# ---- design 1 ----
design_1/density.png
Bar = 50 um. 14 x 14 tiles, from white (low) to dark blue (high), 0 to 100% covered.
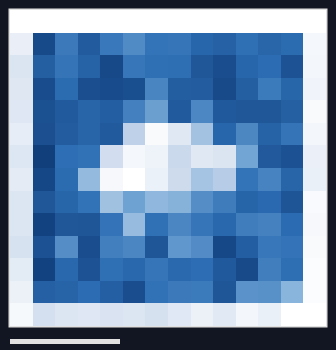
design_1/final_placement.png
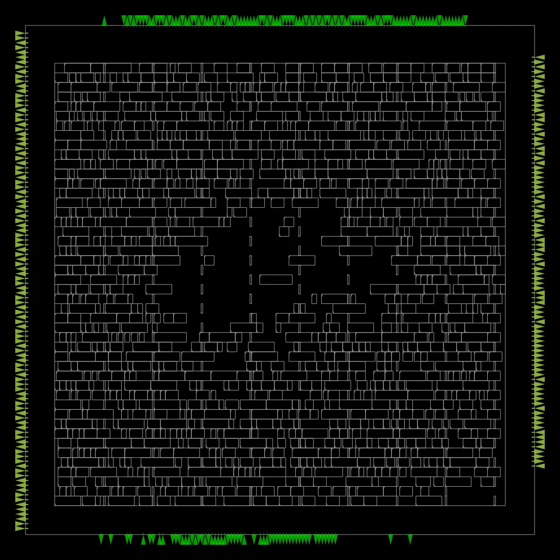
design_1/port_nets.png
Bar = 50 um.
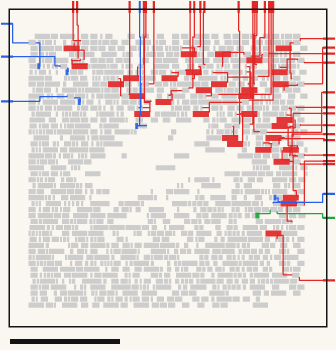
**config.mk**
```make
export PLATFORM = sky130hd
export DESIGN_NAME = mem_access_flat
export DESIGN_NICKNAME = d
export VERILOG_FILES = /design/src/rtl/mem_access_if.sv /design/src/rtl/mem_access.sv /design/src/flat_wrapper.sv
export SDC_FILE = /design/constraint.sdc
export NUM_CORES = 1
export LEC_CHECK = 0
export ABC_CLOCK_PERIOD_IN_PS = 4390
export CAP_MARGIN = 20
export CORE_MARGIN = 8
export CORE_UTILIZATION = 44
export DETAILED_ROUTE_END_ITERATION = 12
export GPL_ROUTABILITY_DRIVEN = 0
export PLACE_DENSITY = 0.84
export SYNTH_ARGS = -nofsm -noshare
export SYNTH_HDL_FRONTEND = slang
export SYNTH_SLANG_ARGS = --single-unit
```
**constraint.sdc**
```tcl
create_clock -name clk -period 4.39 [get_ports clk]
set_input_delay 0.6585 -clock clk [delete_from_list [all_inputs] [get_ports clk]]
set_output_delay 0.6585 -clock clk [all_outputs]
set_load 0.02 [all_outputs]
```
**src/rtl/mem_access_if.sv**
```systemverilog
// Data-memory req/ack handshake between the memory-access stage (master)
// and the data memory (slave).
interface mem_access_if;
  logic        dmem_req;
  logic        dmem_we;
  logic [31:0] dmem_addr;
  logic [31:0] dmem_wdata;
  logic        dmem_ack;
  logic [31:0] dmem_rdata;

  modport master (
    output dmem_req, dmem_we, dmem_addr, dmem_wdata,
    input  dmem_ack, dmem_rdata
  );

  modport slave (
    input  dmem_req, dmem_we, dmem_addr, dmem_wdata,
    output dmem_ack, dmem_rdata
  );
endinterface

```
**src/rtl/mem_access.sv**
```systemverilog
// Memory-access pipeline stage: owns the EX/MEM and MEM/WB registers,
// performs word loads/stores over the req/ack data-memory handshake,
// resolves branches/jumps and stalls the front end on slow memory.
module mem_access (
  input  logic         clk,
  input  logic         rst,
  input  logic [31:0]  EX_ALU_result,
  input  logic         EX_zero,
  input  logic [4:0]   EX_rd,
  input  logic         EX_branch,
  input  logic         EX_unconditional_jmp,
  input  logic         EX_memread,
  input  logic         EX_memwrite,
  input  logic         EX_memtoreg,
  input  logic         EX_regwrite,
  input  logic [31:0]  EX_rs2_data,
  input  logic [31:0]  EX_pc,
  input  logic         EX_stall,
  mem_access_if.master dmem,
  output logic [31:0]  EX_MEM_ALU_result,
  output logic [4:0]   EX_MEM_rd,
  output logic         EX_MEM_regwrite,
  output logic         EX_MEM_memread,
  output logic         EX_MEM_memtoreg,
  output logic [31:0]  EX_MEM_pc,
  output logic [31:0]  MEM_WB_result,
  output logic [4:0]   MEM_WB_rd,
  output logic         MEM_WB_regwrite,
  output logic         MEM_stall,
  output logic         MEM_take,
  output logic         MEM_misaligned,
  output logic [31:0]  MEM_wait_cycles
);

  typedef enum logic {ST_IDLE, ST_WAIT} state_t;

  state_t      state;
  logic        ex_mem_zero;
  logic        ex_mem_branch;
  logic        ex_mem_jmp;
  logic        ex_mem_memwrite;
  logic [31:0] ex_mem_rs2_data;
  logic        mem_op;
  logic        misaligned;
  logic        bubble;
  logic        unused_in_wait;

  assign mem_op     = EX_MEM_memread | ex_mem_memwrite;
  assign misaligned = mem_op & (EX_MEM_ALU_result[1:0] != 2'b00);

  assign dmem.dmem_req   = mem_op & ~misaligned;
  assign dmem.dmem_we    = ex_mem_memwrite;
  assign dmem.dmem_addr  = EX_MEM_ALU_result;
  assign dmem.dmem_wdata = ex_mem_rs2_data;

  assign MEM_stall = dmem.dmem_req & ~dmem.dmem_ack;
  assign MEM_take  = ~MEM_stall & (ex_mem_jmp | (ex_mem_branch & ex_mem_zero));
  assign bubble    = EX_stall | MEM_take;

  // Transfer phase is tracked for observability only; the datapath keys
  // directly off dmem_req/dmem_ack.
  assign unused_in_wait = (state == ST_WAIT);

  // EX/MEM register: capture execute results, inject bubble on load-use
  // stall or taken control flow, hold while memory stalls.
  always_ff @(posedge clk) begin
    if (rst) begin
      EX_MEM_ALU_result <= '0;
      ex_mem_zero       <= 1'b0;
      EX_MEM_rd         <= '0;
      ex_mem_branch     <= 1'b0;
      ex_mem_jmp        <= 1'b0;
      EX_MEM_memread    <= 1'b0;
      ex_mem_memwrite   <= 1'b0;
      EX_MEM_memtoreg   <= 1'b0;
      EX_MEM_regwrite   <= 1'b0;
      ex_mem_rs2_data   <= '0;
      EX_MEM_pc         <= '0;
    end else if (!MEM_stall) begin
      EX_MEM_ALU_result <= EX_ALU_result;
      ex_mem_zero       <= EX_zero;
      EX_MEM_rd         <= EX_rd;
      ex_mem_branch     <= EX_branch & ~bubble;
      ex_mem_jmp        <= EX_unconditional_jmp & ~bubble;
      EX_MEM_memread    <= EX_memread & ~bubble;
      ex_mem_memwrite   <= EX_memwrite & ~bubble;
      EX_MEM_memtoreg   <= EX_memtoreg;
      EX_MEM_regwrite   <= EX_regwrite & ~bubble;
      ex_mem_rs2_data   <= EX_rs2_data;
      EX_MEM_pc         <= EX_pc;
    end
  end

  // MEM/WB register: retire one op per unstalled edge, bubble while stalled.
  always_ff @(posedge clk) begin
    if (rst) begin
      MEM_WB_result   <= '0;
      MEM_WB_rd       <= '0;
      MEM_WB_regwrite <= 1'b0;
    end else if (!MEM_stall) begin
      MEM_WB_result   <= EX_MEM_memtoreg ? dmem.dmem_rdata : EX_MEM_ALU_result;
      MEM_WB_rd       <= EX_MEM_rd;
      MEM_WB_regwrite <= EX_MEM_regwrite & ~misaligned;
    end else begin
      MEM_WB_regwrite <= 1'b0;
    end
  end

  // Sticky misaligned flag and saturating stall-cycle counter.
  always_ff @(posedge clk) begin
    if (rst) begin
      MEM_misaligned  <= 1'b0;
      MEM_wait_cycles <= '0;
    end else begin
      if (misaligned) begin
        MEM_misaligned <= 1'b1;
      end
      if (MEM_stall && (MEM_wait_cycles != '1)) begin
        MEM_wait_cycles <= MEM_wait_cycles + 32'd1;
      end
    end
  end

  // Request phase FSM: WAIT while a request has been outstanding over an edge.
  always_ff @(posedge clk) begin
    if (rst) begin
      state <= ST_IDLE;
    end else begin
      case (state)
        ST_IDLE: if (dmem.dmem_req && !dmem.dmem_ack) state <= ST_WAIT;
        ST_WAIT: if (dmem.dmem_ack) state <= ST_IDLE;
        default: state <= ST_IDLE;
      endcase
    end
  end

endmodule

```
**src/flat_wrapper.sv**
```systemverilog
// flat-port wrapper written by rule: the top's interface ports become plain ports
module mem_access_flat 
  (clk, rst, EX_ALU_result, EX_zero, EX_rd, EX_branch, EX_unconditional_jmp, EX_memread, EX_memwrite, EX_memtoreg, EX_regwrite, EX_rs2_data, EX_pc, EX_stall, EX_MEM_ALU_result, EX_MEM_rd, EX_MEM_regwrite, EX_MEM_memread, EX_MEM_memtoreg, EX_MEM_pc, MEM_WB_result, MEM_WB_rd, MEM_WB_regwrite, MEM_stall, MEM_take, MEM_misaligned, MEM_wait_cycles, dmem_dmem_req, dmem_dmem_we, dmem_dmem_addr, dmem_dmem_wdata, dmem_dmem_ack, dmem_dmem_rdata);
  mem_access_if dmem_i ();
  input  logic clk;
  input  logic rst;
  input  logic [31:0] EX_ALU_result;
  input  logic EX_zero;
  input  logic [4:0] EX_rd;
  input  logic EX_branch;
  input  logic EX_unconditional_jmp;
  input  logic EX_memread;
  input  logic EX_memwrite;
  input  logic EX_memtoreg;
  input  logic EX_regwrite;
  input  logic [31:0] EX_rs2_data;
  input  logic [31:0] EX_pc;
  input  logic EX_stall;
  output logic [31:0] EX_MEM_ALU_result;
  output logic [4:0] EX_MEM_rd;
  output logic EX_MEM_regwrite;
  output logic EX_MEM_memread;
  output logic EX_MEM_memtoreg;
  output logic [31:0] EX_MEM_pc;
  output logic [31:0] MEM_WB_result;
  output logic [4:0] MEM_WB_rd;
  output logic MEM_WB_regwrite;
  output logic MEM_stall;
  output logic MEM_take;
  output logic MEM_misaligned;
  output logic [31:0] MEM_wait_cycles;
  output wire logic [$bits(dmem_i.dmem_req)-1:0] dmem_dmem_req;
  output wire logic [$bits(dmem_i.dmem_we)-1:0] dmem_dmem_we;
  output wire logic [$bits(dmem_i.dmem_addr)-1:0] dmem_dmem_addr;
  output wire logic [$bits(dmem_i.dmem_wdata)-1:0] dmem_dmem_wdata;
  input wire logic [$bits(dmem_i.dmem_ack)-1:0] dmem_dmem_ack;
  input wire logic [$bits(dmem_i.dmem_rdata)-1:0] dmem_dmem_rdata;
  assign dmem_dmem_req = dmem_i.dmem_req;
  assign dmem_dmem_we = dmem_i.dmem_we;
  assign dmem_dmem_addr = dmem_i.dmem_addr;
  assign dmem_dmem_wdata = dmem_i.dmem_wdata;
  assign dmem_i.dmem_ack = dmem_dmem_ack;
  assign dmem_i.dmem_rdata = dmem_dmem_rdata;
  mem_access u_core (.clk(clk), .rst(rst), .EX_ALU_result(EX_ALU_result), .EX_zero(EX_zero), .EX_rd(EX_rd), .EX_branch(EX_branch), .EX_unconditional_jmp(EX_unconditional_jmp), .EX_memread(EX_memread), .EX_memwrite(EX_memwrite), .EX_memtoreg(EX_memtoreg), .EX_regwrite(EX_regwrite), .EX_rs2_data(EX_rs2_data), .EX_pc(EX_pc), .EX_stall(EX_stall), .dmem(dmem_i), .EX_MEM_ALU_result(EX_MEM_ALU_result), .EX_MEM_rd(EX_MEM_rd), .EX_MEM_regwrite(EX_MEM_regwrite), .EX_MEM_memread(EX_MEM_memread), .EX_MEM_memtoreg(EX_MEM_memtoreg), .EX_MEM_pc(EX_MEM_pc), .MEM_WB_result(MEM_WB_result), .MEM_WB_rd(MEM_WB_rd), .MEM_WB_regwrite(MEM_WB_regwrite), .MEM_stall(MEM_stall), .MEM_take(MEM_take), .MEM_misaligned(MEM_misaligned), .MEM_wait_cycles(MEM_wait_cycles));
endmodule
```
==> impl_metrics.ini <==
; flow metrics
[synthesis]
synth_chip_area_um2 = 7204
top_area_cell = dfxtp_1
common_cells = nand2_1, dfxtp_1, a21oi_1
mappedNetlistArea_um2 = 7204

[global_route]
gr-usage-met3_pct = 10.52
global_route.usage.total_pct = 23.67
globalRouteMet2Util_pct = 40.27

[detailed_routing]
viasPerCell = 5.205
wl_met1_mm = 9.500

[clock_network]
clk-insertion-delay-late_ns = 0.42

[timing]
drv_slew = 0
finalSetupTns_ns = 0
fin_crit_sh_pct = 74.25

[worst_setup_path]
timing.critical_path.mode_cell = clkdlybuf4s50_1
critical_path.cell_chain = clkdlybuf4s50_1 > or4_4 > inv_6 > clkdlybuf4s50_1

[power_and_ir_drop]
power_switching_share_pct = 26.30

[cells_and_area]
post-route-cell-area_um2 = 11180

[status]
status = finished clean
Notes on design_1/density.png above:
mean over tiles: 53%
emptiest ninth of the die: middle
tiles over 75% full: 38%
Floorplan Core Area: 15940 um2
end-of-flow core utilization: 70.13%
share of the core filled by cells before placement: 45.19%

Notes on design_1/final_placement.png above:
post-route non-filler standard cell count: 1381
Placement Rows: 46

Notes on design_1/port_nets.png above:
[EX_rd] blue | direction: input | end cells: 5 | buffers: 5 | wire: 181 um
[MEM_WB_result] red | direction: output | end cells: 32 | buffers: 32 | wire: 1320 um
[dmem_dmem_req] green | direction: output | end cells: 1 | buffers: 1 | wire: 32.9 um

[cells by family after synthesis]
kind of cell | synth area share [%]
buffers and inverters | 7.190
XOR/XNOR | 0.6078
flip-flops | 49.74
adder cells (fa/ha/maj) | 0.1736
AND/OR/NAND/NOR | 21.27
AND-OR/OR-AND | 16.26
multiplexers | 4.759
[layout make-up]
type,instances,area share (%)
Clock inverter,10,0.8953
Inverter,4,0.1791
Multi-Input combinational cell,588,27.79
Sequential cell,179,32.06
Timing Repair Buffer,362,32.33
Clock buffer,22,4.331
Tap cell,216,2.417

# ---- design 2 ----
design_2/density.png
Bar = 20 um. 12 x 12 tiles, from white (low) to dark blue (high), 0 to 100% covered.
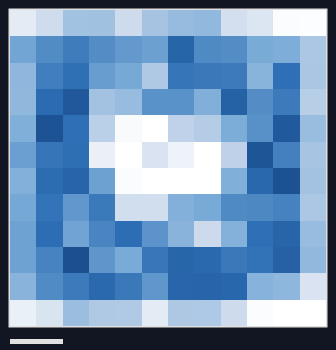
## src/rtl/mem_access_ctrl.sv

```systemverilog
// mem_access_ctrl
// ---------------------------------------------------------------------------
// Memory-stage access controller between the EX/MEM pipeline register and a
// request/acknowledge data-memory bus. Each load or store leaving EX/MEM
// becomes one bus transaction. The pipeline is stalled until that
// transaction finishes, so upstream registers use enable = ~stall.
//
// Bus handshake: bus_req is raised on the edge that leaves IDLE. It stays
// high, with bus_we/bus_addr/bus_wdata frozen, until the edge on which
// bus_ack is seen in WAIT or the wait budget runs out. bus_ack is looked at
// only in WAIT, and bus_rdata is taken only in the cycle bus_ack is high.
//
// Ports:
//   clk, reset                   clock, async active-high reset
//   mem_read_in, mem_write_in    EX/MEM load / store request (store wins)
//   alu_result_in, rs2_data_in   access address / store data
//   bus_req, bus_we              registered request, 1 = write
//   bus_addr, bus_wdata          registered address / store data
//   bus_ack, bus_rdata           completion and read data from memory
//   stall                        combinational pipeline hold
//   load_data_out, load_valid    captured read data, one-cycle completion pulse
//   bus_error                    sticky timeout flag
//   state_dbg                    current FSM state (0 IDLE, 1 WAIT, 2 DONE)
// ---------------------------------------------------------------------------
module mem_access_ctrl #(
  parameter int TIMEOUT_CYCLES = 16
) (
  input  logic        clk,
  input  logic        reset,
  input  logic        mem_read_in,
  input  logic        mem_write_in,
  input  logic [31:0] alu_result_in,
  input  logic [31:0] rs2_data_in,
  output logic        bus_req,
  output logic        bus_we,
  output logic [31:0] bus_addr,
  output logic [31:0] bus_wdata,
  input  logic        bus_ack,
  input  logic [31:0] bus_rdata,
  output logic        stall,
  output logic [31:0] load_data_out,
  output logic        load_valid,
  output logic        bus_error,
  output logic [1:0]  state_dbg
);

  localparam int CW = $clog2(TIMEOUT_CYCLES + 1);
  // The counter reads 0 in the first WAIT cycle, so the last allowed WAIT
  // cycle is the one where it reads TIMEOUT_CYCLES-1.
  localparam logic [CW-1:0] LAST_WAIT = CW'(TIMEOUT_CYCLES - 1);
  localparam logic [CW-1:0] CNT_MAX   = CW'(TIMEOUT_CYCLES);

  typedef enum logic [1:0] {
    S_IDLE = 2'd0,
    S_WAIT = 2'd1,
    S_DONE = 2'd2
  } state_t;

  state_t          state_q, state_d;
  logic [CW-1:0]   wait_cnt;
  logic            req;
  logic            last_wait;
  logic            stall_c;

  assign req       = mem_read_in | mem_write_in;
  assign last_wait = (wait_cnt == LAST_WAIT);
  assign state_dbg = state_q;

  // The IDLE-with-request term depends on raw inputs. Masking it with reset
  // keeps stall low for the whole time reset is held.
  assign stall = stall_c & ~reset;

  always_ff @(posedge clk or posedge reset) begin
    if (reset) state_q <= S_IDLE;
    else       state_q <= state_d;
  end

  always_comb begin
    state_d = state_q;
    stall_c = 1'b0;
    case (state_q)
      S_IDLE: begin
        if (req) begin
          stall_c = 1'b1;
          state_d = S_WAIT;
        end
      end
      S_WAIT: begin
        stall_c = 1'b1;
        if (bus_ack || last_wait) state_d = S_DONE;
      end
      // Requests seen here still belong to the access that just finished.
      S_DONE:  state_d = S_IDLE;
      default: state_d = S_IDLE;
    endcase
  end

  always_ff @(posedge clk or posedge reset) begin
    if (reset) begin
      bus_req       <= 1'b0;
      bus_we        <= 1'b0;
      bus_addr      <= '0;
      bus_wdata     <= '0;
      load_data_out <= '0;
      load_valid    <= 1'b0;
      bus_error     <= 1'b0;
      wait_cnt      <= '0;
    end else begin
      load_valid <= 1'b0;
      case (state_q)
        S_IDLE: begin
          if (req) begin
            bus_req   <= 1'b1;
            bus_we    <= mem_write_in;
            bus_addr  <= alu_result_in;
            bus_wdata <= rs2_data_in;
            wait_cnt  <= '0;
          end
        end
        S_WAIT: begin
          if (wait_cnt != CNT_MAX) wait_cnt <= wait_cnt + CW'(1);
          // An ack on the last allowed cycle still counts as a normal completion.
          if (bus_ack) begin
            bus_req    <= 1'b0;
            load_valid <= 1'b1;
            if (!bus_we) load_data_out <= bus_rdata;
          end else if (last_wait) begin
            bus_req    <= 1'b0;
            bus_error  <= 1'b1;
            load_valid <= 1'b1;
            if (!bus_we) load_data_out <= '0;
          end
        end
        default: ;
      endcase
    end
  end

endmodule

```

## config.mk

```make
export PLATFORM = sky130hd
export DESIGN_NAME = mem_access_ctrl
export DESIGN_NICKNAME = d
export VERILOG_FILES = /design/src/rtl/mem_access_ctrl.sv
export SDC_FILE = /design/constraint.sdc
export NUM_CORES = 1
export LEC_CHECK = 0
export CAP_MARGIN = 0
export CORE_MARGIN = 3
export CORE_UTILIZATION = 35
export CTS_CLUSTER_DIAMETER = 50
export DETAILED_ROUTE_END_ITERATION = 6
export GPL_ROUTABILITY_DRIVEN = 0
export MAX_ROUTING_LAYER = met4
export PLACE_DENSITY = 0.71
export SYNTH_ARGS = -nofsm -noshare
export SYNTH_HDL_FRONTEND = slang
export SYNTH_SLANG_ARGS = --single-unit
```

## constraint.sdc

```tcl
create_clock -name clk -period 3.55 [get_ports clk]
set_input_delay 0.5325 -clock clk [delete_from_list [all_inputs] [get_ports clk]]
set_output_delay 0.5325 -clock clk [all_outputs]
set_load 0.005 [all_outputs]
```

==> impl_metrics.ini <==
; flow metrics
[status]
status = finished clean

[cells_and_area]
final.clkbuf_count = 12
fin_cells = 703
comb_area_share_pct = 22.16
logic_area_um2 = 1564
seq_cell_count = 107
final.signal_inverter_count = 39
synthToLayoutAreaGrowth_pct = 56.98
register_area_um2 = 2678
post-route-cell-area_um2 = 7059

[synthesis]
synth_nets = 427
mappedNetlistArea_um2 = 4497
average_size_of_a_mapped_cell_um2 = 13.92
ys_async_sr_fraction_pct = 100.0
basic_gates_by_area_pct = 5.370
common_cells = dfrtp_1, inv_1, mux2_4
synth-adder-area-share_pct = 0.8347
synth.top_cell.area_share_pct = 59.54
synthCells = 323
topCombFamilyByArea = multiplexers
enable_flop_cells = 0
yosysUniqueCellTypes = 32
top_area_cell = dfrtp_1

[detailed_routing]
detail_route.wl_per_cell_um = 15.80
highest_layer = met4
viasPerCell = 4.556
wl_met1_mm = 4.866
antenna_left = 0
route.final.wire_length_mm = 11.11
post-route-drc-count = 0

[timing]
finalHoldViolations = 0
setup_slack_of_the_critical_path_after_layout_ns = 0.9440
setup_repair_after_global_routing_missed_its_margin = no
timing.slew.headroom_pct = 58.14
hold_slack_ns = 0.4850
setup_viol_count_final = 0

[clock_network]
ctsLongestPathBuffers = 2

[global_route]
first_global_vias = 3533
grt_remaining_overflow = 0
antenna_found_initial = 0
grt_max_degree = 59

[placed_design]
placed_cell_area_um2 = 6698
placement.setup.worst_slack_ns = 0.9421

[power_and_ir_drop]
pwr.group.sequential_mw = 2.16
power.total_mw = 5.776
power.largest_group = combinational cells
p_clk_mw = 1.18
power_leakage_nw = 3.070

[worst_setup_path]
critical_path.cell_chain = clkdlybuf4s50_1 > nor3_1 > or2_2 > nor2_1 > clkdlybuf4s50_1
cp_data_arrival_time_ns = 2.07
critical_path_buf_inv_count = 2
timing.reg2reg.worst_path_depth = 7
reg2reg_setup_slack_ns = 1.51
worstSetupPathType = in -> out
crit_fanout = 4

[run]
maxCapViolCount = 0

[worst_hold_path]
hold-path-endpoint = bus_error
hold_path_startpoint = bus_error
## Picture notes: design_2/density.png
nearly empty tiles: 8.3%
fullest tile: 87%
mean over tiles: 48%
Floorplan Core Area: 12260 um2
end-of-flow core utilization: 57.57%
share of the core filled by cells before placement: 36.67%

worst max path at each step:
stage / from / end / slack [ns] / depth (start not counted)
2_1_floorplan: reset / bus_addr[0] / 0.20 / 1
3_3_place_gp: mem_write_in / stall / 0.96 / 5
3_5_place_dp: mem_write_in / stall / 0.94 / 5
4_1_cts: mem_write_in / stall / 0.94 / 5
5_1_grt: mem_write_in / stall / 0.87 / 5
6_report: mem_write_in / stall / 0.94 / 5
sequential cells by signal (all words and copies together) (netlist names):
register and flops:
bus_req 1, load_data_out 32, bus_addr 32, load_valid 1
bus_error 1, bus_wdata 32, state_dbg 2, wait_cnt 5
bus_we 1

# ---- design 3 ----
design_3/port_nets.png
Bar = 20 um.
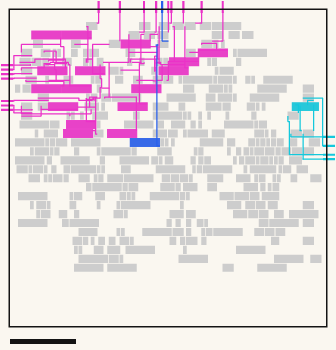
design_3/registers.png
Bar = 20 um. Other sequential cells in the stronger gray, the rest of the logic in the fainter gray.
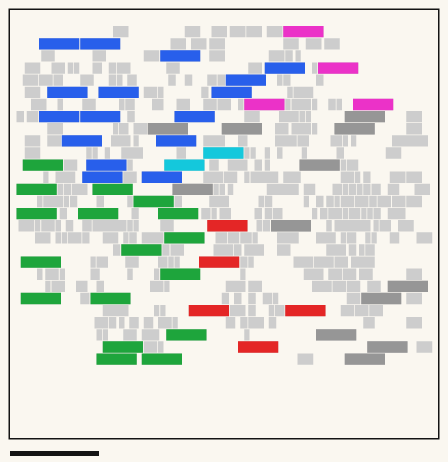
design_3/pdn.png
Bar = 20 um. Pins as bars on the die edge. Tap cells in gray.
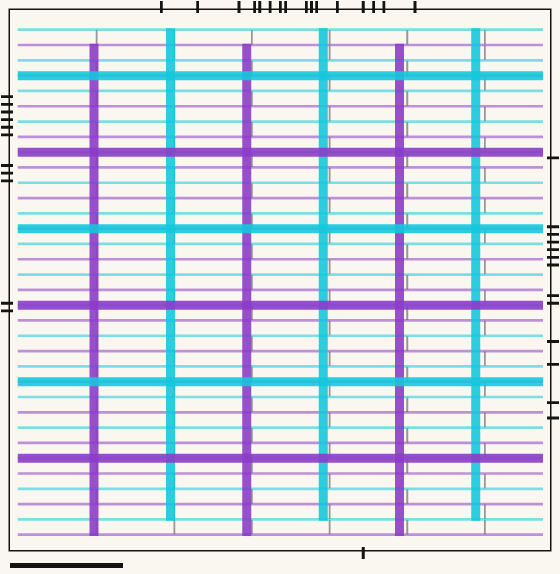
$ cat config.mk
export PLATFORM = sky130hd
export DESIGN_NAME = frame_scheduler
export DESIGN_NICKNAME = d
export VERILOG_FILES = /design/src/rtl/frame_sched_pkg.sv /design/src/rtl/frame_scheduler_rr_pick.sv /design/src/rtl/frame_scheduler.sv
export SDC_FILE = /design/constraint.sdc
export NUM_CORES = 1
export LEC_CHECK = 0
export CORE_UTILIZATION = 35
export DETAILED_ROUTE_END_ITERATION = 8
export SYNTH_ARGS = -nofsm -noshare
export SYNTH_HDL_FRONTEND = slang
export SYNTH_SLANG_ARGS = --single-unit
$ cat constraint.sdc
create_clock -name clk -period 2.98 [get_ports clk]
set_input_delay 0.447 -clock clk [delete_from_list [all_inputs] [get_ports clk]]
set_output_delay 0.447 -clock clk [all_outputs]
set_load 0.02 [all_outputs]
$ cat src/rtl/frame_sched_pkg.sv
// Shared types and 800x600 sync timing for the frame scheduler.
package frame_sched_pkg;

  typedef enum logic [1:0] {
    DISPLAY,
    ARB,
    GRANT
  } state_e;

  localparam int unsigned HTOTAL  = 1040;
  localparam int unsigned VTOTAL  = 666;
  localparam int unsigned HSYNC   = 120;
  localparam int unsigned HBP     = 64;
  localparam int unsigned HACTIVE = 800;
  localparam int unsigned VSYNC   = 6;
  localparam int unsigned VBP     = 23;
  localparam int unsigned VACTIVE = 600;

  // eof fires on the last active pixel, so the front porch
  // contributes one extra cycle before the blank lines start.
  function automatic int unsigned blank_cycles();
    int unsigned hfp;
    hfp = HTOTAL - HACTIVE - HSYNC - HBP;
    return (hfp + 1)
         + (VTOTAL - VACTIVE) * HTOTAL
         + HSYNC + HBP;
  endfunction

endpackage

$ cat src/rtl/frame_scheduler_rr_pick.sv
// Round-robin priority picker: first set req bit at or above ptr, wrapping.
module rr_pick #(
  parameter int unsigned NREQ = 4,
  parameter int unsigned IW   = $clog2(NREQ)
) (
  input  logic [NREQ-1:0] req_i,
  input  logic [IW-1:0]   ptr_i,
  output logic [NREQ-1:0] gnt_o,
  output logic [IW-1:0]   idx_o
);

  logic          found;
  logic [IW-1:0] j;

  always_comb begin
    gnt_o = '0;
    idx_o = '0;
    found = 1'b0;
    j     = '0;
    for (int unsigned i = 0; i < NREQ; i++) begin
      j = IW'((32'(ptr_i) + i) % NREQ);
      if (!found && req_i[j]) begin
        found    = 1'b1;
        gnt_o[j] = 1'b1;
        idx_o    = j;
      end
    end
  end

endmodule

$ cat src/rtl/frame_scheduler.sv
// Grants the sprite/state RAM update port to one requester at a time,
// only inside the vertical-blanking window.
module frame_scheduler
  import frame_sched_pkg::*;
#(
  parameter int unsigned NREQ         = 4,
  parameter int unsigned BLANK_CYCLES = blank_cycles(),
  parameter int unsigned GUARD        = 8,
  parameter int unsigned MAX_BURST    = 16
) (
  input  logic            clk,
  input  logic            reset_n,
  input  logic            eof,
  input  logic            sof,
  input  logic [NREQ-1:0] req,
  input  logic [NREQ-1:0] done,
  input  logic            clr_status,
  output logic [NREQ-1:0] grant,
  output logic            busy,
  output logic            window,
  output logic            frame_tick,
  output logic [15:0]     frame_cnt,
  output logic [NREQ-1:0] overrun,
  output logic            late
);

  localparam int unsigned IW = $clog2(NREQ);
  localparam int unsigned BW = $clog2(MAX_BURST + 1);

  localparam logic [16:0]   BLANK_LD = 17'(BLANK_CYCLES);
  localparam logic [16:0]   CLOSE_AT = 17'(GUARD + 1);
  localparam logic [BW-1:0] BURST_MX = BW'(MAX_BURST);
  localparam logic [IW-1:0] LAST_IDX = IW'(NREQ - 1);

  state_e          state_q, state_d;
  logic [NREQ-1:0] grant_q, grant_d;
  logic [IW-1:0]   gidx_q, gidx_d;
  logic [IW-1:0]   ptr_q, ptr_d;
  logic [BW-1:0]   burst_q, burst_d;
  logic [16:0]     rem_q, rem_d;
  logic            tick_q, tick_d;
  logic [15:0]     cnt_q, cnt_d;
  logic [NREQ-1:0] ovr_q, ovr_d;
  logic            late_q, late_d;
  logic            busy_q, win_q;

  logic [NREQ-1:0] pick_oh;
  logic [IW-1:0]   pick_idx;
  logic [IW-1:0]   nxt_ptr;
  logic [NREQ-1:0] ovr_set;
  logic            late_set;
  logic            closing;

  rr_pick #(
    .NREQ(NREQ),
    .IW  (IW)
  ) u_pick (
    .req_i(req),
    .ptr_i(ptr_q),
    .gnt_o(pick_oh),
    .idx_o(pick_idx)
  );

  assign nxt_ptr = (gidx_q == LAST_IDX) ? '0 : gidx_q + 1'b1;
  // Leaving after this cycle would land remaining at GUARD.
  assign closing = (rem_q <= CLOSE_AT) || sof;

  always_comb begin
    state_d  = state_q;
    grant_d  = grant_q;
    gidx_d   = gidx_q;
    ptr_d    = ptr_q;
    burst_d  = burst_q;
    rem_d    = (rem_q == '0) ? '0 : rem_q - 1'b1;
    tick_d   = 1'b0;
    cnt_d    = cnt_q;
    ovr_set  = '0;
    late_set = 1'b0;
    unique case (state_q)
      DISPLAY: begin
        if (eof && !sof) begin
          state_d = ARB;
          rem_d   = BLANK_LD;
          tick_d  = 1'b1;
          cnt_d   = cnt_q + 16'd1;
        end
      end
      ARB: begin
        if (closing) begin
          state_d = DISPLAY;
        end else if (req != '0) begin
          state_d = GRANT;
          grant_d = pick_oh;
          gidx_d  = pick_idx;
          burst_d = BW'(1);
        end
      end
      GRANT: begin
        if (done[gidx_q]) begin
          state_d = ARB;
          grant_d = '0;
          burst_d = '0;
          ptr_d   = nxt_ptr;
        end else if (burst_q == BURST_MX) begin
          state_d         = ARB;
          grant_d         = '0;
          burst_d         = '0;
          ptr_d           = nxt_ptr;
          ovr_set[gidx_q] = 1'b1;
        end else if (closing) begin
          state_d  = DISPLAY;
          grant_d  = '0;
          burst_d  = '0;
          ptr_d    = nxt_ptr;
          late_set = 1'b1;
        end else begin
          burst_d = burst_q + 1'b1;
        end
      end
      default: state_d = DISPLAY;
    endcase
    ovr_d  = (ovr_q & ~{NREQ{clr_status}}) | ovr_set;
    late_d = (late_q & ~clr_status) | late_set;
  end

  always_ff @(posedge clk or negedge reset_n) begin
    if (!reset_n) begin
      state_q <= DISPLAY;
      grant_q <= '0;
      gidx_q  <= '0;
      ptr_q   <= '0;
      burst_q <= '0;
      rem_q   <= '0;
      tick_q  <= 1'b0;
      cnt_q   <= '0;
      ovr_q   <= '0;
      late_q  <= 1'b0;
      busy_q  <= 1'b0;
      win_q   <= 1'b0;
    end else begin
      state_q <= state_d;
      grant_q <= grant_d;
      gidx_q  <= gidx_d;
      ptr_q   <= ptr_d;
      burst_q <= burst_d;
      rem_q   <= rem_d;
      tick_q  <= tick_d;
      cnt_q   <= cnt_d;
      ovr_q   <= ovr_d;
      late_q  <= late_d;
      busy_q  <= |grant_d;
      win_q   <= (state_d != DISPLAY);
    end
  end

  assign grant      = grant_q;
  assign busy       = busy_q;
  assign window     = win_q;
  assign frame_tick = tick_q;
  assign frame_cnt  = cnt_q;
  assign overrun    = ovr_q;
  assign late       = late_q;

endmodule

==> impl_metrics.ini <==
; flow metrics
[synthesis]
common_cells = dfrtp_1, nor2_1, nand2_1
synth-adder-area-share_pct = 7.689
basic_gates_by_area_pct = 18.66
yosysUniqueCellTypes = 56
average_size_of_a_mapped_cell_um2 = 9.909
ys_async_sr_fraction_pct = 100.0
synth_chip_area_um2 = 3092
dominantRegCellSynth = dfrtp_1
postSynthSeqShare_pct = 45.33
yosys_warnings = 0
topCombFamilyByArea = simple AND/OR/NAND/NOR gates

[worst_setup_path]
cp_data_arrival_time_ns = 2.83
critical_path_buf_inv_count = 1
timing.critical_path.slowest_stage_cell = or4_1
worst_r2r_endpoint = busy
worstReg2RegStart = ptr_q[0]
data_required_time_at_the_worst_endpoint_ns = 3.17
reg2reg_setup_slack_ns = 0.34
critPathCaptureType = flip-flop

[die]
core_area_um2 = 8382
chipArea_um2 = 9213
fp-row-count = 33

[cells_and_area]
fin_cells = 465
layout.cells.most_common = dfrtp_1
top_area_cell_class = multi-input combinational cells
n_antenna_cell = 0
nMultiInputCombCells = 226

[run]
maxCapViolCount = 0

[global_route]
antenna_found_initial = 0
grtUsageMet1_pct = 19.13
globalRouteMet2Util_pct = 24.05
gr-usage-met3_pct = 2.844

[timing]
finalSetupTns_ns = 0
timing.slew.headroom_pct = 50.66
fin_crit_sh_pct = 88.44
setup_repair_after_global_routing_missed_its_margin = no

[detailed_routing]
first_iter_violations = 94
wl_met1_mm = 2.987
antenna_left = 0
dr_wl_met2_mm = 2.783

[power_and_ir_drop]
net_switching_component_of_the_power_mw = 1.108
sequentialPowerShare_pct = 39.7
power.total_mw = 2.766
power.internal_mw = 1.658

[worst_hold_path]
type_of_the_tightest_min_delay_check = in -> async

[clock_network]
cts_hold_buf = 0
tritoncts = done

[status]
status = finished clean
## Picture notes: design_3/port_nets.png
[window] blue | direction: output | end cells: 1 | buffers: 1 | wire: 42.7 um
[frame_cnt] magenta | direction: output | end cells: 16 | buffers: 16 | wire: 607 um
[done] cyan | direction: input | end cells: 1 | buffers: 4 | wire: 90.1 um
port bufs: 40
number of top-level pins: 41

## Picture notes: design_3/registers.png
[rem_q] green | placed flops: 17
[burst_q] red | placed flops: 5
[overrun] magenta | placed flops: 4 | where: top right
[frame_cnt] blue | placed flops: 16
[state_q] cyan | placed flops: 2
end-of-flow core utilization: 44.42%
flop share of the area: 37.63%
Seq power: 1.10 mW
footprint of the flip-flops and latches: 1401 um2

## Picture notes: design_3/pdn.png
[VSS] purple
[VDD] cyan
signal pins: 41
met1 rails: 34
met5 straps: 6

==> power by group through the flow <==
stage / Clock (mW) / Sequential, mW / Combinational, mW
after floorplan: 0 / 1.17 / 0.789
after global placement: 0 / 1.11 / 1.22
after detailed placement: 0 / 1.11 / 1.24
after CTS: 0.454 / 1.10 / 1.24
after global routing: 0.486 / 1.13 / 1.38
final: 0.434 / 1.10 / 1.23
==> sequential cells by signal, summed over array words and instances, names as in the netlist <==
register    count
frame_cnt      16
ptr_q           2
overrun         4
late            1
frame_tick      1
gidx_q          2
rem_q          17
state_q         2
window          1
grant           4
busy            1
burst_q         5

# ---- design 4 ----
design_4/registers.png
Bar = 20 um. Other sequential cells in the stronger gray, the rest of the logic in the fainter gray.
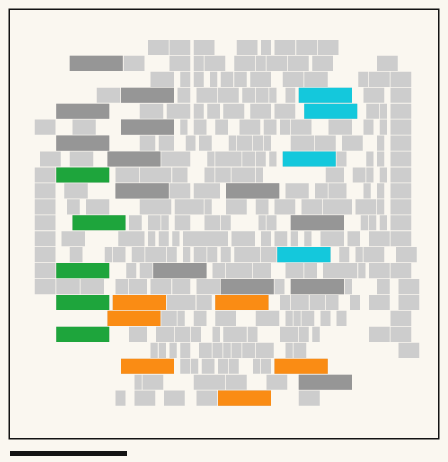
design_4/pdn.png
Bar = 20 um. Pins as bars on the die edge. Tap cells in gray.
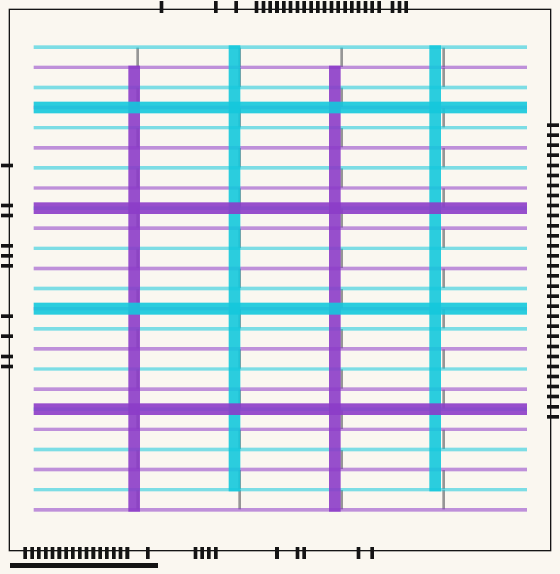
[src/rtl/cpu_ctrl_pkg.sv]
// Shared encodings for the multicycle control sequencer:
// opcodes, IR field positions, FSM states and register selectors.
package cpu_ctrl_pkg;

    localparam int OP_MSB = 31;
    localparam int OP_LSB = 27;
    localparam int RA_MSB = 26;
    localparam int RA_LSB = 23;
    localparam int RB_MSB = 22;
    localparam int RB_LSB = 19;
    localparam int RC_MSB = 18;
    localparam int RC_LSB = 15;

    localparam logic [4:0] OP_ADD      = 5'b00000;
    localparam logic [4:0] OP_ALU_LAST = 5'b01100;
    localparam logic [4:0] OP_MUL      = 5'b01111;
    localparam logic [4:0] OP_DIV      = 5'b10000;
    localparam logic [4:0] OP_NOP      = 5'b11010;
    localparam logic [4:0] OP_HALT     = 5'b11011;

    typedef enum logic [3:0] {
        S_RESET, S_T0, S_T1, S_T2, S_T3,
        S_T4, S_T5, S_T6, S_HALT, S_STOPPED
    } state_e;

    typedef enum logic [1:0] {
        SEL_RA, SEL_RB, SEL_RC
    } sel_e;

    typedef enum logic [2:0] {
        CLS_ALU, CLS_MD, CLS_NOP, CLS_HALT, CLS_BAD
    } cls_e;

    function automatic cls_e op_class(input logic [4:0] op);
        if (op <= OP_ALU_LAST)
            return CLS_ALU;
        else if (op == OP_MUL || op == OP_DIV)
            return CLS_MD;
        else if (op == OP_NOP)
            return CLS_NOP;
        else if (op == OP_HALT)
            return CLS_HALT;
        else
            return CLS_BAD;
    endfunction

endpackage

[src/rtl/reg_select_decode.sv]
// Picks Ra/Rb/Rc and expands it to a gated one-hot
// register enable vector.
module reg_select_decode
    import cpu_ctrl_pkg::*;
#(
    parameter int NREG = 16
) (
    input  logic [3:0]      i_ra,
    input  logic [3:0]      i_rb,
    input  logic [3:0]      i_rc,
    input  sel_e            i_sel,
    input  logic            i_en,
    output logic [NREG-1:0] o_onehot
);

    logic [3:0] w_idx;

    always_comb begin
        w_idx = i_ra;
        case (i_sel)
            SEL_RB:  w_idx = i_rb;
            SEL_RC:  w_idx = i_rc;
            default: w_idx = i_ra;
        endcase
    end

    assign o_onehot = i_en
        ? ({{(NREG-1){1'b0}}, 1'b1} << w_idx)
        : '0;

endmodule

[src/rtl/control_sequencer.sv]
// Multicycle control FSM for the single-bus CPU datapath:
// fetch, decode and T3..T6 execute with memory/ALU handshakes.
module control_sequencer
    import cpu_ctrl_pkg::*;
#(
    parameter int ALU_TIMEOUT = 64,
    parameter int NREG        = 16
) (
    input  logic            clock,
    input  logic            clear,
    input  logic            stop,
    input  logic [31:0]     ir,
    input  logic            mem_ready,
    input  logic            alu_done,
    output logic            PCout,
    output logic            ZHIout,
    output logic            ZLOout,
    output logic            MDRout,
    output logic            MARin,
    output logic            PCin,
    output logic            MDRin,
    output logic            IRin,
    output logic            Yin,
    output logic            Zhighin,
    output logic            Zlowin,
    output logic            HIin,
    output logic            LOin,
    output logic            IncPC,
    output logic            read,
    output logic [NREG-1:0] Rin,
    output logic [NREG-1:0] Rout,
    output logic [4:0]      operation,
    output logic            run,
    output logic            fault
);

    localparam int CW = $clog2(ALU_TIMEOUT);
    localparam logic [CW-1:0] CNT_MAX = CW'(ALU_TIMEOUT - 1);

    state_e        r_state;
    logic [4:0]    r_op;
    logic [3:0]    r_ra;
    logic [3:0]    r_rb;
    logic [3:0]    r_rc;
    logic [CW-1:0] r_cnt;
    logic          r_fault;

    cls_e w_cls;
    logic w_rin_en;
    logic w_rout_en;
    sel_e w_rout_sel;
    logic w_unused_ir_lo;

    assign w_cls = op_class(r_op);
    assign w_unused_ir_lo = ^ir[14:0];
    assign fault = r_fault;

    always_ff @(posedge clock or negedge clear) begin
        if (!clear) begin
            r_state <= S_RESET;
            r_op    <= '0;
            r_ra    <= '0;
            r_rb    <= '0;
            r_rc    <= '0;
            r_cnt   <= '0;
            r_fault <= 1'b0;
        end else begin
            case (r_state)
                S_RESET: r_state <= S_T0;
                S_T0:    r_state <= S_T1;
                S_T1:    if (mem_ready) r_state <= S_T2;
                S_T2: begin
                    r_op    <= ir[OP_MSB:OP_LSB];
                    r_ra    <= ir[RA_MSB:RA_LSB];
                    r_rb    <= ir[RB_MSB:RB_LSB];
                    r_rc    <= ir[RC_MSB:RC_LSB];
                    r_state <= S_T3;
                end
                S_T3: begin
                    case (w_cls)
                        CLS_ALU, CLS_MD: r_state <= S_T4;
                        CLS_NOP:  r_state <= stop ? S_STOPPED : S_T0;
                        CLS_HALT: r_state <= S_HALT;
                        default: begin
                            r_fault <= 1'b1;
                            r_state <= S_T0;
                        end
                    endcase
                end
                S_T4: begin
                    if (w_cls != CLS_MD) begin
                        r_state <= S_T5;
                    end else if (alu_done) begin
                        r_cnt   <= '0;
                        r_state <= S_T5;
                    end else if (r_cnt == CNT_MAX) begin
                        // Abandon the instruction: no result write-back
                        r_cnt   <= '0;
                        r_fault <= 1'b1;
                        r_state <= S_T0;
                    end else begin
                        r_cnt <= r_cnt + 1'b1;
                    end
                end
                S_T5: begin
                    if (w_cls == CLS_MD)
                        r_state <= S_T6;
                    else
                        r_state <= stop ? S_STOPPED : S_T0;
                end
                S_T6:      r_state <= stop ? S_STOPPED : S_T0;
                S_STOPPED: if (!stop) r_state <= S_T0;
                S_HALT:    r_state <= S_HALT;
                default:   r_state <= S_RESET;
            endcase
        end
    end

    always_comb begin
        PCout      = 1'b0;
        ZHIout     = 1'b0;
        ZLOout     = 1'b0;
        MDRout     = 1'b0;
        MARin      = 1'b0;
        PCin       = 1'b0;
        MDRin      = 1'b0;
        IRin       = 1'b0;
        Yin        = 1'b0;
        Zhighin    = 1'b0;
        Zlowin     = 1'b0;
        HIin       = 1'b0;
        LOin       = 1'b0;
        IncPC      = 1'b0;
        read       = 1'b0;
        operation  = '0;
        run        = 1'b0;
        w_rin_en   = 1'b0;
        w_rout_en  = 1'b0;
        w_rout_sel = SEL_RA;
        case (r_state)
            S_T0: begin
                run   = 1'b1;
                PCout = 1'b1;
                MARin = 1'b1;
                IncPC = 1'b1;
                Zlowin = 1'b1;
            end
            S_T1: begin
                run    = 1'b1;
                ZLOout = 1'b1;
                read   = 1'b1;
                MDRin  = 1'b1;
                // Single PC load, only when the fetch completes
                PCin   = mem_ready;
            end
            S_T2: begin
                run    = 1'b1;
                MDRout = 1'b1;
                IRin   = 1'b1;
            end
            S_T3: begin
                run = 1'b1;
                if (w_cls == CLS_ALU) begin
                    w_rout_en  = 1'b1;
                    w_rout_sel = SEL_RB;
                    Yin        = 1'b1;
                end else if (w_cls == CLS_MD) begin
                    w_rout_en  = 1'b1;
                    w_rout_sel = SEL_RA;
                    Yin        = 1'b1;
                end
            end
            S_T4: begin
                run       = 1'b1;
                operation = r_op;
                Zlowin    = 1'b1;
                w_rout_en = 1'b1;
                if (w_cls == CLS_MD) begin
                    w_rout_sel = SEL_RB;
                    Zhighin    = 1'b1;
                end else begin
                    w_rout_sel = SEL_RC;
                end
            end
            S_T5: begin
                run    = 1'b1;
                ZLOout = 1'b1;
                if (w_cls == CLS_MD)
                    LOin = 1'b1;
                else
                    w_rin_en = 1'b1;
            end
            S_T6: begin
                run    = 1'b1;
                ZHIout = 1'b1;
                HIin   = 1'b1;
            end
            default: begin
                run = 1'b0;
            end
        endcase
    end

    reg_select_decode #(.NREG(NREG)) u_rin (
        .i_ra     (r_ra),
        .i_rb     (r_rb),
        .i_rc     (r_rc),
        .i_sel    (SEL_RA),
        .i_en     (w_rin_en),
        .o_onehot (Rin)
    );

    reg_select_decode #(.NREG(NREG)) u_rout (
        .i_ra     (r_ra),
        .i_rb     (r_rb),
        .i_rc     (r_rc),
        .i_sel    (w_rout_sel),
        .i_en     (w_rout_en),
        .o_onehot (Rout)
    );

endmodule
[config.mk]
export PLATFORM = sky130hd
export DESIGN_NAME = control_sequencer
export DESIGN_NICKNAME = d
export VERILOG_FILES = /design/src/rtl/cpu_ctrl_pkg.sv /design/src/rtl/reg_select_decode.sv /design/src/rtl/control_sequencer.sv
export SDC_FILE = /design/constraint.sdc
export NUM_CORES = 1
export LEC_CHECK = 0
export CAP_MARGIN = 25
export CORE_MARGIN = 3
export CORE_UTILIZATION = 45
export DETAILED_ROUTE_END_ITERATION = 10
export GPL_TIMING_DRIVEN = 0
export PLACE_DENSITY = 0.88
export REMOVE_ABC_BUFFERS = 1
export SLEW_MARGIN = 25
export SYNTH_ARGS = -nofsm -noshare
export SYNTH_HDL_FRONTEND = slang
export SYNTH_SLANG_ARGS = --single-unit
[constraint.sdc]
create_clock -name clock -period 5.65 [get_ports clock]
set_clock_uncertainty 0.15 [all_clocks]
set_input_delay 1.13 -clock clock [delete_from_list [all_inputs] [get_ports clock]]
set_output_delay 1.13 -clock clock [all_outputs]
set_load 0.01 [all_outputs]
==> impl_metrics.ini <==
; flow metrics
[synthesis]
top_area_cell = dfrtp_1
yosys-mux-area-fraction_pct = 10.02
mappedNetlistArea_um2 = 2022
synthXorXnorAreaFrac_pct = 0.4332
topCombFamilyByArea = simple AND/OR/NAND/NOR gates
synth.area.top_cells = dfrtp_1, mux2_2, nor3_1, nor2_1, nand2_1

[cells_and_area]
clk_share_pct = 1.498
n_antenna_cell = 0
post_route_cells_drive_above_1_share_pct = 13.33
final_net_count = 327

[worst_setup_path]
worstSetupPathType = reg -> out
worst_r2r_endpoint = r_rb[0]

[clock_network]
clkSinkCount = 28

[status]
status = finished clean

[timing]
finalSetupTns_ns = 0
fin_crit_ns = 4.950

[global_route]
first_global_vias = 1768
antenna_found_initial = 0
## Picture notes: design_4/registers.png
[r_ra] cyan | placed flops: 4
[r_cnt] orange | placed flops: 6 | where: bottom middle
[r_op] green | placed flops: 5
not colored: 13
footprint of the flip-flops and latches: 700.7 um2
flop share of the area: 25.42%
end-of-flow core utilization: 66.06%

## Picture notes: design_4/pdn.png
[VDD] cyan
[VSS] purple
signal pins: 91
tap cells: 50
met4 straps: 4
Floorplan Core Area: 4173 um2
Die H: 73.03 um
IR Drop Worst-Case VDD: 0.0002628 V
Horiz. Die Dim: 73.03 um

## cells in the final DEF (no fill, tap or decap), types with 4 or more instances in the layout
cell type,Yosys,final
inv_1,4,4
nor2_1,24,24
dfrtp_1,28,28
clkdlybuf4s50_1,0,74
o21ai_0,11,11
nor4_1,10,10
nor3_1,22,22
and2_1,7,7
a22oi_1,5,5
nand2_1,18,18
mux2_2,18,18
nand2b_1,8,8
## routing by layer
layer	GRT usage, %	vias up	wire length [um]	share of wire (%)
met5	0	-	0	0
met1	25.26	859	2224	44
li1	-	940	-	-
met2	31.88	71	2429	48
met4	6.352	0	77	1.5
met3	2.617	7	288	5.7

# ---- design 5 ----
design_5/pdn.png
Bar = 20 um. Pins as bars on the die edge. Tap cells in gray.
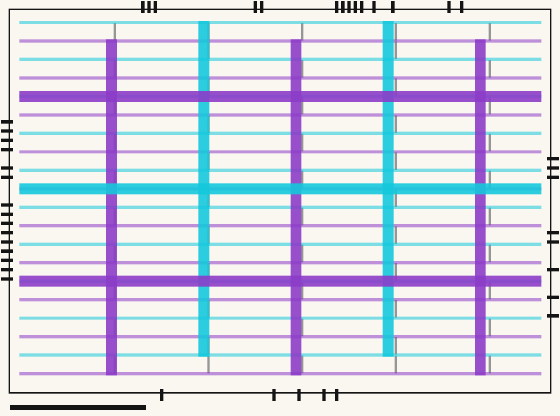
--- config.mk ---
export PLATFORM = sky130hd
export DESIGN_NAME = run_sequencer
export DESIGN_NICKNAME = d
export VERILOG_FILES = /design/src/rtl/run_sequencer.sv
export SDC_FILE = /design/constraint.sdc
export NUM_CORES = 1
export LEC_CHECK = 0
export ABC_AREA = 1
export CAP_MARGIN = 30
export CORE_ASPECT_RATIO = 0.7
export CORE_UTILIZATION = 51
export DETAILED_ROUTE_END_ITERATION = 10
export GPL_ROUTABILITY_DRIVEN = 0
export HOLD_SLACK_MARGIN = 0.12
export PLACE_DENSITY = 0.86
export SYNTH_ARGS = -nofsm -noshare
export SYNTH_HDL_FRONTEND = slang
export SYNTH_SLANG_ARGS = --single-unit
export TNS_END_PERCENT = 30
--- constraint.sdc ---
create_clock -name clk -period 1.8 [get_ports clk]
set_input_delay 0.36 -clock clk [delete_from_list [all_inputs] [get_ports clk]]
set_output_delay 0.36 -clock clk [all_outputs]
set_load 0.01 [all_outputs]
--- src/rtl/run_sequencer.sv ---
// Command-driven initiator for the INIT/RUNNING run-control FSM.
// Issues start/stop strobes, shadows the FSM state and reports completion.
module run_sequencer #(
  parameter int CNT_W = 16
) (
  input  logic             clk,
  input  logic             rst,
  input  logic             cmd_valid,
  output logic             cmd_ready,
  input  logic [CNT_W-1:0] cmd_len,
  input  logic             abort,
  output logic             start,
  output logic             stop,
  output logic             running,
  output logic [CNT_W-1:0] remaining,
  output logic             done,
  output logic             aborted
);

  typedef enum logic [1:0] {
    IDLE  = 2'd0,
    START = 2'd1,
    RUN   = 2'd2,
    STOP  = 2'd3
  } state_t;

  state_t state, nxt;

  logic [CNT_W-1:0] len_q;
  logic [CNT_W-1:0] rem_d;
  logic             hit_q, hit_d;
  logic             accept;
  logic             rdy_d, start_d, stop_d;
  logic             run_d, done_d, abd_d;

  assign accept = cmd_valid & cmd_ready;

  // Outputs are registered from the next-state decode,
  // so each one lines up with the state it describes.
  always_ff @(posedge clk or posedge rst) begin
    if (rst) begin
      state     <= IDLE;
      len_q     <= '0;
      hit_q     <= 1'b0;
      cmd_ready <= 1'b0;
      start     <= 1'b0;
      stop      <= 1'b0;
      running   <= 1'b0;
      remaining <= '0;
      done      <= 1'b0;
      aborted   <= 1'b0;
    end else begin
      state     <= nxt;
      hit_q     <= hit_d;
      cmd_ready <= rdy_d;
      start     <= start_d;
      stop      <= stop_d;
      running   <= run_d;
      remaining <= rem_d;
      done      <= done_d;
      aborted   <= abd_d;
      if (accept)
        len_q <= cmd_len;
    end
  end

  always_comb begin
    nxt = state;
    unique case (state)
      IDLE: begin
        if (accept && cmd_len != '0)
          nxt = START;
      end
      START: begin
        nxt = abort ? STOP : RUN;
      end
      RUN: begin
        if (abort || remaining == CNT_W'(1))
          nxt = STOP;
      end
      STOP: begin
        nxt = IDLE;
      end
      default: nxt = IDLE;
    endcase
  end

  always_comb begin
    rdy_d   = (nxt == IDLE);
    start_d = (nxt == START);
    stop_d  = (nxt == STOP);
    run_d   = (nxt == RUN) || (nxt == STOP);
    rem_d   = '0;
    if (nxt == RUN)
      rem_d = (state == START) ? len_q
                               : remaining - CNT_W'(1);
    done_d = (state == STOP) ||
             (state == IDLE && accept && cmd_len == '0);
    // Remember whether this run was cut short.
    hit_d = hit_q;
    if (state == IDLE)
      hit_d = 1'b0;
    else if ((state == START || state == RUN) && abort)
      hit_d = 1'b1;
    abd_d = (state == STOP) && hit_q;
  end

endmodule

==> impl_metrics.ini <==
; flow metrics
[cells_and_area]
seq_share_pct = 37.31
buf_share_pct = 17.56
buffers_excl_clock = 49
postLayoutCoreUtil_pct = 69.27
logic_area_um2 = 944.7
final.signal_inverter_count = 31

[clock_network]
cts_made_buffers = 5
clkSinkCount = 41
cts.repair_timing.setup_buffer_count = 0
ctsLongestPathBuffers = 2
tritoncts = done
cts_hold_buf = 0

[synthesis]
synth.top_cell.area_share_pct = 47.87
yosysUniqueCellTypes = 25
ys_cells = 268
mappedNetlistArea_um2 = 2143
average_size_of_a_mapped_cell_um2 = 7.997
yosys-mux-area-fraction_pct = 1.868
synth.area.top_cells = dfrtp_1, nand2_1, nor2_1, inv_1, o21ai_0
synthXorXnorAreaFrac_pct = 1.226

[worst_setup_path]
critical_path_buf_inv_count = 1
crit_path_end = remaining[4]
critPathCaptureType = primary output
timing.reg2reg.worst_path_depth = 9
critical_path.cell_chain = clkdlybuf4s50_1
worst_path_top_cell_family_by_delay = buffers and inverters
timing.critical_path.slowest_stage_cell = clkdlybuf4s50_1
critical_path_cell_count = 1

[timing]
finalClockSkew_ns = 0.006998
fin_crit_sh_pct = 96.25
setup_viol_count_final = 0

[global_route]
global_route.usage.total_pct = 24.50
gr-usage-met3_pct = 4.098
globalRouteMet2Util_pct = 36.75
first_global_vias = 1758

[detailed_routing]
antenna_left = 0
post-route-drc-count = 0
wl_met1_mm = 2.290
routed-via-count = 1883
route.final.wire_length_mm = 4.921

[power_and_ir_drop]
power.density_nw_per_um2 = 1864
pwr.group.sequential_mw = 1.63
net_switching_component_of_the_power_mw = 2.270
p_clk_mw = 0.733
power_switching_share_pct = 44.28
power_leakage_nw = 1.394
power.total_mw = 5.127
sequentialPowerShare_pct = 31.7

[die]
chipArea_um2 = 4470

[placed_design]
port_buffers = 41
dp.final_hpwl_mm = 3.709
placement.setup.worst_slack_ns = 0.02284
place_inst = 363

[status]
status = finished clean

[run]
stage_log_warnings = 30
Notes on design_5/pdn.png above:
[VSS] purple
[VDD] cyan
met1 rails: 20
signal pins: 42
Floorplan Core Area: 3970 um2
Horiz. Die Dim: 79.49 um
IR Drop Worst-Case VDD: 0.0009339 V
Die H: 56.24 um

layout by cell type (no fill, tap or decap), types with 2 or more instances in the layout:
master,n
clkbuf_8,5
nor2_1,37
o21ai_0,17
nand3b_1,3
inv_1,30
o22ai_1,4
nor2_2,13
mux2i_1,4
buf_4,7
dfrtp_1,41
nand3_1,13
xor2_1,3
ha_1,6
nor3_1,2
nor2_4,2
nand2_2,3
clkdlybuf4s50_1,41
nand2_1,75
a21oi_1,4
sequential cells by signal, summed over array words and instances, names as in the netlist:
name / count
aborted: 1
hit_q: 1
done: 1
start: 1
cmd_ready: 1
remaining: 16
len_q: 16
state: 2
running: 1
stop: 1

# ---- design 6 ----
design_6/density.png
Bar = 20 um. 8 x 8 tiles, from white (low) to dark blue (high), 0 to 100% covered.
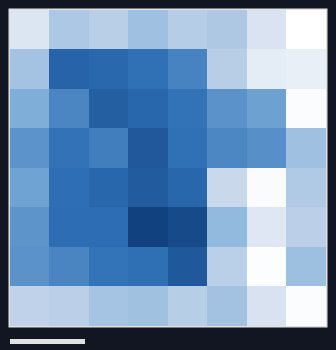
design_6/registers.png
Bar = 20 um. Other sequential cells in the stronger gray, the rest of the logic in the fainter gray.
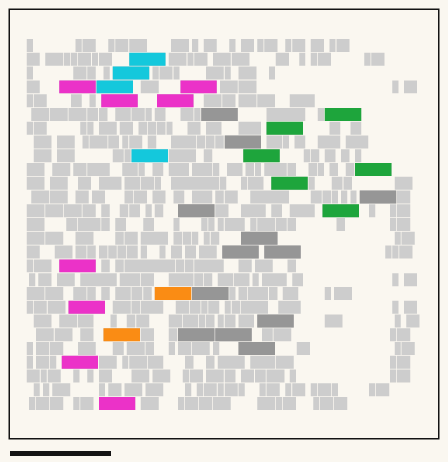
$ cat config.mk
export PLATFORM = sky130hd
export DESIGN_NAME = cache_msg_arb
export DESIGN_NICKNAME = d
export VERILOG_FILES = /design/src/rtl/cache_msg_pkg.sv /design/src/rtl/cache_msg_rr_arb.sv /design/src/rtl/cache_msg_arb.sv
export SDC_FILE = /design/constraint.sdc
export NUM_CORES = 1
export LEC_CHECK = 0
export ABC_AREA = 0
export CORE_MARGIN = 3
export CORE_UTILIZATION = 42
export CTS_CLUSTER_SIZE = 10
export DETAILED_ROUTE_END_ITERATION = 7
export GPL_TIMING_DRIVEN = 0
export PLACE_DENSITY = 0.82
export SYNTH_ARGS = -nofsm -noshare
export SYNTH_HDL_FRONTEND = slang
export SYNTH_SLANG_ARGS = --single-unit
$ cat constraint.sdc
create_clock -name clk -period 3.92 [get_ports clk]
set_clock_uncertainty 0.1 [all_clocks]
set_input_delay 0.784 -clock clk [delete_from_list [all_inputs] [get_ports clk]]
set_output_delay 0.784 -clock clk [all_outputs]
set_load 0.1 [all_outputs]
$ cat src/rtl/cache_msg_pkg.sv
// cache_msg_pkg: message field layout, opcode bits, FSM states and field helpers
package cache_msg_pkg;

    localparam int OP_W         = 4;
    localparam int SRC_OFS      = OP_W;
    localparam int OP_BCAST_BIT = 3;
    localparam int OP_LOCK_BIT  = 2;

    typedef enum logic {IDLE, LOCKED} arb_state_t;

    function automatic logic [3:0] msg_op(input logic [31:0] m);
        return m[3:0];
    endfunction

    function automatic logic [7:0] msg_src(input logic [31:0] m, input int idw);
        return 8'((m >> SRC_OFS) & ((32'd1 << idw) - 32'd1));
    endfunction

    function automatic logic [7:0] msg_dst(input logic [31:0] m, input int idw);
        return 8'((m >> (SRC_OFS + idw)) & ((32'd1 << idw) - 32'd1));
    endfunction

    function automatic logic op_has(input logic [3:0] op, input int b);
        return |(op & (4'd1 << b));
    endfunction

endpackage

$ cat src/rtl/cache_msg_rr_arb.sv
// cache_msg_rr_arb: round-robin picker; search starts one past the last granted port
module cache_msg_rr_arb
    import cache_msg_pkg::*;
#(
    parameter int cache_num = 4,
    localparam int idw = $clog2(cache_num)
) (
    input  logic                 clk,
    input  logic                 rst_n,
    input  logic [cache_num-1:0] eligible,
    output logic [cache_num-1:0] gnt,
    output logic [idw-1:0]       idx,
    output logic                 valid
);

    logic [idw-1:0] last;
    logic [idw-1:0] p;

    // First eligible port scanning upward from last+1, wrapping modulo cache_num
    always_comb begin
        valid = 1'b0;
        idx = '0;
        p = '0;
        for (int k = 1; k <= cache_num; k++) begin
            p = idw'((int'(last) + k) % cache_num);
            if (!valid && eligible[p]) begin
                valid = 1'b1;
                idx = p;
            end
        end
    end

    assign gnt = valid ? (cache_num'(1) << idx) : '0;

    // Pointer holds the last granted port; reset value makes port 0 the first candidate
    always_ff @(posedge clk) begin
        if (!rst_n)
            last <= idw'(cache_num - 1);
        else if (valid)
            last <= idx;
    end

endmodule

$ cat src/rtl/cache_msg_arb.sv
// cache_msg_arb: round-robin coherence message arbiter/router with locked request/response mode.
// Optional per-port saturating grant counters are enabled by defining CACHE_MSG_ARB_STATS_EN.
module cache_msg_arb
    import cache_msg_pkg::*;
#(
    parameter int cache_num    = 4,
    parameter int lock_timeout = 64,
    localparam int idw = $clog2(cache_num),
    localparam int mw  = 4 + 2 * idw
) (
    input  logic                    clk,
    input  logic                    rst_n,
    input  logic [cache_num-1:0]    msg_req,
    output logic [cache_num-1:0]    msg_gnt,
    input  logic [cache_num*mw-1:0] msg,
    output logic [cache_num-1:0]    msg_in_valid,
    output logic [mw-1:0]           msg_in,
    output logic                    msg_err,
    output logic                    lock_active,
    output logic                    lock_timeout_o,
    output logic [cache_num*16-1:0] grant_cnt
);

    localparam int tw = ($clog2(lock_timeout) > 0) ? $clog2(lock_timeout) : 1;

    arb_state_t           state;
    logic [idw-1:0]       lock_src;
    logic [idw-1:0]       lock_rsp;
    logic [tw-1:0]        timer;
    logic [cache_num-1:0] eligible;
    logic [cache_num-1:0] gnt;
    logic [idw-1:0]       idx;
    logic                 valid;
    logic [mw-1:0]        sel;
    logic [3:0]           op;
    logic [7:0]           src;
    logic [7:0]           dst;
    logic                 bcast;
    logic                 lock_req;
    logic                 self_dst;
    logic                 release_lock;
    logic                 timeout;
    logic [cache_num-1:0] route;

    // A port granted last cycle still shows req, so it is masked; LOCKED admits only the responder
    assign eligible = msg_req & ~msg_gnt &
                      ((state == LOCKED) ? (cache_num'(1) << lock_rsp) : '1);

    cache_msg_rr_arb #(.cache_num(cache_num)) u_rr (
        .clk      (clk),
        .rst_n    (rst_n),
        .eligible (eligible),
        .gnt      (gnt),
        .idx      (idx),
        .valid    (valid)
    );

    assign sel          = msg[idx*mw +: mw];
    assign op           = msg_op(32'(sel));
    assign src          = msg_src(32'(sel), idw);
    assign dst          = msg_dst(32'(sel), idw);
    assign bcast        = op_has(op, OP_BCAST_BIT);
    assign lock_req     = op_has(op, OP_LOCK_BIT);
    assign self_dst     = dst == src;
    assign route        = bcast ? ~(cache_num'(1) << src) : self_dst ? '0 : (cache_num'(1) << dst);
    assign release_lock = valid && dst == 8'(lock_src);
    assign timeout      = timer == tw'(lock_timeout - 1);

    // Registered grant/delivery outputs and the IDLE/LOCKED lock tracker
    always_ff @(posedge clk) begin
        if (!rst_n) begin
            state          <= IDLE;
            lock_active    <= 1'b0;
            lock_timeout_o <= 1'b0;
            lock_src       <= '0;
            lock_rsp       <= '0;
            timer          <= '0;
            msg_gnt        <= '0;
            msg_in_valid   <= '0;
            msg_in         <= '0;
            msg_err        <= 1'b0;
        end else begin
            msg_gnt        <= gnt;
            msg_in_valid   <= valid ? route : '0;
            msg_err        <= valid && !bcast && self_dst;
            lock_timeout_o <= 1'b0;
            if (valid)
                msg_in <= sel;
            case (state)
                IDLE: begin
                    if (valid && !bcast && lock_req && !self_dst) begin
                        state       <= LOCKED;
                        lock_active <= 1'b1;
                        lock_src    <= idx;
                        lock_rsp    <= dst[idw-1:0];
                        timer       <= '0;
                    end
                end
                LOCKED: begin
                    if (release_lock || timeout) begin
                        state          <= IDLE;
                        lock_active    <= 1'b0;
                        lock_timeout_o <= !release_lock;
                    end else begin
                        timer <= timer + 1'b1;
                    end
                end
                default: state <= IDLE;
            endcase
        end
    end

`ifdef CACHE_MSG_ARB_STATS_EN
    for (genvar i = 0; i < cache_num; i++) begin : g_cnt
        logic [15:0] cnt;
        // Saturating count of grants issued to this port
        always_ff @(posedge clk) begin
            if (!rst_n)
                cnt <= '0;
            else if (gnt[i] && cnt != 16'hFFFF)
                cnt <= cnt + 16'd1;
        end
        assign grant_cnt[i*16 +: 16] = cnt;
    end
`else
    assign grant_cnt = '0;
`endif

endmodule

==> impl_metrics.ini <==
; flow metrics
[status]
status = finished clean

[detailed_routing]
met3WireLength_um = 672
highest_layer = met4

[cells_and_area]
final.signal_inverter_count = 9
n_antenna_cell = 0
seq_cell_count = 32
buf_share_pct = 30.74
largest_register_ff_count = 8
layout.cells.most_common = buf_4

[global_route]
global_route.usage.total_pct = 17.67
gr-usage-met3_pct = 4.416
wire_length_of_the_first_global_routing_pass_mm = 10.45

[synthesis]
enable_flop_cells = 0
synthCells = 305
yosysUniqueCellTypes = 62
common_cells = buf_4, dfxtp_1, nand2_1
synth.top_cell.area_share_pct = 24.72
synth.area.top_cells = dfxtp_1, buf_4, mux2i_1, nand3_1, nand2_1

[timing]
timing.slew.headroom_pct = 33.51
fin_crit_sh_pct = 91.87
worst-slew-pin-transition_ns = 0.9943
setup_viol_count_final = 0
finalSetupTns_ns = 0

[placed_design]
placed_cell_area_um2 = 3468
dp.final_hpwl_mm = 5.295

[worst_setup_path]
slowest_delay_ns = 0.51
worst_path_top_cell_family_by_delay = AND-OR/OR-AND gates
critPathCaptureType = flip-flop

[power_and_ir_drop]
power.density_nw_per_um2 = 945.9
power.internal_mw = 1.366
comb-power_mw = 2.58
power_leakage_nw = 1.659
pwr.group.sequential_mw = 0.525

[die]
die-width_um = 84.55
num_tap_cells = 72

[worst_hold_path]
type_of_the_tightest_min_delay_check = reg -> reg

[run]
stage_log_warnings = 26
maxCapViolCount = 0
Notes on design_6/density.png above:
fullest tile: 93%
tiles over 75% full: 20%
nearly empty tiles: 3.1%

Notes on design_6/registers.png above:
[timer] green | placed flops: 6
[msg_in] magenta | placed flops: 8
[u_rr.last] orange | placed flops: 2
[msg_in_valid] cyan | placed flops: 4

[worst min-delay path: stages, from the launching register on]
cell and delay, ns:
dfxtp_1 0.31, nand2_1 0.05, a21boi_0 0.07
[worst paths after layout]
check | from | end | slack, ns | cells after the start
worst max register to register | lock_rsp[0] | timer[3] | 0.86 | 9
worst min register to register | msg_in[2] | msg_in[2] | 0.38 | 2
worst min-delay path | msg_in[2] | msg_in[2] | 0.38 | 2
worst max-delay path | msg_req[0] | timer[3] | 0.32 | 10

# ---- design 7 ----
`src/rtl/fb_line_prefetch_pkg.sv`:
```
// Shared types for the framebuffer line prefetcher: the RGB565 pixel word
// and the encoding of the row-fetch state machine.
package fb_line_prefetch_pkg;

  typedef struct packed {
    logic [4:0] r;
    logic [5:0] g;
    logic [4:0] b;
  } rgb565_t;

  typedef logic [1:0] fetch_state_t;

  localparam logic [1:0] ST_IDLE = 2'd0;
  localparam logic [1:0] ST_REQ  = 2'd1;
  localparam logic [1:0] ST_WAIT = 2'd2;

endpackage

```
`src/rtl/fb_line_ram.sv`:
```
// One line buffer: simple dual-port RAM, synchronous write, registered read.
// The read register only updates on rd_en so the display data holds between reads.
module fb_line_ram
  import fb_line_prefetch_pkg::*;
#(
  parameter int DEPTH = 64,
  parameter int AW    = $clog2(DEPTH)
) (
  input  logic          clk,
  input  logic          rst_n,
  input  logic          wr_en,
  input  logic [AW-1:0] wr_addr,
  input  rgb565_t       wr_data,
  input  logic          rd_en,
  input  logic [AW-1:0] rd_addr,
  output rgb565_t       rd_data
);

  rgb565_t mem [DEPTH];

  // Fetch side writes one word per returned memory response.
  always_ff @(posedge clk) begin
    if (wr_en) mem[wr_addr] <= wr_data;
  end

  // Display side read, registered; holds its value when not reading.
  always_ff @(posedge clk or negedge rst_n) begin
    if (!rst_n) rd_data <= '0;
    else if (rd_en) rd_data <= mem[rd_addr];
  end

endmodule

```
`src/rtl/fb_line_prefetch.sv`:
```
// Serves display reads from a ping-pong pair of line buffers and refills the
// idle ("next") buffer one row at a time from a slow, variable-latency memory.
module fb_line_prefetch
  import fb_line_prefetch_pkg::*;
#(
  parameter int FB_WIDTH  = 64,
  parameter int FB_HEIGHT = 64,
  parameter int ADDR_W    = $clog2(FB_WIDTH * FB_HEIGHT)
) (
  input  logic                         pixel_clk,
  input  logic                         rst_n,
  input  logic [$clog2(FB_WIDTH)-1:0]  fb_read_x,
  input  logic [$clog2(FB_HEIGHT)-1:0] fb_read_y,
  input  logic                         fb_read_en,
  output rgb565_t                      fb_read_data,
  output logic                         fb_read_valid,
  output logic                         mem_req,
  output logic [ADDR_W-1:0]            mem_addr,
  input  logic                         mem_ready,
  input  logic [15:0]                  mem_rdata,
  input  logic                         mem_rvalid,
  output logic                         underrun,
  output logic                         fetch_busy
);

  localparam int COL_W = $clog2(FB_WIDTH);
  localparam int ROW_W = $clog2(FB_HEIGHT);
  localparam logic [COL_W-1:0] COL_LAST = COL_W'(FB_WIDTH - 1);
  localparam logic [ROW_W-1:0] ROW_LAST = ROW_W'(FB_HEIGHT - 1);

  // Display-side state
  logic [ROW_W-1:0] cur_row_reg;
  logic [ROW_W-1:0] nxt_row_reg;
  logic             cur_valid_reg;
  logic             nxt_valid_reg;
  logic             buf_sel_reg;   // which RAM currently holds cur_row
  logic             out_sel_reg;   // which RAM's read register drives fb_read_data
  logic             valid_reg;
  logic             underrun_reg;

  // Fetch-side state
  fetch_state_t     state_reg;
  logic [COL_W-1:0] col_reg;
  logic [ROW_W-1:0] fetch_row_reg; // row latched at fetch start keeps mem_addr stable
  logic             discard_reg;   // outstanding fetch belongs to an abandoned row

  logic    hit, swap, pend, resync;
  logic    start, rsp, wr_en, fill_done;
  rgb565_t wr_word;
  rgb565_t rd_word [2];

  // Read classification; a hit on the current row takes priority.
  assign hit    = fb_read_en && cur_valid_reg && (fb_read_y == cur_row_reg);
  assign swap   = fb_read_en && !hit && (fb_read_y == nxt_row_reg) && nxt_valid_reg;
  assign pend   = fb_read_en && !hit && (fb_read_y == nxt_row_reg) && !nxt_valid_reg;
  assign resync = fb_read_en && !hit && (fb_read_y != nxt_row_reg);

  assign start     = (state_reg == ST_IDLE) && !nxt_valid_reg && !discard_reg;
  assign rsp       = (state_reg == ST_WAIT) && mem_rvalid;
  assign wr_en     = rsp && !discard_reg;
  assign fill_done = wr_en && (col_reg == COL_LAST) && !resync;
  assign wr_word   = rgb565_t'(mem_rdata);

  assign fb_read_data  = rd_word[out_sel_reg];
  assign fb_read_valid = valid_reg;
  assign underrun      = underrun_reg;
  assign mem_req       = (state_reg == ST_REQ);
  assign fetch_busy    = (state_reg != ST_IDLE);
  assign mem_addr      = ADDR_W'(fetch_row_reg) * ADDR_W'(FB_WIDTH) + ADDR_W'(col_reg);

  // Display-side bookkeeping: buffer swap, resync and sticky underrun.
  always_ff @(posedge pixel_clk or negedge rst_n) begin
    if (!rst_n) begin
      cur_row_reg   <= ROW_LAST;
      nxt_row_reg   <= '0;
      cur_valid_reg <= 1'b0;
      nxt_valid_reg <= 1'b0;
      buf_sel_reg   <= 1'b0;
      out_sel_reg   <= 1'b0;
      valid_reg     <= 1'b0;
      underrun_reg  <= 1'b0;
    end else begin
      valid_reg <= hit || swap;
      if (pend || resync) underrun_reg <= 1'b1;
      if (hit) out_sel_reg <= buf_sel_reg;
      if (swap) begin
        out_sel_reg   <= ~buf_sel_reg;
        buf_sel_reg   <= ~buf_sel_reg;
        cur_row_reg   <= nxt_row_reg;
        cur_valid_reg <= 1'b1;
        nxt_row_reg   <= (nxt_row_reg == ROW_LAST) ? '0 : nxt_row_reg + ROW_W'(1);
        nxt_valid_reg <= 1'b0;
      end else if (resync) begin
        cur_valid_reg <= 1'b0;
        nxt_row_reg   <= fb_read_y;
        nxt_valid_reg <= 1'b0;
      end else if (fill_done) begin
        nxt_valid_reg <= 1'b1;
      end
    end
  end

  // Row fetch: one outstanding request at a time, column by column.
  always_ff @(posedge pixel_clk or negedge rst_n) begin
    if (!rst_n) begin
      state_reg     <= ST_IDLE;
      col_reg       <= '0;
      fetch_row_reg <= '0;
      discard_reg   <= 1'b0;
    end else begin
      // A resync abandons the running fetch unless its final response lands now.
      if (resync && (start || state_reg == ST_REQ || (state_reg == ST_WAIT && !mem_rvalid)))
        discard_reg <= 1'b1;
      else if (rsp)
        discard_reg <= 1'b0;

      case (state_reg)
        ST_IDLE: begin
          if (start) begin
            state_reg     <= ST_REQ;
            col_reg       <= '0;
            fetch_row_reg <= nxt_row_reg;
          end
        end
        ST_REQ: begin
          if (mem_ready) state_reg <= ST_WAIT;
        end
        ST_WAIT: begin
          if (mem_rvalid) begin
            if (discard_reg || resync || col_reg == COL_LAST) begin
              state_reg <= ST_IDLE;
            end else begin
              col_reg   <= col_reg + COL_W'(1);
              state_reg <= ST_REQ;
            end
          end
        end
        default: state_reg <= ST_IDLE;
      endcase
    end
  end

  // Two line buffers; fetch writes the one not selected as current.
  for (genvar gi = 0; gi < 2; gi++) begin : g_buf
    logic is_cur;
    assign is_cur = (buf_sel_reg == 1'(gi));
    fb_line_ram #(.DEPTH(FB_WIDTH)) u_ram (
      .clk     (pixel_clk),
      .rst_n   (rst_n),
      .wr_en   (wr_en && !is_cur),
      .wr_addr (col_reg),
      .wr_data (wr_word),
      .rd_en   ((hit && is_cur) || (swap && !is_cur)),
      .rd_addr (fb_read_x),
      .rd_data (rd_word[gi])
    );
  end

endmodule
```
`config.mk`:
```
export PLATFORM = sky130hd
export DESIGN_NAME = fb_line_prefetch
export DESIGN_NICKNAME = d
export VERILOG_FILES = /design/src/rtl/fb_line_prefetch_pkg.sv /design/src/rtl/fb_line_ram.sv /design/src/rtl/fb_line_prefetch.sv
export SDC_FILE = /design/constraint.sdc
export NUM_CORES = 2
export LEC_CHECK = 0
export ABC_AREA = 1
export CAP_MARGIN = 30
export CORE_MARGIN = 3
export CORE_UTILIZATION = 38
export DETAILED_ROUTE_END_ITERATION = 6
export MAX_ROUTING_LAYER = met4
export PLACE_DENSITY = 0.56
export SKIP_LAST_GASP = 1
export SYNTH_ARGS = -nofsm -noshare
export SYNTH_HDL_FRONTEND = slang
export SYNTH_HIERARCHICAL = 1
export SYNTH_SLANG_ARGS = --single-unit
```
`constraint.sdc`:
```
create_clock -name pixel_clk -period 3.8 [get_ports pixel_clk]
set_input_delay 0.76 -clock pixel_clk [delete_from_list [all_inputs] [get_ports pixel_clk]]
set_output_delay 0.76 -clock pixel_clk [all_outputs]
set_load 0.01 [all_outputs]
```
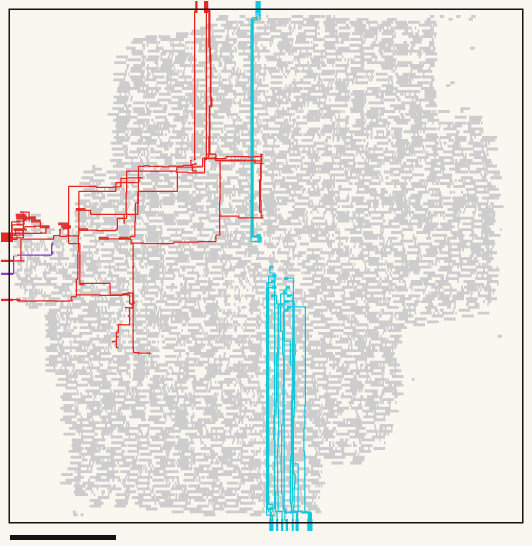
design_7/port_nets.png
Bar = 100 um.
[fb_read_data] cyan | direction: output | end cells: 16 | buffers: 16 | wire: 3720 um
[mem_addr] red | direction: output | end cells: 12 | buffers: 13 | wire: 2760 um
[mem_ready] purple | direction: input | end cells: 2 | buffers: 1 | wire: 63.0 um

==> impl_metrics.ini <==
; flow metrics
[power_and_ir_drop]
net_switching_component_of_the_power_mw = 11.48
clockPowerShare_pct = 40.1
power.internal_mw = 37.31

[worst_setup_path]
worstReg2RegStart = state_reg[1]
worst_r2r_endpoint = g_buf[1].u_ram/mem[52][4]
crit_path_end = fb_read_data[0]

[cells_and_area]
post-route-cell-area_um2 = 98350
layout.cells.most_common = nand2_1

[detailed_routing]
wl_met1_mm = 104.7

[synthesis]
topCombFamilyByArea = simple AND/OR/NAND/NOR gates
synth.most_common_cell = nand2_1
dominantRegCellSynth = edfxtp_1
common_cells = nand2_1, edfxtp_1, nand3_1
yosys_warnings = 6

[clock_network]
worst_setup_hold_path_clk_slew_ns = 0.06
tritoncts = done

[placed_design]
dp.final_hpwl_mm = 143.1
place_inst = 10190
placement.setup.worst_slack_ns = 0.3726

[status]
status = finished clean

[timing]
drv_slew = 0
finalHoldViolations = 0
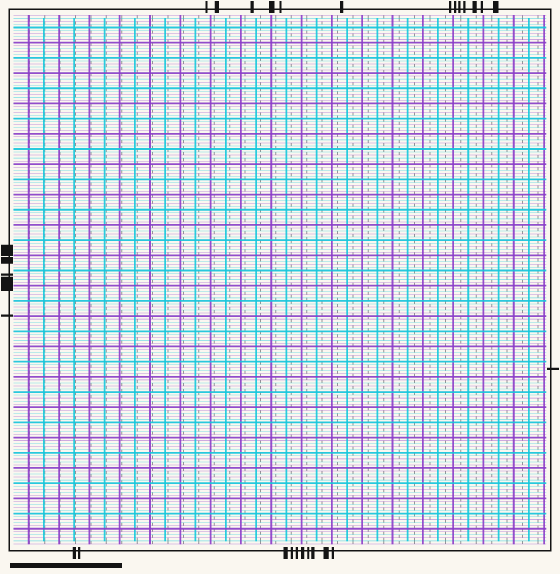
design_7/pdn.png
Bar = 100 um. Pins as bars on the die edge. Tap cells in gray.
[VDD] cyan
[VSS] purple
met5 straps: 34
met1 rails: 175
Die H: 483.5 um
Floorplan Core Area: 225800 um2
Horiz. Die Dim: 483.5 um
IR Drop Worst-Case VDD: 0.0004749 V

-- final cells by class --
class                   instances  area [um2]  area share [%]
flip-flops and latches       2113       63130           64.19
multi-input cells            4651       20320           20.66
clock buffers                 281        5607           5.701
repair buffers                379        4468           4.543
well taps                    2992        3744           3.806
clock inverters               108       797.0          0.8104
inverters                      60       277.8          0.2824
diodes                          3       7.507        0.007633
-- critical path, delay by kind of cell (launching register included) --
kind | cells | cell delay, ns
buf+inv | 1 | 0.52
flops | 1 | 0.90
mux | 1 | 0.53

# ---- design 8 ----
design_8/density.png
Bar = 50 um. 14 x 12 tiles, from white (low) to dark blue (high), 0 to 100% covered.
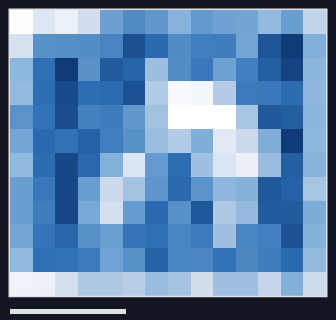
File: src/rtl/fetch_stage.sv
// Instruction-fetch stage: owns the PC, addresses the async instruction memory and
// registers the returned word into the IF/ID pipeline register.
module fetch_stage #(
    parameter logic [31:0] RESET_PC   = 32'h0000_0000,
    parameter int          IMEM_WORDS = 256
) (
    input  logic        clk,
    input  logic        rst_n,
    input  logic        stall,
    input  logic        flush,
    input  logic        redirect_valid,
    input  logic [31:0] redirect_pc,
    output logic [31:0] imem_addr,
    input  logic [31:0] imem_instr,
    output logic [31:0] if_id_instr,
    output logic [31:0] if_id_pc,
    output logic [31:0] if_id_pc4,
    output logic        if_id_valid,
    output logic        misalign_err,
    output logic        fetch_fault,
    output logic [31:0] instr_count
);

    // Byte limit held in 33 bits so IMEM_WORDS*4 cannot overflow the compare.
    localparam logic [32:0] PC_LIMIT = 33'(IMEM_WORDS) * 33'd4;

    logic [31:0] pc_q,       pc_d;
    logic [31:0] instr_q,    instr_d;
    logic [31:0] id_pc_q,    id_pc_d;
    logic [31:0] id_pc4_q,   id_pc4_d;
    logic        valid_q,    valid_d;
    logic        misalign_q, misalign_d;
    logic        fault_q,    fault_d;
    logic [31:0] count_q,    count_d;

    logic [31:0] pc_plus4;
    logic [31:0] redirect_aligned;
    logic        in_range;
    logic        redirect_in_range;

    assign pc_plus4          = pc_q + 32'd4;
    assign redirect_aligned  = {redirect_pc[31:2], 2'b00};
    assign in_range          = ({1'b0, pc_q} < PC_LIMIT);
    assign redirect_in_range = ({1'b0, redirect_aligned} < PC_LIMIT);

    always_comb begin
        pc_d       = pc_q;
        instr_d    = instr_q;
        id_pc_d    = id_pc_q;
        id_pc4_d   = id_pc4_q;
        valid_d    = valid_q;
        misalign_d = 1'b0;
        fault_d    = fault_q;
        count_d    = count_q;

        if (redirect_valid) begin
            pc_d       = redirect_aligned;
            instr_d    = 32'h0;
            id_pc_d    = 32'h0;
            id_pc4_d   = 32'h0;
            valid_d    = 1'b0;
            misalign_d = |redirect_pc[1:0];
            if (redirect_in_range) begin
                fault_d = 1'b0;
            end
        end else if (flush) begin
            instr_d  = 32'h0;
            id_pc_d  = 32'h0;
            id_pc4_d = 32'h0;
            valid_d  = 1'b0;
            if (!stall && in_range) begin
                pc_d = pc_plus4;
            end
        end else if (stall) begin
            pc_d = pc_q;
        end else if (in_range) begin
            instr_d  = imem_instr;
            id_pc_d  = pc_q;
            id_pc4_d = pc_plus4;
            valid_d  = 1'b1;
            pc_d     = pc_plus4;
            count_d  = count_q + 32'd1;
        end else begin
            // Fetching beyond memory: park the PC and feed bubbles until redirected.
            instr_d  = 32'h0;
            id_pc_d  = 32'h0;
            id_pc4_d = 32'h0;
            valid_d  = 1'b0;
            fault_d  = 1'b1;
        end
    end

    always_ff @(posedge clk) begin
        if (!rst_n) begin
            pc_q       <= RESET_PC;
            instr_q    <= 32'h0;
            id_pc_q    <= 32'h0;
            id_pc4_q   <= 32'h0;
            valid_q    <= 1'b0;
            misalign_q <= 1'b0;
            fault_q    <= 1'b0;
            count_q    <= 32'h0;
        end else begin
            pc_q       <= pc_d;
            instr_q    <= instr_d;
            id_pc_q    <= id_pc_d;
            id_pc4_q   <= id_pc4_d;
            valid_q    <= valid_d;
            misalign_q <= misalign_d;
            fault_q    <= fault_d;
            count_q    <= count_d;
        end
    end

    assign imem_addr    = pc_q;
    assign if_id_instr  = instr_q;
    assign if_id_pc     = id_pc_q;
    assign if_id_pc4    = id_pc4_q;
    assign if_id_valid  = valid_q;
    assign misalign_err = misalign_q;
    assign fetch_fault  = fault_q;
    assign instr_count  = count_q;

endmodule

File: config.mk
export PLATFORM = sky130hd
export DESIGN_NAME = fetch_stage
export DESIGN_NICKNAME = d
export VERILOG_FILES = /design/src/rtl/fetch_stage.sv
export SDC_FILE = /design/constraint.sdc
export NUM_CORES = 1
export LEC_CHECK = 0
export CORE_ASPECT_RATIO = 0.9
export CORE_MARGIN = 3
export CORE_UTILIZATION = 40
export DETAILED_ROUTE_END_ITERATION = 8
export PLACE_DENSITY = 0.77
export REMOVE_ABC_BUFFERS = 1
export SLEW_MARGIN = 30
export SYNTH_ARGS = -nofsm -noshare
export SYNTH_HDL_FRONTEND = slang
export SYNTH_SLANG_ARGS = --single-unit
File: constraint.sdc
create_clock -name clk -period 2.4 [get_ports clk]
set_input_delay 0.48 -clock clk [delete_from_list [all_inputs] [get_ports clk]]
set_output_delay 0.48 -clock clk [all_outputs]
set_load 0.005 [all_outputs]
==> impl_metrics.ini <==
; flow metrics
[cells_and_area]
buffers_excl_clock = 277
seq_share_pct = 33.40
synthToLayoutAreaGrowth_pct = 55.01
nMultiInputCombCells = 451
buf_share_pct = 28.46

[synthesis]
yosys_warnings = 0
top_area_cell = dfxtp_1
synth.top_cell.area_share_pct = 51.75
register_bit_total_from_synthesis = 157
yosys-mux-area-fraction_pct = 3.626

[timing]
finalClockSkew_ns = 0.008774
hold_slack_ns = 0.4576
fin_crit_ns = 2.396
drv_slew = 0

[placed_design]
place_inst = 1083
port_buffers = 225
placed_cell_area_um2 = 8727

[clock_network]
clk-insertion-delay-late_ns = 0.42
clkSinkCount = 157
clock-root-buffer = clkbuf_16

[global_route]
first_global_vias = 5294
grt_remaining_overflow = 0
grt_max_degree = 93
global_route.usage.total_pct = 20.07

[worst_setup_path]
startpoint = imem_addr[21]
data_required_time_at_the_worst_endpoint_ns = 2.76
timing.reg2reg.worst_path_depth = 6
timing.critical_path.slowest_stage_cell = or4_4
worst_path_top_cell_family_by_delay = simple AND/OR/NAND/NOR gates

[die]
chipArea_um2 = 16700
num_tap_cells = 198

[detailed_routing]
dr.pass1.iters = 4
route.final.wire_length_mm = 17.24
post-route-drc-count = 0
antenna_left = 0
routed-via-count = 5698

[worst_hold_path]
hold_path_startpoint = if_id_instr[0]

[status]
status = finished clean
About design_8/density.png:
emptiest ninth of the die: middle
nearly empty tiles: 2.4%
mean over tiles: 55%
Floorplan Core Area: 14770 um2
end-of-flow core utilization: 63.75%
share of the core filled by cells before placement: 41.13%

[power breakdown]
part | internal (mW) | switching, mW
Clock | 1.49 | 1.20
Sequential | 2.64 | 0.0382
Combinational | 0.266 | 0.199
Total | 4.39 | 1.43
[layer usage]
| layer | track usage (%) | vias to the layer above | part of all wire [%] |
|---|---|---|---|
| met1 | 25.72 | 2606 | 44 |
| met4 | 6.423 | 0 | 1.6 |
| met2 | 31.53 | 215 | 45 |
| li1 | - | 2857 | - |
| met5 | 0 | - | 0 |
| met3 | 7.567 | 20 | 9.4 |

# ---- design 9 ----
design_9/port_nets.png
Bar = 20 um.
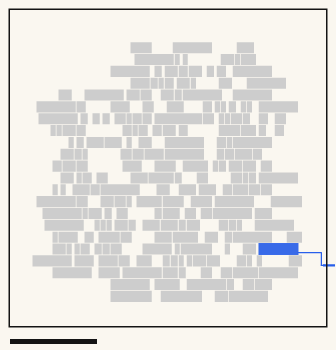
design_9/density.png
Bar = 20 um. 7 x 7 tiles, from white (low) to dark blue (high), 0 to 100% covered.
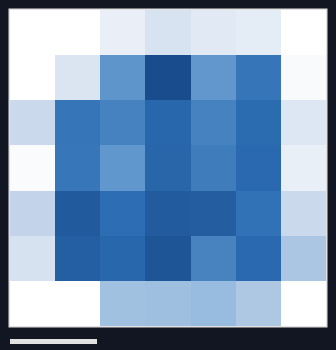
### config.mk
export PLATFORM = sky130hd
export DESIGN_NAME = button_conditioner
export DESIGN_NICKNAME = d
export VERILOG_FILES = /design/src/rtl/button_conditioner.sv
export SDC_FILE = /design/constraint.sdc
export NUM_CORES = 1
export LEC_CHECK = 0
export CAP_MARGIN = 20
export CORE_MARGIN = 5
export CORE_UTILIZATION = 45
export DETAILED_ROUTE_END_ITERATION = 7
export DONT_BUFFER_PORTS = 1
export SETUP_SLACK_MARGIN = 0.2
export SLEW_MARGIN = 10
export SYNTH_ARGS = -nofsm -noshare
export SYNTH_HDL_FRONTEND = slang
export SYNTH_SLANG_ARGS = --single-unit
### constraint.sdc
create_clock -name clk50M -period 2.2 [get_ports clk50M]
set_clock_uncertainty 0.05 [all_clocks]
set_input_delay 0.22 -clock clk50M [delete_from_list [all_inputs] [get_ports clk50M]]
set_output_delay 0.22 -clock clk50M [all_outputs]
set_load 0.01 [all_outputs]
### src/rtl/button_conditioner.sv
// Pushbutton front end: sync, debounce, press/release pulses, toggle.
// Optional auto-repeat: define BUTTON_CONDITIONER_AUTOREPEAT_EN.
module button_conditioner #(
  parameter int DEBOUNCE_CYCLES = 1_000_000,
  parameter int HOLD_CYCLES     = 25_000_000,
  parameter int REPEAT_CYCLES   = 10_000_000
) (
  input  logic clk50M,
  input  logic clr,
  input  logic key_n,
  output logic level,
  output logic press,
  output logic release_evt,
  output logic toggle
);

  localparam int MAX_A =
    (DEBOUNCE_CYCLES > HOLD_CYCLES) ?
    DEBOUNCE_CYCLES : HOLD_CYCLES;
  localparam int MAX_C =
    (MAX_A > REPEAT_CYCLES) ?
    MAX_A : REPEAT_CYCLES;
  localparam int CW = $clog2(MAX_C + 1);

  localparam logic [CW-1:0] ONE =
    CW'(1);
  localparam logic [CW-1:0] DB_LAST =
    CW'(DEBOUNCE_CYCLES - 1);
`ifdef BUTTON_CONDITIONER_AUTOREPEAT_EN
  localparam logic [CW-1:0] HOLD_LAST =
    CW'(HOLD_CYCLES - 1);
  localparam logic [CW-1:0] RPT_LAST =
    CW'(REPEAT_CYCLES - 1);
`else
  localparam logic [CW-1:0] DB_SAT =
    CW'(DEBOUNCE_CYCLES);
`endif

  typedef enum logic [1:0] {
    RELEASED,
    CHK_PRESS,
    PRESSED,
    CHK_REL
  } state_t;

  state_t        state;
  logic [CW-1:0] cnt;
  logic          sync1;
  logic          sync2;
  logic          s;
`ifdef BUTTON_CONDITIONER_AUTOREPEAT_EN
  logic          rpt;
`endif

  // Two-flop synchroniser; idles at "released".
  always_ff @(posedge clk50M or negedge clr) begin
    if (!clr) begin
      sync1 <= 1'b1;
      sync2 <= 1'b1;
    end else begin
      sync1 <= key_n;
      sync2 <= sync1;
    end
  end

  assign s = ~sync2;

  // Debounce FSM with registered level/pulse/toggle outputs.
  always_ff @(posedge clk50M or negedge clr) begin
    if (!clr) begin
      state       <= RELEASED;
      cnt         <= '0;
      level       <= 1'b0;
      press       <= 1'b0;
      release_evt <= 1'b0;
      toggle      <= 1'b0;
`ifdef BUTTON_CONDITIONER_AUTOREPEAT_EN
      rpt         <= 1'b0;
`endif
    end else begin
      press       <= 1'b0;
      release_evt <= 1'b0;
      toggle      <= toggle ^ press;
      unique case (state)
        RELEASED: begin
          if (s) begin
            state <= CHK_PRESS;
            cnt   <= ONE;
          end
        end
        CHK_PRESS: begin
          if (!s) begin
            state <= RELEASED;
            cnt   <= '0;
          end else if (cnt == DB_LAST) begin
            state <= PRESSED;
            press <= 1'b1;
            level <= 1'b1;
            cnt   <= '0;
`ifdef BUTTON_CONDITIONER_AUTOREPEAT_EN
            rpt   <= 1'b0;
`endif
          end else begin
            cnt <= cnt + ONE;
          end
        end
        PRESSED: begin
          if (!s) begin
            state <= CHK_REL;
            cnt   <= ONE;
          end else begin
`ifdef BUTTON_CONDITIONER_AUTOREPEAT_EN
            if (cnt == (rpt ? RPT_LAST : HOLD_LAST)) begin
              press <= 1'b1;
              cnt   <= '0;
              rpt   <= 1'b1;
            end else begin
              cnt <= cnt + ONE;
            end
`else
            if (cnt != DB_SAT) begin
              cnt <= cnt + ONE;
            end
`endif
          end
        end
        CHK_REL: begin
          if (s) begin
            state <= PRESSED;
            cnt   <= '0;
`ifdef BUTTON_CONDITIONER_AUTOREPEAT_EN
            rpt   <= 1'b0;
`endif
          end else if (cnt == DB_LAST) begin
            state       <= RELEASED;
            release_evt <= 1'b1;
            level       <= 1'b0;
            cnt         <= '0;
          end else begin
            cnt <= cnt + ONE;
          end
        end
        default: begin
          state <= RELEASED;
          cnt   <= '0;
        end
      endcase
    end
  end

endmodule

==> impl_metrics.ini <==
; flow metrics
[die]
num_tap_cells = 48

[synthesis]
synth_nets = 195
ys_cells = 190
yosysUniqueCellTypes = 37
yosys-mux-area-fraction_pct = 0
ys_async_sr_fraction_pct = 100.0
synthXorXnorAreaFrac_pct = 7.457
basic_gates_by_area_pct = 28.41

[placed_design]
dp.final_hpwl_mm = 2.885
place_inst = 257

[worst_setup_path]
crit_fanout = 7
data_required_time_at_the_worst_endpoint_ns = 2.31

[timing]
setup_repair_after_global_routing_missed_its_margin = yes
hold_slack_ns = 0.3035
setup_viol_count_final = 29
timing.slew.headroom_pct = 70.10
worst-slew-pin-transition_ns = 0.4451
setup_slack_of_the_critical_path_after_layout_ns = -0.1798

[cells_and_area]
fill_cells = 302
nMultiInputCombCells = 147
final.clkbuf_count = 7
fin_cells = 272

[status]
violated_checks = negative setup slack
status = complete, but fails checks

[detailed_routing]
detail_route.wl_per_cell_um = 15.29
highest_layer = met4
wl_met1_mm = 1.882

[global_route]
grt_remaining_overflow = 0

[power_and_ir_drop]
power.density_nw_per_um2 = 556.9

[clock_network]
cts_repair_resize_count = 16
Notes on design_9/port_nets.png above:
[release_evt] blue | direction: output | end cells: 1 | buffers: 0 | wire: 9.10 um
number of top-level pins: 7
port bufs: 0

Notes on design_9/density.png above:
tiles over 75% full: 27%
mean over tiles: 44%
densest ninth of the die: middle
fullest tile: 89%
nearly empty tiles: 14%
Floorplan Core Area: 3716 um2
share of the core filled by cells before placement: 47.41%
end-of-flow core utilization: 63.80%

==> cell usage in the layout (no fill, tap or decap), drive strengths merged, types with 4 or more instances in the layout <==
cell type | Yosys | layout
dfrtp | 31 | 31
buf | 2 | 28
nor2 | 25 | 25
nand2 | 17 | 17
o21ai | 17 | 17
nand3 | 13 | 13
nand4 | 8 | 8
xnor2 | 8 | 8
xor2 | 7 | 7
clkbuf | 2 | 7
nor3 | 7 | 7
inv | 6 | 6
o211ai | 5 | 5
o31ai | 5 | 5
or3 | 4 | 4
a21oi | 4 | 4

# ---- design 10 ----
design_10/density.png
Bar = 20 um. 11 x 11 tiles, from white (low) to dark blue (high), 0 to 100% covered.
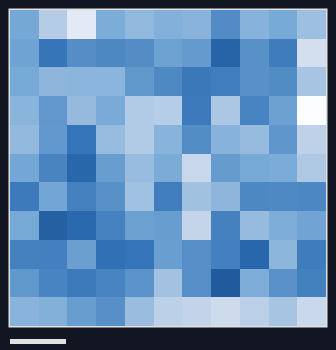
design_10/pdn.png
Bar = 20 um. Pins as bars on the die edge. Tap cells in gray.
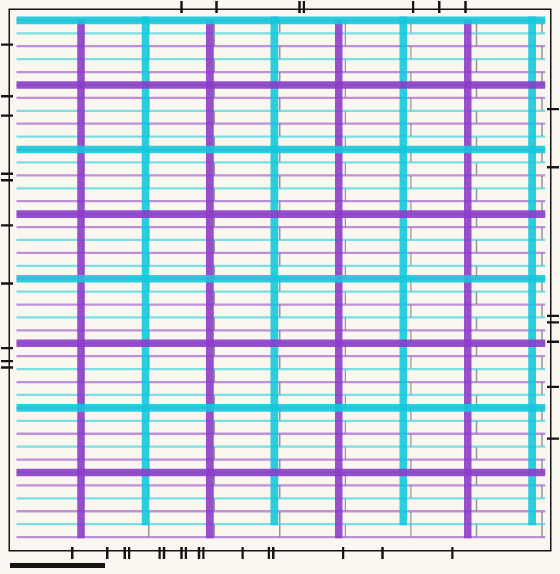
## src/rtl/mips_pkg.sv

```systemverilog
`default_nettype none
// ------------------------------------------------------------------
// mips_pkg : shared constants, state codes and helpers for the
//            multicycle MIPS core
// Rev 1.0
// ------------------------------------------------------------------
package mips_pkg;

  localparam logic [3:0] c_FETCH  = 4'd0;
  localparam logic [3:0] c_DECODE = 4'd1;
  localparam logic [3:0] c_MEMADR = 4'd2;
  localparam logic [3:0] c_MEMRD  = 4'd3;
  localparam logic [3:0] c_MEMWB  = 4'd4;
  localparam logic [3:0] c_MEMWR  = 4'd5;
  localparam logic [3:0] c_EXEC   = 4'd6;
  localparam logic [3:0] c_ALUWB  = 4'd7;
  localparam logic [3:0] c_BRANCH = 4'd8;
  localparam logic [3:0] c_ADDIEX = 4'd9;
  localparam logic [3:0] c_ADDIWB = 4'd10;
  localparam logic [3:0] c_JUMP   = 4'd11;
  localparam logic [3:0] c_HALT   = 4'd12;

  localparam logic [5:0] c_OP_RTYPE = 6'h00;
  localparam logic [5:0] c_OP_J     = 6'h02;
  localparam logic [5:0] c_OP_BEQ   = 6'h04;
  localparam logic [5:0] c_OP_ADDI  = 6'h08;
  localparam logic [5:0] c_OP_LW    = 6'h23;
  localparam logic [5:0] c_OP_SW    = 6'h2B;

  localparam logic [5:0] c_FN_ADD = 6'h20;
  localparam logic [5:0] c_FN_SUB = 6'h22;
  localparam logic [5:0] c_FN_AND = 6'h24;
  localparam logic [5:0] c_FN_OR  = 6'h25;
  localparam logic [5:0] c_FN_SLT = 6'h2A;

  localparam logic [2:0] c_ALU_AND = 3'b000;
  localparam logic [2:0] c_ALU_OR  = 3'b001;
  localparam logic [2:0] c_ALU_ADD = 3'b010;
  localparam logic [2:0] c_ALU_SUB = 3'b110;
  localparam logic [2:0] c_ALU_SLT = 3'b111;

  function automatic logic [31:0] signExt(input logic [15:0] imm);
    return {{16{imm[15]}}, imm};
  endfunction

  // Unsupported funct codes fall back to add.
  function automatic logic [2:0] functToAlu(input logic [5:0] funct);
    case (funct)
      c_FN_SUB: return c_ALU_SUB;
      c_FN_AND: return c_ALU_AND;
      c_FN_OR:  return c_ALU_OR;
      c_FN_SLT: return c_ALU_SLT;
      default:  return c_ALU_ADD;
    endcase
  endfunction

endpackage
`default_nettype wire

```

## src/rtl/alu.sv

```systemverilog
`default_nettype none
// ------------------------------------------------------------------
// alu : 32-bit add/sub/and/or/slt with zero flag
// Rev 1.0
// ------------------------------------------------------------------
module alu
  import mips_pkg::*;
(
  input  logic [31:0] iA,
  input  logic [31:0] iB,
  input  logic [2:0]  iCtrl,
  output logic [31:0] oY,
  output logic        oZero
);

  always_comb begin
    case (iCtrl)
      c_ALU_AND: oY = iA & iB;
      c_ALU_OR:  oY = iA | iB;
      c_ALU_SUB: oY = iA - iB;
      c_ALU_SLT: oY = {31'd0, $signed(iA) < $signed(iB)};
      default:   oY = iA + iB;
    endcase
  end

  assign oZero = (oY == 32'd0);

endmodule
`default_nettype wire

```

## src/rtl/dmem.sv

```systemverilog
`default_nettype none
// ------------------------------------------------------------------
// dmem : 64-word data RAM, combinational read, clocked write
// Rev 1.0
// ------------------------------------------------------------------
module dmem (
  input  logic        iClk,
  input  logic        iWe,
  input  logic [5:0]  iAddr,
  input  logic [31:0] iWd,
  output logic [31:0] oRd
);

  logic [31:0] r_mem [64];

  always_ff @(posedge iClk) begin
    if (iWe) r_mem[iAddr] <= iWd;
  end

  assign oRd = r_mem[iAddr];

endmodule
`default_nettype wire

```

## src/rtl/imem.sv

```systemverilog
`default_nettype none
// ------------------------------------------------------------------
// imem : 64-word instruction ROM, contents fixed by parameter
// Rev 1.0
// ------------------------------------------------------------------
module imem #(
  parameter logic [63:0][31:0] INIT = '0
) (
  input  logic [5:0]  iAddr,
  output logic [31:0] oRd
);

  assign oRd = INIT[iAddr];

endmodule
`default_nettype wire

```

## src/rtl/mc_controller.sv

```systemverilog
`default_nettype none
// ------------------------------------------------------------------
// mc_controller : multicycle MIPS FSM and decoded control strobes
// Rev 1.0
// ------------------------------------------------------------------
module mc_controller
  import mips_pkg::*;
#(
  parameter logic TRAP_ILLEGAL = 1'b0
) (
  input  logic       iClk,
  input  logic       iReset,
  input  logic [5:0] iOp,
  input  logic [5:0] iFunct,
  output logic [3:0] oState,
  output logic       oIRWrite,
  output logic       oPCWrite,
  output logic       oPCWriteCond,
  output logic       oRegWrite,
  output logic       oRegDst,
  output logic       oMemtoReg,
  output logic       oMemWrite,
  output logic       oALUSrcA,
  output logic [1:0] oALUSrcB,
  output logic [1:0] oPCSrc,
  output logic [2:0] oALUControl,
  output logic       oAbWrite,
  output logic       oMdrWrite,
  output logic       oAluOutWrite,
  output logic       oRetire,
  output logic       oHalt
);

  logic [3:0] r_state;
  logic [3:0] w_next;
  logic       w_known;

  always_ff @(posedge iClk or posedge iReset) begin
    if (iReset) r_state <= c_FETCH;
    else        r_state <= w_next;
  end

  always_comb begin
    case (iOp)
      c_OP_LW, c_OP_SW, c_OP_RTYPE, c_OP_BEQ, c_OP_ADDI, c_OP_J: w_known = 1'b1;
      default: w_known = 1'b0;
    endcase
  end

  always_comb begin
    w_next = r_state;
    case (r_state)
      c_FETCH: w_next = c_DECODE;
      c_DECODE: begin
        case (iOp)
          c_OP_LW, c_OP_SW: w_next = c_MEMADR;
          c_OP_RTYPE:       w_next = c_EXEC;
          c_OP_BEQ:         w_next = c_BRANCH;
          c_OP_ADDI:        w_next = c_ADDIEX;
          c_OP_J:           w_next = c_JUMP;
          default:          w_next = TRAP_ILLEGAL ? c_HALT : c_FETCH;
        endcase
      end
      c_MEMADR: w_next = (iOp == c_OP_LW) ? c_MEMRD : c_MEMWR;
      c_MEMRD:  w_next = c_MEMWB;
      c_EXEC:   w_next = c_ALUWB;
      c_ADDIEX: w_next = c_ADDIWB;
      c_HALT:   w_next = c_HALT;
      default:  w_next = c_FETCH;
    endcase
  end

  // ALUSrcB: 00 B, 01 const 4, 10 SignImm, 11 SignImm<<2.  PCSrc: 00 ALU, 01 ALUOut, 10 jump.
  always_comb begin
    oIRWrite     = 1'b0;
    oPCWrite     = 1'b0;
    oPCWriteCond = 1'b0;
    oRegWrite    = 1'b0;
    oRegDst      = 1'b0;
    oMemtoReg    = 1'b0;
    oMemWrite    = 1'b0;
    oALUSrcA     = 1'b0;
    oALUSrcB     = 2'b00;
    oPCSrc       = 2'b00;
    oALUControl  = c_ALU_ADD;
    oAbWrite     = 1'b0;
    oMdrWrite    = 1'b0;
    oAluOutWrite = 1'b0;
    oRetire      = 1'b0;
    case (r_state)
      c_FETCH:  begin oIRWrite = 1'b1; oPCWrite = 1'b1; oALUSrcB = 2'b01; end
      c_DECODE: begin
        oALUSrcB = 2'b11; oAbWrite = 1'b1; oAluOutWrite = 1'b1;
        oRetire  = ~w_known & ~TRAP_ILLEGAL;
      end
      c_MEMADR: begin oALUSrcA = 1'b1; oALUSrcB = 2'b10; oAluOutWrite = 1'b1; end
      c_MEMRD:  oMdrWrite = 1'b1;
      c_MEMWB:  begin oRegWrite = 1'b1; oMemtoReg = 1'b1; oRetire = 1'b1; end
      c_MEMWR:  begin oMemWrite = 1'b1; oRetire = 1'b1; end
      c_EXEC:   begin oALUSrcA = 1'b1; oALUControl = functToAlu(iFunct); oAluOutWrite = 1'b1; end
      c_ALUWB:  begin oRegWrite = 1'b1; oRegDst = 1'b1; oRetire = 1'b1; end
      c_BRANCH: begin
        oALUSrcA = 1'b1; oALUControl = c_ALU_SUB; oPCWriteCond = 1'b1;
        oPCSrc   = 2'b01; oRetire = 1'b1;
      end
      c_ADDIEX: begin oALUSrcA = 1'b1; oALUSrcB = 2'b10; oAluOutWrite = 1'b1; end
      c_ADDIWB: begin oRegWrite = 1'b1; oRetire = 1'b1; end
      c_JUMP:   begin oPCWrite = 1'b1; oPCSrc = 2'b10; oRetire = 1'b1; end
      default:  ;
    endcase
  end

  assign oState = r_state;
  assign oHalt  = (r_state == c_HALT);

endmodule
`default_nettype wire

```

## src/rtl/regfile.sv

```systemverilog
`default_nettype none
// ------------------------------------------------------------------
// regfile : 32x32 register file, two read ports, $0 reads as zero
// Rev 1.0
// ------------------------------------------------------------------
module regfile (
  input  logic        iClk,
  input  logic        iReset,
  input  logic        iWe,
  input  logic [4:0]  iRa1,
  input  logic [4:0]  iRa2,
  input  logic [4:0]  iWa,
  input  logic [31:0] iWd,
  output logic [31:0] oRd1,
  output logic [31:0] oRd2
);

  logic [31:0] r_regs [32];

  always_ff @(posedge iClk or posedge iReset) begin
    if (iReset) begin
      for (int i = 0; i < 32; i++) r_regs[i] <= '0;
    end else if (iWe && (iWa != 5'd0)) begin
      r_regs[iWa] <= iWd;
    end
  end

  assign oRd1 = (iRa1 == 5'd0) ? 32'd0 : r_regs[iRa1];
  assign oRd2 = (iRa2 == 5'd0) ? 32'd0 : r_regs[iRa2];

endmodule
`default_nettype wire

```

## src/rtl/mips_multicycle.sv

```systemverilog
`default_nettype none
// ------------------------------------------------------------------
// mips_multicycle : multicycle MIPS datapath (lw/sw/R/beq/addi/j)
// Rev 1.0
// ------------------------------------------------------------------
module mips_multicycle
  import mips_pkg::*;
#(
  parameter logic [31:0]       RESET_PC     = 32'h0000_0000,
  parameter logic              TRAP_ILLEGAL = 1'b0,
  parameter logic [63:0][31:0] IMEM_INIT    = '0
) (
  input  logic        iClk,
  input  logic        iReset,
  output logic [31:0] oPC,
  output logic [3:0]  oState,
  output logic        oRetire,
  output logic        oHalt
);

  logic [31:0] r_pc, r_ir, r_mdr, r_a, r_b, r_aluOut;
  logic [31:0] w_instr, w_rd1, w_rd2, w_memRd, w_signImm;
  logic [31:0] w_srcA, w_srcB, w_aluResult, w_pcNext, w_wd;
  logic [4:0]  w_wa;
  logic        w_zero, w_pcEn;
  logic        w_irWrite, w_pcWrite, w_pcWriteCond, w_regWrite, w_regDst;
  logic        w_memtoReg, w_memWrite, w_aluSrcA, w_abWrite, w_mdrWrite, w_aluOutWrite;
  logic [1:0]  w_aluSrcB, w_pcSrc;
  logic [2:0]  w_aluControl;

  mc_controller #(.TRAP_ILLEGAL(TRAP_ILLEGAL)) uCtrl (
    .iClk(iClk), .iReset(iReset), .iOp(r_ir[31:26]), .iFunct(r_ir[5:0]),
    .oState(oState), .oIRWrite(w_irWrite), .oPCWrite(w_pcWrite),
    .oPCWriteCond(w_pcWriteCond), .oRegWrite(w_regWrite), .oRegDst(w_regDst),
    .oMemtoReg(w_memtoReg), .oMemWrite(w_memWrite), .oALUSrcA(w_aluSrcA),
    .oALUSrcB(w_aluSrcB), .oPCSrc(w_pcSrc), .oALUControl(w_aluControl),
    .oAbWrite(w_abWrite), .oMdrWrite(w_mdrWrite), .oAluOutWrite(w_aluOutWrite),
    .oRetire(oRetire), .oHalt(oHalt)
  );

  imem #(.INIT(IMEM_INIT)) uImem (.iAddr(r_pc[7:2]), .oRd(w_instr));

  dmem uDmem (
    .iClk(iClk), .iWe(w_memWrite), .iAddr(r_aluOut[7:2]), .iWd(r_b), .oRd(w_memRd)
  );

  regfile uRegfile (
    .iClk(iClk), .iReset(iReset), .iWe(w_regWrite), .iRa1(r_ir[25:21]),
    .iRa2(r_ir[20:16]), .iWa(w_wa), .iWd(w_wd), .oRd1(w_rd1), .oRd2(w_rd2)
  );

  alu uAlu (.iA(w_srcA), .iB(w_srcB), .iCtrl(w_aluControl), .oY(w_aluResult), .oZero(w_zero));

  assign w_signImm = signExt(r_ir[15:0]);
  assign w_srcA    = w_aluSrcA ? r_a : r_pc;
  assign w_wa      = w_regDst ? r_ir[15:11] : r_ir[20:16];
  assign w_wd      = w_memtoReg ? r_mdr : r_aluOut;
  assign w_pcEn    = w_pcWrite | (w_pcWriteCond & w_zero);

  always_comb begin
    case (w_aluSrcB)
      2'b00:   w_srcB = r_b;
      2'b01:   w_srcB = 32'd4;
      2'b10:   w_srcB = w_signImm;
      default: w_srcB = {w_signImm[29:0], 2'b00};
    endcase
  end

  // PC already holds PC+4 by the time a jump executes.
  always_comb begin
    case (w_pcSrc)
      2'b00:   w_pcNext = w_aluResult;
      2'b01:   w_pcNext = r_aluOut;
      default: w_pcNext = {r_pc[31:28], r_ir[25:0], 2'b00};
    endcase
  end

  always_ff @(posedge iClk or posedge iReset) begin
    if (iReset) begin
      r_pc     <= RESET_PC;
      r_ir     <= '0;
      r_mdr    <= '0;
      r_a      <= '0;
      r_b      <= '0;
      r_aluOut <= '0;
    end else begin
      if (w_irWrite)     r_ir     <= w_instr;
      if (w_pcEn)        r_pc     <= w_pcNext;
      if (w_mdrWrite)    r_mdr    <= w_memRd;
      if (w_aluOutWrite) r_aluOut <= w_aluResult;
      if (w_abWrite) begin
        r_a <= w_rd1;
        r_b <= w_rd2;
      end
    end
  end

  assign oPC = r_pc;

endmodule
`default_nettype wire

```

## config.mk

```make
export PLATFORM = sky130hd
export DESIGN_NAME = mips_multicycle
export DESIGN_NICKNAME = d
export VERILOG_FILES = /design/src/rtl/mips_pkg.sv /design/src/rtl/alu.sv /design/src/rtl/dmem.sv /design/src/rtl/imem.sv /design/src/rtl/mc_controller.sv /design/src/rtl/regfile.sv /design/src/rtl/mips_multicycle.sv
export SDC_FILE = /design/constraint.sdc
export NUM_CORES = 1
export LEC_CHECK = 0
export ABC_AREA = 0
export CORE_UTILIZATION = 50
export CTS_CLUSTER_SIZE = 12
export DETAILED_ROUTE_END_ITERATION = 16
export PLACE_DENSITY = 0.69
export SETUP_SLACK_MARGIN = 0.05
export SLEW_MARGIN = 20
export SYNTH_ARGS = -nofsm -noshare
export SYNTH_HDL_FRONTEND = slang
export SYNTH_SLANG_ARGS = --single-unit
```

## constraint.sdc

```tcl
create_clock -name iClk -period 7.6 [get_ports iClk]
set_input_delay 1.52 -clock iClk [delete_from_list [all_inputs] [get_ports iClk]]
set_output_delay 1.52 -clock iClk [all_outputs]
set_load 0.01 [all_outputs]
```

==> impl_metrics.ini <==
; flow metrics
[status]
status = finished clean

[synthesis]
basic_gates_by_area_pct = 21.10
synthXorXnorAreaFrac_pct = 3.931
yosys_warnings = 0
topCombFamilyByArea = AND-OR/OR-AND gates
synth-adder-area-share_pct = 3.570
top_area_cell = dfrtp_1
yosys-mux-area-fraction_pct = 11.69
yosysUniqueCellTypes = 83
register_bit_total_from_synthesis = 68
synthCells = 749
synth.area.top_cells = dfrtp_1, o21ai_0, nand2_1, mux2_2, mux2_4

[die]
fp-row-count = 40
io_pins = 40

[power_and_ir_drop]
comb-power_mw = 0.00801
p_clk_mw = 0.468
power_switching_share_pct = 20.57
sequentialPowerShare_pct = 43.2
power.total_mw = 0.8381
power.internal_mw = 0.6657

[cells_and_area]
lay_top_cells = nand2_1, dfrtp_1, o21ai_0
postLayoutCoreUtil_pct = 57.59
n_antenna_cell = 0
fin_cells = 925
synthToLayoutAreaGrowth_pct = 11.81

[worst_setup_path]
critical_path.cell_chain = buf_4 > nor2_1 > a21oi_2 > nand2_1 > ha_1 > inv_1 > o21ai_0 > o211ai_1 > a211oi_1 > a221oi_1 > nor3b_1 > o211ai_1 > and4bb_2 > nand4_4 > a21oi_1 > mux2_2
timing.reg2reg.worst_path_depth = 16
worstSetupPathType = reg -> reg
timing.critical_path.mode_cell = o211ai_1
reg2reg_setup_slack_ns = 1.56
critical_path.startpoint_type = flip-flop
worst_r2r_endpoint = oPC[30]
worst_path_top_cell_family_by_delay = AND-OR/OR-AND gates
timing.critical_path.slowest_stage_cell = a211oi_1

[placed_design]
placed_cell_area_um2 = 6646
final_wtd_congestion = 0.9252
placement.setup.worst_slack_ns = 1.398
port_buffers = 39
dp.final_hpwl_mm = 14.32

[clock_network]
tritoncts = done
cts.repair_timing.setup_buffer_count = 0
cts.htree.levels = 3
cts_repair_resize_count = 0

[worst_hold_path]
hold_depth = 2

[detailed_routing]
first_iter_violations = 558
highest_layer = met4

[timing]
drv_slew = 0
finalClockSkew_ns = 0.007762
setup_repair_after_global_routing_missed_its_margin = no
finalHoldViolations = 0

[run]
maxCapViolCount = 0

[global_route]
grt_max_degree = 69
first_global_vias = 5801
About design_10/density.png:
fullest tile: 83%
mean over tiles: 52%
tiles over 75% full: 5.0%

About design_10/pdn.png:
[VSS] purple
[VDD] cyan
met5 straps: 8
rows: 40
IR Drop Worst-Case VDD: 0.0001209 V
Floorplan Core Area: 12110 um2
Die H: 113.7 um
Horiz. Die Dim: 113.7 um

[area by class of cell]
| type | instances | area [um2] | area share (%) |
|---|---|---|---|
| clock inverter | 4 | 72.57 | 1.040 |
| tap | 168 | 210.2 | 3.013 |
| multi-input combinational | 605 | 4202 | 60.23 |
| clock buffer | 11 | 252.7 | 3.623 |
| timing repair buffer | 48 | 457.9 | 6.565 |
| sequential | 68 | 1702 | 24.39 |
| inverter | 21 | 78.83 | 1.130 |
[per-layer routing]
metal	GRT usage, %	up-vias
li1	-	2807
met1	43.18	2937
met2	51.54	301
met3	5.632	56
met4	15.35	0
met5	0	-

# ---- design 11 ----
design_11/final_placement.png
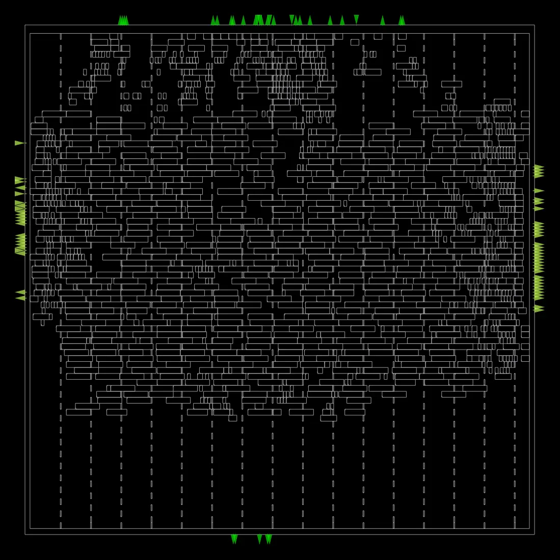
design_11/pdn.png
Bar = 50 um. Pins as bars on the die edge. Tap cells in gray.
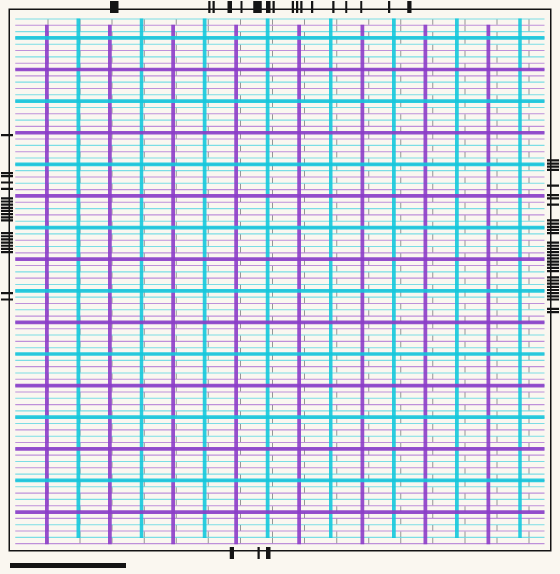
<file path="config.mk">
export PLATFORM = sky130hd
export DESIGN_NAME = conv_window
export DESIGN_NICKNAME = d
export VERILOG_FILES = /design/src/rtl/conv_window.sv
export SDC_FILE = /design/constraint.sdc
export NUM_CORES = 1
export LEC_CHECK = 0
export ABC_AREA = 1
export CAP_MARGIN = 5
export CORE_MARGIN = 2
export CORE_UTILIZATION = 35
export CTS_CLUSTER_SIZE = 40
export DETAILED_ROUTE_END_ITERATION = 12
export SLEW_MARGIN = 5
export SYNTH_ARGS = -nofsm -noshare
export SYNTH_HDL_FRONTEND = slang
export SYNTH_SLANG_ARGS = --single-unit
</file>
<file path="constraint.sdc">
create_clock -name clk -period 25.8 [get_ports clk]
set_input_delay 2.58 -clock clk [delete_from_list [all_inputs] [get_ports clk]]
set_output_delay 2.58 -clock clk [all_outputs]
set_load 0.03 [all_outputs]
</file>
<file path="src/rtl/conv_window.sv">
// conv_window: builds K x K pixel neighbourhoods from a raster-order pixel
// stream using K-1 shift-register line buffers, and emits one flattened
// window for every position where a complete (unpadded) window exists.
module conv_window #(
   parameter int IMG_W  = 28,
   parameter int IMG_H  = 28,
   parameter int K      = 3,
   parameter int DATA_W = 8
) (
   input  logic                  clk,
   input  logic                  rst,
   input  logic                  clear,
   input  logic [DATA_W-1:0]     din,
   input  logic                  din_vld,
   output logic [K*K*DATA_W-1:0] win,
   output logic                  win_vld,
   output logic                  frame_done
);

   localparam int CW = $clog2(IMG_W);
   localparam int RW = $clog2(IMG_H);

   logic [CW-1:0]     col;
   logic [RW-1:0]     row;
   logic              accept;
   logic              last_col;
   logic              last_row;
   logic              emit;

   // line_buf[i][IMG_W-1] holds the pixel of the same column, i+1 rows up
   logic [DATA_W-1:0] line_buf [K-1][IMG_W];
   logic [DATA_W-1:0] win_sr   [K][K];
   logic [DATA_W-1:0] win_nxt  [K][K];

   // clear takes priority over a coincident pixel, which is dropped
   assign accept   = din_vld && !clear;
   assign last_col = (col == CW'(IMG_W - 1));
   assign last_row = (row == RW'(IMG_H - 1));
   assign emit     = (row >= RW'(K - 1)) && (col >= CW'(K - 1));

   // Next window contents: existing columns move left, the newest column
   // (K-1 buffered pixels plus the incoming pixel) enters on the right
   always_comb begin
      for (int r = 0; r < K; r++) begin
         for (int c = 0; c < K - 1; c++) begin
            win_nxt[r][c] = win_sr[r][c+1];
         end
      end
      for (int r = 0; r < K - 1; r++) begin
         win_nxt[r][K-1] = line_buf[K-2-r][IMG_W-1];
      end
      win_nxt[K-1][K-1] = din;
   end

   // Line buffers are chained: each buffer's oldest pixel feeds the next one;
   // their contents survive reset and clear since stale rows are never emitted
   always_ff @(posedge clk) begin
      if (!rst && accept) begin
         for (int i = 0; i < K - 1; i++) begin
            for (int j = IMG_W - 1; j > 0; j--) begin
               line_buf[i][j] <= line_buf[i][j-1];
            end
            if (i == 0) begin
               line_buf[i][0] <= din;
            end else begin
               line_buf[i][0] <= line_buf[i-1][IMG_W-1];
            end
         end
      end
   end

   // Internal window shift register advances on every accepted pixel,
   // including positions that do not produce an output
   always_ff @(posedge clk) begin
      if (!rst && accept) begin
         win_sr <= win_nxt;
      end
   end

   // Raster counters, output window capture and the single-cycle pulses
   always_ff @(posedge clk) begin
      if (rst) begin
         col        <= '0;
         row        <= '0;
         win        <= '0;
         win_vld    <= 1'b0;
         frame_done <= 1'b0;
      end else begin
         win_vld    <= 1'b0;
         frame_done <= 1'b0;
         if (clear) begin
            col <= '0;
            row <= '0;
         end else if (din_vld) begin
            if (last_col) begin
               col <= '0;
               row <= last_row ? '0 : row + 1'b1;
            end else begin
               col <= col + 1'b1;
            end
            if (emit) begin
               win_vld <= 1'b1;
               for (int r = 0; r < K; r++) begin
                  for (int c = 0; c < K; c++) begin
                     win[DATA_W*(r*K+c) +: DATA_W] <= win_nxt[r][c];
                  end
               end
            end
            frame_done <= last_col && last_row;
         end
      end
   end

endmodule
</file>
==> impl_metrics.ini <==
; flow metrics
[clock_network]
cts_hold_buf = 0
clock-root-buffer = clkbuf_16

[power_and_ir_drop]
power_leakage_nw = 7.594
power.total_mw = 1.724

[timing]
drv_slew = 0
finalClockSkew_ns = 0.01977
fmaxAchievable_mhz = 162.5
worst-slew-pin-transition_ns = 1.105
finalHoldViolations = 0
fin_crit_ns = 6.154
finalSetupTns_ns = 0

[placed_design]
placement.setup.worst_slack_ns = 19.04

[cells_and_area]
seq_cell_count = 548
logic_area_um2 = 1594
clk_share_pct = 7.537
nMultiInputCombCells = 346

[synthesis]
synthXorXnorAreaFrac_pct = 0.04800
topCombFamilyByArea = simple AND/OR/NAND/NOR gates
ys_cells = 1158
postSynthSeqShare_pct = 85.58
synth.area.top_cells = edfxtp_1, dfxtp_1, inv_1, nand2_1, nand4_1

[worst_setup_path]
timing.reg2reg.worst_path_depth = 8
crit_fanout = 203
critical_path.cell_chain = clkdlybuf4s50_1 > nor2_1 > inv_1 > nor2_4 > buf_12 > buf_12 > buf_4

[die]
core_area_um2 = 51410
die.size.y_um = 232.3

[status]
status = finished clean

[worst_hold_path]
hold-path-endpoint = line_buf[1][62]

[detailed_routing]
first_iter_violations = 637
Notes on design_11/final_placement.png above:
number of tap instances: 680
fill cell total of the finished layout: 4624

Notes on design_11/pdn.png above:
[VDD] cyan
[VSS] purple
met4 straps: 16
met5 straps: 16
met1 rails: 84
tap cells: 680
rows: 83

## metal layers
layer  GRT usage, %  share of wire, %  vias up
li1               -                 -     4146
met1          15.41                49     4137
met2          15.75                44      155
met3          2.308               4.8       56
met4          2.985               2.0        0
met5              0                 0        -
## power groups by stage
stage	clock network [mW]	registers (mW)	logic [mW]
after detailed placement	0	1.00	0.0270
after floorplan	0	1.01	0.0169
after CTS	0.743	0.981	0.0268
final	0.716	0.981	0.0263
after global routing	0.779	0.982	0.0294
after global placement	0	1.00	0.0265

# ---- design 12 ----
design_12/port_nets.png
Bar = 20 um.
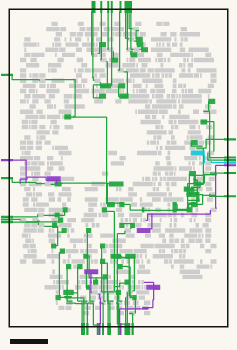
design_12/final_placement.png
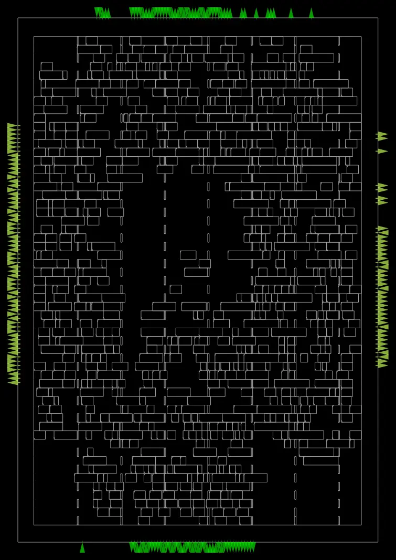
<file path="config.mk">
export PLATFORM = sky130hd
export DESIGN_NAME = instr_decode_stage
export DESIGN_NICKNAME = d
export VERILOG_FILES = /design/src/rtl/instr_decode_stage.sv
export SDC_FILE = /design/constraint.sdc
export NUM_CORES = 1
export LEC_CHECK = 0
export CAP_MARGIN = 20
export CORE_ASPECT_RATIO = 1.5
export CORE_MARGIN = 5
export CORE_UTILIZATION = 32
export CTS_BUF_LIST = sky130_fd_sc_hd__clkbuf_2 sky130_fd_sc_hd__clkbuf_4 sky130_fd_sc_hd__clkbuf_8
export DETAILED_ROUTE_END_ITERATION = 10
export SLEW_MARGIN = 5
export SYNTH_ARGS = -nofsm -noshare
export SYNTH_HDL_FRONTEND = slang
export SYNTH_SLANG_ARGS = --single-unit
</file>
<file path="constraint.sdc">
create_clock -name clk -period 4.1 [get_ports clk]
set_input_delay 0.82 -clock clk [delete_from_list [all_inputs] [get_ports clk]]
set_output_delay 0.82 -clock clk [all_outputs]
set_load 0.01 [all_outputs]
</file>
<file path="src/rtl/instr_decode_stage.sv">
// rtl/instr_decode_stage.sv - registered instruction decode stage with stall, flush and decode counter
module instr_decode_stage #(
  parameter int DBITS        = 32,
  parameter int INSTR_BITS   = 32,
  parameter int REG_IDX_BITS = 4,
  parameter int OP_BITS      = 4,
  parameter int IMM_BITS     = 16
) (
  input  logic                    clk,
  input  logic                    reset,
  input  logic [INSTR_BITS-1:0]   instr_in,
  input  logic [DBITS-1:0]        pc_in,
  input  logic                    in_valid,
  input  logic                    stall,
  input  logic                    flush,
  output logic [OP_BITS-1:0]      op1_q,
  output logic [OP_BITS-1:0]      op2_q,
  output logic [REG_IDX_BITS-1:0] rd_q,
  output logic [REG_IDX_BITS-1:0] rs1_q,
  output logic [REG_IDX_BITS-1:0] rs2_q,
  output logic [DBITS-1:0]        imm_q,
  output logic [DBITS-1:0]        pc_q,
  output logic                    use_imm_q,
  output logic                    reg_we_q,
  output logic                    is_br_q,
  output logic                    is_jal_q,
  output logic                    is_lw_q,
  output logic                    is_sw_q,
  output logic                    illegal_q,
  output logic                    out_valid_q,
  output logic [31:0]             dec_count
);

  localparam logic [OP_BITS-1:0] OP_ALUR  = 4'b0000;
  localparam logic [OP_BITS-1:0] OP_ALUI  = 4'b1000;
  localparam logic [OP_BITS-1:0] OP_CMPR  = 4'b0010;
  localparam logic [OP_BITS-1:0] OP_CMPI  = 4'b1010;
  localparam logic [OP_BITS-1:0] OP_BCOND = 4'b0110;
  localparam logic [OP_BITS-1:0] OP_SW    = 4'b0101;
  localparam logic [OP_BITS-1:0] OP_LW    = 4'b1001;
  localparam logic [OP_BITS-1:0] OP_JAL   = 4'b1011;
  localparam logic [OP_BITS-1:0] OP2_MVHI = 4'b1011;

  logic [OP_BITS-1:0]      op1, op2;
  logic [REG_IDX_BITS-1:0] rd, rs1, rs2;
  logic [IMM_BITS-1:0]     imm16;
  logic [DBITS-1:0]        imm_ext;
  logic legal, use_imm, reg_we, is_br, is_jal, is_lw, is_sw;

  assign op1   = instr_in[31:28];
  assign op2   = instr_in[27:24];
  assign rd    = instr_in[23:20];
  assign rs1   = instr_in[19:16];
  assign rs2   = instr_in[15:12];
  assign imm16 = instr_in[15:0];

  // MVHI places imm16 in the upper half; branch/JAL offsets stay in words.
  assign imm_ext = (op1 == OP_ALUI && op2 == OP2_MVHI)
                 ? {imm16, {(DBITS-IMM_BITS){1'b0}}}
                 : {{(DBITS-IMM_BITS){imm16[IMM_BITS-1]}}, imm16};

  always_comb begin
    legal   = 1'b1;
    use_imm = 1'b0;
    reg_we  = 1'b0;
    is_br   = 1'b0;
    is_jal  = 1'b0;
    is_lw   = 1'b0;
    is_sw   = 1'b0;
    case (op1)
      OP_ALUR:  reg_we = 1'b1;
      OP_CMPR:  reg_we = 1'b1;
      OP_ALUI:  begin reg_we = 1'b1; use_imm = 1'b1; end
      OP_CMPI:  begin reg_we = 1'b1; use_imm = 1'b1; end
      OP_BCOND: begin is_br = 1'b1; use_imm = 1'b1; end
      OP_SW:    begin is_sw = 1'b1; use_imm = 1'b1; end
      OP_LW:    begin is_lw = 1'b1; reg_we = 1'b1; use_imm = 1'b1; end
      OP_JAL:   begin is_jal = 1'b1; reg_we = 1'b1; use_imm = 1'b1; end
      default:  legal = 1'b0;
    endcase
  end

  always_ff @(posedge clk) begin
    if (reset || flush) begin
      op1_q       <= '0;
      op2_q       <= '0;
      rd_q        <= '0;
      rs1_q       <= '0;
      rs2_q       <= '0;
      imm_q       <= '0;
      pc_q        <= '0;
      use_imm_q   <= 1'b0;
      reg_we_q    <= 1'b0;
      is_br_q     <= 1'b0;
      is_jal_q    <= 1'b0;
      is_lw_q     <= 1'b0;
      is_sw_q     <= 1'b0;
      illegal_q   <= 1'b0;
      out_valid_q <= 1'b0;
      if (reset) dec_count <= '0;
    end else if (!stall) begin
      op1_q       <= op1;
      op2_q       <= op2;
      rd_q        <= rd;
      rs1_q       <= rs1;
      rs2_q       <= rs2;
      imm_q       <= imm_ext;
      pc_q        <= pc_in;
      // Invalid slots carry fields but no control, so they behave as bubbles.
      use_imm_q   <= in_valid & use_imm;
      reg_we_q    <= in_valid & reg_we;
      is_br_q     <= in_valid & is_br;
      is_jal_q    <= in_valid & is_jal;
      is_lw_q     <= in_valid & is_lw;
      is_sw_q     <= in_valid & is_sw;
      illegal_q   <= in_valid & ~legal;
      out_valid_q <= in_valid;
      if (in_valid) dec_count <= dec_count + 32'd1;
    end
  end

endmodule

</file>
==> impl_metrics.ini <==
; flow metrics
[status]
status = finished clean

[worst_hold_path]
hold-path-endpoint = imm_q[4]
hold_path_startpoint = imm_q[4]

[cells_and_area]
final_net_count = 778
post-route-cell-area_um2 = 7725
register_area_um2 = 2783
logic_area_um2 = 2262
seq_share_pct = 36.02
fin_cells = 927
buffers_excl_clock = 195
nMultiInputCombCells = 364
synthToLayoutAreaGrowth_pct = 47.95

[synthesis]
average_size_of_a_mapped_cell_um2 = 9.833
synth-adder-area-share_pct = 0.2396
register_bit_total_from_synthesis = 123
synth_nets = 601
synth_chip_area_um2 = 5221
synth.top_cell.area_share_pct = 34.89
yosys_warnings = 0
mappedNetlistArea_um2 = 5221
dominantRegCellSynth = dfxtp_1

[global_route]
busiest_layer = met2

[placed_design]
final_wtd_congestion = 0.7945
dp.final_hpwl_mm = 11.50

[clock_network]
ctsLongestPathBuffers = 2
clkSinkCount = 123
clock-root-buffer = clkbuf_8
clk-insertion-delay-late_ns = 0.42
cts_repair_resize_count = 0
cts.htree.levels = 4

[die]
chipArea_um2 = 19020

[detailed_routing]
post-route-drc-count = 0
routed-via-count = 4601
detail_route.wl_per_cell_um = 17.23
viasPerCell = 4.963

[timing]
timing.slew.headroom_pct = 43.55
drv_slew = 0

[worst_setup_path]
worstSetupPathType = in -> reg
critical_path_buf_inv_count = 1

[power_and_ir_drop]
power_leakage_nw = 2.753
power.total_mw = 2.875

[run]
maxCapViolCount = 0
## Picture notes: design_12/port_nets.png
[reg_we_q] cyan | direction: output | end cells: 1 | buffers: 1 | wire: 15.4 um
[rs2_q] purple | direction: output | end cells: 4 | buffers: 4 | wire: 210 um
[instr_in] green | direction: input | end cells: 66 | buffers: 32 | wire: 1580 um
port bufs: 192
number of top-level pins: 193

## Picture notes: design_12/final_placement.png
Placement Rows: 57
end-of-flow core utilization: 47.93%
Floorplan Core Area: 16120 um2
Seq Cell Count: 123

[power by group]
| part | switching, mW | internal (mW) | leakage, nW |
|---|---|---|---|
| logic | 0.161 | 0.200 | 1.46 |
| registers | 0.0479 | 1.30 | 1.08 |
| clock network | 0.487 | 0.681 | 0.218 |
| total | 0.697 | 2.18 | 2.75 |
[registers in the layout, indices dropped and copies added (netlist names), 4 cells and up]
name	cells
imm_q	31
op2_q	4
rs1_q	4
dec_count	32
rd_q	4
pc_q	32
op1_q	4
rs2_q	4
[worst min-delay path, stage by stage (launching register included)]
cell     delay [ns]
dfxtp_1        0.31
nand2_1        0.06
a21oi_1        0.05

# ---- design 13 ----
design_13/port_nets.png
Bar = 20 um.
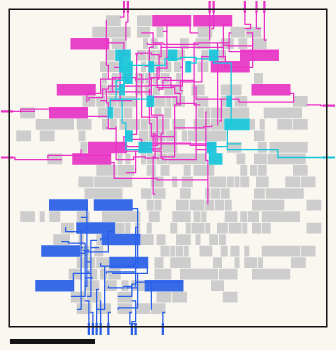
design_13/final_placement.png
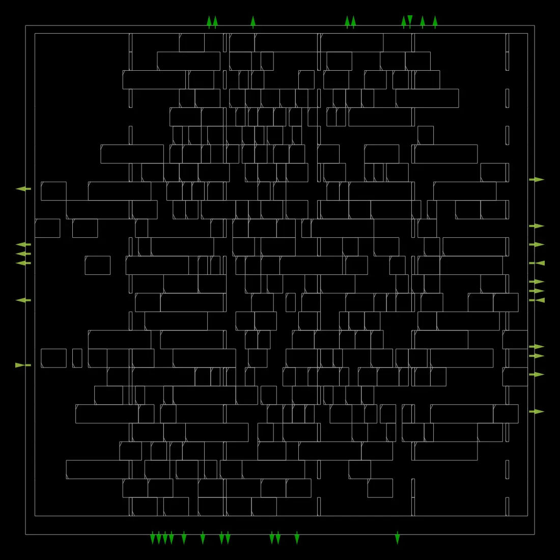
<file path="src/rtl/video_timing_gen_pkg.sv">
// video_timing_pkg: shared state type, 480p default raster timing and the
// total-length helper used by the timing generator and its interface.
`default_nettype none

package video_timing_pkg;

  typedef enum logic {
    IDLE = 1'b0,
    RUN  = 1'b1
  } vt_state_t;

  localparam int DEF_H_ACTIVE = 720;
  localparam int DEF_H_FP     = 16;
  localparam int DEF_H_SYNC   = 62;
  localparam int DEF_H_BP     = 60;
  localparam int DEF_V_ACTIVE = 480;
  localparam int DEF_V_FP     = 9;
  localparam int DEF_V_SYNC   = 6;
  localparam int DEF_V_BP     = 30;

  function automatic int total(input int active, input int fp, input int sync, input int bp);
    return active + fp + sync + bp;
  endfunction

endpackage

`default_nettype wire

</file>
<file path="src/rtl/video_timing_gen_if.sv">
// video_timing_gen_if: control inputs and raster outputs of the timing generator.
`default_nettype none

interface video_timing_gen_if
  import video_timing_pkg::*;
#(
  parameter int HW = $clog2(total(DEF_H_ACTIVE, DEF_H_FP, DEF_H_SYNC, DEF_H_BP)),
  parameter int VW = $clog2(total(DEF_V_ACTIVE, DEF_V_FP, DEF_V_SYNC, DEF_V_BP))
);

  logic          ena;
  logic          run;
  logic          busy;
  logic          de;
  logic          line_start;
  logic          frame_start;
  logic          hs_str;
  logic          vs_str;
  logic [HW-1:0] x;
  logic [VW-1:0] y;
  logic [7:0]    frame_cnt;

  modport master (
    input  ena, run,
    output busy, de, line_start, frame_start, hs_str, vs_str, x, y, frame_cnt
  );

  modport slave (
    output ena, run,
    input  busy, de, line_start, frame_start, hs_str, vs_str, x, y, frame_cnt
  );

endinterface

`default_nettype wire

</file>
<file path="src/rtl/video_timing_gen_wrap_counter.sv">
// wrap_counter: counts 0..MAX on inc_i, wraps to 0; wrap_o flags the wrapping increment.
`default_nettype none

module wrap_counter #(
  parameter int MAX = 7,
  parameter int W   = $clog2(MAX + 1)
) (
  input  logic         clk,
  input  logic         rst,
  input  logic         clear_i,
  input  logic         inc_i,
  output logic [W-1:0] count_o,
  output logic         wrap_o
);

  localparam logic [W-1:0] TOP = W'(MAX);

  logic [W-1:0] count_q;
  logic [W-1:0] count_d;

  assign wrap_o  = inc_i && (count_q == TOP);
  assign count_o = count_q;

  always_comb begin
    count_d = count_q;
    if (clear_i) begin
      count_d = '0;
    end else if (inc_i) begin
      count_d = wrap_o ? '0 : count_q + W'(1);
    end
  end

  always_ff @(posedge clk or posedge rst) begin
    if (rst) begin
      count_q <= '0;
    end else begin
      count_q <= count_d;
    end
  end

endmodule

`default_nettype wire

</file>
<file path="src/rtl/video_timing_gen.sv">
// video_timing_gen: pixel/line raster counter with registered single-pixel strobes,
// active-video flag and frame counter, advancing only on ena edges.
`default_nettype none

module video_timing_gen
  import video_timing_pkg::*;
#(
  parameter int H_ACTIVE = DEF_H_ACTIVE,
  parameter int H_FP     = DEF_H_FP,
  parameter int H_SYNC   = DEF_H_SYNC,
  parameter int H_BP     = DEF_H_BP,
  parameter int V_ACTIVE = DEF_V_ACTIVE,
  parameter int V_FP     = DEF_V_FP,
  parameter int V_SYNC   = DEF_V_SYNC,
  parameter int V_BP     = DEF_V_BP
) (
  input  logic                clk,
  input  logic                rst,
  video_timing_gen_if.master  vt
);

  localparam int H_TOTAL = total(H_ACTIVE, H_FP, H_SYNC, H_BP);
  localparam int V_TOTAL = total(V_ACTIVE, V_FP, V_SYNC, V_BP);
  localparam int HW      = $clog2(H_TOTAL);
  localparam int VW      = $clog2(V_TOTAL);

  localparam logic [HW-1:0] X_DE_END = HW'(H_ACTIVE);
  localparam logic [HW-1:0] X_HS     = HW'(H_ACTIVE + H_FP);
  localparam logic [VW-1:0] Y_DE_END = VW'(V_ACTIVE);
  localparam logic [VW-1:0] Y_VS     = VW'(V_ACTIVE + V_FP);

  vt_state_t state_q, state_d;

  logic [HW-1:0] x_cnt, x_nxt;
  logic [VW-1:0] y_cnt, y_nxt;
  logic          x_wrap, y_wrap;
  logic          x_inc, cnt_clear;

  logic busy_q, busy_d;
  logic de_q, de_d;
  logic ls_q, ls_d;
  logic fs_q, fs_d;
  logic hs_q, hs_d;
  logic vs_q, vs_d;
  logic [7:0] frame_cnt_q;

  // Counters sit at 0 in IDLE so a start always lands on (0,0).
  assign cnt_clear = (state_q == IDLE);
  assign x_inc     = vt.ena && (state_q == RUN);

  wrap_counter #(.MAX(H_TOTAL - 1), .W(HW)) u_x_cnt (
    .clk     (clk),
    .rst     (rst),
    .clear_i (cnt_clear),
    .inc_i   (x_inc),
    .count_o (x_cnt),
    .wrap_o  (x_wrap)
  );

  wrap_counter #(.MAX(V_TOTAL - 1), .W(VW)) u_y_cnt (
    .clk     (clk),
    .rst     (rst),
    .clear_i (cnt_clear),
    .inc_i   (x_wrap),
    .count_o (y_cnt),
    .wrap_o  (y_wrap)
  );

  // Next-state and flag decode; only consumed on ena edges.
  always_comb begin
    state_d = state_q;
    x_nxt   = '0;
    y_nxt   = '0;
    busy_d  = 1'b0;
    de_d    = 1'b0;
    ls_d    = 1'b0;
    fs_d    = 1'b0;
    hs_d    = 1'b0;
    vs_d    = 1'b0;
    case (state_q)
      IDLE: begin
        if (vt.run) state_d = RUN;
      end
      RUN: begin
        x_nxt = x_wrap ? '0 : x_cnt + HW'(1);
        y_nxt = y_wrap ? '0 : (x_wrap ? y_cnt + VW'(1) : y_cnt);
        if (y_wrap && !vt.run) state_d = IDLE;
      end
      default: state_d = IDLE;
    endcase
    if (state_d == RUN) begin
      busy_d = 1'b1;
      de_d   = (x_nxt < X_DE_END) && (y_nxt < Y_DE_END);
      ls_d   = (x_nxt == '0);
      fs_d   = (x_nxt == '0) && (y_nxt == '0);
      hs_d   = (x_nxt == X_HS);
      vs_d   = (x_nxt == '0) && (y_nxt == Y_VS);
    end
  end

  always_ff @(posedge clk or posedge rst) begin
    if (rst) begin
      state_q <= IDLE;
      busy_q  <= 1'b0;
      de_q    <= 1'b0;
      ls_q    <= 1'b0;
      fs_q    <= 1'b0;
      hs_q    <= 1'b0;
      vs_q    <= 1'b0;
    end else if (vt.ena) begin
      state_q <= state_d;
      busy_q  <= busy_d;
      de_q    <= de_d;
      ls_q    <= ls_d;
      fs_q    <= fs_d;
      hs_q    <= hs_d;
      vs_q    <= vs_d;
    end
  end

  always_ff @(posedge clk or posedge rst) begin
    if (rst) begin
      frame_cnt_q <= 8'd0;
    end else if (y_wrap) begin
      frame_cnt_q <= frame_cnt_q + 8'd1;
    end
  end

  assign vt.busy        = busy_q;
  assign vt.de          = de_q;
  assign vt.line_start  = ls_q;
  assign vt.frame_start = fs_q;
  assign vt.hs_str      = hs_q;
  assign vt.vs_str      = vs_q;
  assign vt.x           = x_cnt;
  assign vt.y           = y_cnt;
  assign vt.frame_cnt   = frame_cnt_q;

endmodule

`default_nettype wire

</file>
<file path="src/flat_wrapper.sv">
// flat-port wrapper written by rule: the top's interface ports become plain ports
module video_timing_gen_flat import video_timing_pkg::*;
#(
  parameter int H_ACTIVE = DEF_H_ACTIVE,
  parameter int H_FP     = DEF_H_FP,
  parameter int H_SYNC   = DEF_H_SYNC,
  parameter int H_BP     = DEF_H_BP,
  parameter int V_ACTIVE = DEF_V_ACTIVE,
  parameter int V_FP     = DEF_V_FP,
  parameter int V_SYNC   = DEF_V_SYNC,
  parameter int V_BP     = DEF_V_BP
)
  (clk, rst, vt_ena, vt_run, vt_busy, vt_de, vt_line_start, vt_frame_start, vt_hs_str, vt_vs_str, vt_x, vt_y, vt_frame_cnt);
  video_timing_gen_if vt_i ();
  input  logic clk;
  input  logic rst;
  input wire logic [$bits(vt_i.ena)-1:0] vt_ena;
  input wire logic [$bits(vt_i.run)-1:0] vt_run;
  output wire logic [$bits(vt_i.busy)-1:0] vt_busy;
  output wire logic [$bits(vt_i.de)-1:0] vt_de;
  output wire logic [$bits(vt_i.line_start)-1:0] vt_line_start;
  output wire logic [$bits(vt_i.frame_start)-1:0] vt_frame_start;
  output wire logic [$bits(vt_i.hs_str)-1:0] vt_hs_str;
  output wire logic [$bits(vt_i.vs_str)-1:0] vt_vs_str;
  output wire logic [$bits(vt_i.x)-1:0] vt_x;
  output wire logic [$bits(vt_i.y)-1:0] vt_y;
  output wire logic [$bits(vt_i.frame_cnt)-1:0] vt_frame_cnt;
  assign vt_i.ena = vt_ena;
  assign vt_i.run = vt_run;
  assign vt_busy = vt_i.busy;
  assign vt_de = vt_i.de;
  assign vt_line_start = vt_i.line_start;
  assign vt_frame_start = vt_i.frame_start;
  assign vt_hs_str = vt_i.hs_str;
  assign vt_vs_str = vt_i.vs_str;
  assign vt_x = vt_i.x;
  assign vt_y = vt_i.y;
  assign vt_frame_cnt = vt_i.frame_cnt;
  video_timing_gen #(.H_ACTIVE(H_ACTIVE), .H_FP(H_FP), .H_SYNC(H_SYNC), .H_BP(H_BP), .V_ACTIVE(V_ACTIVE), .V_FP(V_FP), .V_SYNC(V_SYNC), .V_BP(V_BP)) u_core (.clk(clk), .rst(rst), .vt(vt_i));
endmodule
</file>
<file path="config.mk">
export PLATFORM = sky130hd
export DESIGN_NAME = video_timing_gen_flat
export DESIGN_NICKNAME = d
export VERILOG_FILES = /design/src/rtl/video_timing_gen_pkg.sv /design/src/rtl/video_timing_gen_if.sv /design/src/rtl/video_timing_gen_wrap_counter.sv /design/src/rtl/video_timing_gen.sv /design/src/flat_wrapper.sv
export SDC_FILE = /design/constraint.sdc
export NUM_CORES = 1
export LEC_CHECK = 0
export CAP_MARGIN = 20
export CORE_MARGIN = 1
export CORE_UTILIZATION = 40
export DETAILED_ROUTE_END_ITERATION = 10
export PLACE_DENSITY = 0.73
export SETUP_SLACK_MARGIN = 0.02
export SLEW_MARGIN = 10
export SYNTH_ARGS = -nofsm -noshare
export SYNTH_HDL_FRONTEND = slang
export SYNTH_SLANG_ARGS = --single-unit
</file>
<file path="constraint.sdc">
create_clock -name clk -period 4.5 [get_ports clk]
set_clock_uncertainty 0.15 [all_clocks]
set_input_delay 0.45 -clock clk [delete_from_list [all_inputs] [get_ports clk]]
set_output_delay 0.45 -clock clk [all_outputs]
set_load 0.02 [all_outputs]
</file>
==> impl_metrics.ini <==
; flow metrics
[run]
stage_log_warnings = 28

[cells_and_area]
logic_area_um2 = 1152
final.signal_inverter_count = 10
n_antenna_cell = 0
synthToLayoutAreaGrowth_pct = 23.56
post_route_cells_drive_above_1_share_pct = 7.605
lay_top_cells = clkdlybuf4s50_1, dfrtp_1, nand2_1
buf_share_pct = 14.79
post-route-cell-area_um2 = 2605

[power_and_ir_drop]
pwr-share-comb_pct = 10.8
power.density_nw_per_um2 = 243.0
power_leakage_nw = 1.035
p_clk_mw = 0.240
comb-power_mw = 0.0683
pwr.group.sequential_mw = 0.325
power.internal_mw = 0.4651
power_switching_share_pct = 26.53

[detailed_routing]
dr.pass1.iters = 4
antenna_left = 0
post-route-drc-count = 0

[synthesis]
synth_nets = 240
synth.top_cell.area_share_pct = 40.36
register_bit_total_from_synthesis = 34
synth-adder-area-share_pct = 2.967
postSynthSeqShare_pct = 40.36
dominantRegCellSynth = dfrtp_1
common_cells = dfrtp_1, nand2_1, nand3_1
topCombFamilyByArea = simple AND/OR/NAND/NOR gates
basic_gates_by_area_pct = 28.19
synth_compound_gate_area_share_pct = 14.84
synth.area.top_cells = dfrtp_1, xnor2_1, nand2_1, nand3_1, ha_1
average_size_of_a_mapped_cell_um2 = 9.127
synthCells = 231

[die]
fp-row-count = 26

[timing]
fin_crit_sh_pct = 67.19
drv_slew = 0
setup_slack_of_the_critical_path_after_layout_ns = 1.476

[placed_design]
final_wtd_congestion = 0.8985
dp.final_hpwl_mm = 3.766

[status]
status = finished clean

[clock_network]
ctsLongestPathBuffers = 2
clkSinkCount = 34
cts_made_buffers = 5
cts.htree.levels = 2

[worst_setup_path]
worst_path_top_cell_family_by_delay = simple AND/OR/NAND/NOR gates
timing.critical_path.mode_cell = nand4b_1
data_required_time_at_the_worst_endpoint_ns = 4.50

[global_route]
busiest_layer = met2
About design_13/port_nets.png:
[vt_ena] cyan | direction: input | end cells: 16 | buffers: 1 | wire: 139 um
[vt_x] magenta | direction: output | end cells: 10 | buffers: 10 | wire: 807 um
[vt_frame_cnt] blue | direction: output | end cells: 8 | buffers: 8 | wire: 270 um
number of top-level pins: 38
port bufs: 37

About design_13/final_placement.png:
number of tap instances: 70
Seq Cell Count: 34
Floorplan Core Area: 5107 um2
post-route non-filler standard cell count: 333

[final timing paths]
check                                          to  slack, ns  depth (start not counted)
min                        u_core.vt.frame_cnt[7]       0.33                          1
max                              u_core.vt.vs_str       1.48                          7
min in group asynchronous    u_core.vt.line_start       0.39                          3
max in group asynchronous  u_core.vt.frame_cnt[5]       3.49                          3
min reg2reg                u_core.vt.frame_cnt[7]       0.33                          1
max reg2reg                 u_core.vt.frame_start       1.61                          6

# ---- design 14 ----
**src/rtl/tx_serial_pkg.sv**
```systemverilog
// Shared types and constants for the 8b/10b serial transmitter.
package tx_serial_pkg;

    localparam logic [8:0] K28_5    = 9'h1BC;
    localparam int         SYM_BITS = 10;

    // Character: [8] = K flag, [7:0] = byte (HGF EDCBA).
    typedef logic [8:0] char_t;

    typedef enum logic {
        OFF   = 1'b0,
        SHIFT = 1'b1
    } state_e;

endpackage

```
**src/rtl/encode_8b10b.sv**
```systemverilog
// Combinational 8b/10b encoder; dataout[0] is bit a, dataout[9] is bit j.
module encode_8b10b (
    input  logic [8:0] datain,
    input  logic       dispin,
    output logic [9:0] dataout,
    output logic       dispout
);

    logic [4:0] x;
    logic [2:0] y;
    logic       k;
    logic [5:0] six_n;
    logic [3:0] four_tab;
    logic [3:0] four_base;
    logic [5:0] six;
    logic [3:0] four;
    logic       six_unbal;
    logic       six_alt;
    logic       four_unbal;
    logic       four_alt;
    logic       rd_mid;
    logic       use_a7;
    logic       kflip;

    always_comb begin
        x = datain[4:0];
        y = datain[7:5];
        k = datain[8];

        // 5b/6b codes in RD- form, written abcdei with a as the MSB.
        case (x)
            5'd0:  six_n = 6'b100111;
            5'd1:  six_n = 6'b011101;
            5'd2:  six_n = 6'b101101;
            5'd3:  six_n = 6'b110001;
            5'd4:  six_n = 6'b110101;
            5'd5:  six_n = 6'b101001;
            5'd6:  six_n = 6'b011001;
            5'd7:  six_n = 6'b111000;
            5'd8:  six_n = 6'b111001;
            5'd9:  six_n = 6'b100101;
            5'd10: six_n = 6'b010101;
            5'd11: six_n = 6'b110100;
            5'd12: six_n = 6'b001101;
            5'd13: six_n = 6'b101100;
            5'd14: six_n = 6'b011100;
            5'd15: six_n = 6'b010111;
            5'd16: six_n = 6'b011011;
            5'd17: six_n = 6'b100011;
            5'd18: six_n = 6'b010011;
            5'd19: six_n = 6'b110010;
            5'd20: six_n = 6'b001011;
            5'd21: six_n = 6'b101010;
            5'd22: six_n = 6'b011010;
            5'd23: six_n = 6'b111010;
            5'd24: six_n = 6'b110011;
            5'd25: six_n = 6'b100110;
            5'd26: six_n = 6'b010110;
            5'd27: six_n = 6'b110110;
            5'd28: six_n = k ? 6'b001111 : 6'b001110;
            5'd29: six_n = 6'b101110;
            5'd30: six_n = 6'b011110;
            default: six_n = 6'b101011;
        endcase

        six_unbal = ($countones(six_n) != 3);
        six_alt   = six_unbal || (x == 5'd7);
        six       = (dispin && six_alt) ? ~six_n : six_n;
        rd_mid    = dispin ^ six_unbal;

        // Alternate x.A7 avoids a run of five equal bits across the 6b/4b seam.
        use_a7 = (y == 3'd7) && (k ||
                 (!rd_mid && (x == 5'd17 || x == 5'd18 || x == 5'd20)) ||
                 ( rd_mid && (x == 5'd11 || x == 5'd13 || x == 5'd14)));

        case (y)
            3'd0:    four_tab = 4'b1011;
            3'd1:    four_tab = 4'b1001;
            3'd2:    four_tab = 4'b0101;
            3'd3:    four_tab = 4'b1100;
            3'd4:    four_tab = 4'b1101;
            3'd5:    four_tab = 4'b1010;
            3'd6:    four_tab = 4'b0110;
            default: four_tab = use_a7 ? 4'b0111 : 4'b1110;
        endcase

        // Control characters use the complemented form of balanced 3b/4b codes.
        kflip      = k && (y == 3'd1 || y == 3'd2 || y == 3'd5 || y == 3'd6);
        four_base  = four_tab ^ {4{kflip}};
        four_unbal = ($countones(four_tab) != 2);
        four_alt   = four_unbal || (y == 3'd3) || kflip;
        four       = (rd_mid && four_alt) ? ~four_base : four_base;
        dispout    = rd_mid ^ four_unbal;

        for (int i = 0; i < 6; i++) begin
            dataout[i] = six[5 - i];
        end
        for (int i = 0; i < 4; i++) begin
            dataout[6 + i] = four[3 - i];
        end
    end

endmodule

```
**src/rtl/tx_serial_8b10b.sv**
```systemverilog
// 8b/10b serial transmitter: one-entry holding register, encoder, and bit shifter
// that fills with IDLE_CHAR whenever no character is pending.
module tx_serial_8b10b
    import tx_serial_pkg::*;
#(
    parameter int         TICKS_PER_BIT = 2,
    parameter int         LSB_FIRST     = 1,
    parameter logic [8:0] IDLE_CHAR     = K28_5
) (
    input  logic       clk_i,
    input  logic       rst_ni,
    input  logic       en_i,
    input  logic [8:0] data_i,
    input  logic       valid_i,
    output logic       ready_o,
    output logic       data_o,
    output logic       sym_o,
    output logic       idle_o
);

    localparam int             TW        = (TICKS_PER_BIT > 1) ? $clog2(TICKS_PER_BIT) : 1;
    localparam logic [TW-1:0]  TICK_LAST = TW'(TICKS_PER_BIT - 1);
    localparam logic [3:0]     BIT_LAST  = 4'(SYM_BITS - 1);

    state_e         state_q;
    logic [9:0]     shift_q;
    logic           rd_q;
    logic [3:0]     bit_cnt_q;
    logic [TW-1:0]  tick_cnt_q;
    char_t          hold_q;
    logic           full_q;
    logic           sym_q;
    logic           idle_q;

    logic           tick_last;
    logic           sym_end;
    logic           load;
    logic           accept;
    char_t          enc_char;
    logic [9:0]     enc_code;
    logic           enc_rd;
    logic [9:0]     shift_d;
    logic           line_bit;

    assign tick_last = (tick_cnt_q == TICK_LAST);
    assign sym_end   = (state_q == SHIFT) && (bit_cnt_q == BIT_LAST) && tick_last;
    assign load      = en_i && ((state_q == OFF) || sym_end);
    assign accept    = valid_i && !full_q;
    assign enc_char  = full_q ? hold_q : IDLE_CHAR;
    assign shift_d   = (LSB_FIRST != 0) ? {1'b0, shift_q[9:1]} : {shift_q[8:0], 1'b0};
    assign line_bit  = (LSB_FIRST != 0) ? shift_q[0] : shift_q[9];

    encode_8b10b u_enc (
        .datain  (enc_char),
        .dispin  (rd_q),
        .dataout (enc_code),
        .dispout (enc_rd)
    );

    always_ff @(posedge clk_i or negedge rst_ni) begin
        if (!rst_ni) begin
            state_q    <= OFF;
            shift_q    <= '0;
            rd_q       <= 1'b0;
            bit_cnt_q  <= '0;
            tick_cnt_q <= '0;
            hold_q     <= '0;
            full_q     <= 1'b0;
            sym_q      <= 1'b0;
            idle_q     <= 1'b0;
        end else begin
            sym_q <= load;

            // A load only ever drains a character that was held before this edge.
            if (accept) begin
                hold_q <= data_i;
                full_q <= 1'b1;
            end else if (load && full_q) begin
                full_q <= 1'b0;
            end

            if (load) begin
                state_q    <= SHIFT;
                shift_q    <= enc_code;
                rd_q       <= enc_rd;
                bit_cnt_q  <= '0;
                tick_cnt_q <= '0;
                idle_q     <= !full_q;
            end else if (state_q == SHIFT) begin
                if (sym_end) begin
                    state_q    <= OFF;
                    shift_q    <= '0;
                    bit_cnt_q  <= '0;
                    tick_cnt_q <= '0;
                    idle_q     <= 1'b0;
                end else if (tick_last) begin
                    shift_q    <= shift_d;
                    bit_cnt_q  <= bit_cnt_q + 4'd1;
                    tick_cnt_q <= '0;
                end else begin
                    tick_cnt_q <= tick_cnt_q + 1'b1;
                end
            end
        end
    end

    assign ready_o = !full_q;
    assign data_o  = (state_q == SHIFT) && line_bit;
    assign sym_o   = sym_q;
    assign idle_o  = idle_q;

endmodule

```
**config.mk**
```make
export PLATFORM = sky130hd
export DESIGN_NAME = tx_serial_8b10b
export DESIGN_NICKNAME = d
export VERILOG_FILES = /design/src/rtl/tx_serial_pkg.sv /design/src/rtl/encode_8b10b.sv /design/src/rtl/tx_serial_8b10b.sv
export SDC_FILE = /design/constraint.sdc
export NUM_CORES = 1
export LEC_CHECK = 0
export CAP_MARGIN = 20
export CORE_MARGIN = 2
export CORE_UTILIZATION = 59
export DETAILED_ROUTE_END_ITERATION = 7
export PLACE_DENSITY = 0.81
export SYNTH_ARGS = -nofsm -noshare
export SYNTH_HDL_FRONTEND = slang
export SYNTH_HIERARCHICAL = 1
export SYNTH_SLANG_ARGS = --single-unit
```
**constraint.sdc**
```tcl
create_clock -name clk_i -period 15.6 [get_ports clk_i]
set_input_delay 2.34 -clock clk_i [delete_from_list [all_inputs] [get_ports clk_i]]
set_output_delay 2.34 -clock clk_i [all_outputs]
set_load 0.02 [all_outputs]
```
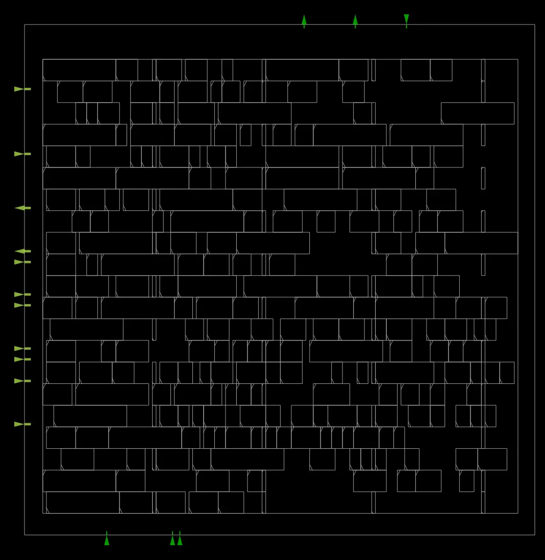
design_14/final_placement.png
Seq Cell Count: 29
Placement Rows: 21

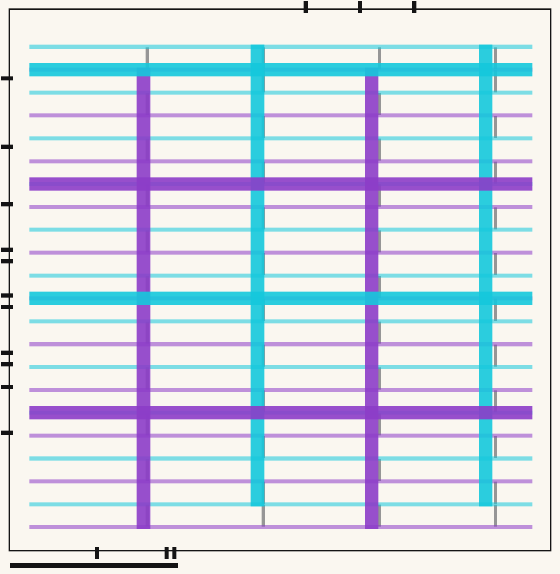
design_14/pdn.png
Bar = 20 um. Pins as bars on the die edge. Tap cells in gray.
[VSS] purple
[VDD] cyan
signal pins: 17
tap cells: 46

-- metal layers --
metal / up-vias / part of all wire [%]
li1: 825 / -
met1: 801 / 47
met2: 46 / 45
met3: 8 / 5.6
met4: 0 / 2.2
met5: - / 0
==> impl_metrics.ini <==
; flow metrics
[synthesis]
synth.area.top_cells = dfrtp_1, mux2_2, a221o_1, nand2_1, fa_1
topCombFamilyByArea = simple AND/OR/NAND/NOR gates
synthCells = 228
enable_flop_cells = 0

[detailed_routing]
route.final.wire_length_mm = 4.105

[placed_design]
dp.final_hpwl_mm = 2.828

[worst_setup_path]
timing.critical_path.mode_cell = fa_1
slowest_delay_ns = 0.65
crit_path_end = shift_q[6]
crit_fanout = 20

[cells_and_area]
clk_share_pct = 2.371
post_route_cells_drive_above_1_share_pct = 11.54
final.clkbuf_count = 5

[worst_hold_path]
hold-path-endpoint = hold_q[0]

[global_route]
global_route.usage.total_pct = 22.76
gr-usage-met3_pct = 5.106
grt_max_degree = 30

[die]
num_tap_cells = 46
initCoreUtil_pct = 62.64

[status]
status = finished clean

[timing]
setup_slack_of_the_critical_path_after_layout_ns = 7.350
timing.slew.headroom_pct = 46.38

# ---- design 15 ----
[src/rtl/latch_ctrl_pkg.sv]
// rtl/latch_ctrl_pkg.sv - shared state encoding and pulse-length bounds for the latch write controller
package latch_ctrl_pkg;

   // Write sequence states; one operation walks IDLE->SETUP->PULSE->HOLD->DONE->IDLE.
   typedef enum logic [2:0] {
      ST_IDLE  = 3'd0,
      ST_SETUP = 3'd1,
      ST_PULSE = 3'd2,
      ST_HOLD  = 3'd3,
      ST_DONE  = 3'd4
   } latch_state_t;

   // Legal range for the number of cycles the latch gate is held open.
   localparam int PULSE_CYC_MIN = 1;
   localparam int PULSE_CYC_MAX = 15;

endpackage

[src/rtl/rr_arbiter2.sv]
// rtl/rr_arbiter2.sv - two-way round-robin arbiter with one-hot grant and enable
module rr_arbiter2 (
   input  logic       clk_in,
   input  logic       rst_n_in,
   input  logic       req0_in,
   input  logic       req1_in,
   input  logic       en_in,
   output logic [1:0] grant_out
);

   // ptr = 0 favours requester 0 on a tie, ptr = 1 favours requester 1.
   logic ptr;

   // Grant decode: a lone request wins outright, a tie is broken by the pointer.
   always_comb begin
      grant_out = 2'b00;
      if (en_in) begin
         if (req0_in && req1_in) begin
            grant_out = ptr ? 2'b10 : 2'b01;
         end else if (req0_in) begin
            grant_out = 2'b01;
         end else if (req1_in) begin
            grant_out = 2'b10;
         end
      end
   end

   // Pointer update: after any grant the other requester gets priority.
   always_ff @(posedge clk_in or negedge rst_n_in) begin
      if (!rst_n_in) begin
         ptr <= 1'b0;
      end else if (|grant_out) begin
         ptr <= grant_out[0];
      end
   end

endmodule

[src/rtl/latch_wr_arbiter.sv]
// rtl/latch_wr_arbiter.sv - arbitrates two writers onto a gated D latch bank with registered gate pulses
module latch_wr_arbiter
   import latch_ctrl_pkg::*;
#(
   parameter int DATA_W    = 8,
   parameter int NUM_LATCH = 4,
   parameter int PULSE_CYC = 2
) (
   input  logic                         clk_in,
   input  logic                         rst_n_in,
   input  logic                         req0_in,
   input  logic                         req1_in,
   input  logic [$clog2(NUM_LATCH)-1:0] addr0_in,
   input  logic [$clog2(NUM_LATCH)-1:0] addr1_in,
   input  logic [DATA_W-1:0]            data0_in,
   input  logic [DATA_W-1:0]            data1_in,
   output logic                         ack0_out,
   output logic                         ack1_out,
   output logic [NUM_LATCH-1:0]         latch_c_out,
   output logic [DATA_W-1:0]            latch_d_out,
   output logic                         busy_out
);

   localparam int ADDR_W    = $clog2(NUM_LATCH);
   // Out-of-range pulse lengths are clamped into the legal window.
   localparam int PULSE_LEN = (PULSE_CYC < PULSE_CYC_MIN) ? PULSE_CYC_MIN :
                              (PULSE_CYC > PULSE_CYC_MAX) ? PULSE_CYC_MAX : PULSE_CYC;
   localparam int CNT_W     = $clog2(PULSE_LEN + 1);

   latch_state_t        state;
   logic [1:0]          grant;
   logic [CNT_W-1:0]    pulse_cnt;
   logic [ADDR_W-1:0]   cap_addr;
   logic                cap_sel;
   logic [NUM_LATCH-1:0] gate_sel;

   rr_arbiter2 u_arb (
      .clk_in    (clk_in),
      .rst_n_in  (rst_n_in),
      .req0_in   (req0_in),
      .req1_in   (req1_in),
      .en_in     (state == ST_IDLE),
      .grant_out (grant)
   );

   // Gate decode from the captured index; an index past the bank selects nothing.
   always_comb begin
      gate_sel = '0;
      for (int i = 0; i < NUM_LATCH; i++) begin
         gate_sel[i] = (cap_addr == ADDR_W'(i));
      end
   end

   // Write sequencer: every output is a flop so the latch gates cannot glitch.
   always_ff @(posedge clk_in or negedge rst_n_in) begin
      if (!rst_n_in) begin
         state       <= ST_IDLE;
         pulse_cnt   <= '0;
         cap_addr    <= '0;
         cap_sel     <= 1'b0;
         latch_c_out <= '0;
         latch_d_out <= '0;
         ack0_out    <= 1'b0;
         ack1_out    <= 1'b0;
         busy_out    <= 1'b0;
      end else begin
         ack0_out <= 1'b0;
         ack1_out <= 1'b0;
         case (state)
            ST_IDLE: begin
               if (|grant) begin
                  cap_sel     <= grant[1];
                  cap_addr    <= grant[1] ? addr1_in : addr0_in;
                  latch_d_out <= grant[1] ? data1_in : data0_in;
                  busy_out    <= 1'b1;
                  state       <= ST_SETUP;
               end
            end
            ST_SETUP: begin
               latch_c_out <= gate_sel;
               pulse_cnt   <= CNT_W'(PULSE_LEN - 1);
               state       <= ST_PULSE;
            end
            ST_PULSE: begin
               if (pulse_cnt == '0) begin
                  latch_c_out <= '0;
                  state       <= ST_HOLD;
               end else begin
                  pulse_cnt <= pulse_cnt - CNT_W'(1);
               end
            end
            ST_HOLD: begin
               ack0_out <= ~cap_sel;
               ack1_out <= cap_sel;
               state    <= ST_DONE;
            end
            ST_DONE: begin
               busy_out <= 1'b0;
               state    <= ST_IDLE;
            end
            default: begin
               latch_c_out <= '0;
               busy_out    <= 1'b0;
               state       <= ST_IDLE;
            end
         endcase
      end
   end

endmodule

[config.mk]
export PLATFORM = sky130hd
export DESIGN_NAME = latch_wr_arbiter
export DESIGN_NICKNAME = d
export VERILOG_FILES = /design/src/rtl/latch_ctrl_pkg.sv /design/src/rtl/rr_arbiter2.sv /design/src/rtl/latch_wr_arbiter.sv
export SDC_FILE = /design/constraint.sdc
export NUM_CORES = 1
export LEC_CHECK = 0
export ABC_AREA = 1
export CAP_MARGIN = 20
export CORE_ASPECT_RATIO = 1.25
export CORE_MARGIN = 3
export CORE_UTILIZATION = 25
export DETAILED_ROUTE_END_ITERATION = 12
export GPL_TIMING_DRIVEN = 0
export PLACE_DENSITY = 0.44
export SETUP_SLACK_MARGIN = 0.1
export SLEW_MARGIN = 20
export SYNTH_ARGS = -nofsm -noshare
export SYNTH_HDL_FRONTEND = slang
export SYNTH_SLANG_ARGS = --single-unit
[constraint.sdc]
create_clock -name clk_in -period 1.2 [get_ports clk_in]
set_input_delay 0.18 -clock clk_in [delete_from_list [all_inputs] [get_ports clk_in]]
set_output_delay 0.18 -clock clk_in [all_outputs]
set_load 0.005 [all_outputs]
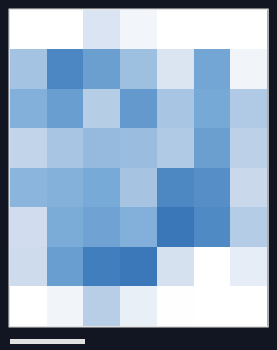
design_15/density.png
Bar = 20 um. 7 x 8 tiles, from white (low) to dark blue (high), 0 to 100% covered.
fullest tile: 71%
emptiest ninth of the die: bottom right
mean over tiles: 32%
nearly empty tiles: 18%

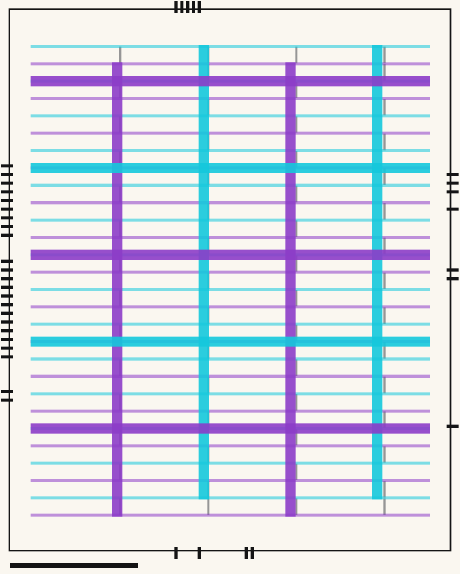
design_15/pdn.png
Bar = 20 um. Pins as bars on the die edge. Tap cells in gray.
[VSS] purple
[VDD] cyan
met1 rails: 28
rows: 27
signal pins: 39
tap cells: 58

==> impl_metrics.ini <==
; flow metrics
[timing]
hold_slack_ns = 0.4241
drv_slew = 0
setup_repair_after_global_routing_missed_its_margin = yes
worst-slew-pin-transition_ns = 0.5529
fin_crit_ns = 1.229
setup_viol_count_final = 5
finalHoldViolations = 0
finalSetupTns_ns = -0.07207
setup_slack_of_the_critical_path_after_layout_ns = -0.02864

[synthesis]
enable_flop_cells = 0
synth.top_cell.area_share_pct = 48.63
ys_async_sr_fraction_pct = 100.0
top_area_cell = dfrtp_1
mappedNetlistArea_um2 = 1235
synth.area.top_cells = dfrtp_1, nand3_1, nand2_1, inv_1, buf_6
yosys_warnings = 0

[power_and_ir_drop]
pwr-share-comb_pct = 52.6
power_leakage_nw = 1.049
net_switching_component_of_the_power_mw = 1.635
power.density_nw_per_um2 = 2281

[worst_setup_path]
timing.critical_path.slowest_stage_cell = dfrtp_1
worst_r2r_endpoint = latch_d_out[4]
startpoint = state[1]
critPathCaptureType = flip-flop
critical_path_cell_count = 8
critical_path.startpoint_type = flip-flop
timing.critical_path.mode_cell = nand2_4
critical_path_buf_inv_count = 2
worst_path_top_cell_family_by_delay = simple AND/OR/NAND/NOR gates

[cells_and_area]
logic_area_um2 = 496.7
reg_top3 = latch_d_out (8), latch_c_out (4), state (3)
post-route-cell-area_um2 = 1957
fill_cells = 504
comb_area_share_pct = 25.38
fin_cells = 276
final.clkbuf_count = 3
final_net_count = 244
clk_share_pct = 3.644
n_antenna_cell = 0

[clock_network]
ctsLongestPathBuffers = 2
cts.repair_timing.setup_buffer_count = 9
worst_setup_hold_path_clk_slew_ns = 0.09

[detailed_routing]
met3WireLength_um = 189
antenna_left = 0
route.final.wire_length_mm = 3.053
viasPerCell = 4.217
first_iter_violations = 47
wl_met1_mm = 1.281

[worst_hold_path]
hold_path_startpoint = cap_sel
hold-path-endpoint = ack0_out
hold_depth = 1

[die]
die-width_um = 68.87
core_area_um2 = 4594
num_tap_cells = 58
die.size.y_um = 84.58

[run]
stage_log_warnings = 28

[global_route]
gr-usage-met3_pct = 3.614
wire_length_of_the_first_global_routing_pass_mm = 5.092

[status]
status = complete, but fails checks
violated_checks = negative setup slack

[placed_design]
port_buffers = 38
place_inst = 254
final_wtd_congestion = 0.7789
-- cells by family (layout without fill, tap and decap cells) --
group	after synthesis	count (layout)	share of synthesized area (%)
and+or+nand+nor	88	88	33.03
buffers and inverters	39	99	14.59
DFF	24	24	48.63
AOI/OAI and AO/OA	6	6	2.735
adders and majority gates	1	1	1.013
-- worst reg2reg max path, stage by stage, from the launching register on --
cell and delay, ns:
dfrtp_1 0.43, inv_2 0.09, nand2_4 0.06, nor2_4 0.13, nand2_4 0.10, clkbuf_16 0.17, nand2_2 0.05, nand3_1 0.07
nand2_1 0.07

# ---- design 16 ----
design_16/final_placement.png
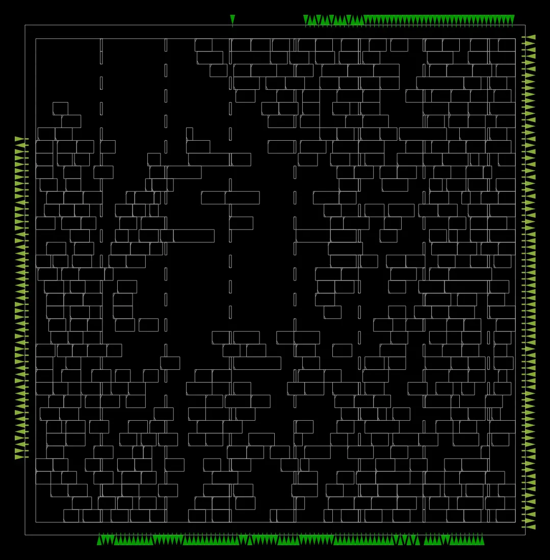
design_16/density.png
Bar = 20 um. 11 x 11 tiles, from white (low) to dark blue (high), 0 to 100% covered.
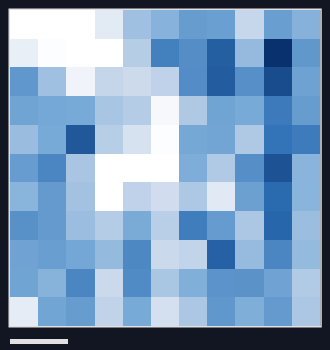
File: config.mk
export PLATFORM = sky130hd
export DESIGN_NAME = mem_port_arbiter
export DESIGN_NICKNAME = d
export VERILOG_FILES = /design/src/rtl/mem_port_arbiter_pkg.sv /design/src/rtl/MUX2T1X32.sv /design/src/rtl/mem_port_arbiter.sv
export SDC_FILE = /design/constraint.sdc
export NUM_CORES = 1
export LEC_CHECK = 0
export CAP_MARGIN = 20
export CORE_AREA = 2 2 105 107
export DETAILED_ROUTE_END_ITERATION = 8
export DIE_AREA = 0 0 107 109
export HOLD_SLACK_MARGIN = 0.05
export PLACE_DENSITY_LB_ADDON = 0.05
export SLEW_MARGIN = 10
export SYNTH_ARGS = -nofsm -noshare
export SYNTH_HDL_FRONTEND = slang
export SYNTH_SLANG_ARGS = --single-unit
File: constraint.sdc
create_clock -name CLK -period 1.2 [get_ports CLK]
set_clock_uncertainty 0.2 [all_clocks]
set_input_delay 0.12 -clock CLK [delete_from_list [all_inputs] [get_ports CLK]]
set_output_delay 0.12 -clock CLK [all_outputs]
set_load 0.005 [all_outputs]
File: src/rtl/mem_port_arbiter_pkg.sv
// Shared CPU memory-port definitions: FSM encodings, requester port indices, default timeout.
package mem_port_arbiter_pkg;

   typedef enum logic {
      ST_IDLE = 1'b0,
      ST_BUSY = 1'b1
   } state_t;

   localparam logic PORT_IF  = 1'b0;
   localparam logic PORT_MEM = 1'b1;

   localparam logic [7:0] TIMEOUT_DEFAULT = 8'd255;

endpackage

File: src/rtl/MUX2T1X32.sv
// 32-bit 2-to-1 selector, purely combinational; S = 1 selects I1.
module MUX2T1X32 (
   input  logic [31:0] I0,
   input  logic [31:0] I1,
   input  logic        S,
   output logic [31:0] O
);

   assign O = S ? I1 : I0;

endmodule

File: src/rtl/mem_port_arbiter.sv
// Round-robin share of the memory port between fetch (port 0) and data (port 1); grant one cycle after REQ,
// held until MEM_READY (or timeout abort when ARB_TIMEOUT_EN is defined). Requesters stall by holding REQ.
module mem_port_arbiter
   import mem_port_arbiter_pkg::*;
#(
   parameter logic [7:0] TIMEOUT = TIMEOUT_DEFAULT
) (
   input  logic        CLK,
   input  logic        RST,
   input  logic        REQ0,
   input  logic        REQ1,
   input  logic [31:0] ADDR0,
   input  logic [31:0] ADDR1,
   input  logic [31:0] WDATA0,
   input  logic [31:0] WDATA1,
   input  logic        WE0,
   input  logic        WE1,
   output logic        ACK0,
   output logic        ACK1,
   output logic [31:0] RDATA,
   output logic        ERR,
   output logic        MEM_REQ,
   output logic [31:0] MEM_ADDR,
   output logic [31:0] MEM_WDATA,
   output logic        MEM_WE,
   input  logic        MEM_READY,
   input  logic [31:0] MEM_RDATA
);

   state_t state;
   logic   gnt;
   logic   last;
   logic   busy;
   logic   pick;
   logic   abort;
   logic   done;
   logic   ok_done;

   assign busy = (state == ST_BUSY);

   // On a tie the port not served last wins; otherwise the lone requester.
   assign pick = (REQ0 && REQ1) ? ~last : REQ1;

`ifdef ARB_TIMEOUT_EN
   logic [7:0] cnt;

   // MEM_READY in the expiry cycle completes normally.
   assign abort = busy && !MEM_READY && (cnt == TIMEOUT);

   always_ff @(posedge CLK) begin
      if (RST) begin
         cnt <= 8'd0;
      end else if (!busy) begin
         cnt <= 8'd0;
      end else if (!MEM_READY && (cnt != TIMEOUT)) begin
         cnt <= cnt + 8'd1;
      end
   end
`else
   logic unused_timeout;

   assign abort          = 1'b0;
   assign unused_timeout = ^TIMEOUT;
`endif

   assign ok_done = busy && MEM_READY && !RST;
   assign done    = busy && (MEM_READY || abort) && !RST;

   always_ff @(posedge CLK) begin
      if (RST) begin
         state <= ST_IDLE;
         gnt   <= PORT_IF;
         last  <= PORT_MEM;
      end else begin
         case (state)
            ST_IDLE: begin
               if (REQ0 || REQ1) begin
                  gnt   <= pick;
                  last  <= pick;
                  state <= ST_BUSY;
               end
            end
            ST_BUSY: begin
               if (done) begin
                  state <= ST_IDLE;
               end
            end
         endcase
      end
   end

   assign MEM_REQ = busy;
   assign MEM_WE  = gnt ? WE1 : WE0;

   MUX2T1X32 u_addr_mux (
      .I0 (ADDR0),
      .I1 (ADDR1),
      .S  (gnt),
      .O  (MEM_ADDR)
   );

   MUX2T1X32 u_wdata_mux (
      .I0 (WDATA0),
      .I1 (WDATA1),
      .S  (gnt),
      .O  (MEM_WDATA)
   );

   assign ACK0  = done && (gnt == PORT_IF);
   assign ACK1  = done && (gnt == PORT_MEM);
   assign ERR   = done && abort;
   assign RDATA = ok_done ? MEM_RDATA : 32'd0;

endmodule

==> impl_metrics.ini <==
; flow metrics
[worst_setup_path]
worst_r2r_endpoint = gnt
worstReg2RegStart = gnt
crit_path_end = MEM_ADDR[24]
critical_path_buf_inv_count = 4
startpoint = gnt
timing.critical_path.mode_cell = buf_6
critical_path.startpoint_type = flip-flop
data_required_time_at_the_worst_endpoint_ns = 0.88
critPathCaptureType = primary output

[die]
fp-row-count = 38
io_pins = 268
chipArea_um2 = 11660

[cells_and_area]
buf_share_pct = 68.66
n_antenna_cell = 0
buffers_excl_clock = 334
register_area_um2 = 67.56
layout.cells.most_common = clkdlybuf4s50_1
final_net_count = 620
post-route-cell-area_um2 = 5190
top_area_cell_class = non-clock buffers
final.signal_inverter_count = 1

[status]
violated_checks = negative setup slack
status = complete, but fails checks

[global_route]
global_route.usage.total_pct = 15.41
globalRouteMet2Util_pct = 31.44
first_global_vias = 2399

[power_and_ir_drop]
worst_ir_drop_vdd_v = 0.0002127
power.density_nw_per_um2 = 454.1

[timing]
setup_viol_count_final = 100
setup_slack_of_the_critical_path_after_layout_ns = -0.5251
fmaxAchievable_mhz = 579.7

[synthesis]
synth.top_cell.area_share_pct = 44.17
dominantRegCellSynth = dfxtp_1
synth-adder-area-share_pct = 0
postSynthSeqShare_pct = 4.908
ys_cells = 126
common_cells = mux2_2, and2_1, mux2_4
average_size_of_a_mapped_cell_um2 = 9.712
topCombFamilyByArea = multiplexers

[worst_hold_path]
hold-path-endpoint = MEM_REQ

[detailed_routing]
viasPerCell = 3.868
post-route-drc-count = 0
first_iter_violations = 46
route.final.wire_length_mm = 10.04
detail_route.wl_per_cell_um = 16.96
antenna_left = 0

[clock_network]
cts_repair_resize_count = 468
cts.htree.levels = 1
worst_setup_hold_path_clk_slew_ns = 0.03

[placed_design]
place_inst = 530
About design_16/final_placement.png:
Floorplan Core Area: 10600 um2
flop share of the area: 1.302%
fill cell total of the finished layout: 992
post-route non-filler standard cell count: 592
Seq Cell Count: 3

About design_16/density.png:
emptiest ninth of the die: top left
tiles over 75% full: 7.4%
mean over tiles: 43%
densest ninth of the die: top right
nearly empty tiles: 9.1%
share of the core filled by cells before placement: 11.54%
end-of-flow core utilization: 48.95%

## routing by layer
metal  vias up  wire length [um]
li1       1098                 -
met2       141              5435
met5         -                 0
met3         6              1041
met1      1045              3471
met4         0                89
## sequential cells by signal, summed over array words and instances, names as in the netlist
signal and cells:
gnt 1, last 1, MEM_REQ 1
## report_power, final
part / switching, mW / total, mW / internal, mW / leakage, nW
Sequential: 0.0143 / 0.123 / 0.109 / 0.0261
Clock: 0.0642 / 0.291 / 0.226 / 0.0228
Combinational: 0.503 / 1.94 / 1.44 / 2.31
Total: 0.581 / 2.36 / 1.78 / 2.36

# ---- design 17 ----
===== config.mk =====
export PLATFORM = sky130hd
export DESIGN_NAME = sprite_dispatcher
export DESIGN_NICKNAME = d
export VERILOG_FILES = /design/src/rtl/sprite_pkg.sv /design/src/rtl/sprite_dispatcher.sv
export SDC_FILE = /design/constraint.sdc
export NUM_CORES = 1
export LEC_CHECK = 0
export CAP_MARGIN = 25
export CORE_MARGIN = 3
export CORE_UTILIZATION = 60
export CTS_CLUSTER_DIAMETER = 200
export DETAILED_ROUTE_END_ITERATION = 12
export PLACE_DENSITY_LB_ADDON = 0.15
export SYNTH_ARGS = -nofsm -noshare
export SYNTH_HDL_FRONTEND = slang
export SYNTH_SLANG_ARGS = --single-unit

===== constraint.sdc =====
create_clock -name clk_pixel -period 5 [get_ports clk_pixel]
set_input_delay 0.75 -clock clk_pixel [delete_from_list [all_inputs] [get_ports clk_pixel]]
set_output_delay 0.75 -clock clk_pixel [all_outputs]
set_load 0.1 [all_outputs]

===== src/rtl/sprite_pkg.sv =====
// Shared sprite table entry, FSM state encoding and default canvas/frame geometry.
// Pure declarations; no logic or latency of its own.
// SPRITE_ANIM_EN adds per-entry animation length storage to the entry struct.
package sprite_pkg;

    // Default geometry shared with the rendering side.
    localparam int DEF_MAX_SPRITES   = 16;
    localparam int DEF_CANVAS_WIDTH  = 360;
    localparam int DEF_CANVAS_HEIGHT = 720;
    localparam int DEF_FRAME_WIDTH   = 64;
    localparam int DEF_FRAME_HEIGHT  = 64;
    localparam int DEF_NUM_FRAMES    = 512;
    localparam int DEF_ANIM_SHIFT    = 2;

    // Field widths of a stored table entry.
    localparam int SPR_X_W = $clog2(DEF_CANVAS_WIDTH);
    localparam int SPR_Y_W = $clog2(DEF_CANVAS_HEIGHT);
    localparam int SPR_F_W = $clog2(DEF_NUM_FRAMES);
    localparam int FC_W    = 6;

    // Dispatcher walk states.
    typedef enum logic [1:0] {
        ST_IDLE  = 2'd0,
        ST_SCAN  = 2'd1,
        ST_ISSUE = 2'd2,
        ST_DONE  = 2'd3
    } sprite_state_e;

    // One sprite table entry.
    typedef struct packed {
        logic               active;
        logic [SPR_X_W-1:0] x;
        logic [SPR_Y_W-1:0] y;
        logic [SPR_F_W-1:0] base_frame;
`ifdef SPRITE_ANIM_EN
        logic [1:0]         anim_log2;
`endif
    } sprite_entry_t;

    // Animation step within a 2^anim_log2 frame loop, advanced every 2^shift video frames.
    function automatic logic [FC_W-1:0] anim_offset(input logic [FC_W-1:0] fc,
                                                    input logic [1:0]      anim_log2,
                                                    input int              shift);
        logic [FC_W-1:0] mask;
        mask = (FC_W'(1) << anim_log2) - FC_W'(1);
        return (fc >> shift) & mask;
    endfunction

endpackage


===== src/rtl/sprite_dispatcher.sv =====
// Walks the sprite table once per video frame and issues each drawable sprite to the renderer.
// Latency: walk starts 1 cycle after frame_count changes; >=1 SCAN cycle between issued sprites.
// Backpressure: sprite_valid holds with stable outputs until sprite_ready; optional macro SPRITE_ANIM_EN.
module sprite_dispatcher
    import sprite_pkg::*;
#(
    parameter int MAX_SPRITES         = DEF_MAX_SPRITES,
    parameter int CANVAS_WIDTH        = DEF_CANVAS_WIDTH,
    parameter int CANVAS_HEIGHT       = DEF_CANVAS_HEIGHT,
    parameter int SPRITE_FRAME_WIDTH  = DEF_FRAME_WIDTH,
    parameter int SPRITE_FRAME_HEIGHT = DEF_FRAME_HEIGHT,
    parameter int NUM_FRAMES          = DEF_NUM_FRAMES,
    parameter int ANIM_SHIFT          = DEF_ANIM_SHIFT
) (
    input  logic                              clk_pixel,
    input  logic                              sys_rst,
    input  logic [5:0]                        frame_count,
    input  logic                              sprite_ready,
    input  logic                              tbl_we,
    input  logic [$clog2(MAX_SPRITES)-1:0]    tbl_addr,
    input  logic                              tbl_active,
    input  logic [$clog2(CANVAS_WIDTH)-1:0]   tbl_x,
    input  logic [$clog2(CANVAS_HEIGHT)-1:0]  tbl_y,
    input  logic [$clog2(NUM_FRAMES)-1:0]     tbl_base_frame,
    input  logic [1:0]                        tbl_anim_log2,
    output logic                              sprite_valid,
    output logic [$clog2(CANVAS_WIDTH)-1:0]   sprite_x,
    output logic [$clog2(CANVAS_HEIGHT)-1:0]  sprite_y,
    output logic [$clog2(NUM_FRAMES)-1:0]     sprite_frame_number,
    output logic                              busy,
    output logic                              overrun,
    output logic [$clog2(MAX_SPRITES+1)-1:0]  issued_count
);

    localparam int IDX_W = $clog2(MAX_SPRITES);
    localparam int X_W   = $clog2(CANVAS_WIDTH);
    localparam int Y_W   = $clog2(CANVAS_HEIGHT);
    localparam int F_W   = $clog2(NUM_FRAMES);
    localparam int CNT_W = $clog2(MAX_SPRITES + 1);

    // Largest top-left corner that still keeps the whole frame on the canvas.
    localparam logic [X_W-1:0]   X_LIM    = X_W'(CANVAS_WIDTH - SPRITE_FRAME_WIDTH);
    localparam logic [Y_W-1:0]   Y_LIM    = Y_W'(CANVAS_HEIGHT - SPRITE_FRAME_HEIGHT);
    localparam logic [IDX_W-1:0] LAST_IDX = IDX_W'(MAX_SPRITES - 1);

    sprite_entry_t     tbl [MAX_SPRITES];
    sprite_entry_t     cur;
    sprite_state_e     state;
    logic [IDX_W-1:0]  idx;
    logic [CNT_W-1:0]  run_cnt;
    logic [5:0]        prev_fc;
    logic              fc_change;
    logic              fits;
    logic              xfer;
    logic              is_last;
    logic [F_W-1:0]    frame_next;

`ifndef SPRITE_ANIM_EN
    // Animation length has no storage in the static-frame build.
    logic unused_anim;
    assign unused_anim = ^tbl_anim_log2;
`endif

    assign cur       = tbl[idx];
    assign fc_change = (frame_count != prev_fc);
    assign xfer      = sprite_valid && sprite_ready;
    assign is_last   = (idx == LAST_IDX);

    // Decide whether the entry under the scan index is drawable and what frame it shows.
    always_comb begin
        fits = cur.active && (cur.x <= X_LIM) && (cur.y <= Y_LIM);
`ifdef SPRITE_ANIM_EN
        frame_next = cur.base_frame
                   + F_W'(anim_offset(frame_count, cur.anim_log2, ANIM_SHIFT));
`else
        frame_next = cur.base_frame;
`endif
    end

    // Table storage: only the active bits are reset, payload fields are don't-care until written.
    always_ff @(posedge clk_pixel) begin
        if (sys_rst) begin
            for (int i = 0; i < MAX_SPRITES; i++) begin
                tbl[i].active <= 1'b0;
            end
        end else if (tbl_we) begin
            tbl[tbl_addr].active     <= tbl_active;
            tbl[tbl_addr].x          <= tbl_x;
            tbl[tbl_addr].y          <= tbl_y;
            tbl[tbl_addr].base_frame <= tbl_base_frame;
`ifdef SPRITE_ANIM_EN
            tbl[tbl_addr].anim_log2  <= tbl_anim_log2;
`endif
        end
    end

    // Walk FSM: a new video frame restarts the walk; issued sprites are latched so
    // later table writes never disturb what the consumer is looking at.
    always_ff @(posedge clk_pixel) begin
        if (sys_rst) begin
            state               <= ST_IDLE;
            idx                 <= '0;
            run_cnt             <= '0;
            prev_fc             <= frame_count;
            sprite_valid        <= 1'b0;
            sprite_x            <= '0;
            sprite_y            <= '0;
            sprite_frame_number <= '0;
            busy                <= 1'b0;
            overrun             <= 1'b0;
            issued_count        <= '0;
        end else begin
            prev_fc <= frame_count;
            if (fc_change && busy) begin
                // Frame ended before the walk did: abandon it and start over.
                // A handshake completing this cycle has already been taken by the consumer.
                overrun      <= 1'b1;
                state        <= ST_SCAN;
                idx          <= '0;
                run_cnt      <= '0;
                sprite_valid <= 1'b0;
            end else begin
                case (state)
                    ST_IDLE: begin
                        if (fc_change) begin
                            state   <= ST_SCAN;
                            idx     <= '0;
                            run_cnt <= '0;
                            busy    <= 1'b1;
                        end
                    end
                    ST_SCAN: begin
                        if (fits) begin
                            sprite_x            <= cur.x;
                            sprite_y            <= cur.y;
                            sprite_frame_number <= frame_next;
                            sprite_valid        <= 1'b1;
                            state               <= ST_ISSUE;
                        end else if (is_last) begin
                            state <= ST_DONE;
                        end else begin
                            idx <= idx + 1'b1;
                        end
                    end
                    ST_ISSUE: begin
                        if (xfer) begin
                            sprite_valid <= 1'b0;
                            run_cnt      <= run_cnt + 1'b1;
                            if (is_last) begin
                                state <= ST_DONE;
                            end else begin
                                state <= ST_SCAN;
                                idx   <= idx + 1'b1;
                            end
                        end
                    end
                    ST_DONE: begin
                        issued_count <= run_cnt;
                        busy         <= 1'b0;
                        state        <= ST_IDLE;
                    end
                    default: begin
                        state <= ST_IDLE;
                    end
                endcase
            end
        end
    end

endmodule


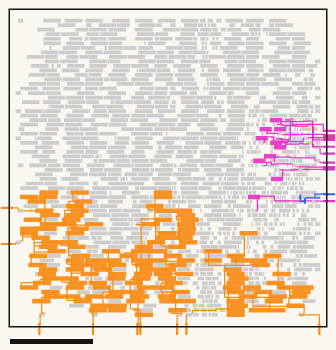
design_17/port_nets.png
Bar = 50 um.
[tbl_x] orange | direction: input | end cells: 144 | buffers: 9 | wire: 1300 um
[sprite_ready] blue | direction: input | end cells: 2 | buffers: 1 | wire: 25.0 um
[sprite_y] magenta | direction: output | end cells: 10 | buffers: 10 | wire: 398 um
port bufs: 78
number of top-level pins: 81

==> impl_metrics.ini <==
; flow metrics
[die]
core_area_um2 = 32950
initCoreUtil_pct = 61.65

[cells_and_area]
final.signal_inverter_count = 4
fill_cells = 1994
post-route-cell-area_um2 = 23440

[detailed_routing]
dr_wl_met2_mm = 21.60
detail_route.wl_per_cell_um = 26.72
wl_met1_mm = 18.49

[worst_hold_path]
hold-path-endpoint = issued_count[0]

[power_and_ir_drop]
comb-power_mw = 1.09

[timing]
finalHoldViolations = 0

[global_route]
antenna_found_initial = 2

[placed_design]
final_wtd_congestion = 0.8219

[synthesis]
synth-adder-area-share_pct = 0.4311

[status]
status = finished clean

[clock_network]
ctsLongestPathBuffers = 3
==> per-stage QoR <==
step	util (%)	hold slack [ns]	setup slack [ns]
3_3_place_gp	66.07	0.4429	1.140
2_1_floorplan	-	0.4552	1.108
4_1_cts	71.11	0.4568	1.042
3_5_place_dp	66.16	0.4487	1.038
5_1_grt	71.12	0.4916	0.7821
6_report	71.12	0.4547	0.9181
==> state kept, by name (all words and copies together) (netlist names), named ones only <==
name / flops
run_cnt: 5
sprite_frame_number: 9
overrun: 1
sprite_valid: 1
sprite_y: 10
state: 2
prev_fc: 6
tbl: 464
sprite_x: 9
issued_count: 5
busy: 1
idx: 4

# ---- design 18 ----
design_18/port_nets.png
Bar = 50 um.
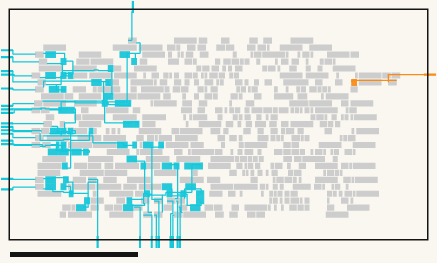
==> config.mk <==
export PLATFORM = sky130hd
export DESIGN_NAME = clk_div_prog
export DESIGN_NICKNAME = d
export VERILOG_FILES = /design/src/rtl/clk_div_prog.sv
export SDC_FILE = /design/constraint.sdc
export NUM_CORES = 1
export LEC_CHECK = 0
export ABC_CLOCK_PERIOD_IN_PS = 4290
export CAP_MARGIN = 5
export CORE_ASPECT_RATIO = 0.5
export CORE_MARGIN = 8
export CORE_UTILIZATION = 45
export DETAILED_ROUTE_END_ITERATION = 8
export GPL_TIMING_DRIVEN = 0
export HOLD_SLACK_MARGIN = 0.12
export PLACE_DENSITY_LB_ADDON = 0.15
export REMOVE_ABC_BUFFERS = 1
export SLEW_MARGIN = 20
export SYNTH_ARGS = -nofsm -noshare
export SYNTH_HDL_FRONTEND = slang
export SYNTH_SLANG_ARGS = --single-unit
==> constraint.sdc <==
create_clock -name clkIn -period 4.29 [get_ports clkIn]
set_input_delay 0.429 -clock clkIn [delete_from_list [all_inputs] [get_ports clkIn]]
set_output_delay 0.429 -clock clkIn [all_outputs]
set_load 0.1 [all_outputs]
==> src/rtl/clk_div_prog.sv <==
// Programmable clock divider with a square or pulse output.
// New divisors are held in a shadow register and applied only at half-period boundaries.
module clk_div_prog #(
    parameter int          CNT_W     = 26,
    parameter int unsigned HALF_INIT = 6250000
) (
    input  logic             clkIn,
    input  logic             rstN,
    input  logic             en,
    input  logic             clr,
    input  logic             divLoad,
    input  logic [CNT_W-1:0] divIn,
    input  logic             pulseMode,
    output logic             clkOut,
    output logic             tick,
    output logic             pending,
    output logic [CNT_W-1:0] halfAct
);

    localparam logic [CNT_W-1:0] HALF_RST = HALF_INIT[CNT_W-1:0];
    localparam logic [CNT_W-1:0] ONE      = {{(CNT_W-1){1'b0}}, 1'b1};

    logic [CNT_W-1:0] cnt_q, cnt_d;
    logic [CNT_W-1:0] half_q, half_d;
    logic [CNT_W-1:0] shadow_q, shadow_d;
    logic             toggle_q, toggle_d;
    logic             tick_q, tick_d;
    logic             clkout_q, clkout_d;
    logic             pending_q, pending_d;

    logic [CNT_W-1:0] div_fix;
    logic             wrap;

    always_comb begin
        div_fix = (divIn == '0) ? ONE : divIn;
        wrap    = en && (cnt_q == half_q - ONE);
    end

    always_comb begin
        cnt_d     = cnt_q;
        half_d    = half_q;
        shadow_d  = shadow_q;
        toggle_d  = toggle_q;
        pending_d = pending_q;
        tick_d    = 1'b0;

        if (clr) begin
            cnt_d    = '0;
            toggle_d = 1'b0;
            if (divLoad) begin
                half_d    = div_fix;
                shadow_d  = div_fix;
                pending_d = 1'b0;
            end else if (pending_q) begin
                half_d    = shadow_q;
                pending_d = 1'b0;
            end
        end else if (divLoad && !en) begin
            // Idle divider: nothing to protect, apply at once.
            cnt_d     = '0;
            half_d    = div_fix;
            shadow_d  = div_fix;
            pending_d = 1'b0;
        end else if (en) begin
            if (wrap) begin
                cnt_d    = '0;
                toggle_d = ~toggle_q;
                tick_d   = 1'b1;
                if (divLoad) begin
                    half_d    = div_fix;
                    shadow_d  = div_fix;
                    pending_d = 1'b0;
                end else if (pending_q) begin
                    half_d    = shadow_q;
                    pending_d = 1'b0;
                end
            end else begin
                cnt_d = cnt_q + ONE;
                if (divLoad) begin
                    shadow_d  = div_fix;
                    pending_d = 1'b1;
                end
            end
        end

        clkout_d = pulseMode ? tick_d : toggle_d;
    end

    always_ff @(posedge clkIn or negedge rstN) begin
        if (!rstN) begin
            cnt_q     <= '0;
            half_q    <= HALF_RST;
            shadow_q  <= HALF_RST;
            toggle_q  <= 1'b0;
            tick_q    <= 1'b0;
            clkout_q  <= 1'b0;
            pending_q <= 1'b0;
        end else begin
            cnt_q     <= cnt_d;
            half_q    <= half_d;
            shadow_q  <= shadow_d;
            toggle_q  <= toggle_d;
            tick_q    <= tick_d;
            clkout_q  <= clkout_d;
            pending_q <= pending_d;
        end
    end

    assign clkOut  = clkout_q;
    assign tick    = tick_q;
    assign pending = pending_q;
    assign halfAct = half_q;

endmodule

==> impl_metrics.ini <==
; flow metrics
[timing]
worst-slew-pin-transition_ns = 0.9963
finalClockSkew_ns = 0.005705
finalSetupTns_ns = 0
setup_slack_of_the_critical_path_after_layout_ns = 0.3137
setup_viol_count_final = 0

[worst_setup_path]
startpoint = halfAct[0]
worst_r2r_endpoint = halfAct[16]
timing.critical_path.slowest_stage_cell = o21ai_2
cp_data_arrival_time_ns = 4.25
critPathCaptureType = flip-flop
slowest_delay_ns = 0.83
reg2reg_setup_slack_ns = 0.31

[detailed_routing]
antenna_left = 0
first_iter_violations = 266

[synthesis]
yosys_warnings = 0
synth-adder-area-share_pct = 0.5144
synthXorXnorAreaFrac_pct = 9.182
synth_compound_gate_area_share_pct = 16.72
top_area_cell = dfrtp_1
basic_gates_by_area_pct = 20.83

[cells_and_area]
synthToLayoutAreaGrowth_pct = 21.14
register_area_um2 = 2082
final.clkbuf_count = 9
n_antenna_cell = 0

[clock_network]
tritoncts = done
cts_repair_resize_count = 0
clock-root-buffer = clkbuf_16
cts.htree.levels = 3
worst_setup_hold_path_clk_slew_ns = 0.07

[status]
status = finished clean

[global_route]
grt_remaining_overflow = 0

[placed_design]
final_wtd_congestion = 0.8456

[power_and_ir_drop]
power.total_mw = 2.335

[worst_hold_path]
hold_depth = 1

[die]
num_tap_cells = 140
die.size.y_um = 89.52
## Picture notes: design_18/port_nets.png
[divIn] cyan | direction: input | end cells: 58 | buffers: 26 | wire: 988 um
[pulseMode] orange | direction: input | end cells: 1 | buffers: 1 | wire: 35.5 um

==> state kept, by name, indices dropped and copies added (netlist names) <==
| name | flops |
|---|---|
| shadow_q | 26 |
| toggle_q | 1 |
| halfAct | 26 |
| cnt_q | 26 |
| clkOut | 1 |
| pending | 1 |
| tick | 1 |
==> power breakdown <==
| group | leakage (nW) | total (mW) | switching, mW | internal, mW |
|---|---|---|---|---|
| Combinational | 1.10 | 0.639 | 0.421 | 0.218 |
| Clock | 0.139 | 0.738 | 0.334 | 0.403 |
| Sequential | 0.988 | 0.958 | 0.104 | 0.854 |
| Total | 2.23 | 2.33 | 0.859 | 1.48 |

# ---- design 19 ----
### config.mk
export PLATFORM = sky130hd
export DESIGN_NAME = uart_rx
export DESIGN_NICKNAME = d
export VERILOG_FILES = /design/src/rtl/uart_pkg.sv /design/src/rtl/sync_2ff.sv /design/src/rtl/uart_rx.sv
export SDC_FILE = /design/constraint.sdc
export NUM_CORES = 1
export LEC_CHECK = 0
export CORE_MARGIN = 2
export CORE_UTILIZATION = 25
export DETAILED_ROUTE_END_ITERATION = 10
export HOLD_SLACK_MARGIN = 0.15
export RECOVER_POWER = 100
export SLEW_MARGIN = 20
export SYNTH_ARGS = -nofsm -noshare
export SYNTH_HDL_FRONTEND = slang
export SYNTH_SLANG_ARGS = --single-unit
### constraint.sdc
create_clock -name clk -period 2.8 [get_ports clk]
set_input_delay 0.84 -clock clk [delete_from_list [all_inputs] [get_ports clk]]
set_output_delay 0.84 -clock clk [all_outputs]
set_load 0.05 [all_outputs]
### src/rtl/uart_pkg.sv
// rtl/uart_pkg.sv - shared encodings and defaults for the UART receiver
package uart_pkg;

    // Default frame geometry: 8 data bits, 16x oversampling, mid-bit at tick 7
    localparam int UART_NB_DATA    = 8;
    localparam int UART_OVERSAMPLE = 16;
    localparam int UART_MID_TICK   = 7;

    // Receiver FSM states, 2-bit binary
    typedef enum logic [1:0] {
        ST_IDLE  = 2'b00,
        ST_START = 2'b01,
        ST_DATA  = 2'b10,
        ST_STOP  = 2'b11
    } uart_state_t;

endpackage

### src/rtl/sync_2ff.sv
// rtl/sync_2ff.sv - two-flop synchroniser for a single asynchronous bit
module sync_2ff #(
    parameter logic RST_VAL = 1'b1
) (
    input  logic clk,
    input  logic rst_n,
    input  logic d,
    output logic q
);

    logic meta;

    // Two back-to-back flops; reset value chosen so the line looks idle
    always_ff @(posedge clk or negedge rst_n) begin
        if (!rst_n) begin
            meta <= RST_VAL;
            q    <= RST_VAL;
        end else begin
            meta <= d;
            q    <= meta;
        end
    end

endmodule

### src/rtl/uart_rx.sv
// rtl/uart_rx.sv - 16x oversampled 8N1 UART receiver with framing-error flag
module uart_rx
    import uart_pkg::*;
#(
    parameter int NB_DATA = UART_NB_DATA,
    parameter int NB_STOP = UART_OVERSAMPLE,
    parameter int NB_TICK = UART_OVERSAMPLE
) (
    input  logic               clk,
    input  logic               i_rst_n,
    input  logic               i_tick,
    input  logic               i_rx,
    output logic [NB_DATA-1:0] o_data,
    output logic               o_rx_done,
    output logic               o_frame_err,
    output logic               o_busy
);

    localparam int NB_NCNT = (NB_DATA > 1) ? $clog2(NB_DATA) : 1;

    localparam logic [3:0]         S_MID  = 4'(UART_MID_TICK);
    localparam logic [3:0]         S_BIT  = 4'(NB_TICK - 1);
    localparam logic [3:0]         S_STOP = 4'(NB_STOP - 1);
    localparam logic [NB_NCNT-1:0] N_LAST = NB_NCNT'(NB_DATA - 1);

    uart_state_t        state, state_n;
    logic [3:0]         s_cnt, s_cnt_n;
    logic [NB_NCNT-1:0] n_cnt, n_cnt_n;
    logic [NB_DATA-1:0] shreg, shreg_n;
    logic [NB_DATA-1:0] data_n;
    logic               done_n, err_n;
    logic               rx_s;

    sync_2ff #(
        .RST_VAL(1'b1)
    ) u_sync (
        .clk  (clk),
        .rst_n(i_rst_n),
        .d    (i_rx),
        .q    (rx_s)
    );

    // State, counters, shift register and registered strobes
    always_ff @(posedge clk or negedge i_rst_n) begin
        if (!i_rst_n) begin
            state       <= ST_IDLE;
            s_cnt       <= '0;
            n_cnt       <= '0;
            shreg       <= '0;
            o_data      <= '0;
            o_rx_done   <= 1'b0;
            o_frame_err <= 1'b0;
        end else begin
            state       <= state_n;
            s_cnt       <= s_cnt_n;
            n_cnt       <= n_cnt_n;
            shreg       <= shreg_n;
            o_data      <= data_n;
            o_rx_done   <= done_n;
            o_frame_err <= err_n;
        end
    end

    // Next-state logic; everything except the IDLE start detect waits for a tick
    always_comb begin
        state_n = state;
        s_cnt_n = s_cnt;
        n_cnt_n = n_cnt;
        shreg_n = shreg;
        data_n  = o_data;
        done_n  = 1'b0;
        err_n   = 1'b0;
        case (state)
            ST_IDLE: begin
                if (!rx_s) begin
                    state_n = ST_START;
                    s_cnt_n = '0;
                end
            end
            ST_START: begin
                if (i_tick) begin
                    if (s_cnt == S_MID) begin
                        if (!rx_s) begin
                            state_n = ST_DATA;
                            s_cnt_n = '0;
                            n_cnt_n = '0;
                        end else begin
                            // start bit vanished by mid-bit: treat as a glitch
                            state_n = ST_IDLE;
                        end
                    end else begin
                        s_cnt_n = s_cnt + 4'd1;
                    end
                end
            end
            ST_DATA: begin
                if (i_tick) begin
                    if (s_cnt == S_BIT) begin
                        shreg_n = {rx_s, shreg[NB_DATA-1:1]};
                        s_cnt_n = '0;
                        if (n_cnt == N_LAST) begin
                            state_n = ST_STOP;
                        end else begin
                            n_cnt_n = n_cnt + 1'b1;
                        end
                    end else begin
                        s_cnt_n = s_cnt + 4'd1;
                    end
                end
            end
            ST_STOP: begin
                if (i_tick) begin
                    if (s_cnt == S_STOP) begin
                        if (rx_s) begin
                            data_n = shreg;
                            done_n = 1'b1;
                        end else begin
                            err_n = 1'b1;
                        end
                        state_n = ST_IDLE;
                    end else begin
                        s_cnt_n = s_cnt + 4'd1;
                    end
                end
            end
            default: state_n = ST_IDLE;
        endcase
    end

    assign o_busy = (state != ST_IDLE);

endmodule

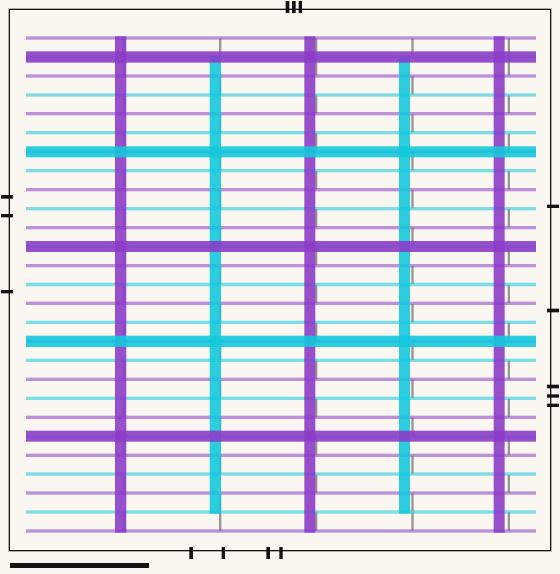
design_19/pdn.png
Bar = 20 um. Pins as bars on the die edge. Tap cells in gray.
[VSS] purple
[VDD] cyan
met1 rails: 27
met5 straps: 5
signal pins: 15
rows: 26
tap cells: 70
IR Drop Worst-Case VDD: 0.0002148 V
Horiz. Die Dim: 77.45 um

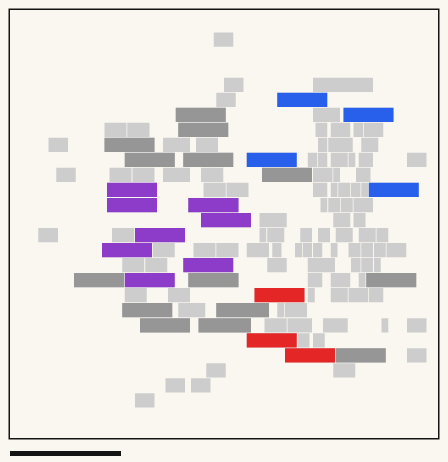
design_19/registers.png
Bar = 20 um. Other sequential cells in the stronger gray, the rest of the logic in the fainter gray.
[s_cnt] blue | placed flops: 4
[shreg] purple | placed flops: 8
[n_cnt] red | placed flops: 3
not colored: 14
flop share of the area: 43.30%
Seq power: 0.532 mW

==> impl_metrics.ini <==
; flow metrics
[detailed_routing]
routed-via-count = 877
route.final.wire_length_mm = 2.553

[worst_setup_path]
critical_path_buf_inv_count = 1
startpoint = state[0]
worstReg2RegStart = s_cnt[0]

[die]
chipArea_um2 = 5999

[cells_and_area]
fin_cells = 198
lay_top_cells = dfrtp_1, mux2_2, dlygate4sd3_1
synthToLayoutAreaGrowth_pct = 24.68

[synthesis]
synth_nets = 114
synthCells = 107
top_area_cell = dfrtp_1
basic_gates_by_area_pct = 14.47
yosys-mux-area-fraction_pct = 16.60

[timing]
hold_slack_ns = 0.3572
drv_slew = 30

[run]
maxCapViolCount = 1

[status]
status = complete, but fails checks
violated_checks = max-capacitance violations, max-slew violations

[worst_hold_path]
hold_path_startpoint = u_sync.meta
type_of_the_tightest_min_delay_check = reg -> reg
## flip-flops by register name (all words and copies together), names as in the netlist, named ones only
signal       cells
n_cnt            3
shreg            8
o_rx_done        1
state            1
o_frame_err      1
o_data           8
s_cnt            4
u_sync.q         1
u_sync.meta      1
## cell type report
class,count,area [um2],area share (%)
Clock buffer,6,82.58,4.911
Clock inverter,2,37.54,2.232
Inverter,3,11.26,0.6696
Multi-Input combinational cell,71,575.6,34.23
Sequential cell,29,728.2,43.30
Tap cell,70,87.58,5.208
Timing Repair Buffer,17,158.9,9.449

# ---- design 20 ----
==> config.mk <==
export PLATFORM = sky130hd
export DESIGN_NAME = uart_rx_cmd_decoder
export DESIGN_NICKNAME = d
export VERILOG_FILES = /design/src/rtl/uart_rx_cmd_decoder.sv
export SDC_FILE = /design/constraint.sdc
export NUM_CORES = 1
export LEC_CHECK = 0
export CORE_ASPECT_RATIO = 1.4
export CORE_MARGIN = 1
export CORE_UTILIZATION = 47
export DETAILED_ROUTE_END_ITERATION = 12
export PLACE_DENSITY = 0.82
export SYNTH_ARGS = -nofsm -noshare
export SYNTH_HDL_FRONTEND = slang
export SYNTH_SLANG_ARGS = --single-unit
==> constraint.sdc <==
create_clock -name CLK -period 4.1 [get_ports CLK]
set_input_delay 0.82 -clock CLK [delete_from_list [all_inputs] [get_ports CLK]]
set_output_delay 0.82 -clock CLK [all_outputs]
set_load 0.03 [all_outputs]
==> src/rtl/uart_rx_cmd_decoder.sv <==
// Decodes UART command frames (reg write / reg read / ALU with or without operands)
// into registered register-file and ALU strobes. Inter-byte timeout: define CMD_TIMEOUT_EN.
module uart_rx_cmd_decoder #(
    parameter int DATA_WIDTH     = 8,
    parameter int ADDR_WIDTH     = 4,
    parameter int TIMEOUT_CYCLES = 4096
) (
    input  logic                  CLK,
    input  logic                  RST,
    input  logic [DATA_WIDTH-1:0] RX_P_DATA,
    input  logic                  RX_D_VLD,
    output logic                  RF_WrEn,
    output logic                  RF_RdEn,
    output logic [ADDR_WIDTH-1:0] RF_Address,
    output logic [DATA_WIDTH-1:0] RF_WrData,
    output logic                  ALU_EN,
    output logic [3:0]            ALU_FUN,
    output logic                  CLK_GATE_EN,
    output logic                  cmd_err,
    output logic                  busy,
    output logic [2:0]            fsm_state
);

    typedef enum logic [2:0] {
        IDLE     = 3'd0,
        WR_ADDR  = 3'd1,
        WR_DATA  = 3'd2,
        RD_ADDR  = 3'd3,
        OP_A     = 3'd4,
        OP_B     = 3'd5,
        ALU_FUNC = 3'd6
    } state_t;

    localparam logic [DATA_WIDTH-1:0] OPC_WR      = DATA_WIDTH'(8'hAA);
    localparam logic [DATA_WIDTH-1:0] OPC_RD      = DATA_WIDTH'(8'hBB);
    localparam logic [DATA_WIDTH-1:0] OPC_ALU_OP  = DATA_WIDTH'(8'hCC);
    localparam logic [DATA_WIDTH-1:0] OPC_ALU_NOP = DATA_WIDTH'(8'hDD);

    state_t                  state;
    state_t                  state_next;
    logic                    wr_en_next;
    logic                    rd_en_next;
    logic                    alu_en_next;
    logic                    err_next;
    logic                    gate_next;
    logic [ADDR_WIDTH-1:0]   addr_next;
    logic [DATA_WIDTH-1:0]   wdata_next;
    logic [3:0]              fun_next;

    // Byte stream seen by the FSM. RX_D_VLD is valid-only (no ready): the receiver
    // cannot be stalled, so every pulse must be consumed in the cycle it is seen.
    logic                    byte_vld;
    logic [DATA_WIDTH-1:0]   byte_data;
    logic                    tmo_fire;

`ifdef CMD_TIMEOUT_EN
    localparam int CNT_W = $clog2(TIMEOUT_CYCLES + 1);

    logic [CNT_W-1:0]        tmo_cnt;
    logic                    pend_vld;
    logic [DATA_WIDTH-1:0]   pend_data;

    assign tmo_fire  = (state != IDLE) && (tmo_cnt == CNT_W'(TIMEOUT_CYCLES - 1));
    assign byte_vld  = tmo_fire ? 1'b0 : (pend_vld | RX_D_VLD);
    assign byte_data = pend_vld ? pend_data : RX_P_DATA;

    // A byte colliding with the abort is parked for one cycle and then decoded from
    // IDLE; while parked, further back-to-back bytes ripple through this one slot.
    always_ff @(posedge CLK or negedge RST) begin
        if (!RST) begin
            tmo_cnt   <= '0;
            pend_vld  <= 1'b0;
            pend_data <= '0;
        end else begin
            if (byte_vld || (state == IDLE)) begin
                tmo_cnt <= '0;
            end else begin
                tmo_cnt <= tmo_cnt + CNT_W'(1);
            end
            if (tmo_fire || pend_vld) begin
                pend_vld  <= RX_D_VLD;
                pend_data <= RX_P_DATA;
            end
        end
    end
`else
    assign tmo_fire  = 1'b0;
    assign byte_vld  = RX_D_VLD;
    assign byte_data = RX_P_DATA;
`endif

    always_ff @(posedge CLK or negedge RST) begin
        if (!RST) begin
            state       <= IDLE;
            RF_WrEn     <= 1'b0;
            RF_RdEn     <= 1'b0;
            RF_Address  <= '0;
            RF_WrData   <= '0;
            ALU_EN      <= 1'b0;
            ALU_FUN     <= 4'h0;
            CLK_GATE_EN <= 1'b0;
            cmd_err     <= 1'b0;
        end else begin
            state       <= state_next;
            RF_WrEn     <= wr_en_next;
            RF_RdEn     <= rd_en_next;
            RF_Address  <= addr_next;
            RF_WrData   <= wdata_next;
            ALU_EN      <= alu_en_next;
            ALU_FUN     <= fun_next;
            CLK_GATE_EN <= gate_next;
            cmd_err     <= err_next;
        end
    end

    always_comb begin
        state_next  = state;
        wr_en_next  = 1'b0;
        rd_en_next  = 1'b0;
        alu_en_next = 1'b0;
        err_next    = 1'b0;
        addr_next   = RF_Address;
        wdata_next  = RF_WrData;
        fun_next    = ALU_FUN;
        // Gate stays open for the whole ALU frame, including the ALU_EN cycle.
        gate_next   = (state == OP_A) || (state == OP_B) || (state == ALU_FUNC);

        if (tmo_fire) begin
            state_next = IDLE;
            err_next   = 1'b1;
            gate_next  = 1'b0;
        end else if (byte_vld) begin
            case (state)
                IDLE: begin
                    if (byte_data == OPC_WR) begin
                        state_next = WR_ADDR;
                    end else if (byte_data == OPC_RD) begin
                        state_next = RD_ADDR;
                    end else if (byte_data == OPC_ALU_OP) begin
                        state_next = OP_A;
                        gate_next  = 1'b1;
                    end else if (byte_data == OPC_ALU_NOP) begin
                        state_next = ALU_FUNC;
                        gate_next  = 1'b1;
                    end else begin
                        err_next = 1'b1;
                    end
                end
                WR_ADDR: begin
                    addr_next  = byte_data[ADDR_WIDTH-1:0];
                    state_next = WR_DATA;
                end
                WR_DATA: begin
                    wdata_next = byte_data;
                    wr_en_next = 1'b1;
                    state_next = IDLE;
                end
                RD_ADDR: begin
                    addr_next  = byte_data[ADDR_WIDTH-1:0];
                    rd_en_next = 1'b1;
                    state_next = IDLE;
                end
                OP_A: begin
                    addr_next  = '0;
                    wdata_next = byte_data;
                    wr_en_next = 1'b1;
                    state_next = OP_B;
                end
                OP_B: begin
                    addr_next  = ADDR_WIDTH'(1);
                    wdata_next = byte_data;
                    wr_en_next = 1'b1;
                    state_next = ALU_FUNC;
                end
                ALU_FUNC: begin
                    fun_next    = byte_data[3:0];
                    alu_en_next = 1'b1;
                    state_next  = IDLE;
                end
                default: begin
                    state_next = IDLE;
                end
            endcase
        end
    end

    assign busy      = (state != IDLE);
    assign fsm_state = state;

endmodule

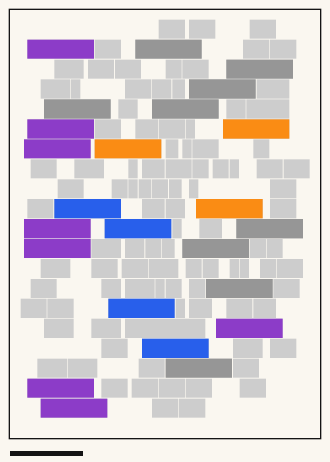
design_20/registers.png
Bar = 10 um. Other sequential cells in the stronger gray, the rest of the logic in the fainter gray.
[fsm_state] orange | placed flops: 3
[ALU_FUN] blue | placed flops: 4
[RF_WrData] purple | placed flops: 8
not colored: 9
end-of-flow core utilization: 68.66%
Seq power: 0.369 mW
footprint of the flip-flops and latches: 600.6 um2
flop share of the area: 40.64%

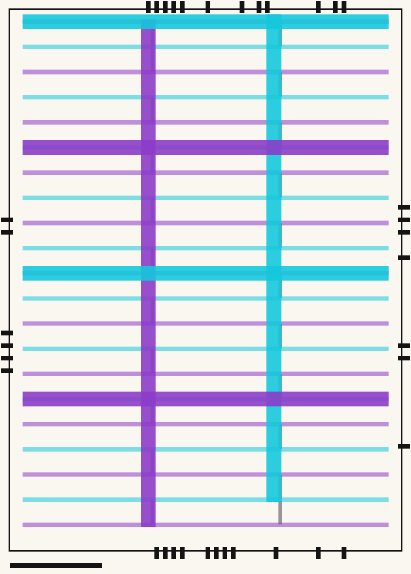
design_20/pdn.png
Bar = 10 um. Pins as bars on the die edge. Tap cells in gray.
[VDD] cyan
[VSS] purple
signal pins: 36
tap cells: 22
rows: 20
met1 rails: 21

==> impl_metrics.ini <==
; flow metrics
[status]
status = finished clean

[power_and_ir_drop]
power.largest_group = combinational cells
power_leakage_nw = 0.6513

[worst_setup_path]
data_required_time_at_the_worst_endpoint_ns = 3.28
worstSetupPathType = reg -> out
critPathCaptureType = primary output

[clock_network]
cts_repair_resize_count = 0

[synthesis]
yosys_warnings = 0
average_size_of_a_mapped_cell_um2 = 12.27

[cells_and_area]
largest-register = RF_WrData
post-route-cell-area_um2 = 1478
final.signal_inverter_count = 3
nMultiInputCombCells = 56

[die]
die.size.y_um = 58.39

[placed_design]
placed_cell_area_um2 = 1425

[global_route]
grtUsageMet1_pct = 27.57
grt_remaining_overflow = 0

[detailed_routing]
first_iter_violations = 20
post-route-drc-count = 0
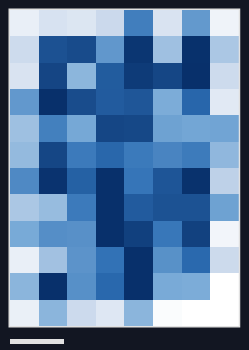
design_20/density.png
Bar = 10 um. 8 x 12 tiles, from white (low) to dark blue (high), 0 to 100% covered.
densest ninth of the die: middle
nearly empty tiles: 3.1%
emptiest ninth of the die: bottom right
share of the core filled by cells before placement: 49.59%
Floorplan Core Area: 2152 um2

[kinds of logic after synthesis]
kind of cell / share of synthesized area [%]
compound gates: 13.13
buf+inv: 2.931
flops: 56.27
mux: 12.66
simple gates: 15.01
[per-stage QoR]
| stage | util, % | setup WS, ns | hold WS [ns] |
|---|---|---|---|
| after floorplan | - | 1.993 | 0.5244 |
| after global placement | 66.22 | 1.684 | 0.4870 |
| after detailed placement | 66.22 | 1.552 | 0.4921 |
| after CTS | 68.66 | 1.351 | 0.5237 |
| after global routing | 68.66 | 1.278 | 0.5289 |
| final | 68.66 | 1.335 | 0.5208 |

# ---- design 21 ----
$ cat src/rtl/resv_pkg.sv
// Shared constants and state encoding for the pipeline-1 reservation station
// sequencer and its picker.
package resv_pkg;

    localparam int N_CELLS = 8;
    localparam int W_IDENT = 4;

    // All-ones ident means "no cell". It compares above every real ident.
    localparam logic [W_IDENT-1:0] UNUSED_CD = 4'b1111;
    localparam logic [W_IDENT-1:0] CELLS_CD  = W_IDENT'(N_CELLS);

    typedef enum logic [1:0] {
        ST_INIT  = 2'd0,
        ST_RUN   = 2'd1,
        ST_FLUSH = 2'd2
    } state_t;

endpackage

$ cat src/rtl/resv_pick_oldest.sv
// Lowest-index (oldest) candidate picker over a packed per-cell candit bus.
module resv_pick_oldest
    import resv_pkg::*;
(
    input  logic [N_CELLS*W_IDENT-1:0] candit_bus,
    output logic                       found,
    output logic [W_IDENT-1:0]         ident
);

    // Scanning from the top down lets the lowest candidate overwrite the rest.
    always_comb begin
        found = 1'b0;
        ident = UNUSED_CD;
        for (int k = N_CELLS - 1; k >= 0; k--) begin
            if (candit_bus[k*W_IDENT +: W_IDENT] != UNUSED_CD) begin
                found = 1'b1;
                ident = W_IDENT'(k);
            end
        end
    end

endmodule

$ cat src/rtl/resv_sched_pip1.sv
// Pipeline-1 reservation station sequencer: issue pick, compaction shift,
// decoder insert, occupancy count and init/flush clear sequencing.
module resv_sched_pip1
    import resv_pkg::*;
(
    input  logic                       clk,
    input  logic                       clear_n,
    input  logic [N_CELLS*W_IDENT-1:0] candit0_bus,
    input  logic [N_CELLS*W_IDENT-1:0] candit1_bus,
    input  logic                       exu0_ready,
    input  logic                       exu1_ready,
    input  logic                       ins_valid,
    output logic                       ins_ready,
    input  logic                       flush_req,
    output logic [W_IDENT-1:0]         addr_insert,
    output logic [W_IDENT-1:0]         addr_shift,
    output logic                       cell_clear,
    output logic                       iss0_valid,
    output logic                       iss1_valid,
    output logic [W_IDENT-1:0]         iss_idx,
    output logic [W_IDENT-1:0]         count,
    output logic                       full,
    output logic [1:0]                 dbg_state
);

    // Decoder handshake: an op is written into cell addr_insert on every
    // rising edge where ins_valid && ins_ready; ins_ready never waits on
    // ins_valid, and ins_valid may drop without being accepted.

    state_t             state_q, state_d;
    logic [W_IDENT-1:0] count_q;
    logic               prio_q;

    logic               found0, found1;
    logic [W_IDENT-1:0] id0, id1;
    logic               active, c0, c1, pick1, issue, accept;

    resv_pick_oldest u_pick0 (
        .candit_bus (candit0_bus),
        .found      (found0),
        .ident      (id0)
    );

    resv_pick_oldest u_pick1 (
        .candit_bus (candit1_bus),
        .found      (found1),
        .ident      (id1)
    );

    always_ff @(posedge clk or negedge clear_n) begin
        if (!clear_n) begin
            state_q <= ST_INIT;
        end else begin
            state_q <= state_d;
        end
    end

    always_comb begin
        state_d = state_q;
        case (state_q)
            ST_INIT:  state_d = ST_RUN;
            ST_RUN:   if (flush_req) state_d = ST_FLUSH;
            ST_FLUSH: if (!flush_req) state_d = ST_RUN;
            default:  state_d = ST_INIT;
        endcase
    end

    // A flush request squashes issue and insert in the very cycle it arrives.
    assign active = (state_q == ST_RUN) && !flush_req;
    assign c0     = active && found0 && exu0_ready;
    assign c1     = active && found1 && exu1_ready;

    // Only one shift bus, so at most one issue; pip1 wins on age or when its
    // starvation flag is set.
    assign pick1  = c1 && (!c0 || prio_q || (id1 < id0));
    assign issue  = c0 || c1;

    assign iss1_valid = pick1;
    assign iss0_valid = c0 && !pick1;
    assign iss_idx    = pick1 ? id1 : (c0 ? id0 : UNUSED_CD);
    assign addr_shift = iss_idx;

    assign ins_ready   = active && ((count_q < CELLS_CD) || issue);
    assign accept      = ins_valid && ins_ready;
    // With a shift in flight the free slot moves down by one.
    assign addr_insert = !accept ? UNUSED_CD
                       : (issue ? count_q - 1'b1 : count_q);

    assign cell_clear = (state_q != ST_RUN);
    assign count      = count_q;
    assign full       = (count_q == CELLS_CD);
    assign dbg_state  = state_q;

    always_ff @(posedge clk or negedge clear_n) begin
        if (!clear_n) begin
            count_q <= '0;
            prio_q  <= 1'b0;
        end else begin
            if (state_q != ST_RUN) begin
                count_q <= '0;
            end else if (accept && !issue) begin
                count_q <= count_q + 1'b1;
            end else if (issue && !accept) begin
                count_q <= count_q - 1'b1;
            end

            if (iss1_valid) begin
                prio_q <= 1'b0;
            end else if (iss0_valid && c1) begin
                prio_q <= 1'b1;
            end
        end
    end

    // An issue from an empty station would wrap the occupancy count.
    always_ff @(posedge clk) begin
        if (clear_n && issue && !accept) begin
            assert (count_q != '0);
        end
    end

endmodule

$ cat config.mk
export PLATFORM = sky130hd
export DESIGN_NAME = resv_sched_pip1
export DESIGN_NICKNAME = d
export VERILOG_FILES = /design/src/rtl/resv_pkg.sv /design/src/rtl/resv_pick_oldest.sv /design/src/rtl/resv_sched_pip1.sv
export SDC_FILE = /design/constraint.sdc
export NUM_CORES = 1
export LEC_CHECK = 0
export CAP_MARGIN = 40
export CORE_UTILIZATION = 35
export CTS_BUF_LIST = sky130_fd_sc_hd__clkbuf_16
export DETAILED_ROUTE_END_ITERATION = 10
export PLACE_DENSITY = 0.95
export REMOVE_ABC_BUFFERS = 1
export SLEW_MARGIN = 20
export SYNTH_ARGS = -nofsm -noshare
export SYNTH_HDL_FRONTEND = slang
export SYNTH_HIERARCHICAL = 1
export SYNTH_SLANG_ARGS = --single-unit
$ cat constraint.sdc
create_clock -name clk -period 5.9 [get_ports clk]
set_input_delay 0.59 -clock clk [delete_from_list [all_inputs] [get_ports clk]]
set_output_delay 0.59 -clock clk [all_outputs]
set_load 0.05 [all_outputs]
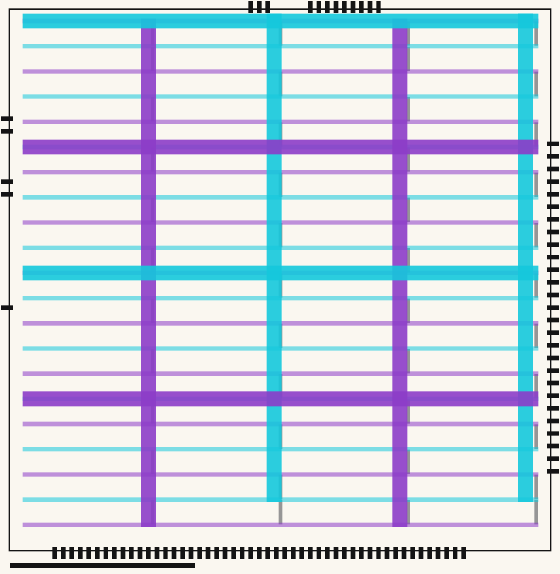
design_21/pdn.png
Bar = 20 um. Pins as bars on the die edge. Tap cells in gray.
[VSS] purple
[VDD] cyan
tap cells: 44
met4 straps: 4

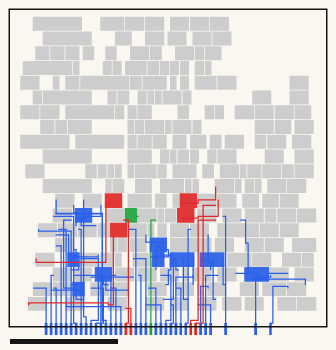
design_21/port_nets.png
Bar = 20 um.
[iss0_valid] green | direction: output | end cells: 1 | buffers: 1 | wire: 20.9 um
[candit0_bus] blue | direction: input | end cells: 9 | buffers: 32 | wire: 614 um
[iss_idx] red | direction: output | end cells: 4 | buffers: 4 | wire: 148 um

==> impl_metrics.ini <==
; flow metrics
[status]
status = finished clean

[cells_and_area]
layout.cells.most_common = clkdlybuf4s50_1
final_net_count = 304
final.signal_inverter_count = 8
buf_share_pct = 43.50
seq_cell_count = 7
clk_share_pct = 3.723
comb_area_share_pct = 40.48
final.clkbuf_count = 3
fin_cells = 272

[run]
maxCapViolCount = 0

[detailed_routing]
antenna_left = 0
highest_layer = met4
dr.pass1.iters = 4
route.final.wire_length_mm = 3.692
wl_met1_mm = 1.535

[timing]
fmaxAchievable_mhz = 225.8
drv_slew = 0
setup_viol_count_final = 0
timing.slew.headroom_pct = 64.37
hold_slack_ns = 0.5019
fin_crit_ns = 4.429

[die]
chipArea_um2 = 3400
fp-row-count = 20
core_area_um2 = 3028
initCoreUtil_pct = 36.65

[worst_setup_path]
worstReg2RegStart = count[0]
data_required_time_at_the_worst_endpoint_ns = 5.31
critical_path.cell_chain = clkdlybuf4s50_1 > nand4_2 > nor4_4 > and3_1 > inv_1 > ha_1 > a2111o_1 > a31o_1 > a32oi_1 > clkdlybuf4s50_1
worst_r2r_endpoint = count[1]
worst_path_top_cell_family_by_delay = buffers and inverters

[power_and_ir_drop]
power.internal_mw = 0.3222
power_leakage_nw = 0.8348
comb-power_mw = 0.431
power.density_nw_per_um2 = 300.5
pwr.group.sequential_mw = 0.0949
sequentialPowerShare_pct = 14.9

[clock_network]
ctsLongestPathBuffers = 2
cts.repair_timing.setup_buffer_count = 0
worst_setup_hold_path_clk_slew_ns = 0.03
cts.htree.levels = 1
clk-insertion-delay-late_ns = 0.23

[synthesis]
mappedNetlistArea_um2 = 1110
synth.top_cell.area_share_pct = 15.78
common_cells = nor2_1, o21ai_0, dfrtp_1, inv_1, nand4_2
synth_compound_gate_area_share_pct = 24.46
yosysUniqueCellTypes = 44
postSynthSeqShare_pct = 15.78
synthXorXnorAreaFrac_pct = 0

[placed_design]
dp.final_hpwl_mm = 3.162

[global_route]
busiest_layer = met2
antenna_found_initial = 0

[worst_hold_path]
hold_path_startpoint = prio_q
hold-path-endpoint = prio_q
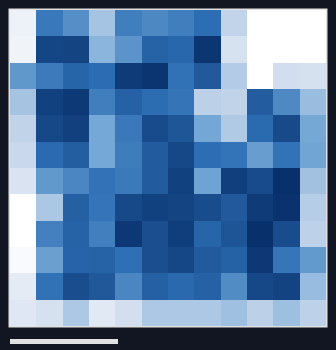
design_21/density.png
Bar = 20 um. 12 x 12 tiles, from white (low) to dark blue (high), 0 to 100% covered.
mean over tiles: 61%
tiles over 75% full: 43%
nearly empty tiles: 6.2%
fullest tile: 100%
emptiest ninth of the die: top right

-- per-stage QoR --
step           worst slack, ns  total power [mW]  instance area, um2  utilization (%)
2_1_floorplan            1.664            0.3583                1062                -
3_3_place_gp             1.499            0.5194                2038            67.31
3_5_place_dp             1.457            0.5249                2038            67.31
4_1_cts                  1.450            0.6395                2117            69.92
5_1_grt                  1.314            0.6716                2117            69.92
6_report                 1.471            0.6362                2117            69.92
-- registers in the layout, indices dropped and copies added (netlist names) --
signal and count:
count 4, dbg_state 2, prio_q 1


==> notes/layouts.md <==
Pictures saved along the way, in no particular order.

Selected gate families.
panel A
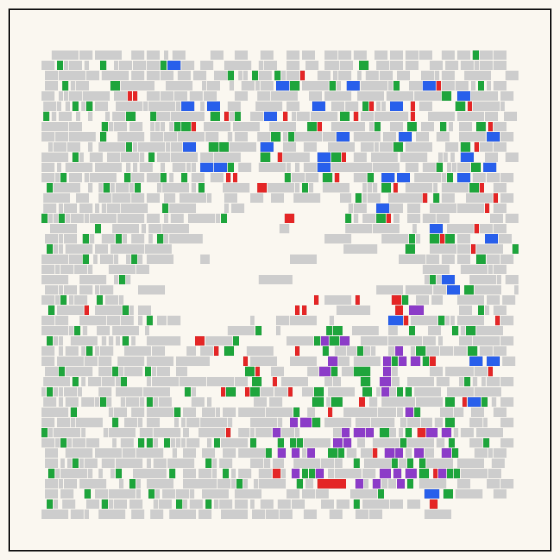
panel B
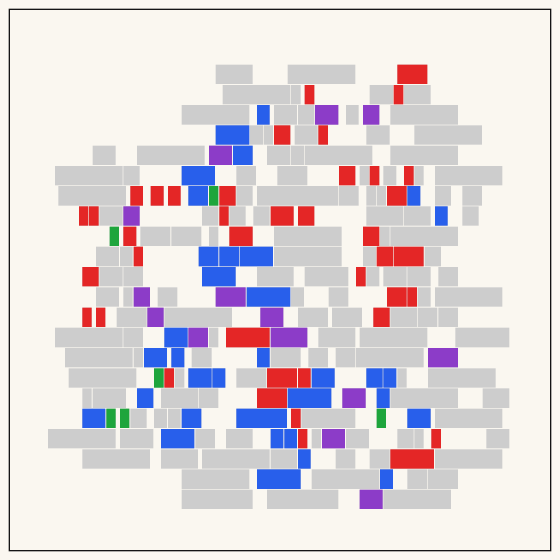
panel C
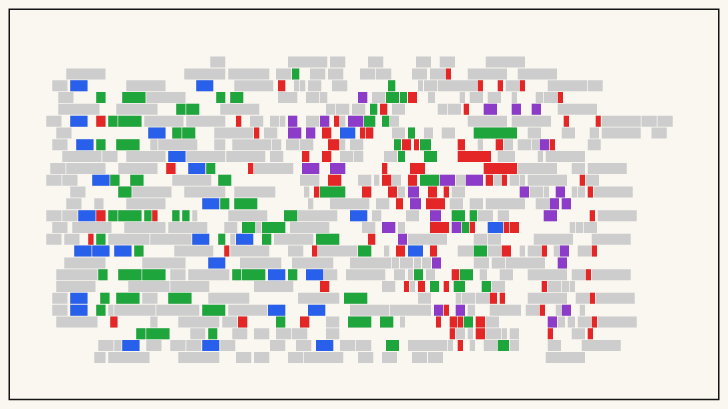
panel D
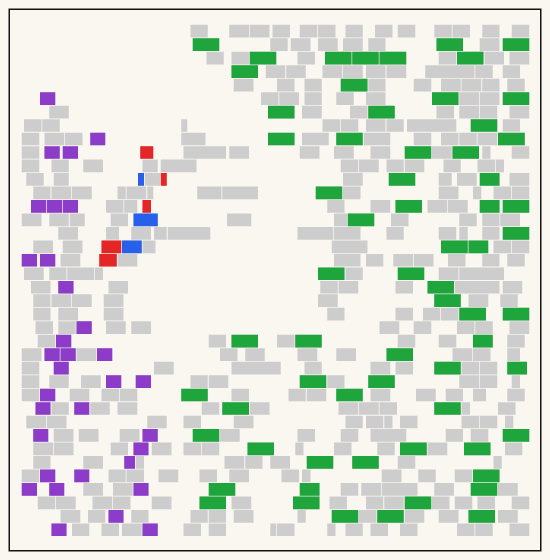
- most cells: panel A
- fewest cells: panel B
| from | picture |
|---|---|
| design 18 | panel C |
| design 1 | panel A |
| design 16 | panel D |
| design 9 | panel B |


==> layout pictures side by side <==
Placement view.
Plate I
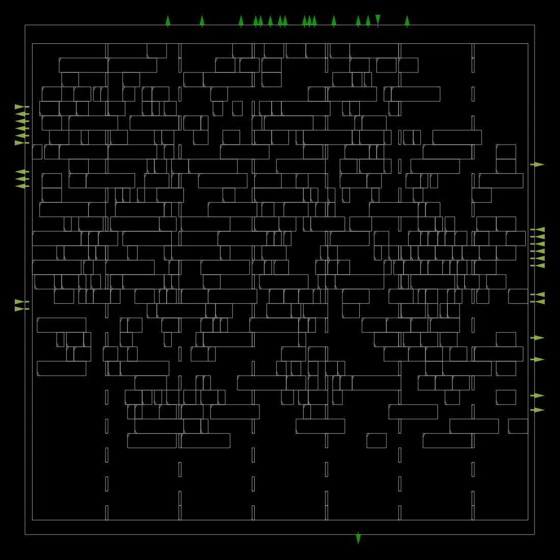
Plate II
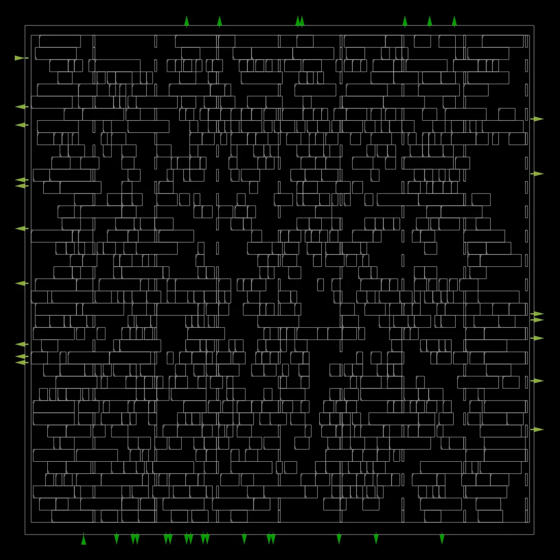
Plate III
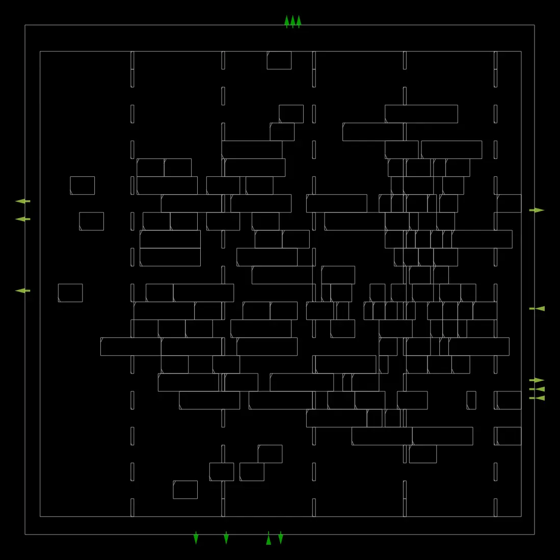
Plate IV
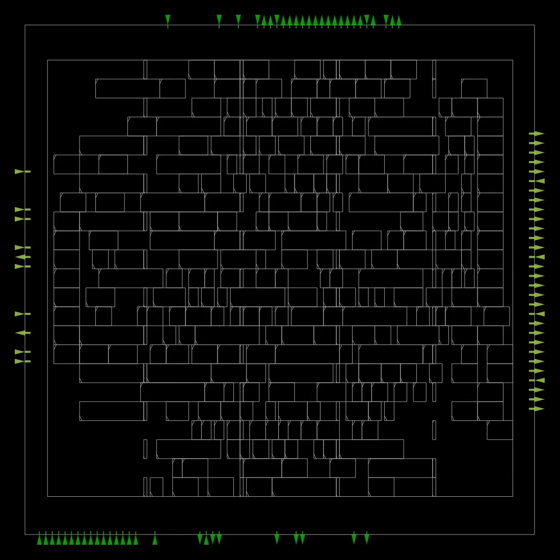
Plate V
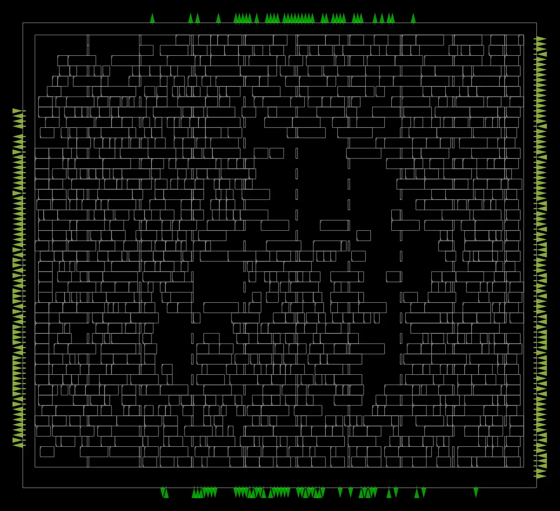
Plate VI
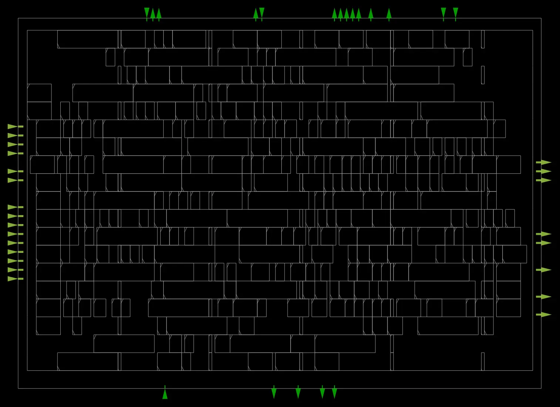
design 8 -> Plate V
design 19 -> Plate III
design 3 -> Plate I
design 4 -> Plate IV
design 5 -> Plate VI
design 10 -> Plate II
The one with the most sequential cells is Plate V.

No activity file was given, so power comes from the tool's default toggle rates.
